=== block 1 ===
Fig. 1: block 1, port wiring
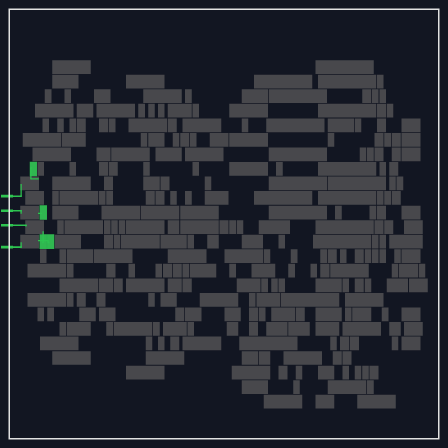

## src/rtl/move_request_arbiter.sv

```systemverilog
// move_request_arbiter
//   Front end for the 2048 core's direction input. It synchronizes and
//   debounces four raw buttons, keeps only the highest-priority press when
//   several land in the same cycle, buffers accepted moves in a small FIFO,
//   and presents them one at a time as a one-hot direction over valid/ready.
//
//   Event pipeline, with a steady raw press first sampled at edge 0:
//     edge 1      second synchronizer flop sees the press
//     edge D+1    debounced level goes PRESSED (D = DEBOUNCE_CYCLES)
//     edge D+2    edge-detected press is arbitrated and registered (acc_q)
//     edge D+3    push into the FIFO; dir_valid rises if the FIFO was empty
//
//   Optional feature macro: MOVE_AUTO_REPEAT_EN. When it is defined, a held
//   button re-fires every REPEAT_CYCLES cycles. When it is undefined, no
//   repeat logic is built and REPEAT_CYCLES has no effect.
//
// Ports
//   clk         system clock
//   rst         synchronous reset, active high
//   btn_raw     raw async buttons: [0] top, [1] bottom, [2] left, [3] right
//   game_state  00 not_playing, 01 playing, 10 win, 11 lose
//   core_ready  core can accept a move this cycle
//   dir_valid   a move is presented on direction
//   direction   one-hot move; 0 when !dir_valid
//   pending     moves buffered, including the presented one
//   overflow    sticky: a press was dropped because the FIFO was full

// Per-button synchronizer plus RELEASED/PRESSED debounce FSM.
module move_btn_debounce #(
  parameter int DEBOUNCE_CYCLES = 16
) (
  input  logic clk,
  input  logic rst,
  input  logic raw,
  output logic level
);
  typedef enum logic {RELEASED = 1'b0, PRESSED = 1'b1} deb_state_e;

  localparam int CW = $clog2(DEBOUNCE_CYCLES);

  logic [1:0]    sync_q;
  deb_state_e    state_q, state_d;
  logic [CW-1:0] cnt_q, cnt_d;
  logic          differ;

  always_ff @(posedge clk) begin
    if (rst) begin
      sync_q  <= '0;
      state_q <= RELEASED;
      cnt_q   <= '0;
    end else begin
      sync_q  <= {sync_q[0], raw};
      state_q <= state_d;
      cnt_q   <= cnt_d;
    end
  end

  // The counter holds how many consecutive cycles the input has disagreed
  // with the level. The level toggles on the cycle after that count reaches
  // D-1, which means the input must disagree for D cycles in a row.
  always_comb begin
    state_d = state_q;
    cnt_d   = '0;
    differ  = sync_q[1] != (state_q == PRESSED);
    if (differ) begin
      if (cnt_q == CW'(DEBOUNCE_CYCLES - 1)) begin
        state_d = (state_q == PRESSED) ? RELEASED : PRESSED;
        cnt_d   = '0;
      end else begin
        cnt_d = cnt_q + CW'(1);
      end
    end
  end

  assign level = (state_q == PRESSED);
endmodule

module move_request_arbiter #(
  parameter int DEBOUNCE_CYCLES = 16,
  parameter int FIFO_DEPTH      = 4,
  parameter int REPEAT_CYCLES   = 5000
) (
  input  logic                            clk,
  input  logic                            rst,
  input  logic [3:0]                      btn_raw,
  input  logic [1:0]                      game_state,
  input  logic                            core_ready,
  output logic                            dir_valid,
  output logic [3:0]                      direction,
  output logic [$clog2(FIFO_DEPTH+1)-1:0] pending,
  output logic                            overflow
);
  localparam int NUM_LANES = 4;
  localparam int PW        = $clog2(FIFO_DEPTH + 1);
  localparam int AW        = $clog2(FIFO_DEPTH);

  logic [NUM_LANES-1:0] lvl, lvl_q, press_ev, rep_ev, ev, pick, acc_q;
  logic                 playing, push, pop, full, push_ok;

  logic [FIFO_DEPTH-1:0][NUM_LANES-1:0] mem;
  logic [AW-1:0]                        wr_ptr, rd_ptr;
  logic [PW-1:0]                        count;

  assign playing = (game_state == 2'b01);

  move_btn_debounce #(.DEBOUNCE_CYCLES(DEBOUNCE_CYCLES)) u_deb [NUM_LANES-1:0] (
    .clk   (clk),
    .rst   (rst),
    .raw   (btn_raw),
    .level (lvl)
  );

  // Rising edge of the debounced level is the press event. Because the
  // debounce FSMs run regardless of game_state, a button held through a
  // flush does not fire again until it is released and pressed.
  always_ff @(posedge clk) begin
    if (rst) lvl_q <= '0;
    else     lvl_q <= lvl;
  end
  assign press_ev = lvl & ~lvl_q;

  // Keep only the lowest set bit: top > bottom > left > right.
  assign ev   = press_ev | rep_ev;
  assign pick = ev & (~ev + NUM_LANES'(1));

  always_ff @(posedge clk) begin
    if (rst) acc_q <= '0;
    else     acc_q <= playing ? pick : '0;
  end

  assign push    = (|acc_q) && playing;
  assign full    = (count == PW'(FIFO_DEPTH));
  assign dir_valid = (count != '0) && playing;
  assign pop     = dir_valid && core_ready;
  // When the FIFO is full, a pop in the same cycle frees the head slot.
  // That slot is the one wr_ptr points at, so the push can use it.
  assign push_ok = push && (!full || pop);

  always_ff @(posedge clk) begin
    if (rst) begin
      wr_ptr   <= '0;
      rd_ptr   <= '0;
      count    <= '0;
      overflow <= 1'b0;
    end else if (!playing) begin
      wr_ptr   <= '0;
      rd_ptr   <= '0;
      count    <= '0;
      overflow <= 1'b0;
    end else begin
      if (push_ok) wr_ptr <= wr_ptr + AW'(1);
      if (pop)     rd_ptr <= rd_ptr + AW'(1);
      case ({push_ok, pop})
        2'b10:   count <= count + PW'(1);
        2'b01:   count <= count - PW'(1);
        default: count <= count;
      endcase
      if (push && !push_ok) overflow <= 1'b1;
    end
  end

  always_ff @(posedge clk) begin
    if (push_ok) mem[wr_ptr] <= acc_q;
  end

  assign direction = dir_valid ? mem[rd_ptr] : '0;
  assign pending   = count;

`ifdef MOVE_AUTO_REPEAT_EN
  localparam int RW = (REPEAT_CYCLES > 1) ? $clog2(REPEAT_CYCLES) : 1;

  logic                 acc_rep_q, rep_arm_q;
  logic [NUM_LANES-1:0] rep_lane_q, rep_ev_q;
  logic [RW-1:0]        rep_cnt_q;

  // Mark entries that came only from the repeat timer. Those entries must
  // not re-arm the timer, or the repeat period would stretch by the
  // length of the pipeline.
  always_ff @(posedge clk) begin
    if (rst) acc_rep_q <= 1'b0;
    else     acc_rep_q <= ~|(pick & press_ev);
  end

  always_ff @(posedge clk) begin
    if (rst) begin
      rep_arm_q  <= 1'b0;
      rep_lane_q <= '0;
      rep_cnt_q  <= '0;
      rep_ev_q   <= '0;
    end else begin
      rep_ev_q <= '0;
      if (!playing) begin
        rep_arm_q <= 1'b0;
      end else if (push && !acc_rep_q) begin
        // A new real press re-arms the timer. A dropped push leaves it idle.
        rep_arm_q  <= push_ok;
        rep_lane_q <= acc_q;
        rep_cnt_q  <= '0;
      end else if (rep_arm_q && !(|(lvl & rep_lane_q))) begin
        rep_arm_q <= 1'b0;
      end else if (rep_arm_q) begin
        if (rep_cnt_q == RW'(REPEAT_CYCLES - 1)) begin
          rep_cnt_q <= '0;
          rep_ev_q  <= rep_lane_q;
        end else begin
          rep_cnt_q <= rep_cnt_q + RW'(1);
        end
      end
    end
  end

  assign rep_ev = rep_ev_q;
`else
  assign rep_ev = '0;
`endif
endmodule

```

## config.mk

```make
export PLATFORM = sky130hd
export DESIGN_NAME = move_request_arbiter
export DESIGN_NICKNAME = d
export VERILOG_FILES = /design/src/rtl/move_request_arbiter.sv
export SDC_FILE = /design/constraint.sdc
export NUM_CORES = 1
export LEC_CHECK = 0
export ABC_AREA = 1
export ABC_CLOCK_PERIOD_IN_PS = 5520
export CORE_UTILIZATION = 39
export CTS_CLUSTER_SIZE = 40
export DETAILED_ROUTE_END_ITERATION = 8
export GPL_ROUTABILITY_DRIVEN = 1
export PLACE_DENSITY = 0.69
export SKIP_LAST_GASP = 1
export SLEW_MARGIN = 20
export SYNTH_ARGS = -nofsm -noshare
export SYNTH_HDL_FRONTEND = slang
export SYNTH_SLANG_ARGS = --single-unit
```

## constraint.sdc

```tcl
create_clock -name clk -period 5.52 [get_ports clk]
set_input_delay 0.828 -clock clk [delete_from_list [all_inputs] [get_ports clk]]
set_output_delay 0.828 -clock clk [all_outputs]
set_load 0.03 [all_outputs]
```

=== block 2 ===
File: src/rtl/mem_arbiter.sv
// mem_arbiter: two-port (instruction/data) arbiter in front of a shared
// single-port memory. One transaction outstanding at a time; requests are
// muxed combinationally, responses are steered back with zero latency, and
// a BUSY watchdog aborts a transaction the memory never answers.
module mem_arbiter #(
  parameter int XLEN    = 32,
  parameter int TIMEOUT = 255
) (
  input  logic            clk,
  input  logic            rst_n,
  // instruction port
  output logic            imem_req_ready,
  input  logic            imem_req_valid,
  input  logic [XLEN-1:0] imem_req_addr,
  input  logic [2:0]      imem_req_typ,
  output logic            imem_resp_valid,
  output logic [XLEN-1:0] imem_resp_data,
  // data port
  output logic            dmem_req_ready,
  input  logic            dmem_req_valid,
  input  logic [XLEN-1:0] dmem_req_addr,
  input  logic [XLEN-1:0] dmem_req_data,
  input  logic            dmem_req_fcn,
  input  logic [2:0]      dmem_req_typ,
  output logic            dmem_resp_valid,
  output logic [XLEN-1:0] dmem_resp_data,
  // shared memory
  input  logic            mem_req_ready,
  output logic            mem_req_valid,
  output logic [XLEN-1:0] mem_req_addr,
  output logic [XLEN-1:0] mem_req_data,
  output logic            mem_req_fcn,
  output logic [2:0]      mem_req_typ,
  input  logic            mem_resp_valid,
  input  logic [XLEN-1:0] mem_resp_data,
  output logic            arb_err
);

  typedef enum logic {
    IDLE = 1'b0,
    BUSY = 1'b1
  } state_e;

  // Counter only has to reach TIMEOUT-1, so it never wraps.
  localparam int            CW       = (TIMEOUT > 1) ? $clog2(TIMEOUT) : 1;
  localparam logic [CW-1:0] CNT_LAST = CW'(TIMEOUT - 1);

  state_e        state_q, state_d;
  logic          owner_q, owner_d;          // 0 imem, 1 dmem
  logic          last_grant_q, last_grant_d;
  logic [CW-1:0] cnt_q, cnt_d;

  logic grant_dmem;
  logic req_fire;

  // Grantee selection: sole requester wins, a tie goes away from last_grant.
  always_comb begin
    grant_dmem = dmem_req_valid && (!imem_req_valid || !last_grant_q);
  end

  // Request mux from the grantee; imem never writes, so fcn/data are forced 0.
  always_comb begin
    if (grant_dmem) begin
      mem_req_addr = dmem_req_addr;
      mem_req_data = dmem_req_data;
      mem_req_fcn  = dmem_req_fcn;
      mem_req_typ  = dmem_req_typ;
    end else begin
      mem_req_addr = imem_req_addr;
      mem_req_data = '0;
      mem_req_fcn  = 1'b0;
      mem_req_typ  = imem_req_typ;
    end
  end

  // Next-state and handshake/response outputs of the IDLE/BUSY FSM.
  always_comb begin
    // NOTE: every signal written here gets a default first, so no path
    // through the case statement can leave a value held and infer a latch.
    state_d         = state_q;
    owner_d         = owner_q;
    last_grant_d    = last_grant_q;
    cnt_d           = cnt_q;
    mem_req_valid   = 1'b0;
    imem_req_ready  = 1'b0;
    dmem_req_ready  = 1'b0;
    imem_resp_valid = 1'b0;
    dmem_resp_valid = 1'b0;
    arb_err         = 1'b0;
    req_fire        = 1'b0;

    unique case (state_q)
      IDLE: begin
        // A response arriving here belongs to nobody and is dropped.
        mem_req_valid  = grant_dmem ? dmem_req_valid : imem_req_valid;
        imem_req_ready = !grant_dmem && mem_req_ready;
        dmem_req_ready = grant_dmem && mem_req_ready;
        req_fire       = mem_req_valid && mem_req_ready;
        if (req_fire) begin
          state_d      = BUSY;
          owner_d      = grant_dmem;
          last_grant_d = grant_dmem;
          cnt_d        = '0;
        end
      end
      BUSY: begin
        // A response in the timeout cycle still wins over the abort.
        if (mem_resp_valid) begin
          imem_resp_valid = !owner_q;
          dmem_resp_valid = owner_q;
          state_d         = IDLE;
        end else if (cnt_q == CNT_LAST) begin
          arb_err = 1'b1;
          state_d = IDLE;
        end else begin
          cnt_d = cnt_q + 1'b1;
        end
      end
      default: state_d = IDLE;
    endcase

    // Status pulses stay low while reset is asserted.
    if (!rst_n) begin
      imem_resp_valid = 1'b0;
      dmem_resp_valid = 1'b0;
      arb_err         = 1'b0;
    end
  end

  // Response data is broadcast; only the valids are steered.
  assign imem_resp_data = mem_resp_data;
  assign dmem_resp_data = mem_resp_data;

  // State registers with synchronous active-low reset.
  always_ff @(posedge clk) begin
    // NOTE: non-blocking assignments so every register samples the values
    // from before this edge, independent of statement order.
    if (!rst_n) begin
      state_q      <= IDLE;
      owner_q      <= 1'b0;
      last_grant_q <= 1'b0;
      cnt_q        <= '0;
    end else begin
      state_q      <= state_d;
      owner_q      <= owner_d;
      last_grant_q <= last_grant_d;
      cnt_q        <= cnt_d;
    end
  end

endmodule

File: config.mk
export PLATFORM = sky130hd
export DESIGN_NAME = mem_arbiter
export DESIGN_NICKNAME = d
export VERILOG_FILES = /design/src/rtl/mem_arbiter.sv
export SDC_FILE = /design/constraint.sdc
export NUM_CORES = 1
export LEC_CHECK = 0
export CAP_MARGIN = 0
export CORE_AREA = 5 5 104 106
export CTS_CLUSTER_DIAMETER = 50
export CTS_CLUSTER_SIZE = 25
export DETAILED_ROUTE_END_ITERATION = 16
export DIE_AREA = 0 0 109 111
export PLACE_DENSITY = 0.78
export SYNTH_ARGS = -nofsm -noshare
export SYNTH_HDL_FRONTEND = slang
export SYNTH_SLANG_ARGS = --single-unit
File: constraint.sdc
create_clock -name clk -period 1.4 [get_ports clk]
set_input_delay 0.28 -clock clk [delete_from_list [all_inputs] [get_ports clk]]
set_output_delay 0.28 -clock clk [all_outputs]
set_load 0.05 [all_outputs]
=== block 3 ===
==> src/rtl/tdm_pkg.sv <==
// tdm_pkg: shared FSM state type, channel count and frame sizing helper for tdm_demux4
package tdm_pkg;
  typedef enum logic [1:0] {HUNT, RECV, PAR} tdm_state_t;
  localparam int NUM_CH = 4;
  function automatic int frame_bits(input int data_w);
    return NUM_CH * data_w;
  endfunction
endpackage

==> src/rtl/tdm_demux4.sv <==
// tdm_demux4: recovers 4 TDM channels (sync slot + 4*DATA_W bits, ch0 first, MSB first) onto ch_out with frame_valid/sync_err/busy pulses; TDM_PARITY_EN adds an even parity bit and parity_err
module tdm_demux4
  import tdm_pkg::*;
#(
  parameter int DATA_W = 1
) (
  input  logic                     clk,
  input  logic                     rst,
  input  logic                     bit_en,
  input  logic                     sync_in,
  input  logic                     data_in,
  output logic [NUM_CH*DATA_W-1:0] ch_out,
  output logic                     frame_valid,
  output logic                     sync_err,
  output logic                     busy
`ifdef TDM_PARITY_EN
  ,
  output logic                     parity_err
`endif
);
  localparam int FB = frame_bits(DATA_W);
  localparam int CW = $clog2(FB);
`ifdef TDM_PARITY_EN
  localparam int SW = FB;
`else
  localparam int SW = FB - 1;
`endif
  tdm_state_t    r_state;
  logic [CW-1:0] r_cnt;
  logic [SW-1:0] r_shift;
  logic [FB-1:0] w_shift, w_src, w_map;
  logic          w_sync, w_bit, w_last;
  assign w_sync  = bit_en && sync_in;
  assign w_bit   = bit_en && !sync_in;
  assign w_shift = {r_shift[FB-2:0], data_in};
  assign w_last  = r_cnt == CW'(FB - 1);
`ifdef TDM_PARITY_EN
  assign w_src   = r_shift;
`else
  assign w_src   = w_shift;
`endif
  for (genvar k = 0; k < NUM_CH; k++) begin : g_map
    assign w_map[k*DATA_W +: DATA_W] = w_src[(NUM_CH-1-k)*DATA_W +: DATA_W];
  end
  assign busy = r_state != HUNT;
`ifdef TDM_PARITY_EN
  logic r_par;
  always_ff @(posedge clk) begin
    if (rst) begin
      r_par      <= 1'b0;
      parity_err <= 1'b0;
    end else begin
      parity_err <= w_bit && r_state == PAR && (r_par ^ data_in);
      r_par      <= w_sync ? 1'b0 : (w_bit && r_state == RECV) ? r_par ^ data_in : r_par;
    end
  end
`endif
  always_ff @(posedge clk) begin
    if (rst) begin
      r_state     <= HUNT;
      r_cnt       <= '0;
      r_shift     <= '0;
      ch_out      <= '0;
      frame_valid <= 1'b0;
      sync_err    <= 1'b0;
    end else begin
      frame_valid <= 1'b0;
      sync_err    <= 1'b0;
      if (w_sync) begin
        sync_err <= r_state != HUNT;
        r_state  <= RECV;
        r_cnt    <= '0;
        r_shift  <= '0;
      end else if (w_bit && r_state == RECV) begin
        r_shift <= w_shift[SW-1:0];
        if (w_last) begin
`ifdef TDM_PARITY_EN
          r_state <= PAR;
`else
          ch_out      <= w_map;
          frame_valid <= 1'b1;
          r_state     <= HUNT;
`endif
        end else begin
          r_cnt <= r_cnt + 1'b1;
        end
      end
`ifdef TDM_PARITY_EN
      else if (w_bit && r_state == PAR) begin
        r_state <= HUNT;
        if (!(r_par ^ data_in)) begin
          ch_out      <= w_map;
          frame_valid <= 1'b1;
        end
      end
`endif
    end
  end
endmodule
==> config.mk <==
export PLATFORM = sky130hd
export DESIGN_NAME = tdm_demux4
export DESIGN_NICKNAME = d
export VERILOG_FILES = /design/src/rtl/tdm_pkg.sv /design/src/rtl/tdm_demux4.sv
export SDC_FILE = /design/constraint.sdc
export NUM_CORES = 1
export LEC_CHECK = 0
export CORE_AREA = 2 2 39 41
export CTS_BUF_LIST = sky130_fd_sc_hd__clkbuf_4 sky130_fd_sc_hd__clkbuf_8 sky130_fd_sc_hd__clkbuf_16
export CTS_CLUSTER_DIAMETER = 200
export DETAILED_ROUTE_END_ITERATION = 8
export DIE_AREA = 0 0 41 43
export GPL_ROUTABILITY_DRIVEN = 0
export GPL_TIMING_DRIVEN = 0
export PLACE_DENSITY = 0.63
export REMOVE_ABC_BUFFERS = 1
export SLEW_MARGIN = 10
export SYNTH_ARGS = -nofsm -noshare
export SYNTH_HDL_FRONTEND = slang
export SYNTH_SLANG_ARGS = --single-unit
==> constraint.sdc <==
create_clock -name clk -period 3 [get_ports clk]
set_input_delay 0.3 -clock clk [delete_from_list [all_inputs] [get_ports clk]]
set_output_delay 0.3 -clock clk [all_outputs]
set_load 0.03 [all_outputs]
=== block 4 ===
**src/rtl/bf16_mult_core.sv**
```systemverilog
// bf16_mult_core: iterative bfloat16 significand multiplier.
// A shift-add loop retires one multiplier bit per cycle, then a single
// normalization cycle produces the unclamped exponent, the fraction-plus-guard
// field and the sign. Overflow/underflow clamping and packing happen downstream.
module bf16_mult_core #(
  parameter int FRAC_W  = 7,
  parameter int EXP_W   = 8,
  parameter int BIAS    = 127,
  parameter int GUARD_W = 10
) (
  input  logic                        clk,
  input  logic                        rst,
  input  logic                        in_valid,
  output logic                        in_ready,
  input  logic [EXP_W+FRAC_W:0]       a,
  input  logic [EXP_W+FRAC_W:0]       b,
  output logic                        out_valid,
  input  logic                        out_ready,
  output logic [EXP_W+1:0]            expt_pd,
  output logic [FRAC_W+GUARD_W-1:0]   mantissa_pd,
  output logic                        Spd
);

  localparam int SIG_W  = FRAC_W + 1;          // significand incl. hidden bit
  localparam int P_W    = 2 * SIG_W;           // full product width
  localparam int MANT_W = FRAC_W + GUARD_W;    // mantissa_pd width
  localparam int E_W    = EXP_W + 2;           // signed exponent width
  localparam int CNT_W  = $clog2(SIG_W) + 1;   // counts 0..SIG_W inclusive
  localparam int OP_W   = 1 + EXP_W + FRAC_W;

  localparam logic signed [E_W-1:0] BIAS_S = E_W'(BIAS);
  localparam logic [E_W-1:0]        EXP_ZERO = '1;                 // -1
  localparam logic [E_W-1:0]        EXP_INF  = E_W'(1) << EXP_W;   // 2^EXP_W

  typedef enum logic [1:0] {S_IDLE, S_MUL, S_NORM, S_DONE} state_t;

  state_t              r_state;
  logic [EXP_W-1:0]    r_exp_a, r_exp_b;
  logic [SIG_W-1:0]    r_sig_a, r_sig_b;
  logic                r_sign;
  logic [P_W-1:0]      r_acc;
  logic [CNT_W-1:0]    r_count;
  logic [E_W-1:0]      r_expt;
  logic [MANT_W-1:0]   r_mant;
  logic                r_spd;
  logic                r_out_valid;

  logic [P_W-1:0]          w_addend;
  logic                    w_bit;
  logic                    w_zero, w_inf;
  logic signed [E_W-1:0]   w_exp_base;
  logic [MANT_W-1:0]       w_mant_hi, w_mant_lo;

  // Partial product for the current multiplier bit and normalization candidates.
  assign w_addend   = {{SIG_W{1'b0}}, r_sig_a} << r_count[CNT_W-2:0];
  assign w_bit      = r_sig_b[r_count[CNT_W-2:0]];
  assign w_zero     = (r_exp_a == '0) || (r_exp_b == '0);
  assign w_inf      = (&r_exp_a) || (&r_exp_b);
  assign w_exp_base = $signed({{(E_W-EXP_W){1'b0}}, r_exp_a})
                    + $signed({{(E_W-EXP_W){1'b0}}, r_exp_b}) - BIAS_S;
  // Product in [1,4): a set top bit means the leading one is one place higher.
  assign w_mant_hi  = {r_acc[P_W-2:0], {(MANT_W-P_W+1){1'b0}}};
  assign w_mant_lo  = {r_acc[P_W-3:0], {(MANT_W-P_W+2){1'b0}}};

  // Control FSM, shift-add datapath and registered result outputs.
  // NOTE: every register here is assigned with <= so all of them update from
  // the same pre-edge values; a blocking = would leak new values mid-block.
  always_ff @(posedge clk) begin
    if (rst) begin
      r_state     <= S_IDLE;
      r_exp_a     <= '0;
      r_exp_b     <= '0;
      r_sig_a     <= '0;
      r_sig_b     <= '0;
      r_sign      <= 1'b0;
      r_acc       <= '0;
      r_count     <= '0;
      r_expt      <= '0;
      r_mant      <= '0;
      r_spd       <= 1'b0;
      r_out_valid <= 1'b0;
    end else begin
      case (r_state)
        S_IDLE: begin
          if (in_valid) begin
            r_exp_a <= a[OP_W-2 -: EXP_W];
            r_exp_b <= b[OP_W-2 -: EXP_W];
            r_sig_a <= {1'b1, a[FRAC_W-1:0]};
            r_sig_b <= {1'b1, b[FRAC_W-1:0]};
            r_sign  <= a[OP_W-1] ^ b[OP_W-1];
            r_acc   <= '0;
            r_count <= '0;
            r_state <= S_MUL;
          end
        end
        S_MUL: begin
          // One multiplier bit per cycle; the extra terminal cycle (count ==
          // SIG_W) lets the last partial product land before NORM reads acc.
          if (r_count != CNT_W'(SIG_W)) begin
            if (w_bit) r_acc <= r_acc + w_addend;
            r_count <= r_count + 1'b1;
          end else begin
            r_state <= S_NORM;
          end
        end
        S_NORM: begin
          r_spd <= r_sign;
          if (w_zero) begin
            r_expt <= EXP_ZERO;
            r_mant <= '0;
          end else if (w_inf) begin
            r_expt <= EXP_INF;
            r_mant <= '0;
          end else if (r_acc[P_W-1]) begin
            r_expt <= w_exp_base + E_W'(1);
            r_mant <= w_mant_hi;
          end else begin
            r_expt <= w_exp_base;
            r_mant <= w_mant_lo;
          end
          r_out_valid <= 1'b1;
          r_state     <= S_DONE;
        end
        S_DONE: begin
          // Results stay on the outputs after the handshake until the next NORM.
          if (out_ready) begin
            r_out_valid <= 1'b0;
            r_state     <= S_IDLE;
          end
        end
        default: r_state <= S_IDLE;
      endcase
    end
  end

  assign in_ready    = (r_state == S_IDLE);
  assign out_valid   = r_out_valid;
  assign expt_pd     = r_expt;
  assign mantissa_pd = r_mant;
  assign Spd         = r_spd;

endmodule
```
**config.mk**
```make
export PLATFORM = sky130hd
export DESIGN_NAME = bf16_mult_core
export DESIGN_NICKNAME = d
export VERILOG_FILES = /design/src/rtl/bf16_mult_core.sv
export SDC_FILE = /design/constraint.sdc
export NUM_CORES = 1
export LEC_CHECK = 0
export CORE_MARGIN = 2
export CORE_UTILIZATION = 53
export CTS_BUF_LIST = sky130_fd_sc_hd__clkbuf_16
export DETAILED_ROUTE_END_ITERATION = 10
export GPL_TIMING_DRIVEN = 0
export PLACE_DENSITY_LB_ADDON = 0.05
export SLEW_MARGIN = 15
export SYNTH_ARGS = -nofsm -noshare
export SYNTH_HDL_FRONTEND = slang
export SYNTH_SLANG_ARGS = --single-unit
```
**constraint.sdc**
```tcl
create_clock -name clk -period 6.2 [get_ports clk]
set_input_delay 0.62 -clock clk [delete_from_list [all_inputs] [get_ports clk]]
set_output_delay 0.62 -clock clk [all_outputs]
set_load 0.005 [all_outputs]
```
Fig. 2: block 1, cell placement
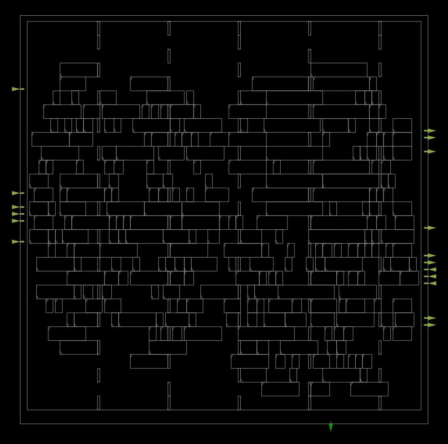
placement row count: 28
fill cell instance count of the final layout: 568
Non-Filler Instances: 352
Tapcells: 75

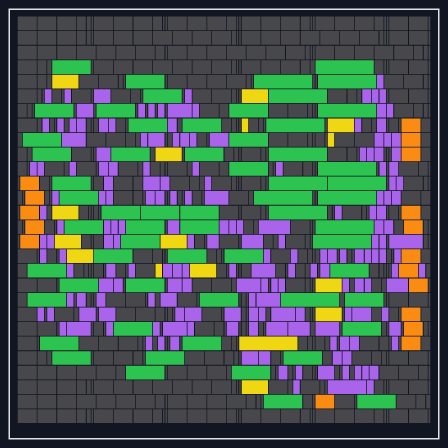
Fig. 3. Cell classes on the final placement (block 1).
Fill, decap, tap and diode cells in grey.
clock drivers and dummy loads -> yellow  # cells 16
other buffers and delay cells -> orange  # cells 17
flops -> green  # cells 60
all other logic -> purple  # cells 184

## Picture notes: Fig. 1
`btn_raw` -> green  # direction input, end cells 4, wire 19.9 um

==> commit_impl_results.txt, block 1 <==
Add synthesis and place-and-route results

- The flow ran to the end, and the final reports show no timing, DRC or antenna violations.
- The floorplan report gives the top-level pin count as 18.
- Overall power consumption after layout is estimated at between 800 and 900 uW.
- Count of final setup violators: 0
- VDD IR-drop max: ~0.20 mV
- Warnings raised by the tools during the run amount to 29.
- CTS tree: done
- Counting only logic cells after layout, the most numerous master is sky130_fd_sc_hd__nor2_1.
* Routed wire length on met3: between 150 and 200 um
- Area fraction in mux cells: 0%
- The power report attributes to the clock group a share of 45.7%.
- Flop2flop setup slack: around 3.5 ns
- Combinational share of power: 2.1%
* X dimension of the die: between 80 and 90 um
* Highest Signal Layer: met4
- Most common cell in the synthesized netlist: sky130_fd_sc_hd__nor2_1
- Along the worst path, the maximum fanout reaches 5.
- Worst-case clock buffer depth: 2
- Most frequently used flop master after synthesis: sky130_fd_sc_hd__dfxtp_1
* Met3 Resource Use GR: ~5.5%
- Flops after synth: 60
- OpenSTA, run right after detailed placement, puts the worst setup slack at 2.225 ns.
- Final #Nets: approximately 290
- For reference, the top cells by area after synthesis are sky130_fd_sc_hd__dfxtp_1 (37%), sky130_fd_sc_hd__edfxtp_1 (20%), sky130_fd_sc_hd__nor2_1 (9.3%).
* Final critical-path setup slack: about 2.2 ns
* Remaining design rule violation count: 0
- In the synthesized netlist the async set-or-reset flop fraction comes to 0%.
- Multi-input gate share of total cell area: between 30% and 40%
* Sequential share of cell area: roughly half
- Post-CTS sizing: 0
* Sequential power share: 52.3%
- Post-cts hold-fix buffer tally: 0
- Cell with the biggest individual delay on the critical path: sky130_fd_sc_hd__clkdlybuf4s50_1
- The share of the core area taken by cells at floorplan is 40.35%.
* Synthesized area divided by synthesized cell count: a little under 10 um^2
- Reported clock group power: approximately 400 uW
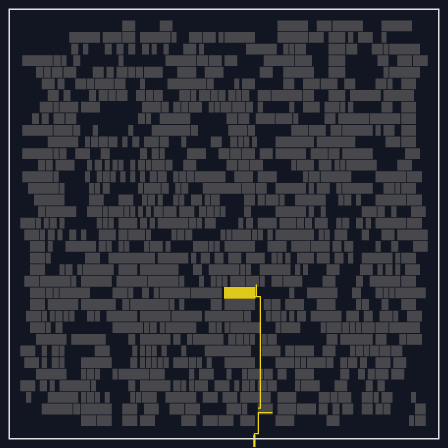
Fig. 4. Port wiring (block 4).
`out_valid` -> yellow  # direction output, end cells 1, wire 40.5 um

==> commit_impl_results.txt, block 4 <==
Add synthesis and place-and-route results

- Registers are responsible for between 30% and 40% of the overall power.
- Largest clock skew in the final design: ~0.0086 ns
* CLK BUF: 9
- Number of levels the H-tree was split into: 3
* Tapcells: roughly 110
- Wire length on met2: 5927 um
- Entering global routing, the biggest net connects 16 pins.
* Sequential share of cell area: a little over a quarter
- The pin closest to its max-slew limit shows a slew of between 1 and 1.5 ns.
- Once synthesis finished, the tally of register bits stood at approximately 81.
- Summing the areas of all xor and xnor instances in the mapped netlist gives under 10% of the synthesized area.
- The average instance in the mapped netlist occupies roughly 8 um^2.
- After the flow finishes, the layout carries non-filler instances totaling 804.
- Cell internal power was estimated by the tool at around 1.3 mW.
* Met2 capacity usage during global routing: 42.54%
- At the floorplan stage, the core utilization is reported as about 54%.
- Per the timing report, the most critical flop-to-flop path finishes at r_acc[11].
- Number of standard cells reported by yosys: between 600 and 700
- For reference, the most critical setup path is categorized as flip-flop to flip-flop.
- Hold_sp: r_sig_b[4]
- Number of multi-input logic gates: 482
- Top register by number of flip-flops: r_acc
* Critical path arrival: approximately 3.6 ns
* Min Hold Slack: 0.4603 ns
- The cell family contributing the most delay on the critical path is simple AND/OR/NAND/NOR gates.
* Status: finished clean
- Summing all multiplexer cells gives an area fraction of approximately 6.9%.
- For reference, the final report shows the hold violation count at 0.
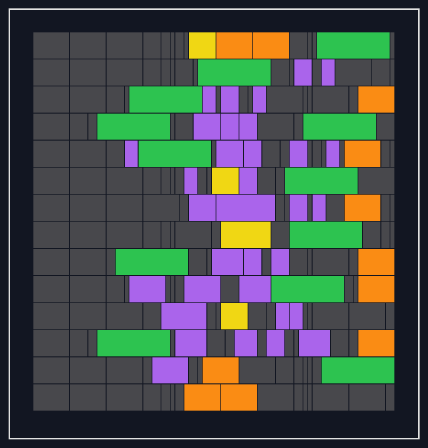
Fig. 5. Cell classes on the final placement (block 3).
Fill, decap, tap and diode cells in grey.
clock drivers and dummy loads -> yellow  # cells 4
other buffers and delay cells -> orange  # cells 11
all other logic -> purple  # cells 33
flops -> green  # cells 12

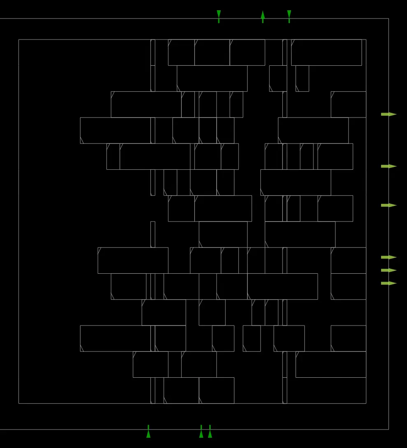
Fig. 6. Cell placement (block 3).
placement row count: 14
sequential share of cell area: 38.87%

==> commit_impl_results.txt, block 3 <==
Add synthesis and place-and-route results

- The run finished with clean final reports.
- Largest power group: registers
* Fill cell instance count of the final layout: 147
- The via count of the first global-routing pass is around 310.
* CLK BUF: 4
- Counting flops with a built-in enable in the synthesized netlist gives 0.
- Per the cell usage report, the commonest logic cells after layout are sky130_fd_sc_hd__dfxtp_1 (12), sky130_fd_sc_hd__clkdlybuf4s50_1 (11), sky130_fd_sc_hd__nand2_1 (5), sky130_fd_sc_hd__a21oi_1 (5).
- Looking at the critical path, the single cell with the biggest stage delay is sky130_fd_sc_hd__clkdlybuf4s50_1.
* M1 GR Usage: between 10% and 20%
- The number of cells on the worst hold path is listed as 2.
- Root buf cell: sky130_fd_sc_hd__clkbuf_4
- After synthesis the netlist holds a flip-flop and latch count of 12.
* Yosys stat chip area: 462.9 um^2
- Tapcells: 16
- The initial antenna violation count is 0.
- The cell-mix breakdown from Yosys lists the compound-gate area share as roughly 11%.
- Routed length per placed instance: between 10 and 15 um
* Overall via count from detail_route: 381
* Post-Syn Area: around 460 um^2
- Sink count of the clock tree: 12
- CTS built an H-tree with a depth of 1.
- In this run, flip-flops and latches consume a little over half of the power.
- Number of distinct library cell variants in the gate-level netlist after synthesis: 18
- PD cells: ~500 mW/mm^2
- Per the post-route antenna check, the number of violating nets is 0.
* Biggest area consumer among cell classes: registers
* Synthesized area divided by synthesized cell count: between 9 and 10 um^2
- Last element of the critical path: busy
* Wire length on met2: approximately 400 um
* Transition time at the pin with the least slew margin: roughly 0.46 ns
- For met2 alone, demand over resource in global routing was between 10% and 20%.
- Global-route wire length before repair: about 1400 um
- In this run, CTS created clock tree buffers numbering 3.
* Leakage: 0.2190 nW
- OpenROAD warning count: 25
- Class of the tightest hold or removal check: flip-flop to flip-flop
- Multi-input gates account for about a third of the area.
- Per the detail_route log, the uppermost layer with routed signals is met4.
* Number of flip-flops in the largest register: 4
* Required time of the worst setup path: ~2.7 ns
* Die H: between 40 and 50 um
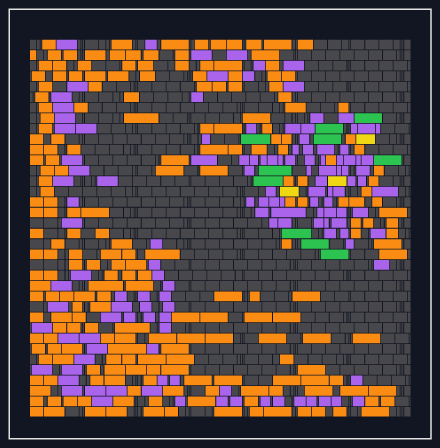
Fig. 7. Cell classes on the final placement (block 2).
Fill, decap, tap and diode cells in grey.
cells driving clock nets -> yellow  # cells 3
other buffers and delay cells -> orange  # cells 219
flops -> green  # cells 10
all other logic -> purple  # cells 131

==> commit_impl_results.txt, block 2 <==
Add synthesis and place-and-route results

- In this run the most used layer during global routing was met2.
* Non-clock buffer instance count of the final layout: 219
* Final period util: 128.7%
- The synthesis report lists the Yosys warning total as 0.
* Gpl congestion: around 0.89
- Placement row count: 36
* Wire length on met2: about 5500 um
* Most common cell in the synthesized netlist: sky130_fd_sc_hd__buf_4
* Signal buf overhead: around 62%
* First-pass iteration count of the detailed router: 4
* Reported clock group power: just over 300 uW
- Setup repair after global routing missed its margin: true
- STA puts the critical path data required time at 1.12 ns.
- The checks that failed: setup timing.
- Yosys shows that the main logic family after synthesis is buffers and inverters.
- Vias in the first global route: 2265
* Remaining design rule violation count: 0
- Final critical-path setup slack: -0.4012 ns
* Clock period minus worst slack: ~1.8 ns
- For reference, compound AND-OR and OR-AND cells occupy under 10% of the area reported after synthesis.
- The net switching power in the latest report is 1.049 mW.
- Clock share of power: a little under an eighth
* Number of flip-flops in the largest register: 8
- OpenROAD warning count: 30
- Synthesized area divided by synthesized cell count: 8.182 um^2
- For this run, asynchronously set or reset flops after synthesis account for 0%.
- For the worst-skew pair, the clock arrives at the later sink with an insertion delay of 0.24 ns.
- Status: finished with violations
* Crit Reg-Reg Endpoint: cnt_q[5]
- In the final report, the number of endpoints failing setup comes to 72.
* Critical Path Start: last_grant_q
- In the final layout, the registers with the most flip-flops are cnt_q: 8 flops, last_grant_q: 1 flops, state_q: 1 flops.
* Footprint of the flip-flops and latches: a little over 200 um^2
- In this run the cell area measured after placement is ~0.0038 mm^2.
* X dimension of the die: between 100 and 150 um
- Crit path kind: flip-flop to output port
* EDFF count, synth: 0
- Top register by number of flip-flops: cnt_q
- Final slew viol count: 0

==> gallery <==
Signal wires on met3.
panel A
Scale bar: 20 um.
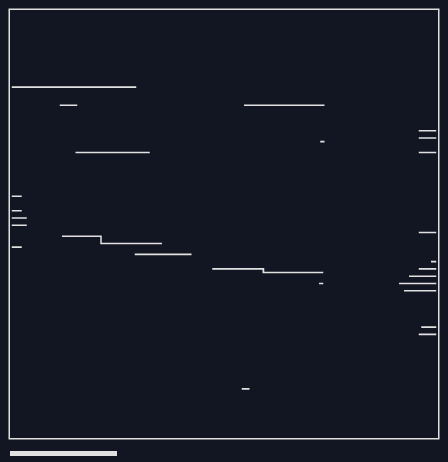
panel B
Scale bar: 10 um.
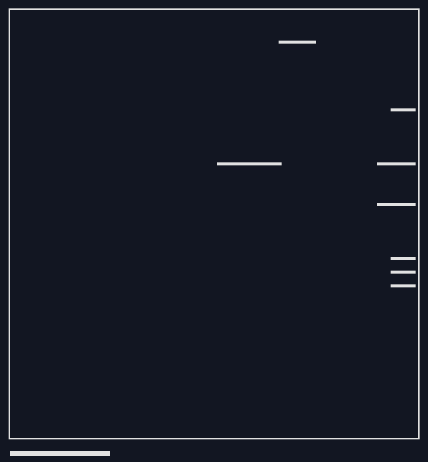
panel C
Scale bar: 20 um.
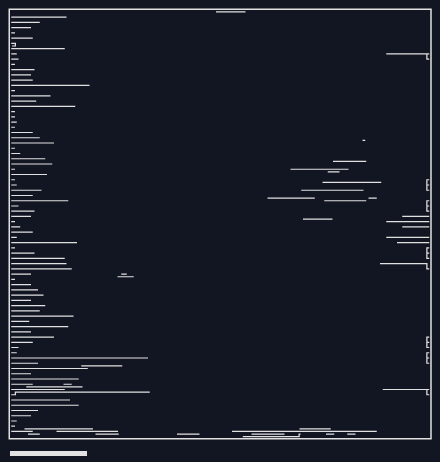
panel D
Scale bar: 20 um.
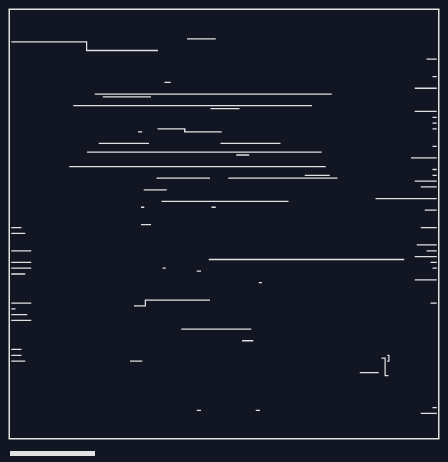
For block 3, see panel B.
For block 2, see panel C.
For block 4, see panel D.
For block 1, see panel A.
- largest die: panel C
- smallest die: panel B


=== block 5 ===
Fig. 8: block 5, cell placement
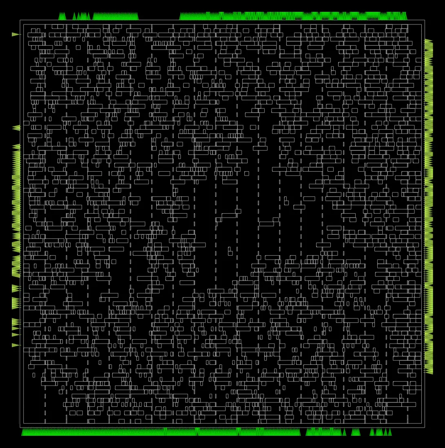

**src/rtl/aes_pkg.sv**
```systemverilog
// Shared types for the AES-128 byte-stream feeder: block/key types and the feeder FSM states.
package aes_pkg;

  localparam int AES_BLOCK_BYTES = 16;

  typedef logic [127:0] aes_block_t;
  typedef logic [127:0] aes_key_t;

  typedef enum logic [1:0] {
    FILL  = 2'd0,
    START = 2'd1,
    WAIT  = 2'd2,
    DRAIN = 2'd3
  } feeder_state_e;

endpackage

```
**src/rtl/aes_byte_shifter.sv**
```systemverilog
// 128-bit byte shift register with clear, parallel load, left byte shift and a 4-bit byte count.
// Used both as serial-in/parallel-out (input side) and parallel-in/serial-out (output side).
module aes_byte_shifter
  import aes_pkg::*;
(
  input  logic       clk,
  input  logic       rst_n,
  input  logic       clr,
  input  logic       load,
  input  aes_block_t load_data,
  input  logic       shift,
  input  logic [7:0] byte_in,
  output aes_block_t data,
  output logic [3:0] cnt
);

  aes_block_t data_q, data_d;
  logic [3:0] cnt_q, cnt_d;

  // Next-state: clear beats load beats shift; a byte enters at the bottom and walks to the top.
  always_comb begin
    data_d = data_q;
    cnt_d  = cnt_q;
    if (clr) begin
      data_d = '0;
      cnt_d  = 4'd0;
    end else if (load) begin
      data_d = load_data;
      cnt_d  = 4'd0;
    end else if (shift) begin
      data_d = {data_q[119:0], byte_in};
      cnt_d  = cnt_q + 4'd1;
    end else begin
      data_d = data_q;
      cnt_d  = cnt_q;
    end
  end

  // Shift register and count state.
  always_ff @(posedge clk or negedge rst_n) begin
    if (!rst_n) begin
      data_q <= '0;
      cnt_q  <= 4'd0;
    end else begin
      data_q <= data_d;
      cnt_q  <= cnt_d;
    end
  end

  assign data = data_q;
  assign cnt  = cnt_q;

endmodule

```
**src/rtl/aes_stream_feeder.sv**
```systemverilog
// Byte-stream front/back end for the AES-128 encryptor core (FILL -> START -> WAIT -> DRAIN).
// Optional CBC chaining is enabled by defining AES_FEEDER_CBC_EN; default build is ECB.
module aes_stream_feeder
  import aes_pkg::*;
#(
  parameter int ENC_TIMEOUT = 32
) (
  input  logic         clk,
  input  logic         rst_n,
  input  logic [127:0] key_in,
  input  logic [127:0] iv_in,
  input  logic         key_load,
  input  logic         s_valid,
  output logic         s_ready,
  input  logic [7:0]   s_data,
  output logic         m_valid,
  input  logic         m_ready,
  output logic [7:0]   m_data,
  output logic         m_last,
  output logic         enc_start,
  output logic [127:0] enc_data,
  output logic [127:0] enc_key,
  input  logic         enc_ready,
  input  logic [127:0] enc_cipher,
  output logic         busy,
  output logic         err
);

  localparam int WCW = (ENC_TIMEOUT > 2) ? $clog2(ENC_TIMEOUT) : 1;
  localparam logic [WCW-1:0] WAIT_LAST = WCW'(ENC_TIMEOUT - 1);

  feeder_state_e  state_q, state_d;
  logic [WCW-1:0] wait_cnt_q, wait_cnt_d;
  aes_key_t       key_q, key_d;
  logic           err_q, err_d;
  logic           s_ready_q, s_ready_d;
  logic           m_valid_q, m_valid_d;
  logic           busy_q, busy_d;
  logic           enc_start_q, enc_start_d;

  aes_block_t     in_data, out_data;
  logic [3:0]     in_cnt, out_cnt;
  logic           in_clr, out_load;
  logic           s_hs, m_hs, key_take, capture;
  logic           unused_s;

  assign s_hs     = s_valid && s_ready_q;
  assign m_hs     = m_valid_q && m_ready;
  assign key_take = (state_q == FILL) && (in_cnt == 4'd0) && key_load;
  assign capture  = (state_q == WAIT) && enc_ready;

  aes_byte_shifter u_in_shift (
    .clk       (clk),
    .rst_n     (rst_n),
    .clr       (in_clr),
    .load      (1'b0),
    .load_data ('0),
    .shift     (s_hs),
    .byte_in   (s_data),
    .data      (in_data),
    .cnt       (in_cnt)
  );

  aes_byte_shifter u_out_shift (
    .clk       (clk),
    .rst_n     (rst_n),
    .clr       (1'b0),
    .load      (out_load),
    .load_data (enc_cipher),
    .shift     (m_hs),
    .byte_in   (8'h00),
    .data      (out_data),
    .cnt       (out_cnt)
  );

  // Next-state logic; the wait counter also runs during START so the timeout lands ENC_TIMEOUT cycles after it.
  always_comb begin
    state_d    = state_q;
    wait_cnt_d = wait_cnt_q;
    err_d      = err_q;
    in_clr     = 1'b0;
    out_load   = 1'b0;
    if (key_take) begin
      key_d = key_in;
    end else begin
      key_d = key_q;
    end
    case (state_q)
      FILL: begin
        if (s_hs && (in_cnt == 4'd15)) begin
          state_d    = START;
          wait_cnt_d = '0;
        end else begin
          state_d = FILL;
        end
      end
      START: begin
        state_d    = WAIT;
        wait_cnt_d = wait_cnt_q + WCW'(1);
      end
      WAIT: begin
        if (enc_ready) begin
          state_d  = DRAIN;
          out_load = 1'b1;
        end else if (wait_cnt_q == WAIT_LAST) begin
          state_d = FILL;
          err_d   = 1'b1;
          in_clr  = 1'b1;
        end else begin
          wait_cnt_d = wait_cnt_q + WCW'(1);
        end
      end
      DRAIN: begin
        if (m_hs && (out_cnt == 4'd15)) begin
          state_d = FILL;
        end else begin
          state_d = DRAIN;
        end
      end
      default: begin
        state_d = FILL;
      end
    endcase
    s_ready_d   = (state_d == FILL);
    m_valid_d   = (state_d == DRAIN);
    busy_d      = (state_d != FILL);
    enc_start_d = (state_d == START);
  end

  // FSM state, key, sticky error and registered handshake/status outputs.
  always_ff @(posedge clk or negedge rst_n) begin
    if (!rst_n) begin
      state_q     <= FILL;
      wait_cnt_q  <= '0;
      key_q       <= '0;
      err_q       <= 1'b0;
      s_ready_q   <= 1'b1;
      m_valid_q   <= 1'b0;
      busy_q      <= 1'b0;
      enc_start_q <= 1'b0;
    end else begin
      state_q     <= state_d;
      wait_cnt_q  <= wait_cnt_d;
      key_q       <= key_d;
      err_q       <= err_d;
      s_ready_q   <= s_ready_d;
      m_valid_q   <= m_valid_d;
      busy_q      <= busy_d;
      enc_start_q <= enc_start_d;
    end
  end

`ifdef AES_FEEDER_CBC_EN
  aes_block_t chain_q, chain_d;

  // Chain register: IV on an honoured key load, ciphertext on capture; a timeout leaves it alone.
  always_comb begin
    if (key_take) begin
      chain_d = iv_in;
    end else if (capture) begin
      chain_d = enc_cipher;
    end else begin
      chain_d = chain_q;
    end
  end

  // Chain register state.
  always_ff @(posedge clk or negedge rst_n) begin
    if (!rst_n) begin
      chain_q <= '0;
    end else begin
      chain_q <= chain_d;
    end
  end

  assign enc_data = in_data ^ chain_q;
  assign unused_s = ^out_data[119:0];
`else
  assign enc_data = in_data;
  assign unused_s = ^{out_data[119:0], iv_in};
`endif

  assign enc_key   = key_q;
  assign enc_start = enc_start_q;
  assign s_ready   = s_ready_q;
  assign m_valid   = m_valid_q;
  assign busy      = busy_q;
  assign err       = err_q;
  assign m_data    = out_data[127:120];
  assign m_last    = m_valid_q && (out_cnt == 4'd15);

endmodule

```
**config.mk**
```make
export PLATFORM = sky130hd
export DESIGN_NAME = aes_stream_feeder
export DESIGN_NICKNAME = d
export VERILOG_FILES = /design/src/rtl/aes_pkg.sv /design/src/rtl/aes_byte_shifter.sv /design/src/rtl/aes_stream_feeder.sv
export SDC_FILE = /design/constraint.sdc
export NUM_CORES = 1
export LEC_CHECK = 0
export CELL_PAD_IN_SITES_DETAIL_PLACEMENT = 0
export CELL_PAD_IN_SITES_GLOBAL_PLACEMENT = 1
export CORE_AREA = 2 2 260 262
export CTS_BUF_LIST = sky130_fd_sc_hd__clkbuf_4
export CTS_CLUSTER_DIAMETER = 100
export DETAILED_ROUTE_END_ITERATION = 16
export DIE_AREA = 0 0 262 264
export PLACE_DENSITY_LB_ADDON = 0.05
export SLEW_MARGIN = 20
export SYNTH_ARGS = -nofsm -noshare
export SYNTH_HDL_FRONTEND = slang
export SYNTH_SLANG_ARGS = --single-unit
```
**constraint.sdc**
```tcl
create_clock -name clk -period 4 [get_ports clk]
set_input_delay 0.8 -clock clk [delete_from_list [all_inputs] [get_ports clk]]
set_output_delay 0.8 -clock clk [all_outputs]
set_load 0.01 [all_outputs]
```
=== block 6 ===
## config.mk

```make
export PLATFORM = sky130hd
export DESIGN_NAME = noc_credit_sink_flat
export DESIGN_NICKNAME = d
export VERILOG_FILES = /design/src/rtl/noc_sink_pkg.sv /design/src/rtl/noc_credit_sink_if.sv /design/src/rtl/noc_sink_fifo.sv /design/src/rtl/noc_credit_sink.sv /design/src/flat_wrapper.sv
export SDC_FILE = /design/constraint.sdc
export NUM_CORES = 1
export LEC_CHECK = 0
export ABC_AREA = 1
export CAP_MARGIN = 10
export CORE_MARGIN = 1.5
export CORE_UTILIZATION = 50
export DETAILED_ROUTE_END_ITERATION = 6
export PLACE_DENSITY_LB_ADDON = 0.12
export SLEW_MARGIN = 20
export SYNTH_ARGS = -nofsm -noshare
export SYNTH_HDL_FRONTEND = slang
export SYNTH_SLANG_ARGS = --single-unit
```

## constraint.sdc

```tcl
create_clock -name clk_noc -period 3.5 [get_ports clk_noc]
set_input_delay 0.525 -clock clk_noc [delete_from_list [all_inputs] [get_ports clk_noc]]
set_output_delay 0.525 -clock clk_noc [all_outputs]
set_load 0.1 [all_outputs]
```

## src/rtl/noc_sink_pkg.sv

```systemverilog
// Shared types for the NoC credit sink: packet-tracking state and the
// default-width flit entry layout stored in the receive FIFO.
package noc_sink_pkg;

  typedef enum logic {
    IDLE   = 1'b0,
    IN_PKT = 1'b1
  } pkt_state_t;

  localparam int DEF_FLIT_WIDTH = 32;
  localparam int DEF_DEST_WIDTH = 4;

  // Default-width entry; modules with non-default widths declare their own
  // struct with the same field order so the packed layout matches.
  typedef struct packed {
    logic [DEF_FLIT_WIDTH-1:0] data;
    logic [DEF_DEST_WIDTH-1:0] dest;
    logic                      tail;
  } flit_entry_t;

endpackage

```

## src/rtl/noc_credit_sink_if.sv

```systemverilog
// Output stream of the credit sink: valid/ready handshake carrying one flit
// per beat, with tail (m_last) and head-of-packet (m_first) marking.
interface noc_credit_sink_if #(
  parameter int FLIT_WIDTH = 32,
  parameter int DEST_WIDTH = 4
);
  logic                  m_valid;
  logic                  m_ready;
  logic [FLIT_WIDTH-1:0] m_data;
  logic [DEST_WIDTH-1:0] m_dest;
  logic                  m_last;
  logic                  m_first;

  modport master (output m_valid, m_data, m_dest, m_last, m_first, input m_ready);
  modport slave  (input m_valid, m_data, m_dest, m_last, m_first, output m_ready);
endinterface

```

## src/rtl/noc_sink_fifo.sv

```systemverilog
// Receive FIFO for the credit sink. Depth equals the upstream credit count,
// so it only fills completely when the consumer stalls. Full is judged on
// the current occupancy, so a same-cycle pop never makes room for a push.
module noc_sink_fifo #(
  parameter int WIDTH = 37,
  parameter int DEPTH = 8
) (
  input  logic                     clk_noc,
  input  logic                     rst_n,
  input  logic                     push_req,
  input  logic [WIDTH-1:0]         wr_data,
  input  logic                     pop_req,
  output logic [WIDTH-1:0]         rd_data,
  output logic [$clog2(DEPTH):0]   occupancy,
  output logic                     full,
  output logic                     empty
);
  localparam int AW = $clog2(DEPTH);

  logic [WIDTH-1:0] mem [DEPTH];
  logic [AW-1:0]    wr_ptr;
  logic [AW-1:0]    rd_ptr;
  logic             push;
  logic             pop;

  assign full    = (occupancy == (AW+1)'(DEPTH));
  assign empty   = (occupancy == '0);
  assign push    = push_req && !full;
  assign pop     = pop_req && !empty;
  assign rd_data = mem[rd_ptr];

  // Pointer and occupancy bookkeeping; pointers wrap naturally (power-of-two depth).
  always_ff @(posedge clk_noc or negedge rst_n) begin
    // NOTE: sequential state uses non-blocking assignments so every register
    // samples pre-edge values regardless of block evaluation order.
    if (!rst_n) begin
      wr_ptr    <= '0;
      rd_ptr    <= '0;
      occupancy <= '0;
    end else begin
      if (push) wr_ptr <= wr_ptr + 1'b1;
      if (pop)  rd_ptr <= rd_ptr + 1'b1;
      case ({push, pop})
        2'b10:   occupancy <= occupancy + 1'b1;
        2'b01:   occupancy <= occupancy - 1'b1;
        default: occupancy <= occupancy;
      endcase
    end
  end

  // Flit storage write port.
  always_ff @(posedge clk_noc) begin
    // NOTE: the storage array is deliberately not reset; occupancy gates every
    // read, so stale contents are never observed and the array maps to plain RAM.
    if (push) mem[wr_ptr] <= wr_data;
  end

endmodule

```

## src/rtl/noc_credit_sink.sv

```systemverilog
// NoC credit sink: terminates the send/credit loop of one router output port.
// Buffers flits, presents them on a valid/ready stream with head marking,
// returns one registered credit per consumed flit, counts delivered packets.
// Optional build macro NOC_CREDIT_SINK_DEST_CHECK_EN enables the sticky
// err_dest check (destination change inside a packet); otherwise err_dest is 0.
module noc_credit_sink
  import noc_sink_pkg::*;
#(
  parameter int FLIT_WIDTH        = 32,
  parameter int DEST_WIDTH        = 4,
  parameter int FLIT_BUFFER_DEPTH = 8,
  parameter int CNT_WIDTH         = 16
) (
  input  logic                               clk_noc,
  input  logic                               rst_n,
  input  logic [FLIT_WIDTH-1:0]              data_in,
  input  logic [DEST_WIDTH-1:0]              dest_in,
  input  logic                               is_tail_in,
  input  logic                               send_in,
  output logic                               credit_out,
  noc_credit_sink_if.master                  m,
  output logic [$clog2(FLIT_BUFFER_DEPTH):0] occupancy,
  output logic [CNT_WIDTH-1:0]               pkt_count,
  output logic                               err_overflow,
  output logic                               err_dest
);

  typedef struct packed {
    logic [FLIT_WIDTH-1:0] data;
    logic [DEST_WIDTH-1:0] dest;
    logic                  tail;
  } entry_t;

  entry_t     wr_entry;
  entry_t     rd_entry;
  logic       full;
  logic       empty;
  logic       pop;
  logic       pkt_done;
  pkt_state_t state_q;
  pkt_state_t state_d;

  assign wr_entry = '{data: data_in, dest: dest_in, tail: is_tail_in};

  noc_sink_fifo #(
    .WIDTH ($bits(entry_t)),
    .DEPTH (FLIT_BUFFER_DEPTH)
  ) u_fifo (
    .clk_noc   (clk_noc),
    .rst_n     (rst_n),
    .push_req  (send_in),
    .wr_data   (wr_entry),
    .pop_req   (pop),
    .rd_data   (rd_entry),
    .occupancy (occupancy),
    .full      (full),
    .empty     (empty)
  );

  assign m.m_valid = !empty;
  assign m.m_data  = rd_entry.data;
  assign m.m_dest  = rd_entry.dest;
  assign m.m_last  = rd_entry.tail;
  assign m.m_first = (state_q == IDLE);
  assign pop       = !empty && m.m_ready;

  // Packet state register.
  always_ff @(posedge clk_noc or negedge rst_n) begin
    if (!rst_n) state_q <= IDLE;
    else        state_q <= state_d;
  end

  // Packet next-state: tracks head/body position of the flit at the FIFO head.
  always_comb begin
    // NOTE: defaults first so every path assigns every output and no latch forms.
    state_d  = state_q;
    pkt_done = 1'b0;
    if (pop) begin
      pkt_done = rd_entry.tail;
      case (state_q)
        IDLE:    if (!rd_entry.tail) state_d = IN_PKT;
        IN_PKT:  if (rd_entry.tail)  state_d = IDLE;
        default: state_d = IDLE;
      endcase
    end
  end

  // Credit return, delivered-packet counter and sticky overflow flag.
  always_ff @(posedge clk_noc or negedge rst_n) begin
    if (!rst_n) begin
      credit_out   <= 1'b0;
      pkt_count    <= '0;
      err_overflow <= 1'b0;
    end else begin
      credit_out <= pop;
      if (pkt_done)        pkt_count    <= pkt_count + 1'b1;
      if (send_in && full) err_overflow <= 1'b1;
    end
  end

`ifdef NOC_CREDIT_SINK_DEST_CHECK_EN
  logic [DEST_WIDTH-1:0] head_dest_q;

  // Latch the head destination and flag any body flit that disagrees with it.
  always_ff @(posedge clk_noc or negedge rst_n) begin
    if (!rst_n) begin
      head_dest_q <= '0;
      err_dest    <= 1'b0;
    end else if (pop) begin
      if (state_q == IDLE)                 head_dest_q <= rd_entry.dest;
      else if (rd_entry.dest != head_dest_q) err_dest  <= 1'b1;
    end
  end
`else
  assign err_dest = 1'b0;
`endif

endmodule

```

## src/flat_wrapper.sv

```systemverilog
// flat-port wrapper written by rule: the top's interface ports become plain ports
module noc_credit_sink_flat import noc_sink_pkg::*;
#(
  parameter int FLIT_WIDTH        = 32,
  parameter int DEST_WIDTH        = 4,
  parameter int FLIT_BUFFER_DEPTH = 8,
  parameter int CNT_WIDTH         = 16
)
  (clk_noc, rst_n, data_in, dest_in, is_tail_in, send_in, credit_out, occupancy, pkt_count, err_overflow, err_dest, m_m_valid, m_m_data, m_m_dest, m_m_last, m_m_first, m_m_ready);
  noc_credit_sink_if #(.FLIT_WIDTH(FLIT_WIDTH), .DEST_WIDTH(DEST_WIDTH)) m_i ();
  input  logic clk_noc;
  input  logic rst_n;
  input  logic [FLIT_WIDTH-1:0] data_in;
  input  logic [DEST_WIDTH-1:0] dest_in;
  input  logic is_tail_in;
  input  logic send_in;
  output logic credit_out;
  output logic [$clog2(FLIT_BUFFER_DEPTH):0] occupancy;
  output logic [CNT_WIDTH-1:0] pkt_count;
  output logic err_overflow;
  output logic err_dest;
  output wire logic [$bits(m_i.m_valid)-1:0] m_m_valid;
  output wire logic [$bits(m_i.m_data)-1:0] m_m_data;
  output wire logic [$bits(m_i.m_dest)-1:0] m_m_dest;
  output wire logic [$bits(m_i.m_last)-1:0] m_m_last;
  output wire logic [$bits(m_i.m_first)-1:0] m_m_first;
  input wire logic [$bits(m_i.m_ready)-1:0] m_m_ready;
  assign m_m_valid = m_i.m_valid;
  assign m_m_data = m_i.m_data;
  assign m_m_dest = m_i.m_dest;
  assign m_m_last = m_i.m_last;
  assign m_m_first = m_i.m_first;
  assign m_i.m_ready = m_m_ready;
  noc_credit_sink #(.FLIT_WIDTH(FLIT_WIDTH), .DEST_WIDTH(DEST_WIDTH), .FLIT_BUFFER_DEPTH(FLIT_BUFFER_DEPTH), .CNT_WIDTH(CNT_WIDTH)) u_core (.clk_noc(clk_noc), .rst_n(rst_n), .data_in(data_in), .dest_in(dest_in), .is_tail_in(is_tail_in), .send_in(send_in), .credit_out(credit_out), .m(m_i), .occupancy(occupancy), .pkt_count(pkt_count), .err_overflow(err_overflow), .err_dest(err_dest));
endmodule
```

=== block 7 ===
===== config.mk =====
export PLATFORM = sky130hd
export DESIGN_NAME = seg_scan_mux_flat
export DESIGN_NICKNAME = d
export VERILOG_FILES = /design/src/rtl/seg_pkg.sv /design/src/rtl/seg_scan_mux_if.sv /design/src/rtl/seg_lz_mask.sv /design/src/rtl/seg_scan_mux.sv /design/src/flat_wrapper.sv
export SDC_FILE = /design/constraint.sdc
export NUM_CORES = 1
export LEC_CHECK = 0
export CAP_MARGIN = 20
export CORE_MARGIN = 10
export CORE_UTILIZATION = 50
export CTS_CLUSTER_SIZE = 24
export DETAILED_ROUTE_END_ITERATION = 10
export PLACE_DENSITY = 0.73
export SETUP_SLACK_MARGIN = 0.3
export SLEW_MARGIN = 20
export SYNTH_ARGS = -nofsm -noshare
export SYNTH_HDL_FRONTEND = slang
export SYNTH_HIERARCHICAL = 1
export SYNTH_SLANG_ARGS = --single-unit

===== constraint.sdc =====
create_clock -name slowClk -period 2.4 [get_ports slowClk]
set_input_delay 0.72 -clock slowClk [delete_from_list [all_inputs] [get_ports slowClk]]
set_output_delay 0.72 -clock slowClk [all_outputs]
set_load 0.05 [all_outputs]

===== src/rtl/seg_pkg.sv =====
// -----------------------------------------------------------------------------
// seg_pkg
// Shared constants and types for the 7-segment scan controller.
//   SEG_BLANK  : segment pattern with every (active-low) segment off
//   AN_OFF     : anode vector with every (active-low) anode off, MAX_DIGITS wide
//   MAX_DIGITS : largest digit count the controller supports
//   nib_sel_t  : digit index / nibble-select type
// -----------------------------------------------------------------------------
package seg_pkg;

    localparam int              MAX_DIGITS = 8;
    localparam logic [6:0]      SEG_BLANK  = 7'b1111111;
    localparam logic [MAX_DIGITS-1:0] AN_OFF = '1;

    typedef logic [$clog2(MAX_DIGITS)-1:0] nib_sel_t;

endpackage


===== src/rtl/seg_scan_mux_if.sv =====
// -----------------------------------------------------------------------------
// seg_scan_mux_if
// Signal bundle between the scan controller, its data source, the external
// hex-to-segment decoder and the display pins.
//   value_in   : 32-bit value to display (source -> controller)
//   load       : one-cycle capture strobe for value_in
//   lz_en      : leading-zero suppression enable
//   digit_hex  : nibble currently selected (controller -> decoder)
//   seg_in     : registered decoder pattern, active-low (decoder -> controller)
//   seg_out    : segment pins, active-low
//   an         : anode pins, active-low, one per digit
//   frame_done : one-cycle pulse when the scan wraps back to digit 0
// Modport slave is the controller side; master is everything around it.
// -----------------------------------------------------------------------------
interface seg_scan_mux_if #(
    parameter int NUM_DIGITS = 8
);

    logic [31:0]           value_in;
    logic                  load;
    logic                  lz_en;
    logic [3:0]            digit_hex;
    logic [6:0]            seg_in;
    logic [6:0]            seg_out;
    logic [NUM_DIGITS-1:0] an;
    logic                  frame_done;

    modport slave (
        input  value_in,
        input  load,
        input  lz_en,
        input  seg_in,
        output digit_hex,
        output seg_out,
        output an,
        output frame_done
    );

    modport master (
        output value_in,
        output load,
        output lz_en,
        output seg_in,
        input  digit_hex,
        input  seg_out,
        input  an,
        input  frame_done
    );

endinterface


===== src/rtl/seg_lz_mask.sv =====
// -----------------------------------------------------------------------------
// seg_lz_mask
// Combinational leading-zero blank mask.
//   disp  in  32         : displayed value
//   lz_en in  1          : suppression enable
//   blank out NUM_DIGITS : bit i set when digit i must stay dark
// Digit i (i > 0) is dark when every nibble from i upward is zero. Digit 0
// is never dark, so a value of zero still shows a single "0". Only the
// scanned nibbles take part in the evaluation.
// -----------------------------------------------------------------------------
module seg_lz_mask
    import seg_pkg::*;
#(
    parameter int NUM_DIGITS = 8
) (
    input  logic [4*MAX_DIGITS-1:0] disp,
    input  logic                    lz_en,
    output logic [NUM_DIGITS-1:0]   blank
);

    logic [NUM_DIGITS-1:0] zero_above;

    for (genvar gi = 0; gi < NUM_DIGITS; gi++) begin : g_zero
        assign zero_above[gi] = (disp[4*NUM_DIGITS-1:4*gi] == '0);
    end

    // Bit 0 is masked off so the least significant digit always lights.
    assign blank = lz_en ? (zero_above & ~NUM_DIGITS'(1)) : '0;

endmodule


===== src/rtl/seg_scan_mux.sv =====
// -----------------------------------------------------------------------------
// seg_scan_mux
// Time-multiplexed scan controller for a common-anode 7-segment display.
//   slowClk in  1  scan clock, all state on the rising edge
//   reset   in  1  synchronous, active-high
//   bus     slave modport of seg_scan_mux_if (value/load/lz_en in, decoder
//           handshake digit_hex/seg_in, pins seg_out/an, frame_done pulse)
// Each digit owns a slot of REFRESH_DIV cycles. The first cycle of a slot
// keeps all anodes dark while the external decoder (one cycle latency)
// catches up with the new nibble; the anode then lights for the rest of the
// slot. New values are staged in a pending register and only copied to the
// display register at the frame wrap, so a frame never mixes two values.
// -----------------------------------------------------------------------------
module seg_scan_mux
    import seg_pkg::*;
#(
    parameter int NUM_DIGITS  = 8,
    parameter int REFRESH_DIV = 4096
) (
    input  logic          slowClk,
    input  logic          reset,
    seg_scan_mux_if.slave bus
);

    localparam int                    CNT_W    = $clog2(REFRESH_DIV);
    localparam logic [CNT_W-1:0]      CNT_LAST = CNT_W'(REFRESH_DIV - 1);
    localparam nib_sel_t              IDX_LAST = nib_sel_t'(NUM_DIGITS - 1);
    localparam logic [NUM_DIGITS-1:0] AN_IDLE  = AN_OFF[NUM_DIGITS-1:0];

    logic [CNT_W-1:0]      cnt_reg, cnt_next;
    nib_sel_t              idx_reg, idx_next;
    logic [31:0]           disp_reg, disp_next;
    logic [31:0]           pend_reg, pend_next;
    logic                  pend_v_reg, pend_v_next;
    logic [NUM_DIGITS-1:0] an_reg, an_next;
    logic                  frame_done_reg, frame_done_next;

    logic                  slot_end;
    logic                  frame_end;
    logic [NUM_DIGITS-1:0] blank;
    logic [NUM_DIGITS-1:0] an_slot;

    seg_lz_mask #(
        .NUM_DIGITS (NUM_DIGITS)
    ) u_lz_mask (
        .disp  (disp_reg),
        .lz_en (bus.lz_en),
        .blank (blank)
    );

    // Anode pattern for the digit currently addressed, dark if suppressed.
    for (genvar gi = 0; gi < NUM_DIGITS; gi++) begin : g_an
        assign an_slot[gi] = !((idx_reg == nib_sel_t'(gi)) && !blank[gi]);
    end

    always_comb begin
        slot_end        = (cnt_reg == CNT_LAST);
        frame_end       = slot_end && (idx_reg == IDX_LAST);

        cnt_next        = slot_end ? '0 : cnt_reg + 1'b1;
        idx_next        = idx_reg;
        disp_next       = disp_reg;
        pend_next       = pend_reg;
        pend_v_next     = pend_v_reg;
        an_next         = an_reg;
        frame_done_next = frame_end;

        if (slot_end) begin
            idx_next = (idx_reg == IDX_LAST) ? '0 : idx_reg + 1'b1;
        end

        // A load landing exactly on the wrap bypasses the pending stage.
        if (frame_end) begin
            if (bus.load) begin
                disp_next   = bus.value_in;
                pend_v_next = 1'b0;
            end else if (pend_v_reg) begin
                disp_next   = pend_reg;
                pend_v_next = 1'b0;
            end
        end else if (bus.load) begin
            pend_next   = bus.value_in;
            pend_v_next = 1'b1;
        end

        // Dark for the first cycle of every slot; the anode pattern is
        // latched once on that cycle and held, so lz_en changes only take
        // effect at the next slot.
        if (slot_end) begin
            an_next = AN_IDLE;
        end else if (cnt_reg == '0) begin
            an_next = an_slot;
        end
    end

    always_ff @(posedge slowClk) begin
        if (reset) begin
            cnt_reg        <= '0;
            idx_reg        <= '0;
            disp_reg       <= '0;
            pend_reg       <= '0;
            pend_v_reg     <= 1'b0;
            an_reg         <= AN_IDLE;
            frame_done_reg <= 1'b0;
        end else begin
            cnt_reg        <= cnt_next;
            idx_reg        <= idx_next;
            disp_reg       <= disp_next;
            pend_reg       <= pend_next;
            pend_v_reg     <= pend_v_next;
            an_reg         <= an_next;
            frame_done_reg <= frame_done_next;
        end
    end

    assign bus.digit_hex  = disp_reg[{idx_reg, 2'b00} +: 4];
    assign bus.seg_out    = (an_reg == AN_IDLE) ? SEG_BLANK : bus.seg_in;
    assign bus.an         = an_reg;
    assign bus.frame_done = frame_done_reg;

endmodule

===== src/flat_wrapper.sv =====
// flat-port wrapper written by rule: the top's interface ports become plain ports
module seg_scan_mux_flat import seg_pkg::*;
#(
    parameter int NUM_DIGITS  = 8,
    parameter int REFRESH_DIV = 4096
)
  (slowClk, reset, bus_value_in, bus_load, bus_lz_en, bus_seg_in, bus_digit_hex, bus_seg_out, bus_an, bus_frame_done);
  seg_scan_mux_if #(.NUM_DIGITS(NUM_DIGITS)) bus_i ();
  input  logic slowClk;
  input  logic reset;
  input wire logic [$bits(bus_i.value_in)-1:0] bus_value_in;
  input wire logic [$bits(bus_i.load)-1:0] bus_load;
  input wire logic [$bits(bus_i.lz_en)-1:0] bus_lz_en;
  input wire logic [$bits(bus_i.seg_in)-1:0] bus_seg_in;
  output wire logic [$bits(bus_i.digit_hex)-1:0] bus_digit_hex;
  output wire logic [$bits(bus_i.seg_out)-1:0] bus_seg_out;
  output wire logic [$bits(bus_i.an)-1:0] bus_an;
  output wire logic [$bits(bus_i.frame_done)-1:0] bus_frame_done;
  assign bus_i.value_in = bus_value_in;
  assign bus_i.load = bus_load;
  assign bus_i.lz_en = bus_lz_en;
  assign bus_i.seg_in = bus_seg_in;
  assign bus_digit_hex = bus_i.digit_hex;
  assign bus_seg_out = bus_i.seg_out;
  assign bus_an = bus_i.an;
  assign bus_frame_done = bus_i.frame_done;
  seg_scan_mux #(.NUM_DIGITS(NUM_DIGITS), .REFRESH_DIV(REFRESH_DIV)) u_core (.slowClk(slowClk), .reset(reset), .bus(bus_i));
endmodule

=== block 8 ===
==> src/rtl/seq_mem_arbiter.sv <==
// Shares one single-port memory between the fetch port and the load/store port.
// Ack arrives MEM_LAT+2 cycles after a request is granted from IDLE.
// Requesters stall by holding req until their one-cycle ack; one access is in flight at a time.
module seq_mem_arbiter #(
  parameter int ADDR_W  = 64,
  parameter int DATA_W  = 64,
  parameter int MEM_LAT = 2
) (
  input  logic              clk,
  input  logic              rst_n,
  input  logic              if_req,
  input  logic [ADDR_W-1:0] if_addr,
  output logic [DATA_W-1:0] if_rdata,
  output logic              if_ack,
  input  logic              d_req,
  input  logic              d_we,
  input  logic [ADDR_W-1:0] d_addr,
  input  logic [DATA_W-1:0] d_wdata,
  output logic [DATA_W-1:0] d_rdata,
  output logic              d_ack,
  output logic              mem_en,
  output logic              mem_we,
  output logic [ADDR_W-1:0] mem_addr,
  output logic [DATA_W-1:0] mem_wdata,
  input  logic [DATA_W-1:0] mem_rdata,
  output logic              busy
);

  localparam logic [3:0] LAT = 4'(MEM_LAT);

  typedef enum logic [1:0] {S_IDLE, S_ISSUE, S_WAIT} state_t;

  state_t            state_q, state_d;
  logic [3:0]        cnt_q;
  logic              own_q;   // 1 = data port owns the access
  logic              last_q;  // 1 = data port was granted last
  logic              we_q;
  logic [ADDR_W-1:0] addr_q;
  logic [DATA_W-1:0] wdata_q;
  logic              if_ack_q, d_ack_q;
  logic [DATA_W-1:0] if_rdata_q, d_rdata_q;

  logic if_elig, d_elig, grant, sel_d, done;

  // A port's req during its own ack cycle is still the old request, so it is masked.
  assign if_elig = if_req & ~if_ack_q;
  assign d_elig  = d_req & ~d_ack_q;
  assign grant   = if_elig | d_elig;
  assign sel_d   = d_elig & (~if_elig | ~last_q);
  assign done    = (state_q == S_WAIT) && (cnt_q == 4'd1);

  always_ff @(posedge clk or negedge rst_n) begin
    if (!rst_n) state_q <= S_IDLE;
    else        state_q <= state_d;
  end

  always_comb begin
    state_d = state_q;
    case (state_q)
      S_IDLE:  if (grant) state_d = S_ISSUE;
      S_ISSUE: state_d = S_WAIT;
      S_WAIT:  if (done) state_d = S_IDLE;
      default: state_d = S_IDLE;
    endcase
  end

  always_comb begin
    mem_en = (state_q == S_ISSUE);
    mem_we = (state_q == S_ISSUE) & we_q;
    busy   = (state_q != S_IDLE);
  end

  always_ff @(posedge clk or negedge rst_n) begin
    if (!rst_n) begin
      cnt_q      <= '0;
      own_q      <= 1'b0;
      last_q     <= 1'b0;
      we_q       <= 1'b0;
      addr_q     <= '0;
      wdata_q    <= '0;
      if_ack_q   <= 1'b0;
      d_ack_q    <= 1'b0;
      if_rdata_q <= '0;
      d_rdata_q  <= '0;
    end else begin
      if_ack_q <= done & ~own_q;
      d_ack_q  <= done & own_q;
      if (state_q == S_IDLE && grant) begin
        own_q   <= sel_d;
        last_q  <= sel_d;
        we_q    <= sel_d & d_we;
        addr_q  <= sel_d ? d_addr : if_addr;
        wdata_q <= d_wdata;
      end
      if (state_q == S_ISSUE) cnt_q <= LAT;
      else if (state_q == S_WAIT) cnt_q <= cnt_q - 4'd1;
      if (done && !own_q) if_rdata_q <= mem_rdata;
      if (done && own_q && !we_q) d_rdata_q <= mem_rdata;
    end
  end

  assign if_ack    = if_ack_q;
  assign d_ack     = d_ack_q;
  assign if_rdata  = if_rdata_q;
  assign d_rdata   = d_rdata_q;
  assign mem_addr  = addr_q;
  assign mem_wdata = wdata_q;

endmodule

==> config.mk <==
export PLATFORM = sky130hd
export DESIGN_NAME = seq_mem_arbiter
export DESIGN_NICKNAME = d
export VERILOG_FILES = /design/src/rtl/seq_mem_arbiter.sv
export SDC_FILE = /design/constraint.sdc
export NUM_CORES = 1
export LEC_CHECK = 0
export ABC_CLOCK_PERIOD_IN_PS = 2200
export CAP_MARGIN = 20
export CORE_AREA = 2 2 205 207
export CTS_CLUSTER_DIAMETER = 50
export DETAILED_ROUTE_END_ITERATION = 8
export DIE_AREA = 0 0 207 209
export PLACE_DENSITY = 0.71
export SETUP_SLACK_MARGIN = 0.05
export SLEW_MARGIN = 20
export SYNTH_ARGS = -nofsm -noshare
export SYNTH_HDL_FRONTEND = slang
export SYNTH_SLANG_ARGS = --single-unit
==> constraint.sdc <==
create_clock -name clk -period 2.2 [get_ports clk]
set_input_delay 0.22 -clock clk [delete_from_list [all_inputs] [get_ports clk]]
set_output_delay 0.22 -clock clk [all_outputs]
set_load 0.01 [all_outputs]
Fig. 9: block 5, port wiring
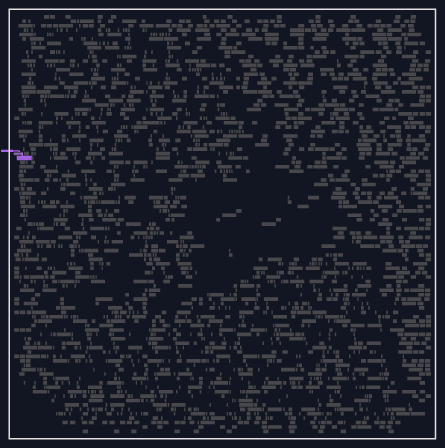
`err` -> purple  # direction output, end cells 1, wire 19.4 um

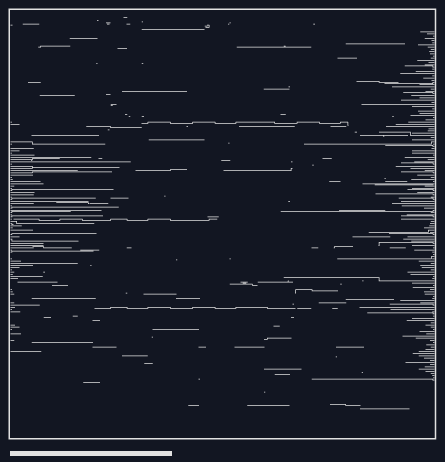
Fig. 10. Signal wires on met3 (block 5).
Scale bar: 100 um.
longest straight run = 93.8 um
wire length on this layer = 5210 um
nets with wire on the layer = 264
share of all routed wire = 8.7%

About Fig. 8:
fill cell instance count of the final layout: 6823
utilization after layout: 36.53%
Non-Filler Instances: 3143

==> commit_impl_results.txt, block 5 <==
Add synthesis and place-and-route results

* Avg Vias per Cell: ~4.4
- Post-Syn Area: roughly 0.017 mm^2
- Clk pin slew, worst setup/hold paths: approximately 0.06 ns
* Pin count of the biggest net entering global routing: 241
- In this run the most critical hold path is launched from s_data[0].
- Number of levels the H-tree was split into: 3
- Headroom to the max-slew limit came out at between 20% and 30%.
- The data required time reported for the critical path is 3.20 ns.
- Detailed routing placed a total of between 5000 and 6000 um of wire on met3.
- Post-synthesis cell type with the largest combined area: sky130_fd_sc_hd__dfrtp_1
- Status: finished clean
- Tapcells: just under 900
- Area share of the largest cell type after synthesis: roughly three fifths
- Combinational cell area excluding buffers and inverters: a little under 0.006 mm^2
* Max capacitance violation total: 0
* ANT cells: 8
- After detailed routing, the wire length on met1 is approximately 24000 um.
- Number of multi-input logic gates: approximately 1100
- In the final timing run, aggregate negative setup slack is 0 ns.
- Global routing consumed, on the met3 layer, around 6.9% of the routing resources.
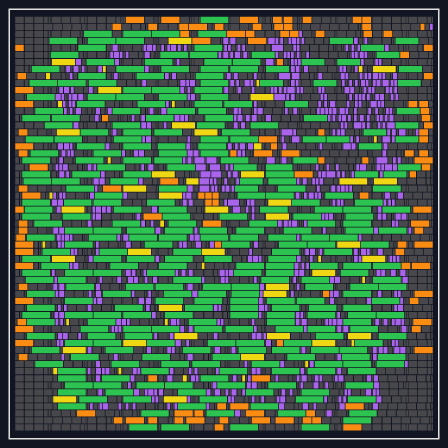
Fig. 11. Cell classes on the final placement (block 6).
Fill, decap, tap and diode cells in grey.
other buffers and delay cells -> orange  # cells 125
flops -> green  # cells 325
all other logic -> purple  # cells 694
clock drivers and dummy loads -> yellow  # cells 60

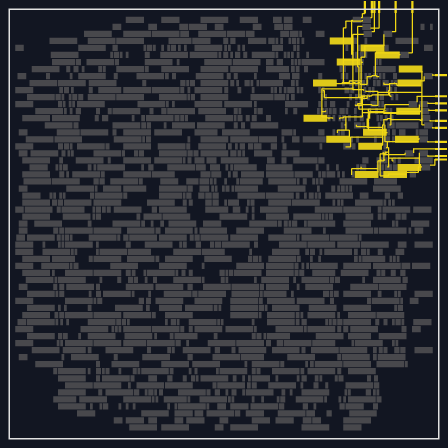
Fig. 12. Port wiring (block 6).
`pkt_count` -> yellow  # direction output, end cells 16, wire 747 um

==> commit_impl_results.txt, block 6 <==
Add synthesis and place-and-route results

- Register share after synthesis: 72.68%
- Critical path fanouts, max: roughly 75
- Clock-pin slew was measured on the worst setup and hold paths at ~0.060 ns.
- M1 wire length: between 10000 and 15000 um
* Number of standard cells reported by yosys: between 1000 and 1500
* Final slew viol count: 0
- The die is ~170 um wide.
- Failing checks: hold timing
- Wire length on met2: between 10000 and 15000 um
* Largest delay contributor family on the critical path: buffers and inverters
- Utilization after layout: about three fifths
- Across all setup checks in the final design, the least slack found is 0.5021 ns.
* Clock period minus worst slack: approximately 3.0 ns
- The final timing report counts setup violations totalling 0.
- Status: finished with violations
* Min Hold Slack: -0.01034 ns
- Routed length per placed instance: about 19 um
- For this run, the detailed router's first-pass iteration total came to 6.
* Post-Route WL: 29190 um
- Hold violation total from the final report: 19
- Adder-cell area share of the yosys netlist: 0.5675%
* ANT cells: 0
* Synth Area in Compound Gates: a little under a tenth
* Critical path cell sequence: buf_4 > o21ai_0 > o22ai_1 > nand2_1 > nand2_1 > buf_12
- After the last flow step, the layout net total stands at roughly 1200.
* Combinational cell area excluding buffers and inverters: between 0.003 and 0.004 mm^2
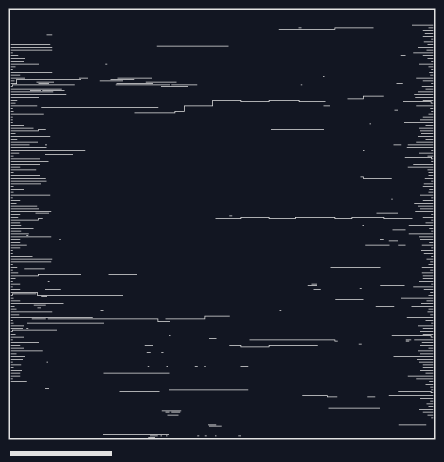
Fig. 13. Signal wires on met3 (block 8).
Scale bar: 50 um.
nets with wire on the layer = 315
wire length on this layer = 3130 um

==> commit_impl_results.txt, block 8 <==
Add synthesis and place-and-route results

* Pin count of the biggest net entering global routing: 69
- In this run the most used layer during global routing was met2.
* Synthesis-to-layout area growth: 66.50%
- Critical path arrival: 2.63 ns
- The first global-routing pass estimated about 60000 um of wire.
* Multi-input gate share of total cell area: 24.44%
- OpenROAD emitted warnings numbering 32.
- Crit path capture type: flip-flop
- For reference, the mux area share after synthesis is about a fifth.
- When the netlist entered floorplanning its net count stood at 1172.
* Final slew viol count: 0
- Of all flip-flops after synthesis, the portion carrying an async set or reset was 100.0%.
* Sink count of the clock tree: 266
- Failing checks: setup timing
- Highest Signal Layer: met5
- In the per-layer summary, the met1 wirelength comes to roughly 17000 um.
* Logic inverters: approximately 73
- The die covers ~0.043 mm^2.
- Most frequently used flop master after synthesis: sky130_fd_sc_hd__dfrtp_1
* Status: finished with violations
- The final report lists the setup-violating endpoint count as 13.
- Post-synthesis, Yosys gives the total cell area as around 0.012 mm^2.
- Gpl congestion: just under 0.8
- In this run the register-to-register setup slack is -0.02 ns.
- The multi-input combinational cells in the finished layout cover a total of between 0.004 and 0.005 mm^2.
- Met2 capacity usage during global routing: between 20 and 30%
- The initial antenna violation count is 3.
- Final critical-path setup slack: -0.02074 ns
* Utilization after layout: between 40% and 50%
* Placement-stage worst setup slack: 0.02844 ns
- Registers take between 0.006 and 0.007 mm^2.
- Per the OpenROAD floorplan log, the height of the die is between 200 and 250 um.
- Clock network area share: 6.228%
- Per STA, the worst path accumulates the most delay in the family simple AND/OR/NAND/NOR gates.
- Critical path depth: 7
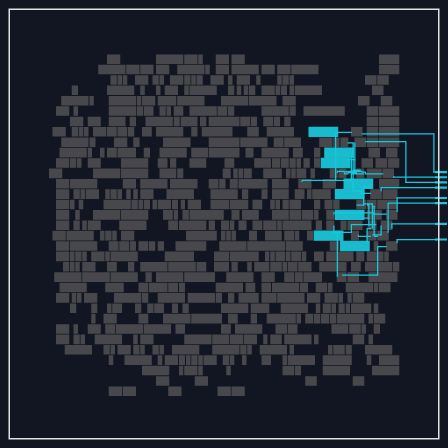
Fig. 14. Port wiring (block 7).
`bus_an` -> cyan  # direction output, end cells 8, wire 338 um

==> commit_impl_results.txt, block 7 <==
Add synthesis and place-and-route results

- Top cell by count, worst path: sky130_fd_sc_hd__nand2_2
- Non-clock buffer instance count of the final layout: ~86
- For the worst flop-to-flop path, the logic depth is 9.
- Share of async-settable or async-resettable flops after synthesis: 0%
* Final critical-path setup slack: -0.01295 ns
- The cell-mix breakdown from Yosys lists the adder-cell area share as ~2.4%.
- Checking max transition, the worst relative margin is between 60% and 70%.
- After Yosys synthesis, and, or, nand and nor cells account for 20.18% of the synthesized area.
- Flops after synth: 89
- The critical path starts at u_core/idx_reg[0].
- The horizontal die dimension reported for this design is between 100 and 150 um.
- End point of the worst hold path: u_core/pend_reg[5]
- Setup violations remaining at the end of the flow were counted as 2.
* Fp util: 51.44%
* Failing checks: setup timing
- OpenROAD warning count: 33
* Sink count of the clock tree: 89
- On met1, the global router reports a usage of between 20% and 30%.
- 334 cells are multi-input combinational gates.
* Synthesized area divided by synthesized cell count: 9.096 um^2
* Setup repair after global routing missed its margin: true
- Inserted Clock Buffers: 9
- Largest stage delay on the critical path: roughly 0.53 ns
- The final report lists a non-filler cell total of about 640.
- Instance tally after logic synthesis: approximately 470
* Status: finished with violations
- Cell with the biggest individual delay on the critical path: sky130_fd_sc_hd__mux4_2
* Met3 Resource Use GR: approximately 4.3%
- The routed design uses just under 5000 um of met2 wire.
* CLK BUF: 11
- By count the netlist is led by sky130_fd_sc_hd__dfxtp_1 (89), sky130_fd_sc_hd__nand2_1 (84), sky130_fd_sc_hd__a21oi_1 (64).

==> screenshots <==
The metal 2 layer.
Cells faint in the background.
Plate I
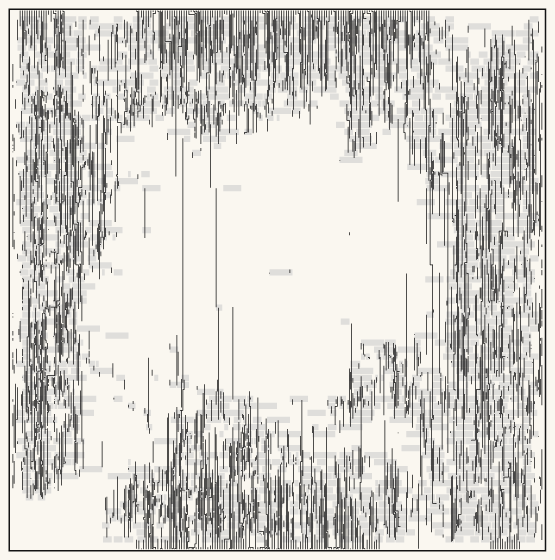
Plate II
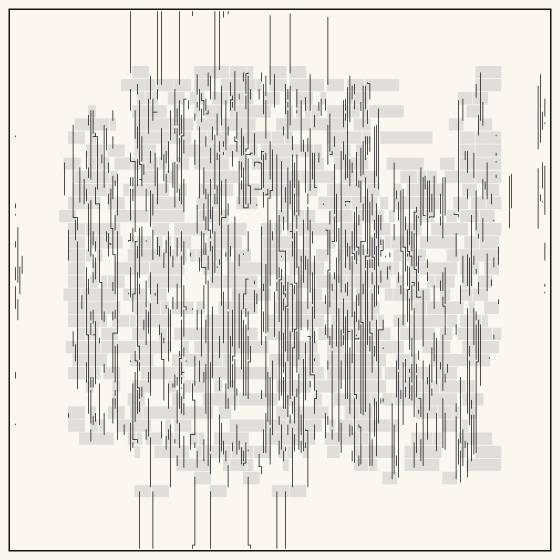
Plate III
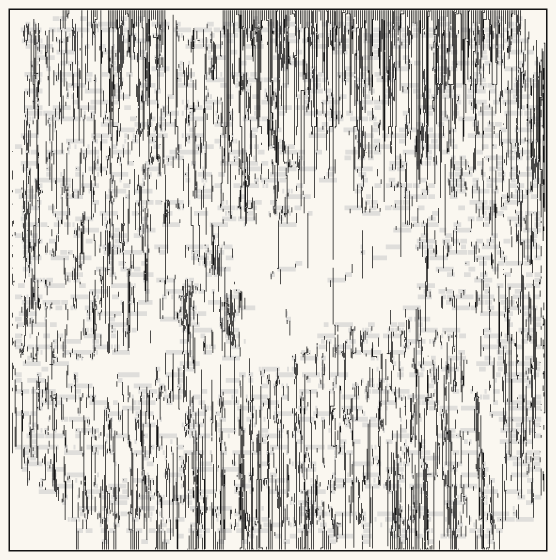
Plate IV
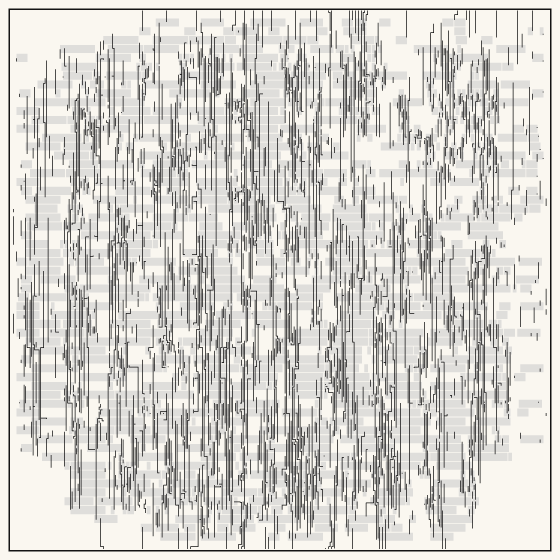
Block 5 is Plate III.
Block 7 is Plate II.
Block 8 is Plate I.
Block 6 is Plate IV.

Key to Plate III:
wire length on this layer = 29.4 mm
nets with wire on the layer = 2092
longest straight run = 110 um


=== block 9 ===
Fig. 15: block 9, cell classes on the final placement
Fill, decap, tap and diode cells in grey.
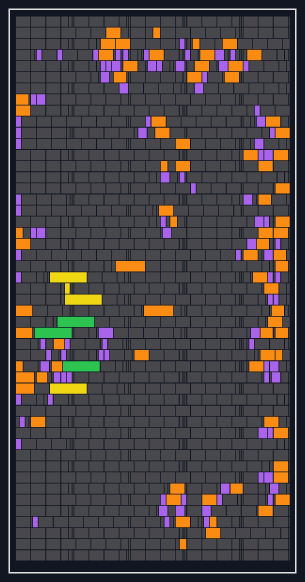

**src/rtl/mem_responder_pkg.sv**
```systemverilog
// mem_responder_pkg: shared state encoding and grant-wait counter width for mem_responder.
package mem_responder_pkg;
  localparam int CTR_W = 4;
  typedef enum logic [1:0] {IDLE, WAIT, RESP} state_t;
endpackage

```
**src/rtl/mem_responder_gnt_ctr.sv**
```systemverilog
// mem_responder_gnt_ctr: counts cycles a request has been held without grant; clears on i_clr.
module mem_responder_gnt_ctr
  import mem_responder_pkg::*;
(
  input  logic             clk,
  input  logic             rst_n,
  input  logic             i_clr,
  input  logic             i_inc,
  output logic [CTR_W-1:0] o_cnt
);
  logic [CTR_W-1:0] r_cnt;
  always_ff @(posedge clk or negedge rst_n)
    if (!rst_n) r_cnt <= '0;
    else        r_cnt <= i_clr ? '0 : i_inc ? r_cnt + 1'b1 : r_cnt;
  assign o_cnt = r_cnt;
endmodule

```
**src/rtl/mem_responder.sv**
```systemverilog
// mem_responder: single-outstanding req/gnt/rvalid responder in front of a synchronous RAM.
// Define MEM_RESPONDER_ERR_EN to answer out-of-window addresses with err_o instead of wrapping.
module mem_responder
  import mem_responder_pkg::*;
#(
  parameter int                    ADDR_WIDTH = 32,
  parameter int                    DATA_WIDTH = 32,
  parameter int                    RAM_SIZE   = 32768,
  parameter logic [ADDR_WIDTH-1:0] BASE_ADDR  = 'h0010_0000,
  parameter int                    GNT_WAIT   = 0
)(
  input  logic                    clk,
  input  logic                    rst_n,
  input  logic                    req_i,
  output logic                    gnt_o,
  output logic                    rvalid_o,
  input  logic [ADDR_WIDTH-1:0]   addr_i,
  input  logic                    we_i,
  input  logic [DATA_WIDTH/8-1:0] be_i,
  input  logic [DATA_WIDTH-1:0]   wdata_i,
  output logic [DATA_WIDTH-1:0]   rdata_o,
  output logic                    err_o,
  output logic                    ram_en_o,
  output logic [ADDR_WIDTH-1:0]   ram_addr_o,
  output logic                    ram_we_o,
  output logic [DATA_WIDTH/8-1:0] ram_be_o,
  output logic [DATA_WIDTH-1:0]   ram_wdata_o,
  input  logic [DATA_WIDTH-1:0]   ram_rdata_i
);
  localparam logic [ADDR_WIDTH-1:0] MASK = ADDR_WIDTH'(RAM_SIZE - 1);
  state_t                r_state, w_next;
  logic [CTR_W-1:0]      w_cnt;
  logic [CTR_W:0]        w_cnt_now;
  logic [ADDR_WIDTH-1:0] w_off;
  logic                  w_gnt, w_ram_ok, r_rd, r_err;
  mem_responder_gnt_ctr u_ctr (
    .clk   (clk),
    .rst_n (rst_n),
    .i_clr (~req_i | w_gnt),
    .i_inc (req_i & ~w_gnt),
    .o_cnt (w_cnt)
  );
  // Counter is 0 outside WAIT, so w_cnt_now is the 1-based index of the current request cycle.
  assign w_cnt_now = {1'b0, w_cnt} + 1'b1;
  assign w_gnt     = rst_n & req_i & (GNT_WAIT == 0 || w_cnt_now >= (CTR_W+1)'(GNT_WAIT));
  assign w_off     = addr_i - BASE_ADDR;
`ifdef MEM_RESPONDER_ERR_EN
  assign w_ram_ok  = w_off < ADDR_WIDTH'(RAM_SIZE);
`else
  assign w_ram_ok  = 1'b1;
`endif
  always_ff @(posedge clk or negedge rst_n)
    if (!rst_n) r_state <= IDLE;
    else        r_state <= w_next;
  always_comb w_next = w_gnt ? RESP : req_i ? WAIT : IDLE;
  always_ff @(posedge clk or negedge rst_n)
    if (!rst_n) begin
      r_rd  <= 1'b0;
      r_err <= 1'b0;
    end else if (w_gnt) begin
      r_rd  <= ~we_i;
      r_err <= ~w_ram_ok;
    end
  always_comb begin
    gnt_o       = w_gnt;
    ram_en_o    = w_gnt & w_ram_ok;
    ram_we_o    = w_gnt & we_i;
    ram_be_o    = be_i;
    ram_wdata_o = wdata_i;
    ram_addr_o  = w_off & MASK;
    rvalid_o    = r_state == RESP;
    rdata_o     = (rvalid_o && r_rd && !r_err) ? ram_rdata_i : '0;
`ifdef MEM_RESPONDER_ERR_EN
    err_o       = rvalid_o & r_err;
`else
    err_o       = 1'b0;
`endif
  end
endmodule

```
**config.mk**
```make
export PLATFORM = sky130hd
export DESIGN_NAME = mem_responder
export DESIGN_NICKNAME = d
export VERILOG_FILES = /design/src/rtl/mem_responder_pkg.sv /design/src/rtl/mem_responder_gnt_ctr.sv /design/src/rtl/mem_responder.sv
export SDC_FILE = /design/constraint.sdc
export NUM_CORES = 1
export LEC_CHECK = 0
export ABC_AREA = 1
export ABC_CLOCK_PERIOD_IN_PS = 2200
export CAP_MARGIN = 5
export CELL_PAD_IN_SITES_DETAIL_PLACEMENT = 0
export CELL_PAD_IN_SITES_GLOBAL_PLACEMENT = 1
export CORE_ASPECT_RATIO = 2
export CORE_UTILIZATION = 11
export CTS_CLUSTER_DIAMETER = 80
export DETAILED_ROUTE_END_ITERATION = 16
export MAX_ROUTING_LAYER = met4
export PLACE_DENSITY_LB_ADDON = 0.1
export SLEW_MARGIN = 20
export SYNTH_ARGS = -nofsm -noshare
export SYNTH_HDL_FRONTEND = slang
export SYNTH_SLANG_ARGS = --single-unit
```
**constraint.sdc**
```tcl
create_clock -name clk -period 2.2 [get_ports clk]
set_input_delay 0.66 -clock clk [delete_from_list [all_inputs] [get_ports clk]]
set_output_delay 0.66 -clock clk [all_outputs]
set_load 0.01 [all_outputs]
```
=== block 10 ===
`config.mk`:
```
export PLATFORM = sky130hd
export DESIGN_NAME = clock_chain_ctrl_flat
export DESIGN_NICKNAME = d
export VERILOG_FILES = /design/src/rtl/clock_chain_ctrl_if.sv /design/src/rtl/clock_chain_ctrl.sv /design/src/flat_wrapper.sv
export SDC_FILE = /design/constraint.sdc
export NUM_CORES = 1
export LEC_CHECK = 0
export CORE_ASPECT_RATIO = 1.5
export CORE_MARGIN = 4
export CORE_UTILIZATION = 56
export CTS_CLUSTER_SIZE = 20
export DETAILED_ROUTE_END_ITERATION = 6
export PLACE_DENSITY = 0.85
export SLEW_MARGIN = 0
export SYNTH_ARGS = -nofsm -noshare
export SYNTH_HDL_FRONTEND = slang
export SYNTH_SLANG_ARGS = --single-unit
```
`constraint.sdc`:
```
create_clock -name CLK -period 2.8 [get_ports CLK]
set_input_delay 0.7 -clock CLK [delete_from_list [all_inputs] [get_ports CLK]]
set_output_delay 0.7 -clock CLK [all_outputs]
set_load 0.01 [all_outputs]
```
`src/rtl/clock_chain_ctrl_if.sv`:
```
// Control inputs and status/pulse outputs of the HH:MM:SS digit-chain sequencer.
interface clock_chain_ctrl_if;
  logic        RUN;
  logic        SET_MODE;
  logic        SEL_NEXT;
  logic        INC;
  logic        TICK;
  logic [5:0]  ADV;
  logic [5:0]  DRST;
  logic [2:0]  FIELD;
  logic [1:0]  STATE;
  logic [23:0] TIME_BCD;

  modport slave (
    input  RUN, SET_MODE, SEL_NEXT, INC,
    output TICK, ADV, DRST, FIELD, STATE, TIME_BCD
  );

  modport master (
    output RUN, SET_MODE, SEL_NEXT, INC,
    input  TICK, ADV, DRST, FIELD, STATE, TIME_BCD
  );
endinterface

```
`src/rtl/clock_chain_ctrl.sv`:
```
// Sequencer for six one-hot digit counters forming HH:MM:SS: 1 Hz prescaler, per-digit
// advance/reset pulses, set mode, and a BCD mirror of the counters.
module clock_chain_ctrl #(
  parameter int unsigned TICK_DIV = 50000000
) (
  input logic               CLK,
  input logic               RESET,
  clock_chain_ctrl_if.slave bus
);
  localparam int unsigned PW = $clog2(TICK_DIV);
  localparam logic [PW-1:0] TermCnt = PW'(TICK_DIV - 1);

  typedef enum logic [1:0] {StIdle = 2'b00, StCount = 2'b01, StSet = 2'b10} state_e;

  state_e        state_q, state_d;
  logic [PW-1:0] presc_q, presc_d;
  logic [23:0]   time_q, time_d;
  logic [2:0]    field_q, field_d;
  logic          tick_q, tick_d;
  logic [5:0]    adv_q, adv_d;
  logic [5:0]    drst_q, drst_d;
  logic          sel_q, inc_q;

  logic [3:0] d0, d1, d2, d3, d4, d5;
  logic       sec_max, min_max, hour_23, inc_rise, sel_rise;

  function automatic logic [3:0] wrap_inc(input logic [3:0] d, input logic [3:0] mx);
    return (d == mx) ? 4'd0 : d + 4'd1;
  endfunction

  assign d0 = time_q[3:0];
  assign d1 = time_q[7:4];
  assign d2 = time_q[11:8];
  assign d3 = time_q[15:12];
  assign d4 = time_q[19:16];
  assign d5 = time_q[23:20];

  assign sec_max  = (d0 == 4'd9) && (d1 == 4'd5);
  assign min_max  = sec_max && (d2 == 4'd9) && (d3 == 4'd5);
  assign hour_23  = (d5 == 4'd2) && (d4 == 4'd3);
  assign inc_rise = bus.INC & ~inc_q;
  assign sel_rise = bus.SEL_NEXT & ~sel_q;

  always_comb begin
    state_d = state_q;
    presc_d = '0;
    time_d  = time_q;
    field_d = field_q;
    tick_d  = 1'b0;
    adv_d   = '0;
    drst_d  = '0;

    unique case (state_q)
      StIdle: begin
        if (bus.SET_MODE)  state_d = StSet;
        else if (bus.RUN)  state_d = StCount;
      end
      StCount: begin
        if (bus.SET_MODE)  state_d = StSet;
        else if (!bus.RUN) state_d = StIdle;
      end
      StSet: begin
        if (!bus.SET_MODE) state_d = bus.RUN ? StCount : StIdle;
      end
      default: state_d = StIdle;
    endcase

    if (state_d != state_q) begin
      // Seconds counters are cleared on the way into set mode.
      if (state_d == StSet) begin
        drst_d[1:0] = 2'b11;
        time_d[7:0] = '0;
      end
    end else if (state_q == StCount) begin
      if (presc_q == TermCnt) begin
        tick_d          = 1'b1;
        adv_d[0]        = 1'b1;
        time_d[3:0]     = wrap_inc(d0, 4'd9);
        if (d0 == 4'd9) begin
          adv_d[1]      = 1'b1;
          time_d[7:4]   = wrap_inc(d1, 4'd5);
        end
        if (sec_max) begin
          adv_d[2]      = 1'b1;
          time_d[11:8]  = wrap_inc(d2, 4'd9);
        end
        if (sec_max && (d2 == 4'd9)) begin
          adv_d[3]      = 1'b1;
          time_d[15:12] = wrap_inc(d3, 4'd5);
        end
        if (min_max) begin
          if (hour_23) begin
            drst_d[5:4]    = 2'b11;
            time_d[23:16]  = '0;
          end else begin
            adv_d[4]       = 1'b1;
            time_d[19:16]  = wrap_inc(d4, 4'd9);
            if (d4 == 4'd9) begin
              adv_d[5]      = 1'b1;
              time_d[23:20] = d5 + 4'd1;
            end
          end
        end
      end else begin
        presc_d = presc_q + 1'b1;
      end
    end else if (state_q == StSet) begin
      if (inc_rise) begin
        unique case (field_q)
          3'b001: begin
            adv_d[0]    = 1'b1;
            time_d[3:0] = wrap_inc(d0, 4'd9);
            if (d0 == 4'd9) begin
              adv_d[1]    = 1'b1;
              time_d[7:4] = wrap_inc(d1, 4'd5);
            end
          end
          3'b010: begin
            adv_d[2]     = 1'b1;
            time_d[11:8] = wrap_inc(d2, 4'd9);
            if (d2 == 4'd9) begin
              adv_d[3]      = 1'b1;
              time_d[15:12] = wrap_inc(d3, 4'd5);
            end
          end
          3'b100: begin
            if (hour_23) begin
              drst_d[5:4]   = 2'b11;
              time_d[23:16] = '0;
            end else begin
              adv_d[4]      = 1'b1;
              time_d[19:16] = wrap_inc(d4, 4'd9);
              if (d4 == 4'd9) begin
                adv_d[5]      = 1'b1;
                time_d[23:20] = d5 + 4'd1;
              end
            end
          end
          default: ;
        endcase
      end
      if (sel_rise) field_d = {field_q[1:0], field_q[2]};
    end

    adv_d = adv_d & ~drst_d;
  end

  always_ff @(posedge CLK or posedge RESET) begin
    if (RESET) begin
      state_q <= StIdle;
      presc_q <= '0;
      time_q  <= '0;
      field_q <= 3'b001;
      tick_q  <= 1'b0;
      adv_q   <= '0;
      drst_q  <= '0;
      sel_q   <= 1'b0;
      inc_q   <= 1'b0;
    end else begin
      state_q <= state_d;
      presc_q <= presc_d;
      time_q  <= time_d;
      field_q <= field_d;
      tick_q  <= tick_d;
      adv_q   <= adv_d;
      drst_q  <= drst_d;
      sel_q   <= bus.SEL_NEXT;
      inc_q   <= bus.INC;
    end
  end

  assign bus.TICK     = tick_q;
  assign bus.ADV      = adv_q;
  assign bus.DRST     = drst_q;
  assign bus.FIELD    = field_q;
  assign bus.STATE    = state_q;
  assign bus.TIME_BCD = time_q;
endmodule

```
`src/flat_wrapper.sv`:
```
// flat-port wrapper written by rule: the top's interface ports become plain ports
module clock_chain_ctrl_flat 
#(
  parameter int unsigned TICK_DIV = 50000000
)
  (CLK, RESET, bus_RUN, bus_SET_MODE, bus_SEL_NEXT, bus_INC, bus_TICK, bus_ADV, bus_DRST, bus_FIELD, bus_STATE, bus_TIME_BCD);
  clock_chain_ctrl_if bus_i ();
  input logic CLK;
  input logic RESET;
  input wire logic [$bits(bus_i.RUN)-1:0] bus_RUN;
  input wire logic [$bits(bus_i.SET_MODE)-1:0] bus_SET_MODE;
  input wire logic [$bits(bus_i.SEL_NEXT)-1:0] bus_SEL_NEXT;
  input wire logic [$bits(bus_i.INC)-1:0] bus_INC;
  output wire logic [$bits(bus_i.TICK)-1:0] bus_TICK;
  output wire logic [$bits(bus_i.ADV)-1:0] bus_ADV;
  output wire logic [$bits(bus_i.DRST)-1:0] bus_DRST;
  output wire logic [$bits(bus_i.FIELD)-1:0] bus_FIELD;
  output wire logic [$bits(bus_i.STATE)-1:0] bus_STATE;
  output wire logic [$bits(bus_i.TIME_BCD)-1:0] bus_TIME_BCD;
  assign bus_i.RUN = bus_RUN;
  assign bus_i.SET_MODE = bus_SET_MODE;
  assign bus_i.SEL_NEXT = bus_SEL_NEXT;
  assign bus_i.INC = bus_INC;
  assign bus_TICK = bus_i.TICK;
  assign bus_ADV = bus_i.ADV;
  assign bus_DRST = bus_i.DRST;
  assign bus_FIELD = bus_i.FIELD;
  assign bus_STATE = bus_i.STATE;
  assign bus_TIME_BCD = bus_i.TIME_BCD;
  clock_chain_ctrl #(.TICK_DIV(TICK_DIV)) u_core (.CLK(CLK), .RESET(RESET), .bus(bus_i));
endmodule
```
=== block 11 ===
<file path="src/rtl/pc_sequencer.sv">
// Instruction sequencer: drives the external PC, fetches over a req/ack port and
// resolves JMP/JZ/CALL/RET/HALT locally, handing every other opcode to the datapath.
module pc_sequencer #(
    parameter int unsigned   AW        = 12,
    parameter int unsigned   IW        = 16,
    parameter int unsigned   DEPTH     = 4,
    parameter logic [AW-1:0] RESET_VEC = '0
) (
    input  logic          clk,
    input  logic          rst_n,
    input  logic          start,
    input  logic [AW-1:0] execadd,
    output logic          loadPC,
    output logic          incPC,
    output logic [AW-1:0] address,
    output logic          imem_req,
    output logic [AW-1:0] imem_addr,
    input  logic          imem_ack,
    input  logic [IW-1:0] imem_data,
    input  logic          zero_flag,
    output logic          exec_req,
    input  logic          exec_done,
    output logic [IW-1:0] instr,
    output logic          halted,
    output logic          fault
);

    localparam int unsigned SPW  = $clog2(DEPTH + 1);
    localparam int unsigned PTRW = (DEPTH > 1) ? $clog2(DEPTH) : 1;

    localparam logic [2:0] S_IDLE   = 3'd0;
    localparam logic [2:0] S_BOOT   = 3'd1;
    localparam logic [2:0] S_FETCH  = 3'd2;
    localparam logic [2:0] S_DECODE = 3'd3;
    localparam logic [2:0] S_EXEC   = 3'd4;
    localparam logic [2:0] S_HALTED = 3'd5;
    localparam logic [2:0] S_FAULT  = 3'd6;

    localparam logic [3:0] OP_NOP  = 4'h0;
    localparam logic [3:0] OP_JMP  = 4'h1;
    localparam logic [3:0] OP_JZ   = 4'h2;
    localparam logic [3:0] OP_CALL = 4'h3;
    localparam logic [3:0] OP_RET  = 4'h4;
    localparam logic [3:0] OP_HALT = 4'hF;

    logic [2:0]      state_q, state_d;
    logic [IW-1:0]   instr_q, instr_d;
    logic [SPW-1:0]  sp_q, sp_d;
    logic [AW-1:0]   stack_q [DEPTH];
    logic [SPW-1:0]  sp_m1;
    logic [PTRW-1:0] wr_idx, rd_idx;
    logic            push_en;
    logic [3:0]      opcode;
    logic [AW-1:0]   target;

    assign opcode    = instr_q[IW-1 -: 4];
    assign target    = instr_q[AW-1:0];
    assign sp_m1     = sp_q - SPW'(1);
    assign wr_idx    = sp_q[PTRW-1:0];
    assign rd_idx    = sp_m1[PTRW-1:0];
    assign imem_addr = execadd;
    assign instr     = instr_q;
    assign halted    = (state_q == S_HALTED) || (state_q == S_FAULT);
    assign fault     = (state_q == S_FAULT);

    always_comb begin
        state_d  = state_q;
        instr_d  = instr_q;
        sp_d     = sp_q;
        push_en  = 1'b0;
        loadPC   = 1'b0;
        incPC    = 1'b0;
        address  = '0;
        imem_req = 1'b0;
        exec_req = 1'b0;
        case (state_q)
            S_IDLE: if (start) state_d = S_BOOT;
            S_BOOT: begin
                loadPC  = 1'b1;
                address = RESET_VEC;
                state_d = S_FETCH;
            end
            S_FETCH: begin
                imem_req = 1'b1;
                if (imem_ack) begin
                    instr_d = imem_data;
                    state_d = S_DECODE;
                end
            end
            S_DECODE: begin
                state_d = S_FETCH;
                case (opcode)
                    OP_NOP: incPC = 1'b1;
                    OP_JMP: begin
                        loadPC  = 1'b1;
                        address = target;
                    end
                    OP_JZ: begin
                        if (zero_flag) begin
                            loadPC  = 1'b1;
                            address = target;
                        end else begin
                            incPC = 1'b1;
                        end
                    end
                    OP_CALL: begin
                        if (sp_q == SPW'(DEPTH)) begin
                            state_d = S_FAULT;
                        end else begin
                            push_en = 1'b1;
                            sp_d    = sp_q + SPW'(1);
                            loadPC  = 1'b1;
                            address = target;
                        end
                    end
                    OP_RET: begin
                        if (sp_q == '0) begin
                            state_d = S_FAULT;
                        end else begin
                            sp_d    = sp_m1;
                            loadPC  = 1'b1;
                            address = stack_q[rd_idx];
                        end
                    end
                    OP_HALT: begin
                        incPC   = 1'b1;
                        state_d = S_HALTED;
                    end
                    default: state_d = S_EXEC;
                endcase
            end
            S_EXEC: begin
                exec_req = 1'b1;
                if (exec_done) begin
                    incPC   = 1'b1;
                    state_d = S_FETCH;
                end
            end
            // Resume continues after the HALT; the PC already moved past it.
            S_HALTED: if (start) state_d = S_FETCH;
            S_FAULT:  state_d = S_FAULT;
            default:  state_d = S_IDLE;
        endcase
    end

    always_ff @(posedge clk or negedge rst_n) begin
        if (!rst_n) begin
            state_q <= S_IDLE;
            instr_q <= '0;
            sp_q    <= '0;
        end else begin
            state_q <= state_d;
            instr_q <= instr_d;
            sp_q    <= sp_d;
        end
    end

    // Stack contents need no reset: the pointer alone defines what is valid.
    always_ff @(posedge clk) begin
        if (push_en) stack_q[wr_idx] <= execadd + AW'(1);
    end

endmodule

</file>
<file path="config.mk">
export PLATFORM = sky130hd
export DESIGN_NAME = pc_sequencer
export DESIGN_NICKNAME = d
export VERILOG_FILES = /design/src/rtl/pc_sequencer.sv
export SDC_FILE = /design/constraint.sdc
export NUM_CORES = 1
export LEC_CHECK = 0
export ABC_CLOCK_PERIOD_IN_PS = 3400
export CAP_MARGIN = 20
export CELL_PAD_IN_SITES_DETAIL_PLACEMENT = 1
export CELL_PAD_IN_SITES_GLOBAL_PLACEMENT = 1
export CORE_MARGIN = 1
export CORE_UTILIZATION = 40
export CTS_BUF_LIST = sky130_fd_sc_hd__clkbuf_2
export DETAILED_ROUTE_END_ITERATION = 12
export DONT_BUFFER_PORTS = 1
export GPL_TIMING_DRIVEN = 0
export PLACE_DENSITY_LB_ADDON = 0.1
export SLEW_MARGIN = 40
export SYNTH_ARGS = -nofsm -noshare
export SYNTH_HDL_FRONTEND = slang
export SYNTH_SLANG_ARGS = --single-unit
</file>
<file path="constraint.sdc">
create_clock -name clk -period 3.4 [get_ports clk]
set_input_delay 0.34 -clock clk [delete_from_list [all_inputs] [get_ports clk]]
set_output_delay 0.34 -clock clk [all_outputs]
set_load 0.005 [all_outputs]
</file>

## Gallery

Cell placement.
shot_01.png
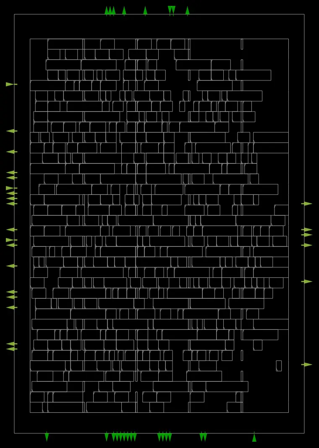
shot_02.png
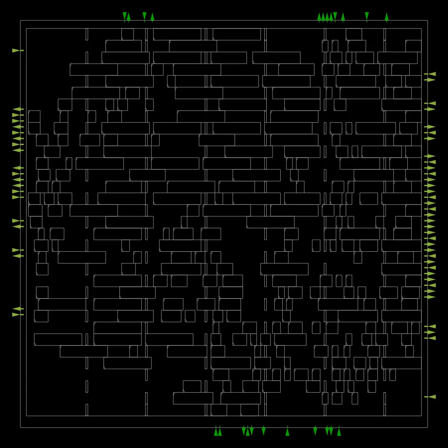
shot_03.png
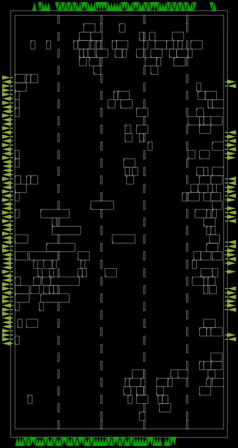
- shot_02.png = block 11
- shot_01.png = block 10
- shot_03.png = block 9
The one with the most cells is shot_01.png.
The one with the fewest sequential cells is shot_03.png.

Fig. 16: block 11, port wiring
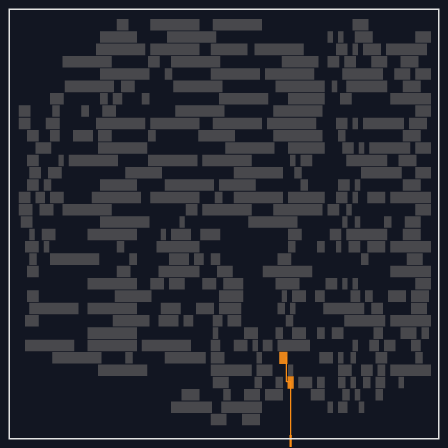
`zero_flag` -> orange  # direction input, end cells 2, wire 18.4 um

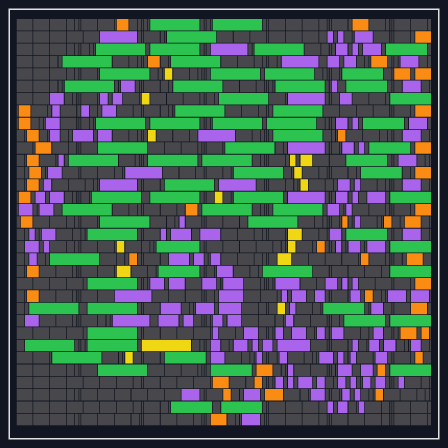
Fig. 17. Cell classes on the final placement (block 11).
Fill, decap, tap and diode cells in grey.
clock drivers and dummy loads -> yellow  # cells 16
other buffers and delay cells -> orange  # cells 45
all other logic -> purple  # cells 146
flops -> green  # cells 70

==> commit_impl_results.txt, block 11 <==
Add synthesis and place-and-route results

- Summed over the clock group, the power is a little under 500 uW.
* Count of final setup violators: 0
* Routed wire length on met3: around 410 um
- Summing the areas of all and, or, nand and nor instances in the mapped netlist gives about a tenth of the synthesized area.
* Leakage: about 1.4 nW
* Met3 Resource Use GR: about 4.2%
* Fp util: about two fifths
* Number of synthesis warnings: 0
- Max-cap violations in this run came to 0.
- Status: finished clean
* Sequential power share: approximately 45%
- VDD IR-drop max: 0.1830 mV
- Footprint of the flip-flops and latches: around 0.002 mm^2
- Global-route wire length before repair: roughly 12000 um
* Most common library cells after synthesis: sky130_fd_sc_hd__edfxtp_1 (48), sky130_fd_sc_hd__dfrtp_1 (22), sky130_fd_sc_hd__nor2_1 (20)
* Fill cell instance count of the final layout: approximately 850
- The floorplan report gives the top-level pin count as 80.
- Area of the core region: between 0.008 and 0.009 mm^2
* Tapcells: ~110
- Post-synthesis cell type with the largest combined area: sky130_fd_sc_hd__edfxtp_1
* Internal power summed over all cells: approximately 1.7 mW
- First-pass iteration count of the detailed router: 4
- Root buf cell: sky130_fd_sc_hd__clkbuf_2
* Crit path kind: flip-flop to output port
- Final-layout setup total negative slack: 0 ns
* Critical Path Start: sp_q[0]
- Area share of the largest cell type after synthesis: a little over two fifths
- Placed cell count: 347
- EDFF count, synth: approximately 48
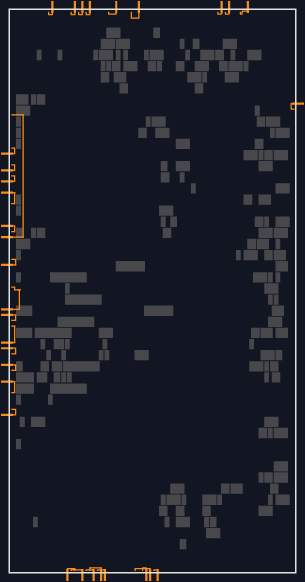
Fig. 18. Port wiring (block 9).
`ram_wdata_o` -> orange  # direction output, end cells 0, wire 135 um

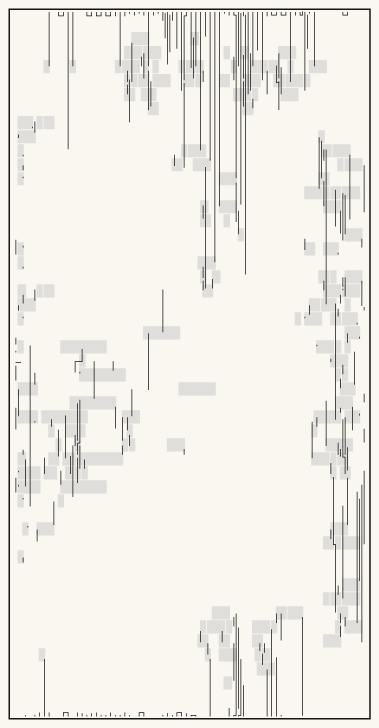
Fig. 19. The metal 2 layer (block 9).
Cells faint in the background.
nets with wire on the layer = 206
longest straight run = 50.3 um
main direction = vertical
wire length on this layer = 1430 um

Notes on Fig. 15 above:
clock drivers and dummy loads -> yellow  # cells 4
all other logic -> purple  # cells 95
other buffers and delay cells -> orange  # cells 76
flops -> green  # cells 3

==> commit_impl_results.txt, block 9 <==
Add synthesis and place-and-route results

- Across all register-to-register paths, the minimum setup slack is about 1.6 ns.
- Last element of the critical path: rdata_o[6]
- Setup repair after global routing missed its margin: false
- The OpenROAD report gives the critical path a required time of approximately 1.5 ns.
* Status: finished clean
- Routed signal wires occupy layers up through met4.
- VDD IR-drop max: between 0.3 and 0.4 mV
- Final slew viol count: 0
* Critical path arrival: 1.51 ns
* Class of the tightest hold or removal check: primary input to asynchronous set/reset pin
* Switching part of the total power: around a quarter
* Number of multi-input logic gates: a little under 60
- Sequential share of cell area: between 5 and 6%
- Largest logic family: buffers and inverters
* Wire length on met2: 1429 um
- Sequential cells placed in the final layout were counted as 3.
* Gpl congestion: around 0.64
* Clock latency on the worst-skew pair: about 0.22 ns
- The die is roughly 140 um tall.
- Entering global routing, the biggest net connects 20 pins.
- Routed length per placed instance: around 9 um
- Summed over all layers, the routed wires come to ~2500 um.
* Number of flip-flops in the largest register: 2
* Count of final setup violators: 0
* Die outline area: 0.009589 mm^2
- Footprint of the flip-flops and latches: between 70 and 80 um^2
* Placement-stage worst setup slack: -0.3148 ns
* Final period util: a little under 100%
* Post-cts hold-fix buffer tally: 0
* Placed cell count: 276
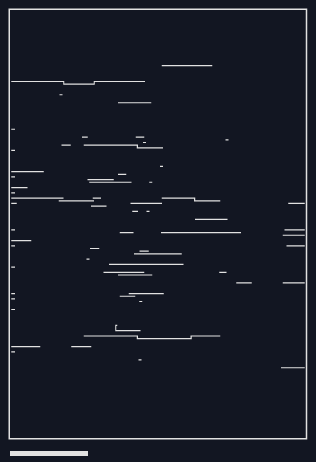
Fig. 20. Signal wires on met3 (block 10).
Scale bar: 20 um.
share of all routed wire = 4.0%
wire length on this layer = 369 um
longest straight run = 20.2 um
main direction = horizontal

==> commit_impl_results.txt, block 10 <==
Add synthesis and place-and-route results

- Largest power group: registers
- The most common logic cell in the final layout is sky130_fd_sc_hd__dfrtp_1.
- Fill cell instance count of the final layout: between 400 and 500
- Largest stage delay on the critical path: 0.71 ns
- Clock network power for this build is 889 uW.
- Switching part of the total power: about a third
* Clock network area share: between 4 and 5%
- Multi-input logic gates represent a cell area share of 42.98%.
* Internal power summed over all cells: 1.884 mW
- Post-layout power: roughly 2.9 mW
- Critical path fanouts, max: 6
- Inserted Clock Buffers: 9
* Cell area after layout: between 0.004 and 0.005 mm^2
- Status: finished clean
- The analysis attributes to net switching a power of 987.2 uW.
- In this run the worst setup path terminates at u_core.bus.TIME_BCD[1].
* Critical Path Start: bus_SET_MODE
- Largest clock skew in the final design: slightly below 0.01 ns
- Most common cell in the synthesized netlist: sky130_fd_sc_hd__dfrtp_1
- Per report_power, the clock group accounts for between 30 and 40% of the total.
- The mapped netlist covers 0.003870 mm^2.
* Maximum operating frequency: around 390 MHz
- Routed length per placed instance: between 15 and 20 um
* Total global routing overflow: 0
- Count of final setup violators: 0
- Post-synthesis cell type with the largest combined area: sky130_fd_sc_hd__dfrtp_1
- Register share after synthesis: a little over two fifths
* ANT cells: 0
* Leading cell types in the layout, fill and taps excluded: sky130_fd_sc_hd__dfrtp_1 (65), sky130_fd_sc_hd__clkdlybuf4s50_1 (45), sky130_fd_sc_hd__nor2_1 (29)
- For this design the top-level I/O count stands at between 40 and 50.
- Of the total power, combinational logic draws about 34%.

=== block 12 ===
--- config.mk ---
export PLATFORM = sky130hd
export DESIGN_NAME = cjb_nbit_arbmux_v
export DESIGN_NICKNAME = d
export VERILOG_FILES = /design/src/rtl/cjb_nbit_arbmux_v_pkg.sv /design/src/rtl/cjb_nbit_arbmux_v_rr.sv /design/src/rtl/cjb_nbit_arbmux_v.sv
export SDC_FILE = /design/constraint.sdc
export NUM_CORES = 1
export LEC_CHECK = 0
export CAP_MARGIN = 15
export CORE_UTILIZATION = 40
export CTS_BUF_LIST = sky130_fd_sc_hd__clkbuf_4
export CTS_CLUSTER_SIZE = 12
export DETAILED_ROUTE_END_ITERATION = 8
export HOLD_SLACK_MARGIN = 0.1
export PLACE_DENSITY = 0.8
export SLEW_MARGIN = 20
export SYNTH_ARGS = -nofsm -noshare
export SYNTH_HDL_FRONTEND = slang
export SYNTH_HIERARCHICAL = 1
export SYNTH_SLANG_ARGS = --single-unit
--- constraint.sdc ---
create_clock -name clk -period 2.2 [get_ports clk]
set_input_delay 0.33 -clock clk [delete_from_list [all_inputs] [get_ports clk]]
set_output_delay 0.33 -clock clk [all_outputs]
set_load 0.01 [all_outputs]
--- src/rtl/cjb_nbit_arbmux_v_pkg.sv ---
// Shared definitions for the n-bit arbitrated multiplexer: mode encodings and
// the helper that derives the select width from the channel count.
package cjb_nbit_arbmux_v_pkg;

    localparam logic CJB_MODE_FIXED = 1'b0;
    localparam logic CJB_MODE_RR    = 1'b1;

    function automatic int cjb_sel_width(input int cnt);
        if (cnt <= 2) begin
            return 1;
        end else begin
            return $clog2(cnt);
        end
    endfunction

endpackage

--- src/rtl/cjb_nbit_arbmux_v_rr.sv ---
// Combinational round-robin picker: rotate requests so ptr is bit 0, take the
// lowest set bit, rotate the one-hot result back into channel order.
module cjb_rr_arbiter_v
    import cjb_nbit_arbmux_v_pkg::*;
#(
    parameter int m  = 4,
    parameter int pw = cjb_sel_width(m)
) (
    input  logic [m-1:0]  req,
    input  logic [pw-1:0] ptr,
    input  logic          en,
    output logic [m-1:0]  gnt
);

    logic [2*m-1:0] rot_dbl_s;
    logic [2*m-1:0] back_dbl_s;
    logic [m-1:0]   rot_s;
    logic [m-1:0]   pick_s;
    logic           found_s;

    // Rotate requests right by ptr (ptr is always < m, so the doubled vector wraps modulo m)
    always_comb begin
        rot_dbl_s = {req, req} >> ptr;
        rot_s     = rot_dbl_s[m-1:0];
    end

    // Lowest-set-bit priority on the rotated requests
    always_comb begin
        pick_s  = {m{1'b0}};
        found_s = 1'b0;
        for (int i = 0; i < m; i++) begin
            if (rot_s[i] && !found_s) begin
                pick_s[i] = 1'b1;
                found_s   = 1'b1;
            end else begin
                pick_s[i] = 1'b0;
            end
        end
    end

    // Rotate the pick back into channel order and qualify with enable
    always_comb begin
        back_dbl_s = {pick_s, pick_s} << ptr;
        gnt        = back_dbl_s[2*m-1:m] & {m{en}};
    end

endmodule

--- src/rtl/cjb_nbit_arbmux_v.sv ---
// Registered m-to-1 n-bit multiplexer with fixed-select or round-robin grant
// and a one-entry valid/ready output register.
module cjb_nbit_arbmux_v
    import cjb_nbit_arbmux_v_pkg::*;
#(
    parameter int n  = 8,
    parameter int m  = 4,
    parameter int sw = cjb_sel_width(m)
) (
    input  logic            clk,
    input  logic            reset,
    input  logic            mode,
    input  logic [sw-1:0]   s,
    input  logic [m*n-1:0]  d,
    input  logic [m-1:0]    req,
    output logic [m-1:0]    gnt,
    output logic [n-1:0]    f,
    output logic            f_valid,
    output logic [sw-1:0]   f_sel,
    input  logic            f_ready
);

    logic [sw-1:0] ptr_r;
    logic          load_s;
    logic          en_s;
    logic [m-1:0]  rr_gnt_s;
    logic [m-1:0]  fix_gnt_s;
    logic          xfer_s;
    logic [sw-1:0] win_s;
    logic [n-1:0]  data_s;
    logic [sw-1:0] ptr_nxt_s;

    cjb_rr_arbiter_v #(
        .m  (m),
        .pw (sw)
    ) u_rr (
        .req (req),
        .ptr (ptr_r),
        .en  (en_s),
        .gnt (rr_gnt_s)
    );

    // Load enable; no grant may be issued while reset is asserted
    always_comb begin
        load_s = ~f_valid | f_ready;
        en_s   = load_s & ~reset;
    end

    // Fixed-select grant and the mode mux; s >= m matches no channel
    always_comb begin
        fix_gnt_s = {m{1'b0}};
        for (int i = 0; i < m; i++) begin
            fix_gnt_s[i] = en_s & req[i] & (s == sw'(i));
        end
        case (mode)
            CJB_MODE_RR:    gnt = rr_gnt_s;
            CJB_MODE_FIXED: gnt = fix_gnt_s;
            default:        gnt = {m{1'b0}};
        endcase
    end

    // One-hot AND-OR data select and winner index encode
    always_comb begin
        data_s = {n{1'b0}};
        win_s  = {sw{1'b0}};
        for (int i = 0; i < m; i++) begin
            data_s = data_s | (d[i*n +: n] & {n{gnt[i]}});
            win_s  = win_s | (sw'(i) & {sw{gnt[i]}});
        end
        xfer_s = |(req & gnt);
        if (win_s == sw'(m - 1)) begin
            ptr_nxt_s = {sw{1'b0}};
        end else begin
            ptr_nxt_s = win_s + {{(sw-1){1'b0}}, 1'b1};
        end
    end

    // Output register and round-robin pointer
    always_ff @(posedge clk) begin
        if (reset) begin
            f       <= {n{1'b0}};
            f_valid <= 1'b0;
            f_sel   <= {sw{1'b0}};
            ptr_r   <= {sw{1'b0}};
        end else if (xfer_s) begin
            f       <= data_s;
            f_sel   <= win_s;
            f_valid <= 1'b1;
            if (mode == CJB_MODE_RR) begin
                ptr_r <= ptr_nxt_s;
            end else begin
                ptr_r <= ptr_r;
            end
        end else if (f_valid && f_ready) begin
            f_valid <= 1'b0;
        end else begin
            f_valid <= f_valid;
        end
    end

endmodule

=== block 13 ===
===== src/rtl/frame_update_sequencer.sv =====
// frame_update_sequencer
//
// Once per frame, detects the start of vertical blanking from the scan counters and
// issues the game-datapath strobes in a fixed order: paddle commit, ball step, then a
// request/acknowledge collision check. Also gates paddle input with a pause toggle and
// keeps frame/hit counters plus sticky error flags.
//
// Ports:
//   clk, reset        system clock, asynchronous active-high reset
//   row, col          current scan position (13 bits each)
//   pause_btn         asynchronous pause button, toggles pause on each press
//   paddle_newFrame   one-cycle strobe: paddles commit positions
//   paddle_active     paddle button sampling enable, low while paused
//   ball_step         one-cycle strobe: ball advances one step
//   coll_req          level request for a collision check
//   coll_ack/coll_hit collision check done / contact result (valid with ack)
//   busy              high whenever the sequencer is not idle
//   frame_count       frame events seen, wrapping
//   hit_count         acknowledged hits, saturating
//   timeout_err       sticky, collision check never acknowledged
//   overrun_err       sticky, frame event arrived while a sequence was in flight
module frame_update_sequencer #(
    parameter int unsigned COLS    = 640,
    parameter int unsigned ROWS    = 480,
    parameter int unsigned SETTLE  = 2,
    parameter int unsigned TIMEOUT = 1024,
    parameter int unsigned HIT_W   = 8
) (
    input  logic             clk,
    input  logic             reset,
    input  logic [12:0]      row,
    input  logic [12:0]      col,
    input  logic             pause_btn,
    output logic             paddle_newFrame,
    output logic             paddle_active,
    output logic             ball_step,
    output logic             coll_req,
    input  logic             coll_ack,
    input  logic             coll_hit,
    output logic             busy,
    output logic [15:0]      frame_count,
    output logic [HIT_W-1:0] hit_count,
    output logic             timeout_err,
    output logic             overrun_err
);

    localparam int unsigned ToW = $clog2(TIMEOUT + 1);

    typedef enum logic [2:0] {
        StIdle,
        StPaddle,
        StWaitP,
        StBall,
        StWaitB,
        StColl,
        StDone
    } state_e;

    state_e           state_q, state_d;
    logic [7:0]       settle_q, settle_d;
    logic [ToW-1:0]   to_q, to_d;
    logic [15:0]      frame_q, frame_d;
    logic [HIT_W-1:0] hit_q, hit_d;
    logic             to_err_q, to_err_d;
    logic             ov_err_q, ov_err_d;
    logic             cond, cond_q, frame_evt;
    logic             sync1_q, sync2_q, sync3_q, pause_rise;
    logic             paused_q, paused_d;

    // Column 0 is always the first visible column whatever COLS is.
    assign cond       = (row == 13'(ROWS)) && (col == '0) && (COLS > 0);
    // Edge detect so a scan position held for several clocks fires only once.
    assign frame_evt  = cond & ~cond_q;
    assign pause_rise = sync2_q & ~sync3_q;
    // Toggle is visible in the same cycle it is detected, so an IDLE decision uses it.
    assign paused_d   = paused_q ^ pause_rise;

    always_comb begin
        state_d  = state_q;
        settle_d = settle_q;
        to_d     = to_q;
        hit_d    = hit_q;
        to_err_d = to_err_q;
        ov_err_d = ov_err_q;
        frame_d  = frame_evt ? frame_q + 16'd1 : frame_q;

        // A frame event during a sequence is dropped but flagged.
        if (frame_evt && (state_q != StIdle)) begin
            ov_err_d = 1'b1;
        end

        case (state_q)
            StIdle: begin
                if (frame_evt && !paused_d) begin
                    state_d = StPaddle;
                end
            end
            StPaddle: begin
                state_d  = StWaitP;
                settle_d = '0;
            end
            StWaitP: begin
                if (settle_q == 8'(SETTLE - 1)) begin
                    state_d  = StBall;
                    settle_d = '0;
                end else begin
                    settle_d = settle_q + 8'd1;
                end
            end
            StBall: begin
                state_d  = StWaitB;
                settle_d = '0;
            end
            StWaitB: begin
                if (settle_q == 8'(SETTLE - 1)) begin
                    state_d  = StColl;
                    settle_d = '0;
                    to_d     = '0;
                end else begin
                    settle_d = settle_q + 8'd1;
                end
            end
            StColl: begin
                // Ack takes priority over a timeout landing on the same cycle.
                if (coll_ack) begin
                    state_d = StDone;
                    if (coll_hit && (hit_q != '1)) begin
                        hit_d = hit_q + 1'b1;
                    end
                end else if (to_q == ToW'(TIMEOUT - 1)) begin
                    state_d  = StDone;
                    to_err_d = 1'b1;
                end else begin
                    to_d = to_q + 1'b1;
                end
            end
            StDone: begin
                state_d = StIdle;
            end
            default: begin
                state_d = StIdle;
            end
        endcase
    end

    always_ff @(posedge clk or posedge reset) begin
        if (reset) begin
            state_q         <= StIdle;
            settle_q        <= '0;
            to_q            <= '0;
            frame_q         <= '0;
            hit_q           <= '0;
            to_err_q        <= 1'b0;
            ov_err_q        <= 1'b0;
            cond_q          <= 1'b0;
            sync1_q         <= 1'b0;
            sync2_q         <= 1'b0;
            sync3_q         <= 1'b0;
            paused_q        <= 1'b0;
            paddle_newFrame <= 1'b0;
            paddle_active   <= 1'b1;
            ball_step       <= 1'b0;
            coll_req        <= 1'b0;
            busy            <= 1'b0;
        end else begin
            state_q         <= state_d;
            settle_q        <= settle_d;
            to_q            <= to_d;
            frame_q         <= frame_d;
            hit_q           <= hit_d;
            to_err_q        <= to_err_d;
            ov_err_q        <= ov_err_d;
            cond_q          <= cond;
            sync1_q         <= pause_btn;
            sync2_q         <= sync1_q;
            sync3_q         <= sync2_q;
            paused_q        <= paused_d;
            // Outputs are registered from the next state so they align with it.
            paddle_newFrame <= (state_d == StPaddle);
            paddle_active   <= ~paused_d;
            ball_step       <= (state_d == StBall);
            coll_req        <= (state_d == StColl);
            busy            <= (state_d != StIdle);
        end
    end

    assign frame_count = frame_q;
    assign hit_count   = hit_q;
    assign timeout_err = to_err_q;
    assign overrun_err = ov_err_q;

endmodule

===== config.mk =====
export PLATFORM = sky130hd
export DESIGN_NAME = frame_update_sequencer
export DESIGN_NICKNAME = d
export VERILOG_FILES = /design/src/rtl/frame_update_sequencer.sv
export SDC_FILE = /design/constraint.sdc
export NUM_CORES = 1
export LEC_CHECK = 0
export CORE_MARGIN = 3
export CORE_UTILIZATION = 50
export DETAILED_ROUTE_END_ITERATION = 8
export HOLD_SLACK_MARGIN = 0.1
export PLACE_DENSITY_LB_ADDON = 0.12
export SYNTH_ARGS = -nofsm -noshare
export SYNTH_HDL_FRONTEND = slang
export SYNTH_SLANG_ARGS = --single-unit

===== constraint.sdc =====
create_clock -name clk -period 2.1 [get_ports clk]
set_input_delay 0.42 -clock clk [delete_from_list [all_inputs] [get_ports clk]]
set_output_delay 0.42 -clock clk [all_outputs]
set_load 0.02 [all_outputs]

=== block 14 ===
--- src/rtl/spi_session_if.sv ---
// spi_session_if: bundle between the SPI sequence detector / pin mux side
// (master) and spi_session_decoder (slave).
//   start, cpol, cpha : session start pulse and SPI mode, sampled on start
//   sclk, sin         : SPI clock and MOSI, already synchronised to clk
//   scs, sindex       : one-hot chip select and decoded index (all-ones = none)
//   active, done, err : session status
interface spi_session_if #(
  parameter int SELECT_SIZE = 8,
  parameter int CS_COUNT    = 4
);
  logic                   start;
  logic                   cpol;
  logic                   cpha;
  logic                   sclk;
  logic                   sin;
  logic [CS_COUNT-1:0]    scs;
  logic [SELECT_SIZE-1:0] sindex;
  logic                   active;
  logic                   done;
  logic                   err;

  modport master (output start, cpol, cpha, sclk, sin,
                  input  scs, sindex, active, done, err);
  modport slave  (input  start, cpol, cpha, sclk, sin,
                  output scs, sindex, active, done, err);
endinterface

--- src/rtl/spi_session_decoder.sv ---
// spi_session_decoder: after a start pulse, shifts an in-band header
// {select, byte count} off sin, then drives one-hot scs[select] for
// count*8 sclk periods. All four SPI modes.
//   clk, rst : system clock (oversamples sclk >= 4x), sync active-high reset
//   bus      : spi_session_if.slave (start/cpol/cpha/sclk/sin in,
//              scs/sindex/active/done/err out, all registered)
module spi_session_decoder #(
  parameter int SELECT_SIZE = 8,
  parameter int CYCLES_SIZE = 16,
  parameter int CS_COUNT    = 4
) (
  input  logic          clk,
  input  logic          rst,
  spi_session_if.slave  bus
);
  localparam int HDR_W  = SELECT_SIZE + CYCLES_SIZE;
  localparam int BCNT_W = $clog2(HDR_W + 1);
  localparam int REM_W  = CYCLES_SIZE + 3;

  typedef enum logic [1:0] {S_IDLE, S_HEADER, S_ACTIVE} state_t;
  state_t state_q, state_d;

  logic                   cpol_q, cpol_d, cpha_q, cpha_d;
  logic                   sclk_prev_q, sclk_prev_d;
  logic [HDR_W-1:0]       hdr_q, hdr_d;
  logic [BCNT_W-1:0]      bcnt_q, bcnt_d;
  logic [REM_W-1:0]       rem_q, rem_d;
  logic [CS_COUNT-1:0]    scs_q, scs_d;
  logic [SELECT_SIZE-1:0] sindex_q, sindex_d;
  logic                   active_q, active_d, done_q, done_d, err_q, err_d;

  // sclk edge classification relative to the latched idle level
  logic edge_w, lead_w, trail_w, sample_w;
  assign edge_w   = bus.sclk != sclk_prev_q;
  assign lead_w   = edge_w && (bus.sclk != cpol_q);
  assign trail_w  = edge_w && (bus.sclk == cpol_q);
  assign sample_w = cpha_q ? trail_w : lead_w;

  // Header decode. In CPHA=1 the final sample and the header-ending trailing
  // edge coincide, so decode from the header including this cycle's bit.
  logic                   shift_en, hdr_end, last_w, idx_bad;
  logic [HDR_W-1:0]       hdr_shift, hdr_now;
  logic [SELECT_SIZE-1:0] idx_w;
  logic [CYCLES_SIZE-1:0] n_w;

  assign shift_en  = (state_q == S_HEADER) && sample_w && (bcnt_q != BCNT_W'(HDR_W));
  assign hdr_shift = {hdr_q[HDR_W-2:0], bus.sin};
  assign hdr_now   = shift_en ? hdr_shift : hdr_q;
  assign hdr_end   = (state_q == S_HEADER) && trail_w &&
                     ((bcnt_q == BCNT_W'(HDR_W)) ||
                      (shift_en && bcnt_q == BCNT_W'(HDR_W - 1)));
  assign idx_w     = hdr_now[HDR_W-1 -: SELECT_SIZE];
  assign n_w       = hdr_now[CYCLES_SIZE-1:0];
  assign idx_bad   = idx_w >= SELECT_SIZE'(CS_COUNT);
  assign last_w    = (state_q == S_ACTIVE) && trail_w && (rem_q == REM_W'(1));

  // state register
  always_ff @(posedge clk) begin
    if (rst) state_q <= S_IDLE;
    else     state_q <= state_d;
  end

  // next state
  always_comb begin
    state_d = state_q;
    if (bus.start) state_d = S_HEADER;
    else begin
      case (state_q)
        S_HEADER: if (hdr_end) state_d = (idx_bad || n_w == '0) ? S_IDLE : S_ACTIVE;
        S_ACTIVE: if (last_w)  state_d = S_IDLE;
        default:  ;
      endcase
    end
  end

  // datapath / output next values
  always_comb begin
    cpol_d      = cpol_q;
    cpha_d      = cpha_q;
    sclk_prev_d = bus.sclk;
    hdr_d       = hdr_q;
    bcnt_d      = bcnt_q;
    rem_d       = rem_q;
    scs_d       = scs_q;
    sindex_d    = sindex_q;
    active_d    = active_q;
    done_d      = 1'b0;
    err_d       = 1'b0;
    if (bus.start) begin
      // start wins over any edge this cycle; also aborts a running session
      cpol_d      = bus.cpol;
      cpha_d      = bus.cpha;
      sclk_prev_d = bus.cpol;
      hdr_d       = '0;
      bcnt_d      = '0;
      scs_d       = '0;
      active_d    = 1'b0;
      sindex_d    = '1;
    end else begin
      if (shift_en) begin
        hdr_d  = hdr_shift;
        bcnt_d = bcnt_q + BCNT_W'(1);
      end
      if (hdr_end) begin
        done_d = idx_bad || (n_w == '0);
        err_d  = idx_bad;
        if (!idx_bad) sindex_d = idx_w;
        if (!idx_bad && n_w != '0) begin
          scs_d    = CS_COUNT'(1) << idx_w;
          active_d = 1'b1;
          rem_d    = {n_w, 3'b000};
        end
      end
      if ((state_q == S_ACTIVE) && trail_w) begin
        rem_d = rem_q - REM_W'(1);
        if (last_w) begin
          scs_d    = '0;
          active_d = 1'b0;
          done_d   = 1'b1;
        end
      end
    end
  end

  always_ff @(posedge clk) begin
    if (rst) begin
      cpol_q      <= 1'b0;
      cpha_q      <= 1'b0;
      sclk_prev_q <= 1'b0;
      hdr_q       <= '0;
      bcnt_q      <= '0;
      rem_q       <= '0;
      scs_q       <= '0;
      sindex_q    <= '1;
      active_q    <= 1'b0;
      done_q      <= 1'b0;
      err_q       <= 1'b0;
    end else begin
      cpol_q      <= cpol_d;
      cpha_q      <= cpha_d;
      sclk_prev_q <= sclk_prev_d;
      hdr_q       <= hdr_d;
      bcnt_q      <= bcnt_d;
      rem_q       <= rem_d;
      scs_q       <= scs_d;
      sindex_q    <= sindex_d;
      active_q    <= active_d;
      done_q      <= done_d;
      err_q       <= err_d;
    end
  end

  assign bus.scs    = scs_q;
  assign bus.sindex = sindex_q;
  assign bus.active = active_q;
  assign bus.done   = done_q;
  assign bus.err    = err_q;
endmodule

--- src/flat_wrapper.sv ---
// flat-port wrapper written by rule: the top's interface ports become plain ports
module spi_session_decoder_flat 
#(
  parameter int SELECT_SIZE = 8,
  parameter int CYCLES_SIZE = 16,
  parameter int CS_COUNT    = 4
)
  (clk, rst, bus_start, bus_cpol, bus_cpha, bus_sclk, bus_sin, bus_scs, bus_sindex, bus_active, bus_done, bus_err);
  spi_session_if #(.SELECT_SIZE(SELECT_SIZE), .CS_COUNT(CS_COUNT)) bus_i ();
  input  logic clk;
  input  logic rst;
  input wire logic [$bits(bus_i.start)-1:0] bus_start;
  input wire logic [$bits(bus_i.cpol)-1:0] bus_cpol;
  input wire logic [$bits(bus_i.cpha)-1:0] bus_cpha;
  input wire logic [$bits(bus_i.sclk)-1:0] bus_sclk;
  input wire logic [$bits(bus_i.sin)-1:0] bus_sin;
  output wire logic [$bits(bus_i.scs)-1:0] bus_scs;
  output wire logic [$bits(bus_i.sindex)-1:0] bus_sindex;
  output wire logic [$bits(bus_i.active)-1:0] bus_active;
  output wire logic [$bits(bus_i.done)-1:0] bus_done;
  output wire logic [$bits(bus_i.err)-1:0] bus_err;
  assign bus_i.start = bus_start;
  assign bus_i.cpol = bus_cpol;
  assign bus_i.cpha = bus_cpha;
  assign bus_i.sclk = bus_sclk;
  assign bus_i.sin = bus_sin;
  assign bus_scs = bus_i.scs;
  assign bus_sindex = bus_i.sindex;
  assign bus_active = bus_i.active;
  assign bus_done = bus_i.done;
  assign bus_err = bus_i.err;
  spi_session_decoder #(.SELECT_SIZE(SELECT_SIZE), .CYCLES_SIZE(CYCLES_SIZE), .CS_COUNT(CS_COUNT)) u_core (.clk(clk), .rst(rst), .bus(bus_i));
endmodule
--- config.mk ---
export PLATFORM = sky130hd
export DESIGN_NAME = spi_session_decoder_flat
export DESIGN_NICKNAME = d
export VERILOG_FILES = /design/src/rtl/spi_session_if.sv /design/src/rtl/spi_session_decoder.sv /design/src/flat_wrapper.sv
export SDC_FILE = /design/constraint.sdc
export NUM_CORES = 1
export LEC_CHECK = 0
export CAP_MARGIN = 20
export CORE_MARGIN = 3
export CORE_UTILIZATION = 50
export DETAILED_ROUTE_END_ITERATION = 8
export GPL_ROUTABILITY_DRIVEN = 1
export HOLD_SLACK_MARGIN = 0.05
export PLACE_DENSITY = 0.69
export SLEW_MARGIN = 10
export SYNTH_ARGS = -nofsm -noshare
export SYNTH_HDL_FRONTEND = slang
export SYNTH_SLANG_ARGS = --single-unit
--- constraint.sdc ---
create_clock -name clk -period 3.4 [get_ports clk]
set_input_delay 0.51 -clock clk [delete_from_list [all_inputs] [get_ports clk]]
set_output_delay 0.51 -clock clk [all_outputs]
set_load 0.03 [all_outputs]
Fig. 21: block 12, cell classes on the final placement
Fill, decap, tap and diode cells in grey.
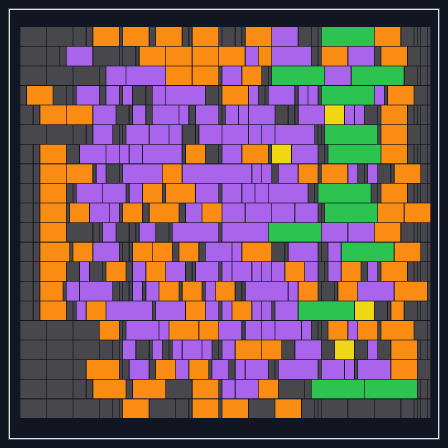
clock drivers and dummy loads -> yellow  # cells 4
flops -> green  # cells 13
other buffers and delay cells -> orange  # cells 92
all other logic -> purple  # cells 135

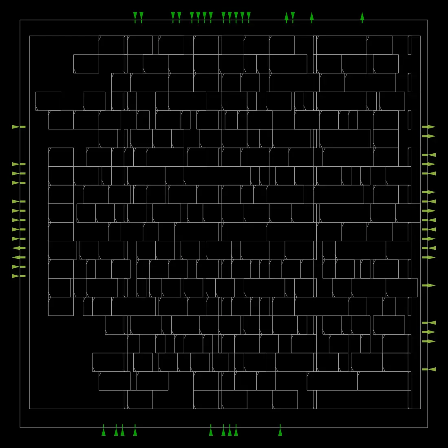
Fig. 22. Cell placement (block 12).
utilization after layout: 71.13%
flop count: 13

==> commit_impl_results.txt, block 12 <==
Add synthesis and place-and-route results

* Status: finished clean
* Number of distinct library cell variants in the gate-level netlist after synthesis: 45
* Power in sequential cells: between 200 and 300 uW
- Wire length on met2: around 2400 um
* M1 wire length: between 1500 and 2000 um
- Gpl congestion: 0.9822
- Together, buffers and inverters on the worst path number 3.
- Clock tree synthesis found a total of 13 sinks.
* Comb. pwr: ~430 uW
- The layout has between 200 and 300 filler cells.
- Looking at the critical path, the single cell with the biggest stage delay is sky130_fd_sc_hd__clkdlybuf4s50_1.
- Post-CTS repair changed the size of 16 cells.
- Count of final setup violators: 0
- First-pass iteration count of the detailed router: 6
* Footprint of the flip-flops and latches: 261.5 um^2
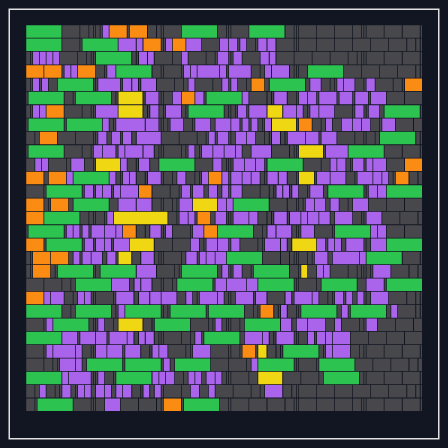
Fig. 23. Cell classes on the final placement (block 14).
Fill, decap, tap and diode cells in grey.
clock drivers and dummy loads -> yellow  # cells 16
all other logic -> purple  # cells 317
flops -> green  # cells 68
other buffers and delay cells -> orange  # cells 33

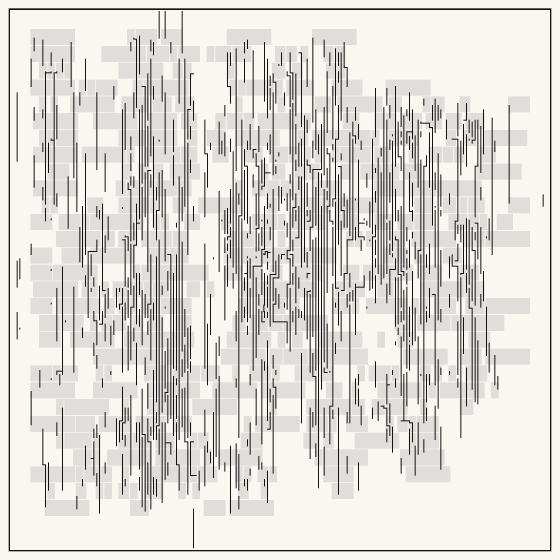
Fig. 24. The metal 2 layer (block 14).
Cells faint in the background.
wire length on this layer = 3990 um
longest straight run = 51.0 um

==> commit_impl_results.txt, block 14 <==
Add synthesis and place-and-route results

- Measured along the y axis, the die boundary spans 87.34 um.
- Static timing analysis puts the maximum clock frequency at around 340 MHz.
- Flop count: around 68
- Tapcells: 77
- Yosys reports that the most numerous cell types are sky130_fd_sc_hd__dfxtp_1 (68), sky130_fd_sc_hd__nand2_1 (65), sky130_fd_sc_hd__nor2_1 (47).
- The final report gives the core utilization as around three fifths.
* First-pass iteration count of the detailed router: 6
- Worst slew margin relative to its limit: between 40% and 50%
* Avg Vias per Cell: ~6
- Most frequently used flop master after synthesis: sky130_fd_sc_hd__dfxtp_1
- After the last flow step, the layout net total stands at approximately 440.
* Min Hold Slack: between 0.4 and 0.5 ns
- Count of nets left with antenna violations after detail routing: 0
* Clock latency on the worst-skew pair: between 0.3 and 0.4 ns
* Combinational share of power: 5.5%
- Placed cell count: about 500
- Cells on worst reg2reg path: 8
- Largest clock skew in the final design: around 0.011 ns
* Worst-case clock buffer depth: 2
- Endpoints with negative setup slack in the final report add up to 0.
- The run finished with clean final reports.
* VDD IR-drop max: around 0.28 mV
- Reg-to-reg critical path startpoint: u_core.state_q[0]
- After synthesis, the largest area contributor takes up approximately 41% of total cell area.
- The global routing report lists combined usage of all routing layers as between 20% and 30%.
- The flow reports power dissipated in sequential cells as 804 uW.
- Before CTS, the worst setup slack after placement is between 0.1 and 0.15 ns.
- Routability-driven placement finished with a final weighted congestion of 0.9102.
- Comb. pwr: 86.1 uW
* Met3 Resource Use GR: 4.447%
- Largest stage delay on the critical path: 0.50 ns
- Sink count of the clock tree: between 60 and 70
- PD cells: between 400 and 500 mW/mm^2
- Crit path kind: primary input to flip-flop
* Peak-usage layer in the global routing report: met2
- Internal power summed over all cells: 1.193 mW
- In the post-synthesis netlist, the cell with the most instances is sky130_fd_sc_hd__dfxtp_1.
* End point of the worst hold path: u_core.bus.sindex[3]
- Overall via count from detail_route: 3079
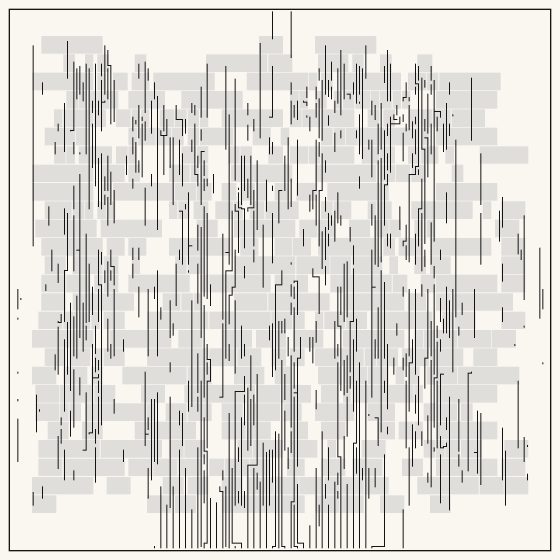
Fig. 25. The metal 2 layer (block 13).
Cells faint in the background.
nets with wire on the layer = 343
share of all routed wire = 51%

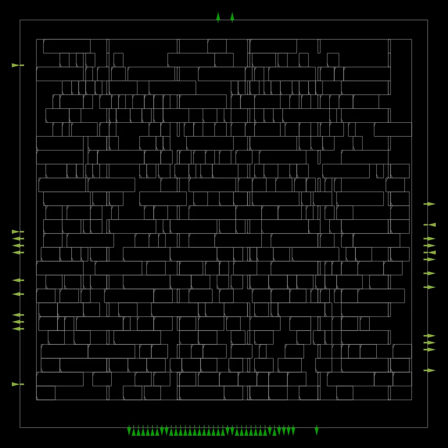
Fig. 26. Cell placement (block 13).
flop count: 58
placement row count: 26
Tapcells: 70
fill cell instance count of the final layout: 404
Non-Filler Instances: 425

==> commit_impl_results.txt, block 13 <==
Add synthesis and place-and-route results

- The run finished with clean final reports.
- Number of levels the H-tree was split into: 3
- Across all layers, the routed design uses 2308 vias.
* Post-Syn Area: between 0.002 and 0.003 mm^2
- Most common library cells after synthesis: sky130_fd_sc_hd__dfrtp_1 (57), sky130_fd_sc_hd__o21ai_0 (27), sky130_fd_sc_hd__nand2_1 (24)
- Clock period minus worst slack: 2.079 ns
* Hold violation total from the final report: 0
* First-pass iteration count of the detailed router: 5
- Per STA, the highest per-stage delay on the worst path measures roughly 0.5 ns.
- Number of antenna violations at the first check in global routing: 0
- Transition time at the pin with the least slew margin: 0.3899 ns
* Sink count of the clock tree: approximately 58
- According to the timing report, the critical path is captured at frame_count[12].
- Summing the areas of all xor and xnor instances in the mapped netlist gives approximately 8.0% of the synthesized area.
* M1 GR Usage: ~27%
- After legalization and detailed placement, the total HPWL measured between 4000 and 5000 um.
- Dividing the detail-routed via count by the number of cells gives ~5.4.
- Number of standard cells reported by yosys: approximately 270
- Class of the tightest hold or removal check: flip-flop to flip-flop
- Area fraction in and, or, nand and nor cells after synthesis: between 20 and 25%
* Leakage: between 1.5 and 2 nW
- Met2 capacity usage during global routing: between 30% and 40%
* Number of synthesis warnings: 0
* Depth of the worst hold-timing path: 0
- Post-cts hold-fix buffer tally: 0
- VDD IR-drop max: 0.6504 mV
- Power in sequential cells: roughly 1.4 mW
- The clock arrives with roughly 0.0075 ns of skew.
* Sequential share of cell area: approximately 39%
- In the global route stage, met3 resource usage came out at roughly 7.9%.
* Final-layout setup total negative slack: 0 ns
- Leaving out fill and tap cells, the most frequent cell in the layout is sky130_fd_sc_hd__dfrtp_1.
- Number of multi-input logic gates: 195
- Routed wire length on met3: 268 um
* Total of buffers placed on input and output ports: around 61
- Largest logic family: simple AND/OR/NAND/NOR gates
- According to the floorplan report, the total die area is about 0.0064 mm^2.
- Number of flip-flops in the largest register: 16
- In the power breakdown, the biggest contributor is registers.
- Total power for the finished layout comes to slightly above 3 mW.
* Vias in the first global route: roughly 2300
- Pin count of the biggest net entering global routing: about 59

## Gallery

Signal wires on met3.
Scale bar: 20 um.
picture 1
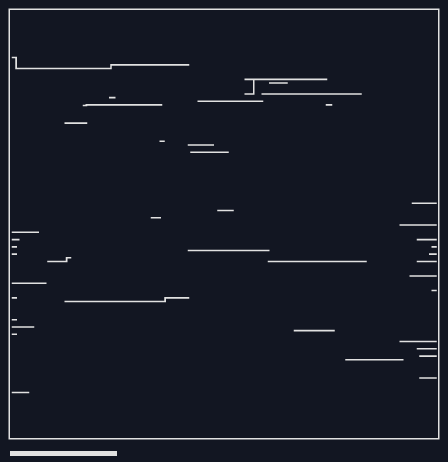
picture 2
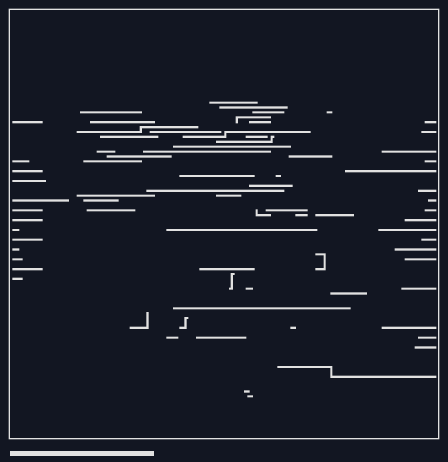
picture 3
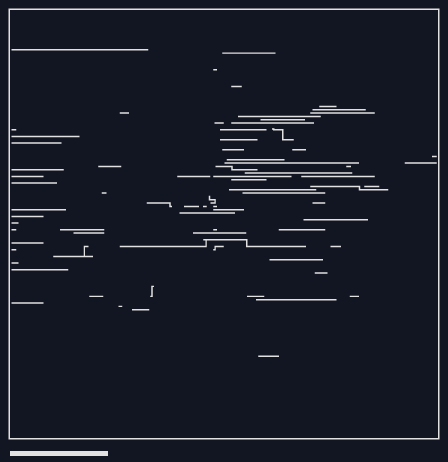
block 13 -> picture 1
block 14 -> picture 3
block 12 -> picture 2

Key to picture 1:
wire length on this layer = 269 um
longest straight run = 18.6 um
main direction = horizontal
nets with wire on the layer = 33


=== block 15 ===
Fig. 27: block 15, cell classes on the final placement
Fill, decap, tap and diode cells in grey.
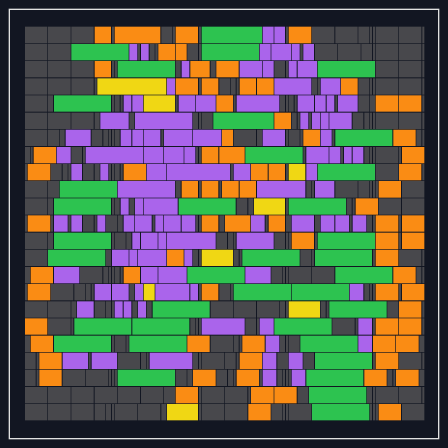

**src/rtl/spidergon_packetizer_if.sv**
```systemverilog
// Handshake and flit bundle between a packet source and the spidergon packetizer.
// The master side issues requests, payload words and credit returns; the slave
// side (the packetizer) answers with ready strobes, flits and status.
interface spidergon_packetizer_if #(
  parameter int NUM_OF_NODES            = 8,
  parameter int FLIT_DATA_WIDTH         = 16,
  parameter int NUM_OF_VIRTUAL_CHANNELS = 2,
  parameter int MAX_PAYLOAD_FLITS       = 4
);
  localparam int DEST_NODE_WIDTH  = $clog2(NUM_OF_NODES);
  localparam int VC_WIDTH         = $clog2(NUM_OF_VIRTUAL_CHANNELS);
  localparam int LEN_WIDTH        = $clog2(MAX_PAYLOAD_FLITS + 1);
  localparam int FLIT_TOTAL_WIDTH = 2 + FLIT_DATA_WIDTH;

  logic                               req_valid;
  logic                               req_ready;
  logic [DEST_NODE_WIDTH-1:0]         req_dest;
  logic [VC_WIDTH-1:0]                req_vc;
  logic [LEN_WIDTH-1:0]               req_len;
  logic                               pay_valid;
  logic                               pay_ready;
  logic [FLIT_DATA_WIDTH-1:0]         pay_data;
  logic [FLIT_TOTAL_WIDTH-1:0]        flit_out;
  logic                               flit_valid;
  logic [NUM_OF_VIRTUAL_CHANNELS-1:0] credit_return;
  logic                               busy;
  logic                               credit_err;

  modport master (
    output req_valid, req_dest, req_vc, req_len,
    output pay_valid, pay_data, credit_return,
    input  req_ready, pay_ready, flit_out, flit_valid, busy, credit_err
  );

  modport slave (
    input  req_valid, req_dest, req_vc, req_len,
    input  pay_valid, pay_data, credit_return,
    output req_ready, pay_ready, flit_out, flit_valid, busy, credit_err
  );
endinterface

```
**src/rtl/spidergon_packetizer.sv**
```systemverilog
// Per-node injection stage: turns a packet request plus a payload word stream
// into HEAD/BODY/TAIL flits (or a single HEADER flit) for a spidergon node
// input, gated by per-VC credit counters mirroring the router VC buffer depth.
module spidergon_packetizer #(
  parameter int NUM_OF_NODES            = 8,
  parameter int FLIT_DATA_WIDTH         = 16,
  parameter int NUM_OF_VIRTUAL_CHANNELS = 2,
  parameter int NODE_ID                 = 0,
  parameter int MAX_PAYLOAD_FLITS       = 4,
  parameter int CREDITS_PER_VC          = 2
) (
  input  logic                    clk,
  input  logic                    reset,
  spidergon_packetizer_if.slave   bus
);
  localparam int DEST_NODE_WIDTH  = $clog2(NUM_OF_NODES);
  localparam int VC_WIDTH         = $clog2(NUM_OF_VIRTUAL_CHANNELS);
  localparam int LEN_WIDTH        = $clog2(MAX_PAYLOAD_FLITS + 1);
  localparam int FLIT_TOTAL_WIDTH = 2 + FLIT_DATA_WIDTH;
  localparam int CRED_WIDTH       = $clog2(CREDITS_PER_VC + 1);
  localparam int PAD_WIDTH        = FLIT_DATA_WIDTH - VC_WIDTH - 2 * DEST_NODE_WIDTH;

  localparam logic [1:0] TYPE_HEAD   = 2'b01;
  localparam logic [1:0] TYPE_BODY   = 2'b10;
  localparam logic [1:0] TYPE_TAIL   = 2'b00;
  localparam logic [1:0] TYPE_HEADER = 2'b11;

  localparam logic [DEST_NODE_WIDTH-1:0] SRC_ID    = DEST_NODE_WIDTH'(NODE_ID);
  localparam logic [LEN_WIDTH-1:0]       MAX_LEN   = LEN_WIDTH'(MAX_PAYLOAD_FLITS);
  localparam logic [LEN_WIDTH-1:0]       LEN_ZERO  = {LEN_WIDTH{1'b0}};
  localparam logic [LEN_WIDTH-1:0]       LEN_ONE   = LEN_WIDTH'(1);
  localparam logic [CRED_WIDTH-1:0]      CRED_FULL = CRED_WIDTH'(CREDITS_PER_VC);
  localparam logic [CRED_WIDTH-1:0]      CRED_ZERO = {CRED_WIDTH{1'b0}};
  localparam logic [CRED_WIDTH-1:0]      CRED_ONE  = CRED_WIDTH'(1);

  typedef enum logic [1:0] {
    ST_IDLE    = 2'd0,
    ST_HEAD    = 2'd1,
    ST_PAYLOAD = 2'd2
  } state_t;

  state_t                          r_state;
  state_t                          w_next_state;

  logic [DEST_NODE_WIDTH-1:0]      r_dest;
  logic [VC_WIDTH-1:0]             r_vc;
  logic [LEN_WIDTH-1:0]            r_len;
  logic [LEN_WIDTH-1:0]            r_remaining;
  logic [CRED_WIDTH-1:0]           r_credit [NUM_OF_VIRTUAL_CHANNELS];
  logic                            r_credit_err;
  logic [FLIT_TOTAL_WIDTH-1:0]     r_flit_out;
  logic                            r_flit_valid;

  logic                            w_req_ready;
  logic                            w_pay_ready;
  logic                            w_accept;
  logic                            w_issue;
  logic                            w_credit_ok;
  logic [1:0]                      w_flit_type;
  logic [FLIT_DATA_WIDTH-1:0]      w_flit_data;
  logic [FLIT_DATA_WIDTH-1:0]      w_route_field;
  logic [LEN_WIDTH-1:0]            w_len_clamped;
  logic [NUM_OF_VIRTUAL_CHANNELS-1:0] w_dec;
  logic [NUM_OF_VIRTUAL_CHANNELS-1:0] w_ovf;

  // Issue decisions look only at the registered counter of the packet's VC,
  // so a same-cycle credit return never enables a send.
  assign w_credit_ok   = (r_credit[r_vc] != CRED_ZERO);
  assign w_accept      = w_req_ready & bus.req_valid;
  assign w_len_clamped = (bus.req_len > MAX_LEN) ? MAX_LEN : bus.req_len;
  assign w_route_field = {r_vc, r_dest, SRC_ID, {PAD_WIDTH{1'b0}}};

  // State register.
  always_ff @(posedge clk or posedge reset) begin
    if (reset) begin
      r_state <= ST_IDLE;
    end else begin
      r_state <= w_next_state;
    end
  end

  // Next-state logic: a packet ends on the HEADER issue or the TAIL handshake.
  always_comb begin
    w_next_state = r_state;
    case (r_state)
      ST_IDLE: begin
        if (w_accept) begin
          w_next_state = ST_HEAD;
        end else begin
          w_next_state = ST_IDLE;
        end
      end
      ST_HEAD: begin
        if (w_issue) begin
          w_next_state = (r_len == LEN_ZERO) ? ST_IDLE : ST_PAYLOAD;
        end else begin
          w_next_state = ST_HEAD;
        end
      end
      ST_PAYLOAD: begin
        if (w_issue && (r_remaining == LEN_ONE)) begin
          w_next_state = ST_IDLE;
        end else begin
          w_next_state = ST_PAYLOAD;
        end
      end
      default: w_next_state = ST_IDLE;
    endcase
  end

  // Output/issue logic: handshake strobes and the flit to be registered.
  always_comb begin
    w_req_ready = 1'b0;
    w_pay_ready = 1'b0;
    w_issue     = 1'b0;
    w_flit_type = TYPE_TAIL;
    w_flit_data = {FLIT_DATA_WIDTH{1'b0}};
    case (r_state)
      ST_IDLE: begin
        w_req_ready = ~reset;
      end
      ST_HEAD: begin
        if (w_credit_ok) begin
          w_issue     = 1'b1;
          w_flit_type = (r_len == LEN_ZERO) ? TYPE_HEADER : TYPE_HEAD;
          w_flit_data = w_route_field;
        end else begin
          w_issue     = 1'b0;
        end
      end
      ST_PAYLOAD: begin
        w_pay_ready = w_credit_ok & ~reset;
        if (w_pay_ready && bus.pay_valid) begin
          w_issue     = 1'b1;
          w_flit_type = (r_remaining == LEN_ONE) ? TYPE_TAIL : TYPE_BODY;
          w_flit_data = bus.pay_data;
        end else begin
          w_issue     = 1'b0;
        end
      end
      default: begin
        w_req_ready = 1'b0;
      end
    endcase
  end

  // Packet context: latch the request and count down remaining payload words.
  always_ff @(posedge clk or posedge reset) begin
    if (reset) begin
      r_dest      <= {DEST_NODE_WIDTH{1'b0}};
      r_vc        <= {VC_WIDTH{1'b0}};
      r_len       <= LEN_ZERO;
      r_remaining <= LEN_ZERO;
    end else if (w_accept) begin
      r_dest      <= bus.req_dest;
      r_vc        <= bus.req_vc;
      r_len       <= w_len_clamped;
    end else if (w_issue && (r_state == ST_HEAD)) begin
      r_remaining <= r_len;
    end else if (w_issue && (r_state == ST_PAYLOAD)) begin
      r_remaining <= r_remaining - LEN_ONE;
    end
  end

  // Registered flit output: valid the cycle after the issue decision.
  always_ff @(posedge clk or posedge reset) begin
    if (reset) begin
      r_flit_out   <= {FLIT_TOTAL_WIDTH{1'b0}};
      r_flit_valid <= 1'b0;
    end else begin
      r_flit_valid <= w_issue;
      r_flit_out   <= w_issue ? {w_flit_type, w_flit_data} : {FLIT_TOTAL_WIDTH{1'b0}};
    end
  end

  // Per-VC send/return decode; a return at full count with no send overflows.
  always_comb begin
    w_dec = {NUM_OF_VIRTUAL_CHANNELS{1'b0}};
    w_ovf = {NUM_OF_VIRTUAL_CHANNELS{1'b0}};
    for (int v = 0; v < NUM_OF_VIRTUAL_CHANNELS; v++) begin
      w_dec[v] = w_issue & (r_vc == VC_WIDTH'(v));
      w_ovf[v] = bus.credit_return[v] & ~w_dec[v] & (r_credit[v] == CRED_FULL);
    end
  end

  // Credit counters: send decrements, return increments, both cancel, full saturates.
  always_ff @(posedge clk or posedge reset) begin
    if (reset) begin
      for (int v = 0; v < NUM_OF_VIRTUAL_CHANNELS; v++) begin
        r_credit[v] <= CRED_FULL;
      end
    end else begin
      for (int v = 0; v < NUM_OF_VIRTUAL_CHANNELS; v++) begin
        if (w_dec[v] && !bus.credit_return[v]) begin
          r_credit[v] <= r_credit[v] - CRED_ONE;
        end else if (bus.credit_return[v] && !w_dec[v] && (r_credit[v] != CRED_FULL)) begin
          r_credit[v] <= r_credit[v] + CRED_ONE;
        end else begin
          r_credit[v] <= r_credit[v];
        end
      end
    end
  end

  // Sticky credit overflow flag, cleared only by reset.
  always_ff @(posedge clk or posedge reset) begin
    if (reset) begin
      r_credit_err <= 1'b0;
    end else begin
      r_credit_err <= r_credit_err | (|w_ovf);
    end
  end

  assign bus.req_ready  = w_req_ready;
  assign bus.pay_ready  = w_pay_ready;
  assign bus.flit_out   = r_flit_out;
  assign bus.flit_valid = r_flit_valid;
  assign bus.busy       = (r_state != ST_IDLE);
  assign bus.credit_err = r_credit_err;
endmodule
```
**src/flat_wrapper.sv**
```systemverilog
// flat-port wrapper written by rule: the top's interface ports become plain ports
module spidergon_packetizer_flat 
#(
  parameter int NUM_OF_NODES            = 8,
  parameter int FLIT_DATA_WIDTH         = 16,
  parameter int NUM_OF_VIRTUAL_CHANNELS = 2,
  parameter int NODE_ID                 = 0,
  parameter int MAX_PAYLOAD_FLITS       = 4,
  parameter int CREDITS_PER_VC          = 2
)
  (clk, reset, bus_req_valid, bus_req_dest, bus_req_vc, bus_req_len, bus_pay_valid, bus_pay_data, bus_credit_return, bus_req_ready, bus_pay_ready, bus_flit_out, bus_flit_valid, bus_busy, bus_credit_err);
  spidergon_packetizer_if #(.NUM_OF_NODES(NUM_OF_NODES), .FLIT_DATA_WIDTH(FLIT_DATA_WIDTH), .NUM_OF_VIRTUAL_CHANNELS(NUM_OF_VIRTUAL_CHANNELS), .MAX_PAYLOAD_FLITS(MAX_PAYLOAD_FLITS)) bus_i ();
  input  logic clk;
  input  logic reset;
  input wire logic [$bits(bus_i.req_valid)-1:0] bus_req_valid;
  input wire logic [$bits(bus_i.req_dest)-1:0] bus_req_dest;
  input wire logic [$bits(bus_i.req_vc)-1:0] bus_req_vc;
  input wire logic [$bits(bus_i.req_len)-1:0] bus_req_len;
  input wire logic [$bits(bus_i.pay_valid)-1:0] bus_pay_valid;
  input wire logic [$bits(bus_i.pay_data)-1:0] bus_pay_data;
  input wire logic [$bits(bus_i.credit_return)-1:0] bus_credit_return;
  output wire logic [$bits(bus_i.req_ready)-1:0] bus_req_ready;
  output wire logic [$bits(bus_i.pay_ready)-1:0] bus_pay_ready;
  output wire logic [$bits(bus_i.flit_out)-1:0] bus_flit_out;
  output wire logic [$bits(bus_i.flit_valid)-1:0] bus_flit_valid;
  output wire logic [$bits(bus_i.busy)-1:0] bus_busy;
  output wire logic [$bits(bus_i.credit_err)-1:0] bus_credit_err;
  assign bus_i.req_valid = bus_req_valid;
  assign bus_i.req_dest = bus_req_dest;
  assign bus_i.req_vc = bus_req_vc;
  assign bus_i.req_len = bus_req_len;
  assign bus_i.pay_valid = bus_pay_valid;
  assign bus_i.pay_data = bus_pay_data;
  assign bus_i.credit_return = bus_credit_return;
  assign bus_req_ready = bus_i.req_ready;
  assign bus_pay_ready = bus_i.pay_ready;
  assign bus_flit_out = bus_i.flit_out;
  assign bus_flit_valid = bus_i.flit_valid;
  assign bus_busy = bus_i.busy;
  assign bus_credit_err = bus_i.credit_err;
  spidergon_packetizer #(.NUM_OF_NODES(NUM_OF_NODES), .FLIT_DATA_WIDTH(FLIT_DATA_WIDTH), .NUM_OF_VIRTUAL_CHANNELS(NUM_OF_VIRTUAL_CHANNELS), .NODE_ID(NODE_ID), .MAX_PAYLOAD_FLITS(MAX_PAYLOAD_FLITS), .CREDITS_PER_VC(CREDITS_PER_VC)) u_core (.clk(clk), .reset(reset), .bus(bus_i));
endmodule
```
**config.mk**
```make
export PLATFORM = sky130hd
export DESIGN_NAME = spidergon_packetizer_flat
export DESIGN_NICKNAME = d
export VERILOG_FILES = /design/src/rtl/spidergon_packetizer_if.sv /design/src/rtl/spidergon_packetizer.sv /design/src/flat_wrapper.sv
export SDC_FILE = /design/constraint.sdc
export NUM_CORES = 1
export LEC_CHECK = 0
export CAP_MARGIN = 25
export CORE_MARGIN = 2
export CORE_UTILIZATION = 42
export DETAILED_ROUTE_END_ITERATION = 8
export GPL_ROUTABILITY_DRIVEN = 0
export PLACE_DENSITY = 0.76
export SETUP_SLACK_MARGIN = 0.02
export SLEW_MARGIN = 20
export SYNTH_ARGS = -nofsm -noshare
export SYNTH_HDL_FRONTEND = slang
export SYNTH_SLANG_ARGS = --single-unit
```
**constraint.sdc**
```tcl
create_clock -name clk -period 1.6 [get_ports clk]
set_input_delay 0.16 -clock clk [delete_from_list [all_inputs] [get_ports clk]]
set_output_delay 0.16 -clock clk [all_outputs]
set_load 0.005 [all_outputs]
```
=== block 16 ===
<file path="config.mk">
export PLATFORM = sky130hd
export DESIGN_NAME = regfile_wb_arbiter
export DESIGN_NICKNAME = d
export VERILOG_FILES = /design/src/rtl/regfile_wb_arbiter_pkg.sv /design/src/rtl/regfile_wb_arbiter_wb_fifo.sv /design/src/rtl/regfile_wb_arbiter.sv
export SDC_FILE = /design/constraint.sdc
export NUM_CORES = 1
export LEC_CHECK = 0
export ABC_AREA = 1
export CAP_MARGIN = 15
export CORE_ASPECT_RATIO = 0.8
export CORE_MARGIN = 2
export CORE_UTILIZATION = 45
export DETAILED_ROUTE_END_ITERATION = 8
export GPL_TIMING_DRIVEN = 0
export PLACE_DENSITY_LB_ADDON = 0.08
export SETUP_SLACK_MARGIN = 0.4
export SLEW_MARGIN = 20
export SYNTH_ARGS = -nofsm -noshare
export SYNTH_HDL_FRONTEND = slang
export SYNTH_SLANG_ARGS = --single-unit
</file>
<file path="constraint.sdc">
create_clock -name clk -period 2.5 [get_ports clk]
set_input_delay 0.5 -clock clk [delete_from_list [all_inputs] [get_ports clk]]
set_output_delay 0.5 -clock clk [all_outputs]
set_load 0.01 [all_outputs]
</file>
<file path="src/rtl/regfile_wb_arbiter_pkg.sv">
// Shared integer register-file constants, also used by regfile_int and decode.
package regfile_wb_arbiter_pkg;
  localparam int XLEN = 32;
  localparam int AW = 5;
  localparam int NREG = 32;
  localparam logic [AW-1:0] REG_X0 = '0;

  typedef enum logic [1:0] {
    SRC_NONE,
    SRC_ALU,
    SRC_LD
  } wb_src_e;
endpackage

</file>
<file path="src/rtl/regfile_wb_arbiter_wb_fifo.sv">
// Synchronous FIFO for buffered load results; count-based full/empty, push and pop may coincide.
module wb_fifo #(
  parameter int W = 37,
  parameter int DEPTH = 4
) (
  input  logic         clk,
  input  logic         rst,
  input  logic         push,
  input  logic [W-1:0] din,
  input  logic         pop,
  output logic [W-1:0] dout,
  output logic         full,
  output logic         empty
);
  localparam int PW = $clog2(DEPTH);
  localparam int CW = PW + 1;

  logic [W-1:0]  mem [DEPTH];
  logic [PW-1:0] wr_ptr;
  logic [PW-1:0] rd_ptr;
  logic [CW-1:0] count;
  logic          do_push;
  logic          do_pop;

  assign empty   = (count == '0);
  assign full    = (count == CW'(DEPTH));
  assign do_pop  = pop && !empty;
  // A full FIFO can still take a push when the head leaves in the same cycle.
  assign do_push = push && (!full || do_pop);
  assign dout    = mem[rd_ptr];

  always_ff @(posedge clk or posedge rst) begin
    if (rst) begin
      wr_ptr <= '0;
      rd_ptr <= '0;
      count  <= '0;
    end else begin
      if (do_push) wr_ptr <= wr_ptr + PW'(1);
      if (do_pop)  rd_ptr <= rd_ptr + PW'(1);
      case ({do_push, do_pop})
        2'b10:   count <= count + CW'(1);
        2'b01:   count <= count - CW'(1);
        default: count <= count;
      endcase
    end
  end

  always_ff @(posedge clk) begin
    if (do_push) mem[wr_ptr] <= din;
  end
endmodule

</file>
<file path="src/rtl/regfile_wb_arbiter.sv">
// Register-file writer: arbitrates ALU and buffered load results onto the single write port
// and keeps the per-register pending scoreboard used by decode for hazard stalls.
module regfile_wb_arbiter #(
  parameter int XLEN = regfile_wb_arbiter_pkg::XLEN,
  parameter int AW = regfile_wb_arbiter_pkg::AW,
  parameter int LD_DEPTH = 4,
  parameter int STARVE_MAX = 4
) (
  input  logic            clk,
  input  logic            rst,
  input  logic            iss_valid,
  input  logic [AW-1:0]   iss_rd,
  output logic            iss_ready,
  input  logic [AW-1:0]   iss_rs1,
  input  logic [AW-1:0]   iss_rs2,
  output logic            hz_stall,
  input  logic            alu_valid,
  input  logic [AW-1:0]   alu_rd,
  input  logic [XLEN-1:0] alu_data,
  input  logic            ld_valid,
  output logic            ld_ready,
  input  logic [AW-1:0]   ld_rd,
  input  logic [XLEN-1:0] ld_data,
  output logic            alu_stall,
  output logic [AW-1:0]   wa1,
  output logic [XLEN-1:0] wd1,
  output logic            we,
  output logic            err_proto
);
  import regfile_wb_arbiter_pkg::*;

  localparam int SW = $clog2(STARVE_MAX) + 1;

  logic [NREG-1:0]    pend;
  logic [NREG-1:0]    pend_nxt;
  logic [SW-1:0]      starve;
  logic               ld_full;
  logic               ld_empty;
  logic               ld_push;
  logic               ld_pop;
  logic [AW+XLEN-1:0] ld_head;
  wb_src_e            src;
  logic [AW-1:0]      win_rd;
  logic [XLEN-1:0]    win_data;
  logic               win_we;

  // Valid/ready: a transfer happens in any cycle where both are high; the ALU
  // side has no ready and is instead throttled through the registered alu_stall.
  assign iss_ready = !iss_valid || !pend[iss_rd];
  assign hz_stall  = pend[iss_rs1] | pend[iss_rs2];
  assign ld_ready  = !ld_full;
  assign ld_push   = ld_valid && ld_ready;

  wb_fifo #(
    .W    (AW + XLEN),
    .DEPTH(LD_DEPTH)
  ) u_fifo (
    .clk  (clk),
    .rst  (rst),
    .push (ld_push),
    .din  ({ld_rd, ld_data}),
    .pop  (ld_pop),
    .dout (ld_head),
    .full (ld_full),
    .empty(ld_empty)
  );

  // An ALU result arriving while alu_stall is high is a protocol error and is dropped.
  always_comb begin
    src      = SRC_NONE;
    win_rd   = REG_X0;
    win_data = '0;
    if (alu_stall && !ld_empty)      src = SRC_LD;
    else if (alu_valid && !alu_stall) src = SRC_ALU;
    else if (!ld_empty)               src = SRC_LD;
    case (src)
      SRC_ALU: begin
        win_rd   = alu_rd;
        win_data = alu_data;
      end
      SRC_LD:  {win_rd, win_data} = ld_head;
      default: ;
    endcase
  end

  assign ld_pop = (src == SRC_LD);
  assign win_we = (src != SRC_NONE) && (win_rd != REG_X0);

  // Commit clears the pending bit on the same edge the register file writes; a new issue wins.
  always_comb begin
    pend_nxt = pend;
    if (we) pend_nxt[wa1] = 1'b0;
    if (iss_valid && iss_ready && (iss_rd != REG_X0)) pend_nxt[iss_rd] = 1'b1;
    pend_nxt[0] = 1'b0;
  end

  always_ff @(posedge clk or posedge rst) begin
    if (rst) begin
      pend      <= '0;
      starve    <= '0;
      alu_stall <= 1'b0;
      err_proto <= 1'b0;
      we        <= 1'b0;
      wa1       <= '0;
      wd1       <= '0;
    end else begin
      pend <= pend_nxt;
      if (alu_valid && alu_stall) err_proto <= 1'b1;
      if (ld_pop) begin
        starve    <= '0;
        alu_stall <= 1'b0;
      end else if ((src == SRC_ALU) && !ld_empty) begin
        starve <= starve + SW'(1);
        if (starve == SW'(STARVE_MAX - 1)) alu_stall <= 1'b1;
      end
      we <= win_we;
      if (win_we) begin
        wa1 <= win_rd;
        wd1 <= win_data;
      end
    end
  end
endmodule
</file>
=== block 17 ===
## src/rtl/isa_pkg.sv

```systemverilog
// Shared ISA definitions for the 16-bit core: op enum, opcode/condition codes, field positions.
// encode() packs one field bundle into an instruction word and is reused as a golden model.
package isa_pkg;

  typedef enum logic [4:0] {
    OP_ADD, OP_ADC, OP_SUB, OP_SBC, OP_LHI, OP_LLI, OP_LDR, OP_STR,
    OP_CMP, OP_ADDI, OP_SUBI, OP_MOV, OP_BEQ, OP_BNE, OP_BCS, OP_BCC,
    OP_BAL, OP_JMP, OP_JAL, OP_JALR, OP_JR, OP_OUTR, OP_HLT
  } op_e;

  localparam logic [4:0] OP_COUNT = 5'd23;

  localparam logic [4:0] OPC_ALU  = 5'b00000;
  localparam logic [4:0] OPC_LHI  = 5'b00001;
  localparam logic [4:0] OPC_LLI  = 5'b00010;
  localparam logic [4:0] OPC_LDR  = 5'b00011;
  localparam logic [4:0] OPC_STR  = 5'b00101;
  localparam logic [4:0] OPC_CMP  = 5'b00110;
  localparam logic [4:0] OPC_ADDI = 5'b00111;
  localparam logic [4:0] OPC_SUBI = 5'b01000;
  localparam logic [4:0] OPC_MOV  = 5'b01011;
  localparam logic [4:0] OPC_JMP  = 5'b10000;
  localparam logic [4:0] OPC_JAL  = 5'b10001;
  localparam logic [4:0] OPC_JALR = 5'b10010;
  localparam logic [4:0] OPC_JR   = 5'b10011;
  localparam logic [4:0] OPC_SYS  = 5'b11100;
  localparam logic [3:0] OPC_BR   = 4'b1100;

  localparam logic [3:0] COND_EQ = 4'b0000;
  localparam logic [3:0] COND_NE = 4'b0001;
  localparam logic [3:0] COND_CS = 4'b0010;
  localparam logic [3:0] COND_CC = 4'b0011;
  localparam logic [3:0] COND_AL = 4'b1110;

  localparam logic [1:0] A_S_ADD = 2'b00;
  localparam logic [1:0] A_S_ADC = 2'b01;
  localparam logic [1:0] A_S_SUB = 2'b10;
  localparam logic [1:0] A_S_SBC = 2'b11;

  localparam int OP_LSB   = 11;
  localparam int COND_LSB = 8;
  localparam int RD_LSB   = 8;
  localparam int RM_LSB   = 5;
  localparam int RN_LSB   = 2;

  function automatic logic is_legal(input logic [4:0] op);
    return op < OP_COUNT;
  endfunction

  function automatic logic [15:0] encode(input logic [4:0] op, input logic [2:0] rd,
                                         input logic [2:0] rm, input logic [2:0] rn,
                                         input logic [10:0] imm);
    logic [15:0] w;
    w = '0;
    case (op)
      OP_ADD, OP_ADC, OP_SUB, OP_SBC: begin
        w[OP_LSB +: 5] = OPC_ALU;
        w[RD_LSB +: 3] = rd;
        w[RM_LSB +: 3] = rm;
        w[RN_LSB +: 3] = rn;
        w[1:0] = (op == OP_ADD) ? A_S_ADD : (op == OP_ADC) ? A_S_ADC :
                 (op == OP_SUB) ? A_S_SUB : A_S_SBC;
      end
      OP_LHI, OP_LLI: begin
        w[OP_LSB +: 5] = (op == OP_LHI) ? OPC_LHI : OPC_LLI;
        w[RD_LSB +: 3] = rd;
        w[7:0] = imm[7:0];
      end
      OP_LDR, OP_STR, OP_ADDI, OP_SUBI: begin
        w[OP_LSB +: 5] = (op == OP_LDR) ? OPC_LDR : (op == OP_STR) ? OPC_STR :
                         (op == OP_ADDI) ? OPC_ADDI : OPC_SUBI;
        w[RD_LSB +: 3] = rd;
        w[RM_LSB +: 3] = rm;
        w[4:0] = imm[4:0];
      end
      OP_CMP: begin
        w[OP_LSB +: 5] = OPC_CMP;
        w[RM_LSB +: 3] = rm;
        w[RN_LSB +: 3] = rn;
      end
      OP_MOV, OP_JALR: begin
        w[OP_LSB +: 5] = (op == OP_MOV) ? OPC_MOV : OPC_JALR;
        w[RD_LSB +: 3] = rd;
        w[RM_LSB +: 3] = rm;
      end
      OP_BEQ, OP_BNE, OP_BCS, OP_BCC, OP_BAL: begin
        w[15:12] = OPC_BR;
        w[COND_LSB +: 4] = (op == OP_BEQ) ? COND_EQ : (op == OP_BNE) ? COND_NE :
                           (op == OP_BCS) ? COND_CS : (op == OP_BCC) ? COND_CC : COND_AL;
        w[7:0] = imm[7:0];
      end
      OP_JMP, OP_JAL: begin
        w[OP_LSB +: 5] = (op == OP_JMP) ? OPC_JMP : OPC_JAL;
        w[10:0] = imm;
      end
      OP_JR: begin
        w[OP_LSB +: 5] = OPC_JR;
        w[RD_LSB +: 3] = rd;
      end
      OP_OUTR: begin
        w[OP_LSB +: 5] = OPC_SYS;
        w[RD_LSB +: 3] = rd;
      end
      OP_HLT: begin
        w[OP_LSB +: 5] = OPC_SYS;
        w[0] = 1'b1;
      end
      default: w = '0;
    endcase
    return w;
  endfunction

endpackage

```

## src/rtl/sync_fifo.sv

```systemverilog
// Flop-based synchronous FIFO; write visible at the read port one cycle after push.
// Push is dropped when full and pop when empty; callers gate on the flags.
module sync_fifo #(
  parameter int WIDTH = 16,
  parameter int DEPTH = 4
) (
  input  logic             clk,
  input  logic             rst,
  input  logic             push_i,
  input  logic [WIDTH-1:0] wr_dat_i,
  input  logic             pop_i,
  output logic [WIDTH-1:0] rd_dat_o,
  output logic             full_o,
  output logic             empty_o
);
  localparam int PW = $clog2(DEPTH);
  localparam logic [PW:0] CNT_FULL = (PW+1)'(DEPTH);

  logic [WIDTH-1:0] mem_q [DEPTH];
  logic [PW-1:0]    wr_ptr_q, rd_ptr_q;
  logic [PW:0]      cnt_q;
  logic             do_push, do_pop;

  assign full_o   = (cnt_q == CNT_FULL);
  assign empty_o  = (cnt_q == '0);
  assign do_push  = push_i & ~full_o;
  assign do_pop   = pop_i & ~empty_o;
  assign rd_dat_o = mem_q[rd_ptr_q];

  always_ff @(posedge clk) begin
    if (rst) begin
      wr_ptr_q <= '0;
      rd_ptr_q <= '0;
      cnt_q    <= '0;
      for (int i = 0; i < DEPTH; i++) mem_q[i] <= '0;
    end else begin
      if (do_push) begin
        mem_q[wr_ptr_q] <= wr_dat_i;
        wr_ptr_q        <= wr_ptr_q + 1'b1;
      end
      if (do_pop) rd_ptr_q <= rd_ptr_q + 1'b1;
      case ({do_push, do_pop})
        2'b10:   cnt_q <= cnt_q + 1'b1;
        2'b01:   cnt_q <= cnt_q - 1'b1;
        default: cnt_q <= cnt_q;
      endcase
    end
  end
endmodule

```

## src/rtl/instr_encoder.sv

```systemverilog
// Packs field bundles into 16-bit instructions and streams them with addresses to instruction memory.
// One-cycle accept-to-output latency; in_ready drops while the output FIFO is full.
module instr_encoder
  import isa_pkg::*;
#(
  parameter int AW    = 8,
  parameter int DEPTH = 4
) (
  input  logic          clk,
  input  logic          rst,
  input  logic          start,
  input  logic [AW-1:0] base_addr,
  input  logic          in_valid,
  output logic          in_ready,
  input  logic [4:0]    in_op,
  input  logic [2:0]    in_rd,
  input  logic [2:0]    in_rm,
  input  logic [2:0]    in_rn,
  input  logic [10:0]   in_imm,
  output logic          out_valid,
  input  logic          out_ready,
  output logic [15:0]   out_word,
  output logic [AW-1:0] out_addr,
  output logic          busy,
  output logic          done,
  output logic          err
);
  typedef enum logic [1:0] {S_IDLE, S_LOAD, S_DRAIN, S_DONE} state_e;

  state_e        state_q, state_d;
  logic          busy_q, done_q, err_q, err_d;
  logic [AW-1:0] addr_q, addr_d;
  logic          fifo_full, fifo_empty;
  logic          accept, push, pop;
  logic [15:0]   enc_word;

  assign in_ready  = (state_q == S_LOAD) & ~fifo_full;
  assign accept    = in_valid & in_ready;
  // Illegal ops complete the handshake but never reach memory.
  assign push      = accept & is_legal(in_op);
  assign out_valid = ~fifo_empty;
  assign pop       = out_valid & out_ready;
  assign enc_word  = encode(in_op, in_rd, in_rm, in_rn, in_imm);
  assign out_addr  = addr_q;
  assign busy      = busy_q;
  assign done      = done_q;
  assign err       = err_q;

  sync_fifo #(.WIDTH(16), .DEPTH(DEPTH)) u_fifo (
    .clk      (clk),
    .rst      (rst),
    .push_i   (push),
    .wr_dat_i (enc_word),
    .pop_i    (pop),
    .rd_dat_o (out_word),
    .full_o   (fifo_full),
    .empty_o  (fifo_empty)
  );

  always_comb begin
    state_d = state_q;
    err_d   = err_q;
    addr_d  = addr_q;
    case (state_q)
      S_IDLE, S_DONE: if (start) begin
        state_d = S_LOAD;
        addr_d  = base_addr;
        err_d   = 1'b0;
      end
      S_LOAD:  if (accept && in_op == OP_HLT) state_d = S_DRAIN;
      S_DRAIN: if (fifo_empty) state_d = S_DONE;
      default: state_d = S_IDLE;
    endcase
    if (accept && !is_legal(in_op)) err_d = 1'b1;
    if (pop) addr_d = addr_q + 1'b1;
  end

  always_ff @(posedge clk) begin
    if (rst) begin
      state_q <= S_IDLE;
      busy_q  <= 1'b0;
      done_q  <= 1'b0;
      err_q   <= 1'b0;
      addr_q  <= '0;
    end else begin
      state_q <= state_d;
      busy_q  <= (state_d == S_LOAD) || (state_d == S_DRAIN);
      done_q  <= (state_d == S_DONE);
      err_q   <= err_d;
      addr_q  <= addr_d;
    end
  end
endmodule

```

## config.mk

```make
export PLATFORM = sky130hd
export DESIGN_NAME = instr_encoder
export DESIGN_NICKNAME = d
export VERILOG_FILES = /design/src/rtl/isa_pkg.sv /design/src/rtl/sync_fifo.sv /design/src/rtl/instr_encoder.sv
export SDC_FILE = /design/constraint.sdc
export NUM_CORES = 1
export LEC_CHECK = 0
export CAP_MARGIN = 25
export CORE_MARGIN = 3
export CORE_UTILIZATION = 45
export DETAILED_ROUTE_END_ITERATION = 10
export GPL_TIMING_DRIVEN = 0
export PLACE_DENSITY = 0.68
export SLEW_MARGIN = 20
export SYNTH_ARGS = -nofsm -noshare
export SYNTH_HDL_FRONTEND = slang
export SYNTH_SLANG_ARGS = --single-unit
```

## constraint.sdc

```tcl
create_clock -name clk -period 3.8 [get_ports clk]
set_input_delay 1.14 -clock clk [delete_from_list [all_inputs] [get_ports clk]]
set_output_delay 1.14 -clock clk [all_outputs]
set_load 0.05 [all_outputs]
```


## Gallery

Port wiring.
(a)
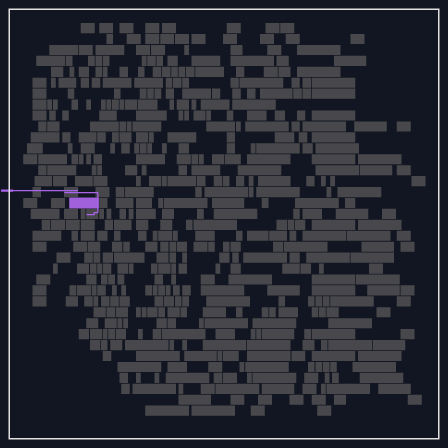
(b)
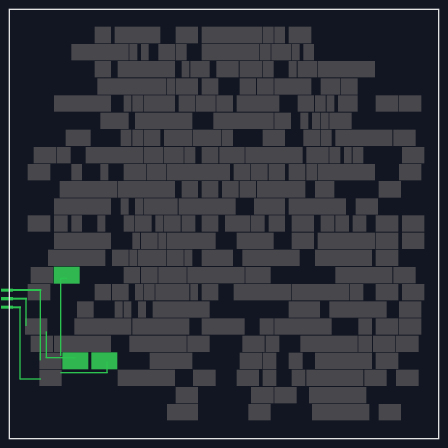
(c)
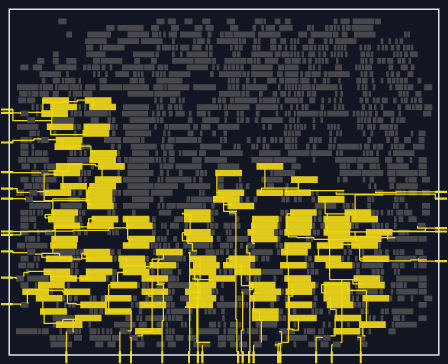
- fewest cells: (b)
(c) -> block 16
(b) -> block 15
(a) -> block 17

Fig. 28: block 15, the metal 2 layer
Cells faint in the background.
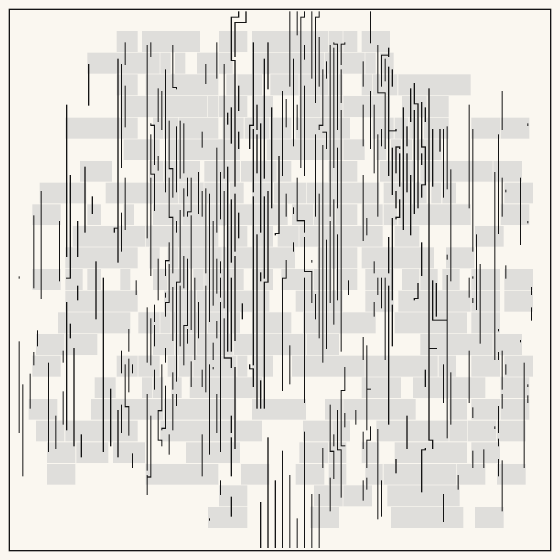
main direction = vertical
wire length on this layer = 2170 um
share of all routed wire = 52%

Notes on Fig. 27 above:
flops -> green  # cells 36
clock drivers and dummy loads -> yellow  # cells 8
other buffers and delay cells -> orange  # cells 76
all other logic -> purple  # cells 108

==> commit_impl_results.txt, block 15 <==
Add synthesis and place-and-route results

- Status: finished with violations
- Failing checks: setup timing
* Final critical-path setup slack: -0.007469 ns
- Post-CTS setup repair buffer count: 1
- Count of final setup violators: 1
- The signal on the critical path passes through nor3_4 > or2_4 > nor3b_2 > buf_2.
- Post-Route WL: 4174 um
* Ports: about 52
* Kind of start point of the critical path: flip-flop
* Number of synthesis warnings: 0
- Pin count of the biggest net entering global routing: 37
- Per the synthesis report, the AND-OR/OR-AND share of the synthesized area is between 10% and 20%.
- On met3, the global router reports a usage of just under 5%.
- Worst-case clock buffer depth: 2
* Cell with the biggest individual delay on the critical path: sky130_fd_sc_hd__dfstp_2
* Hold violation total from the final report: 0
* Leakage: roughly 1.2 nW
- Of the combinational cells, the family taking the most area is simple AND/OR/NAND/NOR gates.
- For reference, the critical path is launched at u_core.r_credit[3].
- First-pass iteration count of the detailed router: 4
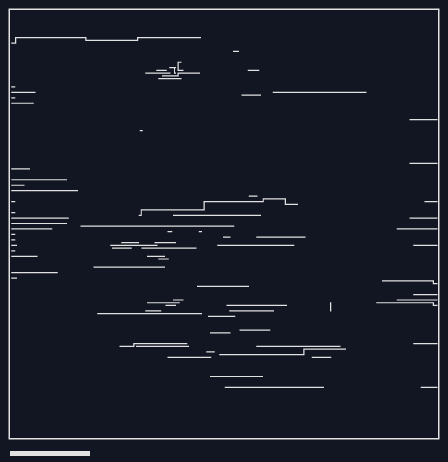
Fig. 29. Signal wires on met3 (block 17).
Scale bar: 20 um.
main direction = horizontal
nets with wire on the layer = 67
share of all routed wire = 6.9%
longest straight run = 37.9 um

==> commit_impl_results.txt, block 17 <==
Add synthesis and place-and-route results

* Crit Reg-Reg Endpoint: u_fifo.mem_q[2][11]
- CTS tree: done
- Net count after synthesis: 440
* Power in sequential cells: approximately 1.1 mW
* Post-Route WL: about 11000 um
- Per the gpl log, the routability congestion estimate is 0.8814.
- Required time of the worst setup path: 2.66 ns
- The clock drives roughly 86 sinks.
* Status: finished clean
- Number of buffers and inverters on the critical path: 3
* Largest delay contributor family on the critical path: buffers and inverters
- After layout, the setup clock skew is reported as 0.007869 ns.
- Counting the clock-network buffers in the layout gives 9.
* Synthesized area divided by synthesized cell count: 11.48 um^2
* Placement row count: 36
- Wire segments on met2 add up to 5224 um in the final route.
* Global-route wire length before repair: 17570 um
- X dimension of the die: 106.5 um
- The script extracted a total leakage power of 1.892 nW.
- Area fraction in and, or, nand and nor cells after synthesis: 16.52%
* Final slew viol count: 0
* Clk pin slew, worst setup/hold paths: 0.09 ns
- Buffers inserted during clock tree synthesis total 9.
- VDD sags by at most around 0.29 mV.
- On met2, the global router reports a usage of 31.86%.
- Transition time at the pin with the least slew margin: a little under 1 ns
- Of the total power, the share spent switching nets is approximately 37%.
- After synthesis, the share of flip-flops with an asynchronous set or reset is 0%.
- End point of the worst hold path: err
* Placed cell area: around 0.0054 mm^2
- Routed wire length on met3: 756 um
* Ports: between 60 and 70
- Post-layout power: ~2.7 mW
- Count of final setup violators: 0
- Footprint of the flip-flops and latches: around 0.0024 mm^2
- The script extracted a net switching power of roughly 1000 uW.
* Non-clock buffer instance count of the final layout: around 89
- The smallest clock period supported by the final layout is computed as between 3 and 4 ns.
- The post-route utilization of the core is recorded as 56.40%.
* Most frequently used flop master after synthesis: sky130_fd_sc_hd__edfxtp_1
* Cells on worst reg2reg path: 7
* Adder-cell area share of the yosys netlist: around 2.3%
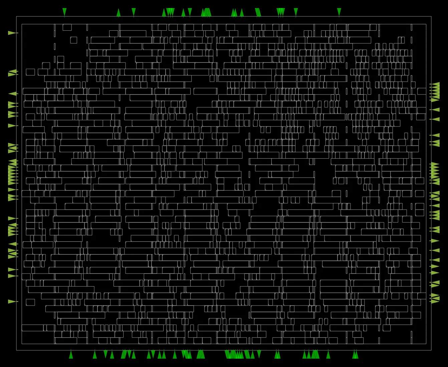
Fig. 30. Cell placement (block 16).
sequential share of cell area: 46.68%
Non-Filler Instances: 1648
fill cell instance count of the final layout: 2045

==> commit_impl_results.txt, block 16 <==
Add synthesis and place-and-route results

- Status: finished clean
- Detailed routing placed a total of about 13000 um of wire on met2.
* Global-route usage over all layers: between 20% and 30%
* Routed length per placed instance: roughly 17 um
- Across the placement rows, the number of tap cells is between 300 and 400.
- Routed wire length on met3: between 1500 and 2000 um
- First-pass iteration count of the detailed router: 5
* Clk pin slew, worst setup/hold paths: about 0.060 ns
- In this run the number of H-tree levels came out at 1.
- Most common library cells after synthesis: sky130_fd_sc_hd__nand2_1 (319), sky130_fd_sc_hd__edfxtp_1 (148), sky130_fd_sc_hd__nand3_1 (142)
- The cell-mix breakdown from Yosys lists the adder-cell area share as under 10%.
* Instance tally after logic synthesis: between 1000 and 1500
- Clock tree synthesis inserted a total of 25 buffers.
- For the sequential group, total power comes out at 5.89 mW.
- Counting both buffers and inverters, the worst setup path holds a total of 2.
* Met2 capacity usage during global routing: between 30% and 40%
- Grouping non-sequential cells by family puts the most area in simple AND/OR/NAND/NOR gates.
* OpenROAD warning count: 32
* Final #Nets: approximately 1400
* Critical path depth: 8
- Per the Yosys statistics, synthesis produced about 1100 cells.
* Avg Vias per Cell: 5.150
- Post-CTS sizing: 95
- Placed cell count: approximately 1600
- Yosys xor share: 0.3269%
- Critical path cell sequence: buf_6 > o211ai_1 > nand3_1 > nand3_1 > nand3b_1 > nand2_1 > nand2_1 > buf_2
* Post-Route WL: ~28000 um
* Signal buf overhead: between 10% and 20%
- The tree built by TritonCTS fans out to approximately 230 sinks.
- Per the OpenROAD floorplan log, the area of the die is between 0.02 and 0.03 mm^2.
- Power attributed to the clock group is 3.57 mW.
- Once placement finished, the instance area stood at 0.01266 mm^2.
- The synthesis report lists the most area-consuming cells as sky130_fd_sc_hd__edfxtp_1 (41%), sky130_fd_sc_hd__dfrtp_1 (19%), sky130_fd_sc_hd__nand2_1 (11%).
- Clock network area share: 5.766%
- Hold violation total from the final report: 0

=== block 18 ===
Fig. 31: block 18, signal wires on met3
Scale bar: 50 um.
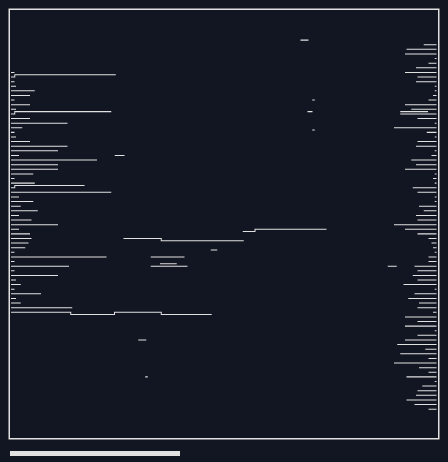

<file path="config.mk">
export PLATFORM = sky130hd
export DESIGN_NAME = mcs_bridge_seq
export DESIGN_NICKNAME = d
export VERILOG_FILES = /design/src/rtl/mcs_bridge_seq.sv
export SDC_FILE = /design/constraint.sdc
export NUM_CORES = 1
export LEC_CHECK = 0
export ABC_AREA = 1
export CELL_PAD_IN_SITES_DETAIL_PLACEMENT = 0
export CELL_PAD_IN_SITES_GLOBAL_PLACEMENT = 1
export CORE_MARGIN = 2
export CORE_UTILIZATION = 32
export DETAILED_ROUTE_END_ITERATION = 10
export GPL_ROUTABILITY_DRIVEN = 1
export PLACE_DENSITY = 0.82
export SLEW_MARGIN = 5
export SYNTH_ARGS = -nofsm -noshare
export SYNTH_HDL_FRONTEND = slang
export SYNTH_SLANG_ARGS = --single-unit
</file>
<file path="constraint.sdc">
create_clock -name clk -period 3.85 [get_ports clk]
set_input_delay 0.9625 -clock clk [delete_from_list [all_inputs] [get_ports clk]]
set_output_delay 0.9625 -clock clk [all_outputs]
set_load 0.005 [all_outputs]
</file>
<file path="src/rtl/mcs_bridge_seq.sv">
// Registered MCS I/O bus to FPro bridge: decodes the window, issues one access at a time and returns
// io_ready after a fixed read latency or a fp_ready handshake with timeout; sticky error flags.
module mcs_bridge_seq #(
  parameter logic [31:0] BRG_BASE = 32'hc000_0000,
  parameter int          N_CS     = 2,
  parameter int          ADDR_W   = 21,
  parameter int          RD_LAT   = 1,
  parameter int          USE_RDY  = 0,
  parameter int          TIMEOUT  = 16
) (
  input  logic              clk,
  input  logic              reset_n,
  input  logic [31:0]       io_address,
  input  logic              io_addr_strobe,
  input  logic [31:0]       io_write_data,
  input  logic              io_write_strobe,
  input  logic [3:0]        io_byte_enable,
  input  logic              io_read_strobe,
  output logic [31:0]       io_read_data,
  output logic              io_ready,
  output logic [N_CS-1:0]   fp_cs,
  output logic              fp_wr,
  output logic              fp_rd,
  output logic [ADDR_W-1:0] fp_addr,
  output logic [31:0]       fp_wr_data,
  output logic [3:0]        fp_be,
  input  logic [31:0]       fp_rd_data,
  input  logic              fp_ready,
  input  logic              err_clr,
  output logic              err_unmapped,
  output logic              err_timeout,
  output logic              err_overrun,
  output logic              busy
);
  localparam int CS_W = (N_CS > 1) ? $clog2(N_CS) : 1;

  typedef enum logic [1:0] {IDLE, ISSUE, WAIT, RESP} state_t;

  state_t          state;
  logic [7:0]      cnt;
  logic [CS_W-1:0] idx;
  logic            in_window;
  logic            idx_ok;
  logic            one_dir;
  logic            accept;
  logic            done;
  logic [N_CS-1:0] cs_dec;
  logic            unused_addr_lsb;

  assign idx             = io_address[23 -: CS_W];
  assign in_window       = (io_address[31:24] == BRG_BASE[31:24]);
  assign idx_ok          = (32'(idx) < 32'(N_CS));
  assign one_dir         = io_write_strobe ^ io_read_strobe;
  assign accept          = in_window && idx_ok && one_dir;
  assign unused_addr_lsb = ^io_address[1:0];
  assign busy            = (state != IDLE);

  always_comb begin
    cs_dec = '0;
    for (int i = 0; i < N_CS; i++) begin
      cs_dec[i] = (32'(idx) == 32'(i));
    end
  end

  // cnt numbers the request cycles from 1; a fixed-mode write always finishes after its ISSUE cycle.
  assign done = (USE_RDY != 0) ? (fp_ready || (cnt == 8'(TIMEOUT)))
                               : (fp_wr || (cnt == 8'(RD_LAT)));

  always_ff @(posedge clk or negedge reset_n) begin
    if (!reset_n) begin
      state        <= IDLE;
      cnt          <= '0;
      io_read_data <= '0;
      io_ready     <= 1'b0;
      fp_cs        <= '0;
      fp_wr        <= 1'b0;
      fp_rd        <= 1'b0;
      fp_addr      <= '0;
      fp_wr_data   <= '0;
      fp_be        <= '0;
      err_unmapped <= 1'b0;
      err_timeout  <= 1'b0;
      err_overrun  <= 1'b0;
    end else begin
      if (err_clr) begin
        err_unmapped <= 1'b0;
        err_timeout  <= 1'b0;
        err_overrun  <= 1'b0;
      end
      case (state)
        IDLE: begin
          if (io_addr_strobe) begin
            fp_addr    <= io_address[ADDR_W+1:2];
            fp_wr_data <= io_write_data;
            fp_be      <= io_byte_enable;
            if (accept) begin
              state <= ISSUE;
              cnt   <= 8'd1;
              fp_cs <= cs_dec;
              fp_wr <= io_write_strobe;
              fp_rd <= io_read_strobe;
            end else begin
              state        <= RESP;
              io_ready     <= 1'b1;
              io_read_data <= '0;
              err_unmapped <= 1'b1;
            end
          end
        end
        ISSUE, WAIT: begin
          if (done) begin
            state    <= RESP;
            io_ready <= 1'b1;
            fp_cs    <= '0;
            fp_wr    <= 1'b0;
            fp_rd    <= 1'b0;
            // A late fp_ready on the timeout cycle still counts as a normal completion.
            if ((USE_RDY != 0) && !fp_ready) begin
              io_read_data <= 32'hDEAD_BEEF;
              err_timeout  <= 1'b1;
            end else begin
              io_read_data <= fp_rd ? fp_rd_data : 32'h0;
            end
          end else begin
            state <= WAIT;
            cnt   <= cnt + 8'd1;
          end
        end
        default: begin
          state    <= IDLE;
          io_ready <= 1'b0;
        end
      endcase
      if (io_addr_strobe && (state != IDLE)) begin
        err_overrun <= 1'b1;
      end
    end
  end

endmodule
</file>
=== block 19 ===
`src/rtl/spi_pkg.sv`:
```
// Shared constants for the SPI responder: FSM encoding, SPI mode and timing limits.
package spi_pkg;

    localparam logic IDLE  = 1'b0;
    localparam logic SHIFT = 1'b1;

    // Mode 0 only: SCK idles low, data sampled on the rising edge.
    localparam bit CPOL = 1'b0;
    localparam bit CPHA = 1'b0;

    localparam int SCK_HALF_MIN = 4;

endpackage

```
`src/rtl/sync_edge.sv`:
```
// Two-flop synchroniser plus a history flop; emits the synced level and
// single-cycle rise/fall strobes.
module sync_edge #(
    parameter logic RST_VAL = 1'b0
) (
    input  logic CLK50MHZ,
    input  logic RST,
    input  logic din,
    output logic lvl,
    output logic rise,
    output logic fall
);

    // sh[0], sh[1] form the synchroniser; sh[2] holds the previous synced level.
    logic [2:0] sh;

    always_ff @(posedge CLK50MHZ or posedge RST) begin
        if (RST) sh <= {3{RST_VAL}};
        else     sh <= {sh[1:0], din};
    end

    assign lvl  = sh[1];
    assign rise =  sh[1] & ~sh[2];
    assign fall = ~sh[1] &  sh[2];

endmodule

```
`src/rtl/spi_slave.sv`:
```
// Mode-0 SPI responder: deserialises MOSI words, serialises tx_data onto MISO,
// and supports back-to-back words inside one CS-low frame.
module spi_slave
    import spi_pkg::*;
#(
    parameter int WIDTH = 32,
    parameter int CNT_W = 6
) (
    input  logic             CLK50MHZ,
    input  logic             RST,
    input  logic             spi_sck,
    input  logic             spi_cs,
    input  logic             spi_mosi,
    output logic             spi_miso,
    output logic             spi_miso_oe,
    input  logic [WIDTH-1:0] tx_data,
    output logic             tx_load,
    output logic [WIDTH-1:0] rx_data,
    output logic             rx_valid,
    output logic             rx_abort,
    output logic             busy
);

    localparam logic [CNT_W-1:0] LAST    = CNT_W'(WIDTH - 1);
    // CS idles high, so its synchroniser resets high to avoid a false cs_fall.
    localparam logic [2:0]       RST_LVL = 3'b010;

    logic [2:0] pins, lvl, rise, fall;
    assign pins = {spi_mosi, spi_cs, spi_sck};

    genvar g;
    generate
        for (g = 0; g < 3; g++) begin : g_sync
            sync_edge #(.RST_VAL(RST_LVL[g])) u_sync (
                .CLK50MHZ(CLK50MHZ),
                .RST     (RST),
                .din     (pins[g]),
                .lvl     (lvl[g]),
                .rise    (rise[g]),
                .fall    (fall[g])
            );
        end
    endgenerate

    logic sck_rise, sck_fall, cs_rise, cs_fall, mosi_s;
    assign sck_rise = rise[0];
    assign sck_fall = fall[0];
    assign cs_rise  = rise[1];
    assign cs_fall  = fall[1];
    assign mosi_s   = lvl[2];

    logic             state, state_nxt;
    logic [CNT_W-1:0] count;
    logic [WIDTH-1:0] tx_shift, rx_shift, rx_next;
    logic             reload;
    logic [1:0]       vld_pipe;

    assign rx_next  = {rx_shift[WIDTH-2:0], mosi_s};
    assign rx_valid = vld_pipe[1];

    always_ff @(posedge CLK50MHZ or posedge RST) begin
        if (RST) state <= IDLE;
        else     state <= state_nxt;
    end

    always_comb begin
        state_nxt = state;
        case (state)
            IDLE:    if (cs_fall) state_nxt = SHIFT;
            SHIFT:   if (cs_rise) state_nxt = IDLE;
            default: state_nxt = IDLE;
        endcase
    end

    always_comb begin
        busy = (state == SHIFT);
    end

    always_ff @(posedge CLK50MHZ or posedge RST) begin
        if (RST) begin
            count       <= '0;
            tx_shift    <= '0;
            rx_shift    <= '0;
            rx_data     <= '0;
            reload      <= 1'b0;
            vld_pipe    <= '0;
            spi_miso    <= 1'b0;
            spi_miso_oe <= 1'b0;
            tx_load     <= 1'b0;
            rx_abort    <= 1'b0;
        end else begin
            tx_load  <= 1'b0;
            rx_abort <= 1'b0;
            vld_pipe <= {vld_pipe[0], 1'b0};
            case (state)
                IDLE: begin
                    if (cs_fall) begin
                        tx_shift    <= tx_data;
                        spi_miso    <= tx_data[WIDTH-1];
                        spi_miso_oe <= 1'b1;
                        tx_load     <= 1'b1;
                        count       <= '0;
                        reload      <= 1'b0;
                    end
                end
                SHIFT: begin
                    // CS deassertion wins over any SCK edge seen in the same cycle.
                    if (cs_rise) begin
                        spi_miso_oe <= 1'b0;
                        spi_miso    <= 1'b0;
                        rx_abort    <= (count != '0);
                        count       <= '0;
                        reload      <= 1'b0;
                    end else if (sck_rise) begin
                        rx_shift <= rx_next;
                        if (count == LAST) begin
                            rx_data     <= rx_next;
                            vld_pipe[0] <= 1'b1;
                            count       <= '0;
                            reload      <= 1'b1;
                        end else begin
                            count <= count + 1'b1;
                        end
                    end else if (sck_fall) begin
                        // The falling edge after a word's last bit starts the next word.
                        if (reload) begin
                            tx_shift <= tx_data;
                            spi_miso <= tx_data[WIDTH-1];
                            tx_load  <= 1'b1;
                            reload   <= 1'b0;
                        end else begin
                            tx_shift <= tx_shift << 1;
                            spi_miso <= tx_shift[WIDTH-2];
                        end
                    end
                end
                default: ;
            endcase
        end
    end

    logic unused_bits;
    assign unused_bits = ^{lvl[1:0], rise[2], fall[2], tx_shift[WIDTH-1], rx_shift[WIDTH-1]};

endmodule

```
`config.mk`:
```
export PLATFORM = sky130hd
export DESIGN_NAME = spi_slave
export DESIGN_NICKNAME = d
export VERILOG_FILES = /design/src/rtl/spi_pkg.sv /design/src/rtl/sync_edge.sv /design/src/rtl/spi_slave.sv
export SDC_FILE = /design/constraint.sdc
export NUM_CORES = 1
export LEC_CHECK = 0
export CAP_MARGIN = 15
export CORE_MARGIN = 1.5
export CORE_UTILIZATION = 49
export DETAILED_ROUTE_END_ITERATION = 6
export HOLD_SLACK_MARGIN = 0.12
export PLACE_DENSITY_LB_ADDON = 0.3
export REMOVE_ABC_BUFFERS = 1
export SYNTH_ARGS = -nofsm -noshare
export SYNTH_HDL_FRONTEND = slang
export SYNTH_SLANG_ARGS = --single-unit
```
`constraint.sdc`:
```
create_clock -name CLK50MHZ -period 3.7 [get_ports CLK50MHZ]
set_input_delay 0.74 -clock CLK50MHZ [delete_from_list [all_inputs] [get_ports CLK50MHZ]]
set_output_delay 0.74 -clock CLK50MHZ [all_outputs]
set_load 0.01 [all_outputs]
```
=== block 20 ===
==> src/rtl/foc_loop_sched.sv <==
// FOC loop sequencer: loads d/q PID coefficients, then issues one datapath
// transaction per sample period with overrun and ready-timeout detection.
module foc_loop_sched #(
    parameter int D_WIDTH  = 19,
    parameter int Q_BITS   = 15,
    parameter int PERIOD_W = 16,
    parameter int TIMEOUT  = 255
) (
    input  logic                clk,
    input  logic                rst,
    input  logic                enable,
    input  logic [PERIOD_W-1:0] period,
    input  logic                cfg_start,
    input  logic [D_WIDTH-1:0]  cfg_kp_d,
    input  logic [D_WIDTH-1:0]  cfg_ki_d,
    input  logic [D_WIDTH-1:0]  cfg_kp_q,
    input  logic [D_WIDTH-1:0]  cfg_ki_q,
    output logic                cfg_busy,
    output logic                configured,
    output logic                pid_d_wen,
    output logic                pid_q_wen,
    output logic [D_WIDTH-1:0]  pid_d_addr,
    output logic [D_WIDTH-1:0]  pid_q_addr,
    output logic [D_WIDTH-1:0]  pid_d_data,
    output logic [D_WIDTH-1:0]  pid_q_data,
    input  logic [D_WIDTH-1:0]  angle_in,
    input  logic [D_WIDTH-1:0]  currA_in,
    input  logic [D_WIDTH-1:0]  currB_in,
    input  logic [D_WIDTH-1:0]  currC_in,
    output logic [D_WIDTH-1:0]  angle_out,
    output logic [D_WIDTH-1:0]  currA_out,
    output logic [D_WIDTH-1:0]  currB_out,
    output logic [D_WIDTH-1:0]  currC_out,
    output logic                foc_valid,
    input  logic                foc_ready,
    output logic                overrun,
    output logic                timeout_err,
    input  logic                err_clr,
    output logic [15:0]         sample_cnt
);

    localparam int TW = (TIMEOUT < 2) ? 1 : $clog2(TIMEOUT);
    localparam logic [TW-1:0] T_LAST = TW'(TIMEOUT - 1);

    // Q_BITS is carried for the datapath only; the binary point must lie inside the word.
    if (Q_BITS >= D_WIDTH) begin : g_qbits_out_of_range
    end

    typedef enum logic [2:0] {
        S_IDLE,
        S_CFG_KP,
        S_CFG_KI,
        S_RUN_WAIT,
        S_RUN_BUSY
    } state_t;

    state_t              state, state_n;
    logic [PERIOD_W-1:0] pcnt;
    logic [PERIOD_W-1:0] reload;
    logic [TW-1:0]       tcnt;
    logic                tick;
    logic                ready_ok;
    logic                tmo;
    logic                latch;

    always_comb begin
        reload   = (period == '0) ? '0 : period - PERIOD_W'(1);
        tick     = ((state == S_RUN_WAIT) || (state == S_RUN_BUSY)) && (pcnt == '0);
        // Ready is only meaningful from the cycle after the valid pulse.
        ready_ok = (state == S_RUN_BUSY) && foc_ready && !foc_valid;
        tmo      = (state == S_RUN_BUSY) && !ready_ok && (tcnt == T_LAST);
        latch    = (state == S_RUN_WAIT) && enable && tick;
    end

    always_ff @(posedge clk or posedge rst) begin
        if (rst) state <= S_IDLE;
        else     state <= state_n;
    end

    always_comb begin
        state_n    = state;
        cfg_busy   = 1'b0;
        pid_d_wen  = 1'b0;
        pid_q_wen  = 1'b0;
        pid_d_addr = '0;
        pid_q_addr = '0;
        pid_d_data = '0;
        pid_q_data = '0;
        case (state)
            S_IDLE: begin
                if (cfg_start)                  state_n = S_CFG_KP;
                else if (enable && configured)  state_n = S_RUN_WAIT;
            end
            S_CFG_KP: begin
                cfg_busy   = 1'b1;
                pid_d_wen  = 1'b1;
                pid_q_wen  = 1'b1;
                pid_d_data = cfg_kp_d;
                pid_q_data = cfg_kp_q;
                state_n    = S_CFG_KI;
            end
            S_CFG_KI: begin
                cfg_busy   = 1'b1;
                pid_d_wen  = 1'b1;
                pid_q_wen  = 1'b1;
                pid_d_addr = D_WIDTH'(1);
                pid_q_addr = D_WIDTH'(1);
                pid_d_data = cfg_ki_d;
                pid_q_data = cfg_ki_q;
                state_n    = S_IDLE;
            end
            S_RUN_WAIT: begin
                if (!enable)   state_n = S_IDLE;
                else if (tick) state_n = S_RUN_BUSY;
            end
            S_RUN_BUSY: begin
                if (ready_ok)  state_n = enable ? S_RUN_WAIT : S_IDLE;
                else if (tmo)  state_n = S_IDLE;
            end
            default: state_n = S_IDLE;
        endcase
    end

    // Outside the run states the period counter tracks the reload value, so
    // entering RUN_WAIT starts from max(period,1)-1 without a separate load path.
    always_ff @(posedge clk or posedge rst) begin
        if (rst) begin
            pcnt        <= '0;
            tcnt        <= '0;
            foc_valid   <= 1'b0;
            angle_out   <= '0;
            currA_out   <= '0;
            currB_out   <= '0;
            currC_out   <= '0;
            sample_cnt  <= '0;
            configured  <= 1'b0;
            overrun     <= 1'b0;
            timeout_err <= 1'b0;
        end else begin
            if ((state == S_RUN_WAIT) || (state == S_RUN_BUSY))
                pcnt <= tick ? reload : pcnt - PERIOD_W'(1);
            else
                pcnt <= reload;

            if (state != S_RUN_BUSY) tcnt <= '0;
            else if (!ready_ok)      tcnt <= tcnt + TW'(1);

            foc_valid <= latch;
            if (latch) begin
                angle_out <= angle_in;
                currA_out <= currA_in;
                currB_out <= currB_in;
                currC_out <= currC_in;
            end

            if (ready_ok)            sample_cnt <= sample_cnt + 16'd1;
            if (state == S_CFG_KI)   configured <= 1'b1;

            if ((state == S_RUN_BUSY) && tick) overrun <= 1'b1;
            else if (err_clr)                  overrun <= 1'b0;

            if (tmo)          timeout_err <= 1'b1;
            else if (err_clr) timeout_err <= 1'b0;
        end
    end

endmodule

==> config.mk <==
export PLATFORM = sky130hd
export DESIGN_NAME = foc_loop_sched
export DESIGN_NICKNAME = d
export VERILOG_FILES = /design/src/rtl/foc_loop_sched.sv
export SDC_FILE = /design/constraint.sdc
export NUM_CORES = 1
export LEC_CHECK = 0
export CAP_MARGIN = 30
export CELL_PAD_IN_SITES_DETAIL_PLACEMENT = 1
export CELL_PAD_IN_SITES_GLOBAL_PLACEMENT = 1
export CORE_ASPECT_RATIO = 1.1
export CORE_MARGIN = 1.5
export CORE_UTILIZATION = 26
export DETAILED_ROUTE_END_ITERATION = 8
export GPL_TIMING_DRIVEN = 0
export PLACE_DENSITY_LB_ADDON = 0.1
export SLEW_MARGIN = 20
export SYNTH_ARGS = -nofsm -noshare
export SYNTH_HDL_FRONTEND = slang
export SYNTH_SLANG_ARGS = --single-unit
==> constraint.sdc <==
create_clock -name clk -period 3.88 [get_ports clk]
set_input_delay 0.582 -clock clk [delete_from_list [all_inputs] [get_ports clk]]
set_output_delay 0.582 -clock clk [all_outputs]
set_load 0.03 [all_outputs]
=== block 21 ===
$ cat config.mk
export PLATFORM = sky130hd
export DESIGN_NAME = disp_secuenciador_flat
export DESIGN_NICKNAME = d
export VERILOG_FILES = /design/src/rtl/disp_secuenciador_if.sv /design/src/rtl/disp_secuenciador.sv /design/src/flat_wrapper.sv
export SDC_FILE = /design/constraint.sdc
export NUM_CORES = 1
export LEC_CHECK = 0
export ABC_CLOCK_PERIOD_IN_PS = 6400
export CAP_MARGIN = 20
export CORE_MARGIN = 1.5
export CORE_UTILIZATION = 40
export DETAILED_ROUTE_END_ITERATION = 10
export PLACE_DENSITY_LB_ADDON = 0.08
export SYNTH_ARGS = -nofsm -noshare
export SYNTH_HDL_FRONTEND = slang
export SYNTH_SLANG_ARGS = --single-unit
export TNS_END_PERCENT = 100
$ cat constraint.sdc
create_clock -name clk -period 6.4 [get_ports clk]
set_input_delay 1.28 -clock clk [delete_from_list [all_inputs] [get_ports clk]]
set_output_delay 1.28 -clock clk [all_outputs]
set_load 0.1 [all_outputs]
$ cat src/rtl/disp_secuenciador_if.sv
// rtl/disp_secuenciador_if.sv - recipe request / ingredient drive bundle for the dispenser sequencer
interface disp_secuenciador_if #(
   parameter int NUM_ING = 3,
   parameter int CNT_W   = 3
);
   localparam int CANAL_W = (NUM_ING > 1) ? $clog2(NUM_ING) : 1;

   logic                     start;
   logic [NUM_ING*CNT_W-1:0] dosis;
   logic                     pausa;
   logic                     abortar;
   logic [NUM_ING-1:0]       led;
   logic [CANAL_W-1:0]       canal;
   logic [CNT_W-1:0]         counter;
   logic                     busy;
   logic                     done;
   logic                     abortado;

   modport master (
      output start, dosis, pausa, abortar,
      input  led, canal, counter, busy, done, abortado
   );

   modport slave (
      input  start, dosis, pausa, abortar,
      output led, canal, counter, busy, done, abortado
   );
endinterface

$ cat src/rtl/disp_secuenciador.sv
// rtl/disp_secuenciador.sv - multi-ingredient dispenser sequencer with pause and abort
module disp_secuenciador #(
   parameter int NUM_ING = 3,
   parameter int CNT_W   = 3
) (
   input logic                clk,
   input logic                rst,
   disp_secuenciador_if.slave bus
);
   localparam int CANAL_W = (NUM_ING > 1) ? $clog2(NUM_ING) : 1;
   localparam logic [NUM_ING-1:0] LED_ONE   = NUM_ING'(1);
   localparam logic [CANAL_W-1:0] LAST_CH   = CANAL_W'(NUM_ING - 1);
   localparam logic [CNT_W-1:0]   CNT_ONE   = CNT_W'(1);

   typedef enum logic [1:0] {
      IDLE = 2'd0,
      DISP = 2'd1,
      DONE = 2'd2
   } state_t;

   state_t           state;
   logic [CNT_W-1:0] dose_q [NUM_ING];
   logic [CNT_W-1:0] cur_dose;

   assign cur_dose = dose_q[bus.canal];

   always_ff @(posedge clk) begin
      if (rst) begin
         state        <= IDLE;
         bus.led      <= '0;
         bus.canal    <= '0;
         bus.counter  <= '0;
         bus.busy     <= 1'b0;
         bus.done     <= 1'b0;
         bus.abortado <= 1'b0;
         for (int i = 0; i < NUM_ING; i++) dose_q[i] <= '0;
      end else begin
         bus.done     <= 1'b0;
         bus.abortado <= 1'b0;
         case (state)
            IDLE: begin
               bus.led <= '0;
               if (bus.start && !bus.abortar) begin
                  for (int i = 0; i < NUM_ING; i++) dose_q[i] <= bus.dosis[i*CNT_W +: CNT_W];
                  bus.canal   <= '0;
                  bus.counter <= '0;
                  bus.busy    <= 1'b1;
                  state       <= DISP;
               end
            end
            DISP: begin
               if (bus.abortar) begin
                  bus.led      <= '0;
                  bus.counter  <= '0;
                  bus.canal    <= '0;
                  bus.busy     <= 1'b0;
                  bus.abortado <= 1'b1;
                  state        <= IDLE;
               end else if (bus.pausa) begin
                  bus.led <= '0;
               end else if (bus.counter < cur_dose) begin
                  bus.led     <= LED_ONE << bus.canal;
                  bus.counter <= bus.counter + CNT_ONE;
               end else begin
                  // gap tick: every channel ends with one led-low edge, even at dose 0
                  bus.led     <= '0;
                  bus.counter <= '0;
                  if (bus.canal == LAST_CH) begin
                     bus.done <= 1'b1;
                     state    <= DONE;
                  end else begin
                     bus.canal <= bus.canal + CANAL_W'(1);
                  end
               end
            end
            DONE: begin
               bus.led     <= '0;
               bus.canal   <= '0;
               bus.counter <= '0;
               bus.busy    <= 1'b0;
               state       <= IDLE;
            end
            default: begin
               bus.led  <= '0;
               bus.busy <= 1'b0;
               state    <= IDLE;
            end
         endcase
      end
   end
endmodule

$ cat src/flat_wrapper.sv
// flat-port wrapper written by rule: the top's interface ports become plain ports
module disp_secuenciador_flat 
#(
   parameter int NUM_ING = 3,
   parameter int CNT_W   = 3
)
  (clk, rst, bus_start, bus_dosis, bus_pausa, bus_abortar, bus_led, bus_canal, bus_counter, bus_busy, bus_done, bus_abortado);
  disp_secuenciador_if #(.NUM_ING(NUM_ING), .CNT_W(CNT_W)) bus_i ();
  input logic clk;
  input logic rst;
  input wire logic [$bits(bus_i.start)-1:0] bus_start;
  input wire logic [$bits(bus_i.dosis)-1:0] bus_dosis;
  input wire logic [$bits(bus_i.pausa)-1:0] bus_pausa;
  input wire logic [$bits(bus_i.abortar)-1:0] bus_abortar;
  output wire logic [$bits(bus_i.led)-1:0] bus_led;
  output wire logic [$bits(bus_i.canal)-1:0] bus_canal;
  output wire logic [$bits(bus_i.counter)-1:0] bus_counter;
  output wire logic [$bits(bus_i.busy)-1:0] bus_busy;
  output wire logic [$bits(bus_i.done)-1:0] bus_done;
  output wire logic [$bits(bus_i.abortado)-1:0] bus_abortado;
  assign bus_i.start = bus_start;
  assign bus_i.dosis = bus_dosis;
  assign bus_i.pausa = bus_pausa;
  assign bus_i.abortar = bus_abortar;
  assign bus_led = bus_i.led;
  assign bus_canal = bus_i.canal;
  assign bus_counter = bus_i.counter;
  assign bus_busy = bus_i.busy;
  assign bus_done = bus_i.done;
  assign bus_abortado = bus_i.abortado;
  disp_secuenciador #(.NUM_ING(NUM_ING), .CNT_W(CNT_W)) u_core (.clk(clk), .rst(rst), .bus(bus_i));
endmodule
Fig. 32: block 21, port wiring
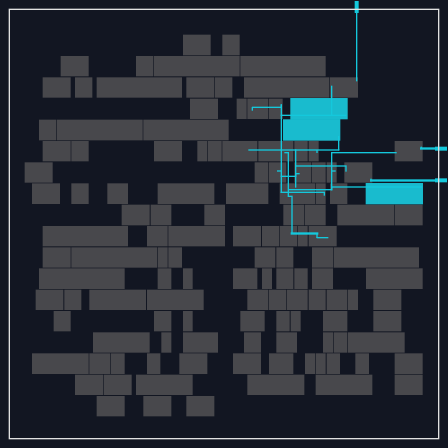
`bus_counter` -> cyan  # direction output, end cells 3, wire 128 um

==> commit_impl_results.txt, block 21 <==
Add synthesis and place-and-route results

- The flow reports that combinational logic draws 11.8% of the design power.
* Adder-cell area share of the yosys netlist: between 4 and 5%
- Per the post-route antenna check, the number of violating nets is 0.
- Across the placement rows, the number of tap cells is 30.
* Overall via count from detail_route: about 800
- Yosys instantiated no cell more often than sky130_fd_sc_hd__dfxtp_1.
* Clock latency on the worst-skew pair: about 0.31 ns
- EDFF count, synth: 9
- Status: finished clean
* First-pass iteration count of the detailed router: 4
- Total of buffers placed on input and output ports: 24
* Placement-stage worst setup slack: ~3.2 ns
- Net switching is ~22% of the power.
* Top register by number of flip-flops: u_core.dose_q
* Setup repair after global routing missed its margin: false
* CLK BUF: 3
- STA classifies the critical path endpoint as an output port.
- Hold violation total from the final report: 0
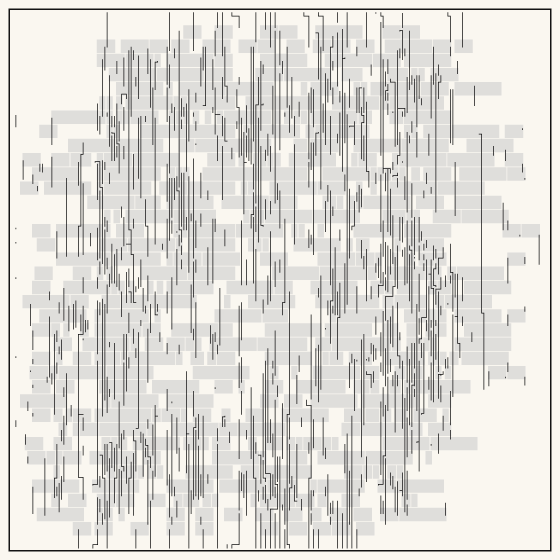
Fig. 33. The metal 2 layer (block 19).
Cells faint in the background.
share of all routed wire = 48%
longest straight run = 36.4 um

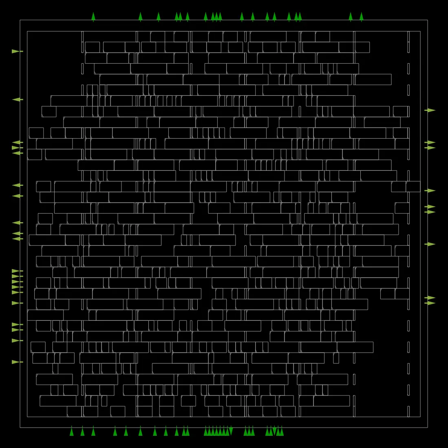
Fig. 34. Cell placement (block 19).
area of the core region: 0.009774 mm^2
placement row count: 36
Tapcells: 133
fill cell instance count of the final layout: 742

==> commit_impl_results.txt, block 19 <==
Add synthesis and place-and-route results

- The register with the most flip-flops in the layout has 32 of them.
* Total global routing overflow: 0
- First-pass iteration count of the detailed router: 4
- The critical path maximum fanout is 21.
- In the finished design the tool counted flip-flops and latches totalling around 120.
- Per the run report, area growth between synthesis and finish was 29.50%.
- The final layout reports a setup TNS of 0 ns.
- Kind of start point of the critical path: flip-flop
- Number of distinct library cell variants in the gate-level netlist after synthesis: roughly 42
- In the synthesized netlist the async set-or-reset flop fraction comes to 100.0%.
* Status: finished clean
* Crit path capture type: output port
- Buffers inserted during clock tree synthesis total 17.
- about 75 I/O pins were placed.
- Yosys stat chip area: roughly 0.005 mm^2
* CTS tree: done
- For reference, the top logic cell family by area is multiplexers.
- Cell with the biggest individual delay on the critical path: sky130_fd_sc_hd__dfrtp_1
- Critical Path Start: busy
- Most common cell in the synthesized netlist: sky130_fd_sc_hd__nand2_1
- Worst slew margin relative to its limit: 32.58%
* Gpl congestion: approximately 0.80
- The routed layout has between 3000 and 4000 vias.
- The largest total area in the synthesized netlist belongs to sky130_fd_sc_hd__dfrtp_1.
* Placement-stage worst setup slack: 1.069 ns
- Routed signal wires occupy layers up through met4.
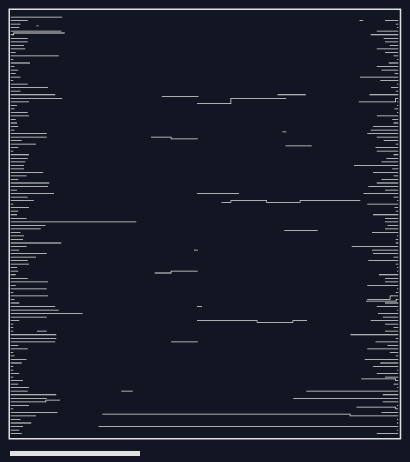
Fig. 35. Signal wires on met3 (block 20).
Scale bar: 50 um.
share of all routed wire = 9.7%
nets with wire on the layer = 241
wire length on this layer = 2090 um
longest straight run = 115 um
main direction = horizontal

==> commit_impl_results.txt, block 20 <==
Add synthesis and place-and-route results

- Per the detail_route report, vias per standard cell equal approximately 4.5.
- Final slew viol count: 0
* Maximum operating frequency: roughly 280 MHz
- Recorded from the global router log, the overflow total was 0.
- Status: finished clean
- Per the gpl log, the routability congestion estimate is 0.7925.
- Routed signal wires occupy layers up through met4.
* Clk pin slew, worst setup/hold paths: 0.06 ns
- Largest stage delay on the critical path: 0.78 ns
- End point of the worst hold path: sample_cnt[15]
- Pin count of the biggest net entering global routing: 74
* Transition time at the pin with the least slew margin: roughly 0.65 ns
- For reference, full adder, half adder and majority cells occupy under 10% of the area reported after synthesis.
* Combinational share of power: between 30 and 40%
* Switching part of the total power: between 30% and 40%
- The path class of the tightest hold or removal check is flip-flop to flip-flop.
* Critical path cell sequence: buf_2 > nor3b_1 > clkbuf_1 > buf_2 > a22o_1 > clkdlybuf4s50_1
- TritonCTS built the clock tree.
* Placement-stage worst setup slack: around 0.46 ns
* Final #Nets: 1067
* Register share after synthesis: around half
- Reported clock group power: around 1.7 mW
* Hold_sp: sample_cnt[15]
- Root buf cell: sky130_fd_sc_hd__clkbuf_16
- In the final run the clock tree shows a worst skew of 0.005771 ns.
- Area share of the largest cell type after synthesis: between 40% and 50%
- Yosys xor share: ~6.5%
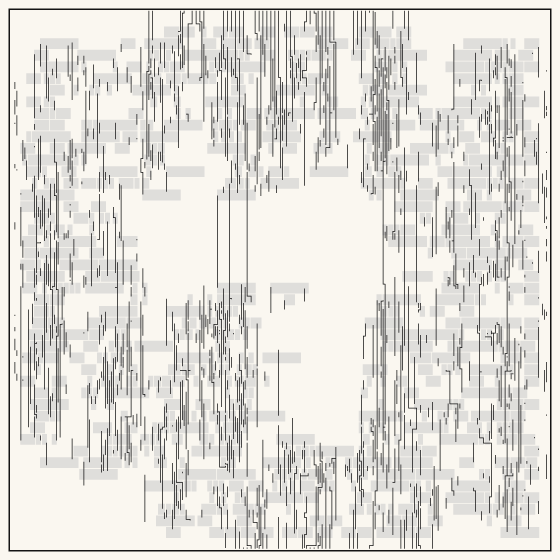
Fig. 36. The metal 2 layer (block 18).
Cells faint in the background.
share of all routed wire = 45%
wire length on this layer = 5850 um
longest straight run = 50.6 um

About Fig. 31:
wire length on this layer = 970 um
nets with wire on the layer = 140
share of all routed wire = 7.4%

==> commit_impl_results.txt, block 18 <==
Add synthesis and place-and-route results

- Status: finished clean
* Die outline area: between 0.015 and 0.02 mm^2
* Register share after synthesis: a little under three fifths
- Post-synthesis cell type with the largest combined area: sky130_fd_sc_hd__dfrtp_1
* Transition time at the pin with the least slew margin: 0.6345 ns
- VDD IR-drop max: approximately 0.34 mV
- Highest Signal Layer: met4
* Met2 capacity usage during global routing: around 27%
* Avg Vias per Cell: roughly 4.5
- Setup repair after global routing missed its margin: false
* Cells on worst reg2reg path: 8
- Inserted Clock Buffers: 9
- Most common library cells after synthesis: sky130_fd_sc_hd__nand2_1 (294), sky130_fd_sc_hd__dfrtp_1 (106), sky130_fd_sc_hd__inv_1 (54)
- Last element of the critical path: busy
* Share of async-settable or async-resettable flops after synthesis: 100.0%
- The multi-input combinational cells in the finished layout cover a total of roughly 0.0018 mm^2.
- In the final layout, the registers with the most flip-flops are fp_wr_data: 32 flops, io_read_data: 32 flops, fp_addr: 21 flops.
* Yosys stat chip area: about 0.0048 mm^2
- Peak-usage layer in the global routing report: met2
* Critical path cell sequence: inv_1 > ha_1 > inv_2 > clkdlybuf4s50_1
- In the final design database the tool counted 916 nets.
- Sorting the synthesized cells by area gives the leading types as sky130_fd_sc_hd__dfrtp_1 (56%), sky130_fd_sc_hd__nand2_1 (23%), sky130_fd_sc_hd__nand3_1 (5.2%).
- Per STA, the worst path accumulates the most delay in the family buffers and inverters.
* Placed cell area: just under 0.007 mm^2
- Critical Path Start: state[0]
* Vias in the first global route: about 4400
- Logic inverters: between 60 and 70
* Number of standard cells reported by yosys: around 620
* Area fraction in mux cells: 0%
- Post-Syn Area: roughly 0.0048 mm^2
- The layout report lists the non-clock buffer share of cell area as 28.48%.
* Instance tally after logic synthesis: 615
- The layout has 12 clock buffers.
- Flop count: around 110
- Most common cell in the synthesized netlist: sky130_fd_sc_hd__nand2_1
* Footprint of the flip-flops and latches: approximately 0.0027 mm^2
* Fp util: 32.87%
- Flop2flop setup slack: 1.58 ns
- In this run the worst path has a maximum fanout of 6.
- Dividing total power by cell area gives a power density of about 760 mW/mm^2.
- EDFF count, synth: 0
- The script extracted a total leakage power of between 3 and 4 nW.

=== block 22 ===
Fig. 37: block 22, the metal 2 layer
Cells faint in the background.
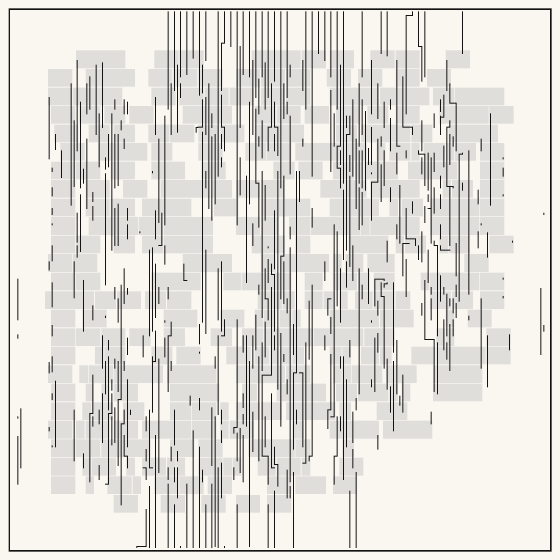

**src/rtl/mem_arbiter.sv**
```systemverilog
// Round-robin arbiter sharing one RAM port between the CPU sequencer and the
// program loader; every transfer is a fixed SETUP/STROBE/DONE access.
module mem_arbiter #(
  parameter int AW = 13,
  parameter int DW = 8
) (
  input  logic          CLK1,
  input  logic          RST,
  input  logic          CPU_REQ,
  input  logic          CPU_WE,
  input  logic [AW-1:0] CPU_ADDR,
  input  logic [DW-1:0] CPU_WDATA,
  output logic          CPU_GNT,
  output logic [DW-1:0] CPU_RDATA,
  output logic          CPU_RVALID,
  input  logic          LD_REQ,
  input  logic          LD_WE,
  input  logic [AW-1:0] LD_ADDR,
  input  logic [DW-1:0] LD_WDATA,
  output logic          LD_GNT,
  output logic [DW-1:0] LD_RDATA,
  output logic          LD_RVALID,
  output logic [AW-1:0] MEM_ADDR,
  output logic          MEM_RD,
  output logic          MEM_WD,
  output logic [DW-1:0] MEM_WDATA,
  input  logic [DW-1:0] MEM_RDATA,
  output logic          BUSY
);

  typedef enum logic [1:0] {IDLE, SETUP, STROBE, DONE} state_t;

  state_t        state;
  logic          last_ld;   // 1: loader won the most recent arbitration
  logic          lat_we;
  logic          lat_ld;

  logic          pick_ld;
  logic          req_we;
  logic [AW-1:0] req_addr;
  logic [DW-1:0] req_wdata;

  // Loader wins when it is alone, or on a tie when the CPU went last.
  always_comb begin
    pick_ld   = LD_REQ && (!CPU_REQ || !last_ld);
    req_we    = pick_ld ? LD_WE    : CPU_WE;
    req_addr  = pick_ld ? LD_ADDR  : CPU_ADDR;
    req_wdata = pick_ld ? LD_WDATA : CPU_WDATA;
  end

  always_ff @(posedge CLK1) begin
    if (!RST) begin
      state      <= IDLE;
      last_ld    <= 1'b1;
      lat_we     <= 1'b0;
      lat_ld     <= 1'b0;
      CPU_GNT    <= 1'b0;
      CPU_RDATA  <= '0;
      CPU_RVALID <= 1'b0;
      LD_GNT     <= 1'b0;
      LD_RDATA   <= '0;
      LD_RVALID  <= 1'b0;
      MEM_ADDR   <= '0;
      MEM_RD     <= 1'b0;
      MEM_WD     <= 1'b0;
      MEM_WDATA  <= '0;
      BUSY       <= 1'b0;
    end else begin
      CPU_GNT    <= 1'b0;
      LD_GNT     <= 1'b0;
      CPU_RVALID <= 1'b0;
      LD_RVALID  <= 1'b0;
      case (state)
        IDLE: begin
          if (CPU_REQ || LD_REQ) begin
            state     <= SETUP;
            lat_ld    <= pick_ld;
            last_ld   <= pick_ld;
            lat_we    <= req_we;
            CPU_GNT   <= !pick_ld;
            LD_GNT    <= pick_ld;
            BUSY      <= 1'b1;
            MEM_ADDR  <= req_addr;
            MEM_RD    <= !req_we;
            MEM_WD    <= 1'b0;
            MEM_WDATA <= req_we ? req_wdata : '0;
          end
        end
        SETUP: begin
          state  <= STROBE;
          MEM_WD <= lat_we;
        end
        STROBE: begin
          // Read data is captured on the edge that closes the strobe.
          state  <= DONE;
          MEM_RD <= 1'b0;
          MEM_WD <= 1'b0;
          if (!lat_we) begin
            if (lat_ld) begin
              LD_RDATA  <= MEM_RDATA;
              LD_RVALID <= 1'b1;
            end else begin
              CPU_RDATA  <= MEM_RDATA;
              CPU_RVALID <= 1'b1;
            end
          end
        end
        DONE: begin
          state     <= IDLE;
          BUSY      <= 1'b0;
          MEM_ADDR  <= '0;
          MEM_WDATA <= '0;
          CPU_RDATA <= '0;
          LD_RDATA  <= '0;
        end
        default: state <= IDLE;
      endcase
    end
  end

endmodule

```
**config.mk**
```make
export PLATFORM = sky130hd
export DESIGN_NAME = mem_arbiter
export DESIGN_NICKNAME = d
export VERILOG_FILES = /design/src/rtl/mem_arbiter.sv
export SDC_FILE = /design/constraint.sdc
export NUM_CORES = 1
export LEC_CHECK = 0
export CAP_MARGIN = 20
export CORE_MARGIN = 5
export CORE_UTILIZATION = 43
export CTS_CLUSTER_SIZE = 12
export DETAILED_ROUTE_END_ITERATION = 7
export PLACE_DENSITY = 0.84
export SLEW_MARGIN = 5
export SYNTH_ARGS = -nofsm -noshare
export SYNTH_HDL_FRONTEND = slang
export SYNTH_SLANG_ARGS = --single-unit
```
**constraint.sdc**
```tcl
create_clock -name CLK1 -period 4.16 [get_ports CLK1]
set_clock_uncertainty 0.2 [all_clocks]
set_input_delay 1.04 -clock CLK1 [delete_from_list [all_inputs] [get_ports CLK1]]
set_output_delay 1.04 -clock CLK1 [all_outputs]
set_load 0.02 [all_outputs]
```
=== block 23 ===
[src/rtl/spi_sck_gen.sv]
// rtl/spi_sck_gen.sv - SPI SCK generator with CPOL/CPHA edge, sample and shift strobes
// Optional macro SCK_PAUSE_EN adds a pause input that freezes the generator in RUN/TAIL.
module spi_sck_gen #(
  parameter int DIV_W    = 8,
  parameter int MAX_BITS = 32,
  localparam int CNT_W   = $clog2(MAX_BITS + 1)
) (
  input  logic             clk_100,
  input  logic             s_rst,
  input  logic             start,
  input  logic [DIV_W-1:0] div,
  input  logic [CNT_W-1:0] nbits,
  input  logic             cpol,
  input  logic             cpha,
`ifdef SCK_PAUSE_EN
  input  logic             pause,
`endif
  output logic             busy,
  output logic             done,
  output logic             sck,
  output logic             lead_edge,
  output logic             trail_edge,
  output logic             sample_stb,
  output logic             shift_stb
);

  typedef enum logic [1:0] {S_IDLE, S_RUN, S_TAIL, S_DONE} state_t;

  state_t           r_state, w_state_nxt;
  logic [DIV_W-1:0] r_hc, w_hc_nxt, r_div_l, w_div_nxt;
  logic [CNT_W:0]   r_ec, w_ec_nxt, w_ec_inc, w_ec_last;
  logic [CNT_W-1:0] r_nbits_l, w_nbits_nxt, w_nbits_clamp;
  logic             r_cpol_l, w_cpol_nxt, r_cpha_l, w_cpha_nxt;
  logic             r_sck, w_sck_nxt, r_busy, w_busy_nxt, r_done, w_done_nxt;
  logic             r_lead, w_lead_nxt, r_trail, w_trail_nxt;
  logic             r_sample, w_sample_nxt, r_shift, w_shift_nxt;
  logic             w_pause;

`ifdef SCK_PAUSE_EN
  assign w_pause = pause;
`else
  assign w_pause = 1'b0;
`endif

  assign w_ec_inc      = r_ec + (CNT_W+1)'(1);
  assign w_ec_last     = {r_nbits_l, 1'b0};
  assign w_nbits_clamp = (nbits > CNT_W'(MAX_BITS)) ? CNT_W'(MAX_BITS) : nbits;

  always_ff @(posedge clk_100) begin
    if (s_rst) begin
      r_state   <= S_IDLE;
      r_hc      <= '0;
      r_ec      <= '0;
      r_div_l   <= '0;
      r_nbits_l <= '0;
      r_cpol_l  <= 1'b0;
      r_cpha_l  <= 1'b0;
      r_sck     <= 1'b0;
      r_busy    <= 1'b0;
      r_done    <= 1'b0;
      r_lead    <= 1'b0;
      r_trail   <= 1'b0;
      r_sample  <= 1'b0;
      r_shift   <= 1'b0;
    end else begin
      r_state   <= w_state_nxt;
      r_hc      <= w_hc_nxt;
      r_ec      <= w_ec_nxt;
      r_div_l   <= w_div_nxt;
      r_nbits_l <= w_nbits_nxt;
      r_cpol_l  <= w_cpol_nxt;
      r_cpha_l  <= w_cpha_nxt;
      r_sck     <= w_sck_nxt;
      r_busy    <= w_busy_nxt;
      r_done    <= w_done_nxt;
      r_lead    <= w_lead_nxt;
      r_trail   <= w_trail_nxt;
      r_sample  <= w_sample_nxt;
      r_shift   <= w_shift_nxt;
    end
  end

  always_comb begin
    w_state_nxt  = r_state;
    w_hc_nxt     = r_hc;
    w_ec_nxt     = r_ec;
    w_div_nxt    = r_div_l;
    w_nbits_nxt  = r_nbits_l;
    w_cpol_nxt   = r_cpol_l;
    w_cpha_nxt   = r_cpha_l;
    w_sck_nxt    = r_sck;
    w_busy_nxt   = r_busy;
    w_done_nxt   = 1'b0;
    w_lead_nxt   = 1'b0;
    w_trail_nxt  = 1'b0;
    w_sample_nxt = 1'b0;
    w_shift_nxt  = 1'b0;
    case (r_state)
      S_IDLE: begin
        w_sck_nxt = cpol;
        if (start && (nbits != '0)) begin
          w_div_nxt   = div;
          w_nbits_nxt = w_nbits_clamp;
          w_cpol_nxt  = cpol;
          w_cpha_nxt  = cpha;
          w_hc_nxt    = '0;
          w_ec_nxt    = '0;
          w_busy_nxt  = 1'b1;
          w_state_nxt = S_RUN;
        end
      end
      S_RUN: begin
        if (!w_pause) begin
          if (r_hc == r_div_l) begin
            w_sck_nxt   = ~r_sck;
            w_hc_nxt    = '0;
            w_ec_nxt    = w_ec_inc;
            // Odd edge numbers are leading edges, even ones trailing.
            w_lead_nxt  = w_ec_inc[0];
            w_trail_nxt = ~w_ec_inc[0];
            if (r_cpha_l) begin
              w_sample_nxt = ~w_ec_inc[0];
              w_shift_nxt  = w_ec_inc[0];
            end else begin
              w_sample_nxt = w_ec_inc[0];
              w_shift_nxt  = ~w_ec_inc[0] && (w_ec_inc != w_ec_last);
            end
            if (w_ec_inc == w_ec_last) begin
              w_state_nxt = S_TAIL;
            end
          end else begin
            w_hc_nxt = r_hc + DIV_W'(1);
          end
        end
      end
      S_TAIL: begin
        if (!w_pause) begin
          if (r_hc == r_div_l) begin
            w_hc_nxt    = '0;
            w_done_nxt  = 1'b1;
            w_busy_nxt  = 1'b0;
            w_state_nxt = S_DONE;
          end else begin
            w_hc_nxt = r_hc + DIV_W'(1);
          end
        end
      end
      // One cycle that carries the done pulse; a start seen here is not accepted.
      S_DONE: begin
        w_sck_nxt   = r_cpol_l;
        w_state_nxt = S_IDLE;
      end
      default: w_state_nxt = S_IDLE;
    endcase
  end

  assign busy       = r_busy;
  assign done       = r_done;
  assign sck        = r_sck;
  assign lead_edge  = r_lead;
  assign trail_edge = r_trail;
  assign sample_stb = r_sample;
  assign shift_stb  = r_shift;

endmodule

[config.mk]
export PLATFORM = sky130hd
export DESIGN_NAME = spi_sck_gen
export DESIGN_NICKNAME = d
export VERILOG_FILES = /design/src/rtl/spi_sck_gen.sv
export SDC_FILE = /design/constraint.sdc
export NUM_CORES = 1
export LEC_CHECK = 0
export ABC_AREA = 1
export CORE_UTILIZATION = 26
export DETAILED_ROUTE_END_ITERATION = 10
export RECOVER_POWER = 25
export SETUP_SLACK_MARGIN = 0.4
export SLEW_MARGIN = 40
export SYNTH_ARGS = -nofsm -noshare
export SYNTH_HDL_FRONTEND = slang
export SYNTH_SLANG_ARGS = --single-unit
[constraint.sdc]
create_clock -name clk_100 -period 1.95 [get_ports clk_100]
set_clock_uncertainty 0.15 [all_clocks]
set_input_delay 0.195 -clock clk_100 [delete_from_list [all_inputs] [get_ports clk_100]]
set_output_delay 0.195 -clock clk_100 [all_outputs]
set_load 0.02 [all_outputs]
=== block 24 ===
`config.mk`:
```
export PLATFORM = sky130hd
export DESIGN_NAME = mem_access
export DESIGN_NICKNAME = d
export VERILOG_FILES = /design/src/rtl/mem_access.sv
export SDC_FILE = /design/constraint.sdc
export NUM_CORES = 1
export LEC_CHECK = 0
export CORE_AREA = 4 4 162 164
export CTS_CLUSTER_SIZE = 16
export DETAILED_ROUTE_END_ITERATION = 12
export DIE_AREA = 0 0 166 168
export PLACE_DENSITY = 0.61
export SLEW_MARGIN = 20
export SYNTH_ARGS = -nofsm -noshare
export SYNTH_HDL_FRONTEND = slang
export SYNTH_SLANG_ARGS = --single-unit
```
`constraint.sdc`:
```
create_clock -name clk -period 4.1 [get_ports clk]
set_input_delay 1.025 -clock clk [delete_from_list [all_inputs] [get_ports clk]]
set_output_delay 1.025 -clock clk [all_outputs]
set_load 0.03 [all_outputs]
```
`src/rtl/mem_access.sv`:
```
// mem_access: memory stage of the five-stage RISC-V pipeline.
// Issues aligned loads/stores on a req/ready data bus, steers store lanes,
// extracts and extends load data, times out stuck accesses and holds MEM/WB.
module mem_access #(
   parameter int unsigned TIMEOUT = 16
) (
   input  logic        clk,
   input  logic        reset,
   input  logic [31:0] ALUOutM,
   input  logic [31:0] MemWriteDataM,
   input  logic [31:0] LUI_or_AUIPCM,
   input  logic [31:0] PCPlus4M,
   input  logic [4:0]  rdM,
   input  logic [2:0]  ResultSrcM,
   input  logic        RegWriteM,
   input  logic        MemWriteM,
   input  logic        is_loadM,
   input  logic [2:0]  funct3M,
   output logic [31:0] ALUOutM2E,
   output logic        dmem_req,
   output logic        dmem_we,
   output logic [31:0] dmem_addr,
   output logic [31:0] dmem_wdata,
   output logic [3:0]  dmem_wstrb,
   input  logic [31:0] dmem_rdata,
   input  logic        dmem_ready,
   output logic        mem_stall,
   output logic [31:0] ALUOutW,
   output logic [31:0] ReadDataW,
   output logic [31:0] LUI_or_AUIPCW,
   output logic [31:0] PCPlus4W,
   output logic [4:0]  rdW,
   output logic [2:0]  ResultSrcW,
   output logic        RegWriteW,
   output logic        misalign_W,
   output logic        bus_err_W
);

   typedef enum logic {S_IDLE, S_WAIT} state_t;

   state_t      state, nextState;
   logic [7:0]  waitCnt;
   logic [8:0]  stallsSoFar;
   logic        isAccess, isHalf, isWord, misaligned;
   logic        alignedAccess, abort, complete;
   logic [7:0]  laneByte;
   logic [15:0] laneHalf;
   logic [31:0] loadData;

   // Access decode, alignment check and abort/complete qualification.
   // The IDLE cycle counts as the first stall, so abort fires once
   // TIMEOUT-1 stall cycles have elapsed (TIMEOUT=1 aborts immediately).
   always_comb begin
      isAccess      = is_loadM | MemWriteM;
      isHalf        = (funct3M[1:0] == 2'b01);
      isWord        = funct3M[1];
      misaligned    = isAccess & ((isHalf & ALUOutM[0]) | (isWord & (|ALUOutM[1:0])));
      alignedAccess = isAccess & ~misaligned & ~reset;
      stallsSoFar   = (state == S_WAIT) ? ({1'b0, waitCnt} + 9'd1) : '0;
      abort         = alignedAccess & ~dmem_ready & (stallsSoFar == 9'(TIMEOUT - 1));
      complete      = alignedAccess & dmem_ready;
   end

   // State register and wait counter.
   always_ff @(posedge clk) begin
      if (reset) begin
         state   <= S_IDLE;
         waitCnt <= '0;
      end else begin
         state   <= nextState;
         waitCnt <= (state == S_WAIT && nextState == S_WAIT) ? waitCnt + 8'd1 : '0;
      end
   end

   // Next-state logic.
   always_comb begin
      nextState = state;
      case (state)
         S_IDLE: if (alignedAccess && !dmem_ready && !abort) nextState = S_WAIT;
         S_WAIT: if (!alignedAccess || dmem_ready || abort) nextState = S_IDLE;
         default: nextState = S_IDLE;
      endcase
   end

   // Bus outputs, stall, store lane steering and load extraction.
   always_comb begin
      ALUOutM2E = ALUOutM;
      dmem_req  = alignedAccess;
      dmem_we   = alignedAccess & MemWriteM;
      dmem_addr = {ALUOutM[31:2], 2'b00};
      mem_stall = alignedAccess & ~dmem_ready & ~abort;
      case (funct3M[1:0])
         2'b00: begin
            dmem_wdata = {4{MemWriteDataM[7:0]}};
            dmem_wstrb = 4'b0001 << ALUOutM[1:0];
         end
         2'b01: begin
            dmem_wdata = {2{MemWriteDataM[15:0]}};
            dmem_wstrb = 4'b0011 << ALUOutM[1:0];
         end
         default: begin
            dmem_wdata = MemWriteDataM;
            dmem_wstrb = 4'b1111;
         end
      endcase
      if (!MemWriteM) dmem_wstrb = '0;
      laneByte = dmem_rdata[8*ALUOutM[1:0] +: 8];
      laneHalf = ALUOutM[1] ? dmem_rdata[31:16] : dmem_rdata[15:0];
      case (funct3M)
         3'b000:  loadData = {{24{laneByte[7]}}, laneByte};
         3'b001:  loadData = {{16{laneHalf[15]}}, laneHalf};
         3'b100:  loadData = {24'd0, laneByte};
         3'b101:  loadData = {16'd0, laneHalf};
         default: loadData = dmem_rdata;
      endcase
   end

   // MEM/WB pipeline register: bubble on stall, flags on misalign/abort.
   always_ff @(posedge clk) begin
      if (reset) begin
         ALUOutW       <= '0;
         ReadDataW     <= '0;
         LUI_or_AUIPCW <= '0;
         PCPlus4W      <= '0;
         rdW           <= '0;
         ResultSrcW    <= '0;
         RegWriteW     <= 1'b0;
         misalign_W    <= 1'b0;
         bus_err_W     <= 1'b0;
      end else if (mem_stall) begin
         RegWriteW  <= 1'b0;
         misalign_W <= 1'b0;
         bus_err_W  <= 1'b0;
      end else begin
         ALUOutW       <= ALUOutM;
         ReadDataW     <= (is_loadM && complete) ? loadData : '0;
         LUI_or_AUIPCW <= LUI_or_AUIPCM;
         PCPlus4W      <= PCPlus4M;
         rdW           <= rdM;
         ResultSrcW    <= ResultSrcM;
         RegWriteW     <= RegWriteM & ~misaligned & ~abort;
         misalign_W    <= misaligned;
         bus_err_W     <= abort;
      end
   end

endmodule
```

## Gallery

Port wiring.
image #1
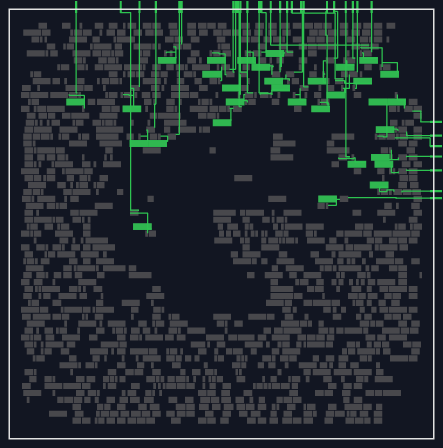
image #2
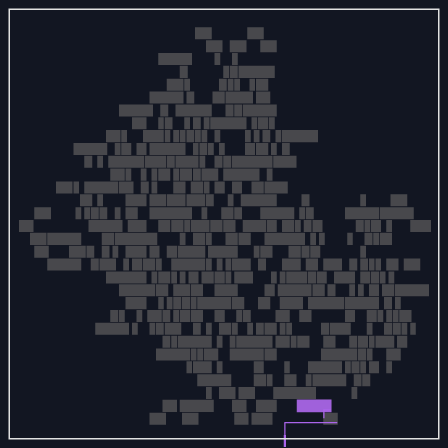
image #3
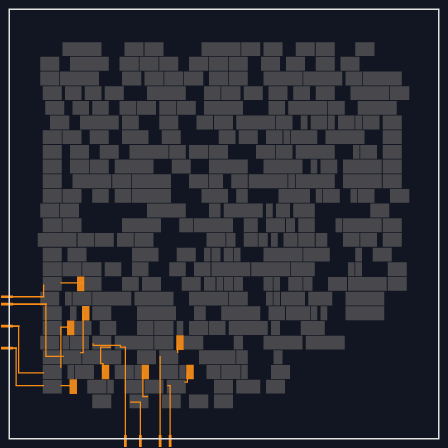
image #3: block 22
image #2: block 23
image #1: block 24
Of these, most cells: image #1
Of these, fewest cells: image #3

Key to image #1:
`ALUOutW` -> green  # direction output, end cells 32, wire 1260 um

Fig. 38: block 22, cell classes on the final placement
Fill, decap, tap and diode cells in grey.
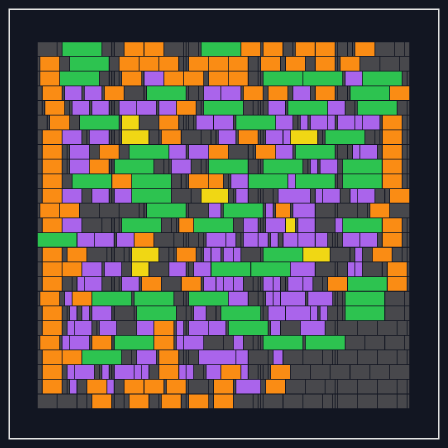
clock drivers and dummy loads -> yellow  # cells 8
all other logic -> purple  # cells 138
flops -> green  # cells 49
other buffers and delay cells -> orange  # cells 102

Notes on Fig. 37 above:
share of all routed wire = 51%
main direction = vertical
wire length on this layer = 2810 um
longest straight run = 34.3 um

==> commit_impl_results.txt, block 22 <==
Add synthesis and place-and-route results

- Area of the core region: approximately 0.0047 mm^2
* Number of flip-flops in the largest register: 13
- Combinational share of power: 39.3%
* Final critical-path setup slack: 1.327 ns
* Synthesis-to-layout area growth: 53.45%
- ANT cells: 0
- Number of levels the H-tree was split into: 2
- Multi-input combinational cells in the finished layout were counted as between 100 and 150.
- Yosys xor share: 0%
* M1 GR Usage: about a fifth
- The flow reports an fmax of 353.0 MHz.
- Post-CTS setup repair buffer count: 0
- In this design, the stage delay of the slowest critical-path cell is about 0.60 ns.
- Note, the detailed placer reported a final HPWL of 4145 um.
- For reference, the mux area share after synthesis is a little over 10%.
* Root buf cell: sky130_fd_sc_hd__clkbuf_8
* Cells on worst reg2reg path: 6
- Hold_sp: MEM_ADDR[12]
- The leakage component of the power was reported as about 1.2 nW.
- The Yosys step of the flow raised 0 warnings.
* Number of standard cells reported by yosys: between 200 and 250
- Pins over their slew limit in the final report were tallied at 0.
- Before any placement, the netlist area is recorded as 0.002067 mm^2.
- Total power normalized to cell area comes to between 400 and 500 mW/mm^2.
- The tightest hold path in the finished design has a slack of ~0.27 ns.
- Multi-input gates account for about a third of the area.
- Flop count: 49
* Status: finished clean
- The final layout reports a setup TNS of 0 ns.
* Non-Filler Instances: 351
- M1 wire length: around 2200 um
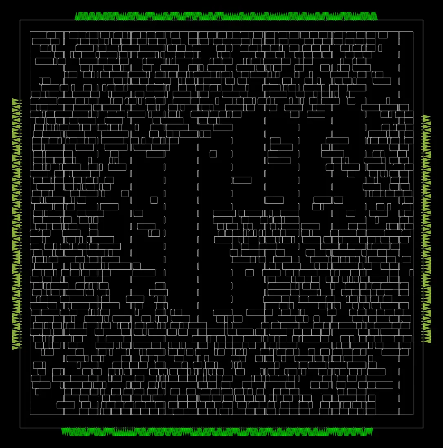
Fig. 39. Cell placement (block 24).
area of the core region: 0.02489 mm^2
flop count: 148
placement row count: 58
sequential share of cell area: 25.88%

==> commit_impl_results.txt, block 24 <==
Add synthesis and place-and-route results

- Crit path kind: primary input to output port
- In this run the critical register-to-register path is captured at PCPlus4W[3].
- Instance tally after logic synthesis: about 810
- According to the timing report, the data required time at the worst endpoint equals just over 3 ns.
- CTS tree: done
- Power in sequential cells: around 1.6 mW
- The run finished with clean final reports.
* Transition time at the pin with the least slew margin: 0.7070 ns
- Per STA, the startpoint of the critical path is funct3M[1].
- X dimension of the die: 166 um
- Count of final setup violators: 0
- Largest delay contributor family on the critical path: buffers and inverters
- Yosys stat counts between 800 and 900 cells in the synthesized netlist.
- The biggest area contributor in the post-synthesis netlist is sky130_fd_sc_hd__dfxtp_1.
- Setup slack on the worst path after placement came out at about 0.27 ns.
- In the Yosys report, the sequential cells make up a little over two fifths of the chip area.
- The area taken by sequential standard cells is reported as approximately 0.003 mm^2.
* Peak-usage layer in the global routing report: met2
- After detailed routing, no signal wire sits above met5.
* Overall via count from detail_route: a little under 7000
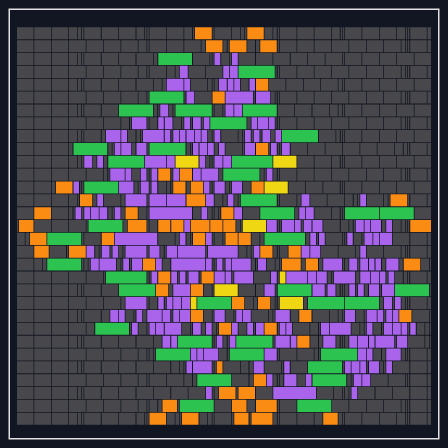
Fig. 40. Cell classes on the final placement (block 23).
Fill, decap, tap and diode cells in grey.
all other logic -> purple  # cells 239
other buffers and delay cells -> orange  # cells 65
clock drivers and dummy loads -> yellow  # cells 8
flops -> green  # cells 40

==> commit_impl_results.txt, block 23 <==
Add synthesis and place-and-route results

- Overall via count from detail_route: about 2000
* Final #Nets: approximately 380
- Power in sequential cells: 1.21 mW
* Number of buffers and inverters on the critical path: 3
- Counting cells, the worst reg-to-reg path comes to 9.
* Synthesized area divided by synthesized cell count: slightly above 7 um^2
* Wire length on met2: 2796 um
* Clock period minus worst slack: between 1.5 and 2 ns
- For this run the aggregate overflow at the end of global routing stands at 0.
* Post-cts hold-fix buffer tally: 0
- Depth of the worst hold-timing path: 3
* Post-CTS sizing: 25
- Counting flops with an async set or reset pin after synthesis yields a share of 0%.
* Routed length per placed instance: approximately 12 um
* Final period util: between 90 and 100%
- Combinational power for this build is 2.21 mW.
- Cell internal power was estimated by the tool at ~2.4 mW.
* Gpl congestion: 0.8195
- OpenSTA lists the critical path startpoint as r_state[0].
- End point of the worst hold path: r_nbits_l[4]
* Clock network area share: a little over 3%
* Flop count: about 40
* Total of buffers placed on input and output ports: 25
* Instance tally after logic synthesis: approximately 290
- X dimension of the die: a little over 90 um
- Remaining design rule violation count: 0
- Clock latency on the worst-skew pair: 0.29 ns
* Count of final setup violators: 0
- Nets still carrying antenna violations after routing amount to 0.
- Per the CTS log, the root buffer master is sky130_fd_sc_hd__clkbuf_8.
* Status: finished clean


## Gallery

The metal 2 layer.
Cells faint in the background.
Plate I
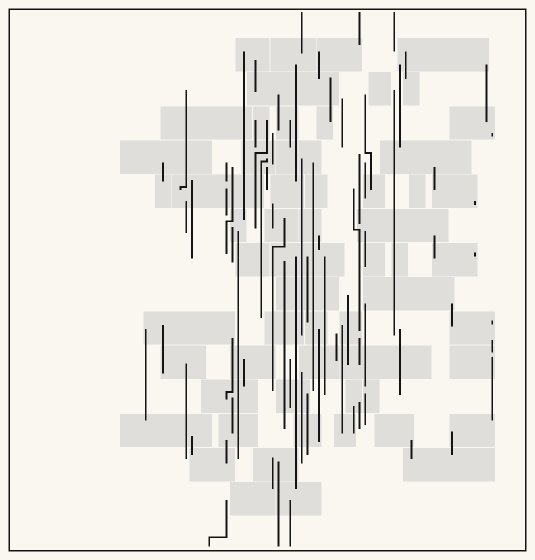
Plate II
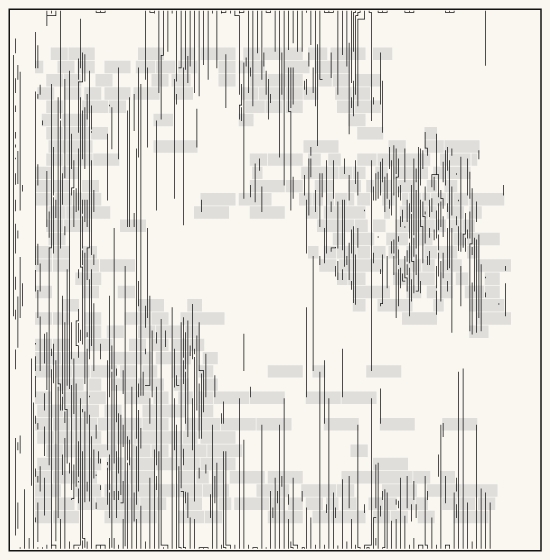
Plate III
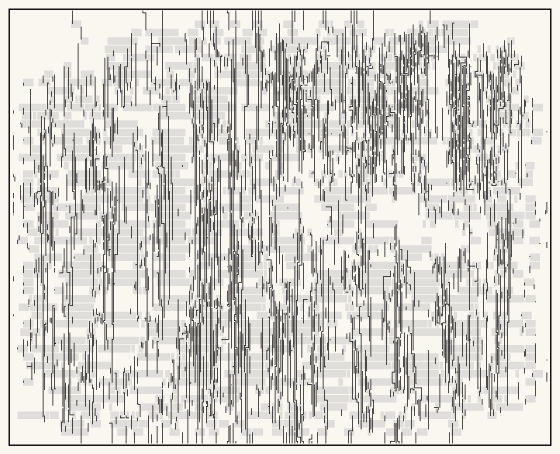
Plate IV
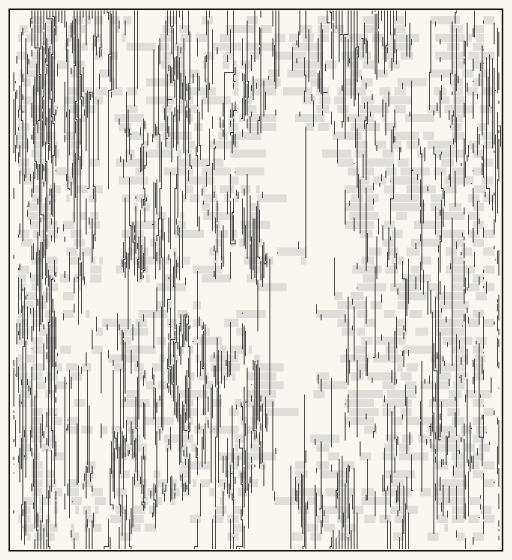
Plate V
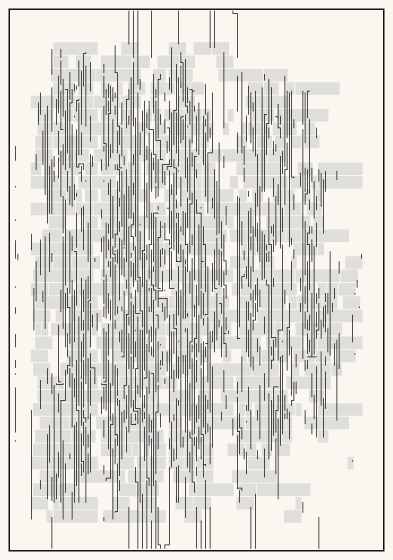
Plate VI
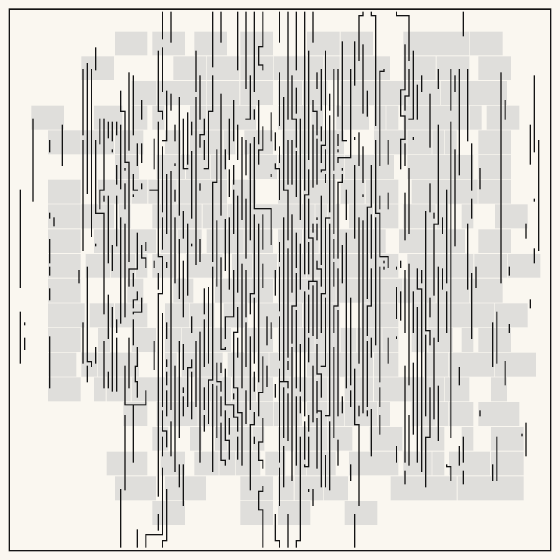
| from | picture |
|---|---|
| block 20 | Plate IV |
| block 2 | Plate II |
| block 10 | Plate V |
| block 12 | Plate VI |
| block 16 | Plate III |
| block 3 | Plate I |


==> notes/layouts.md <==
Pictures saved along the way, in no particular order.

The metal 2 layer.
Cells faint in the background.
(a)
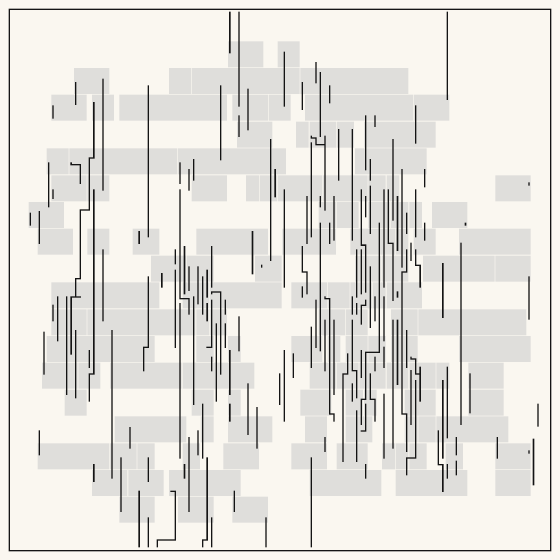
(b)
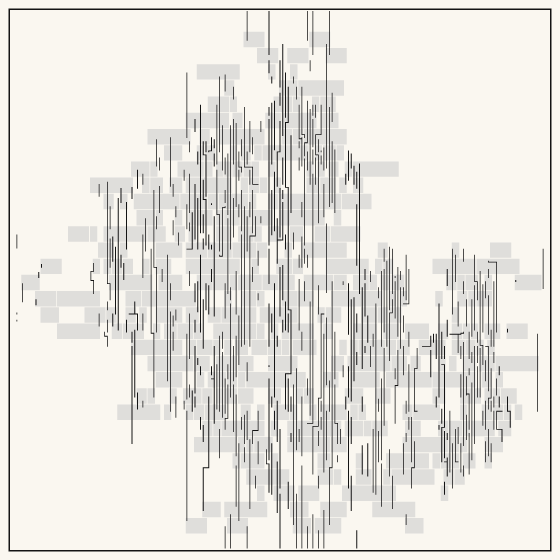
(c)
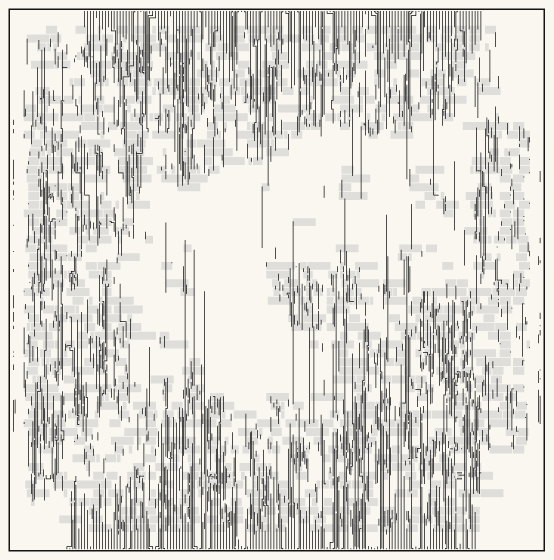
(d)
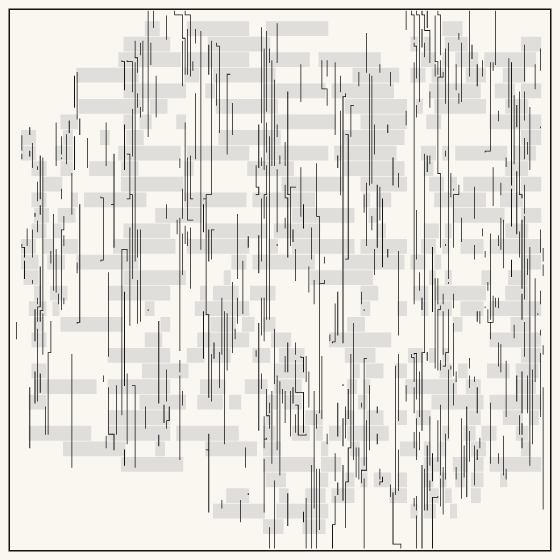
(e)
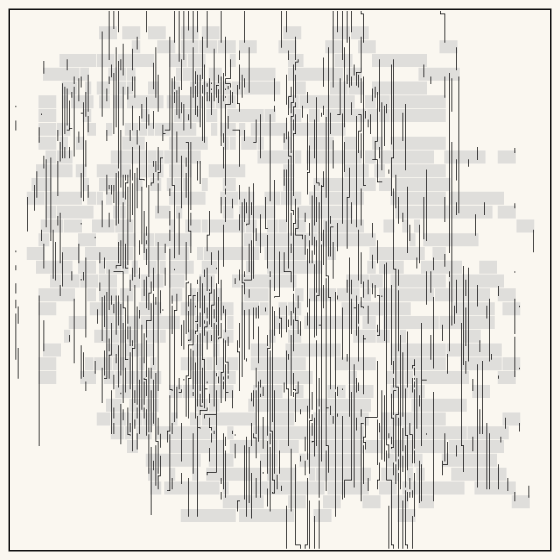
(f)
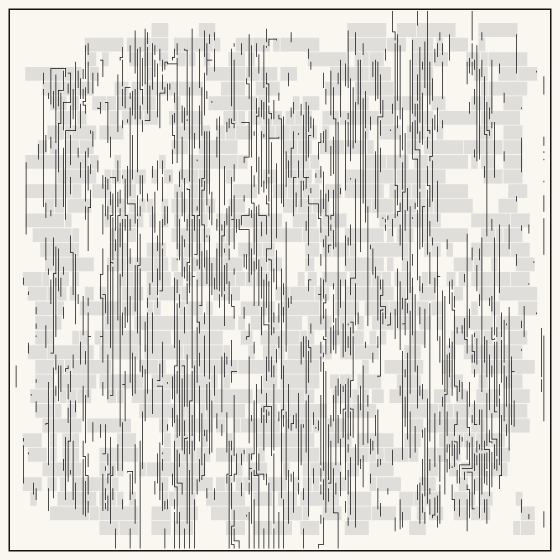
| picture | from |
|---|---|
| (b) | block 23 |
| (e) | block 17 |
| (d) | block 11 |
| (c) | block 24 |
| (a) | block 21 |
| (f) | block 4 |

Key to (d):
wire length on this layer = 3340 um
nets with wire on the layer = 271
main direction = vertical

Power is estimated from default activity; no workload was simulated.
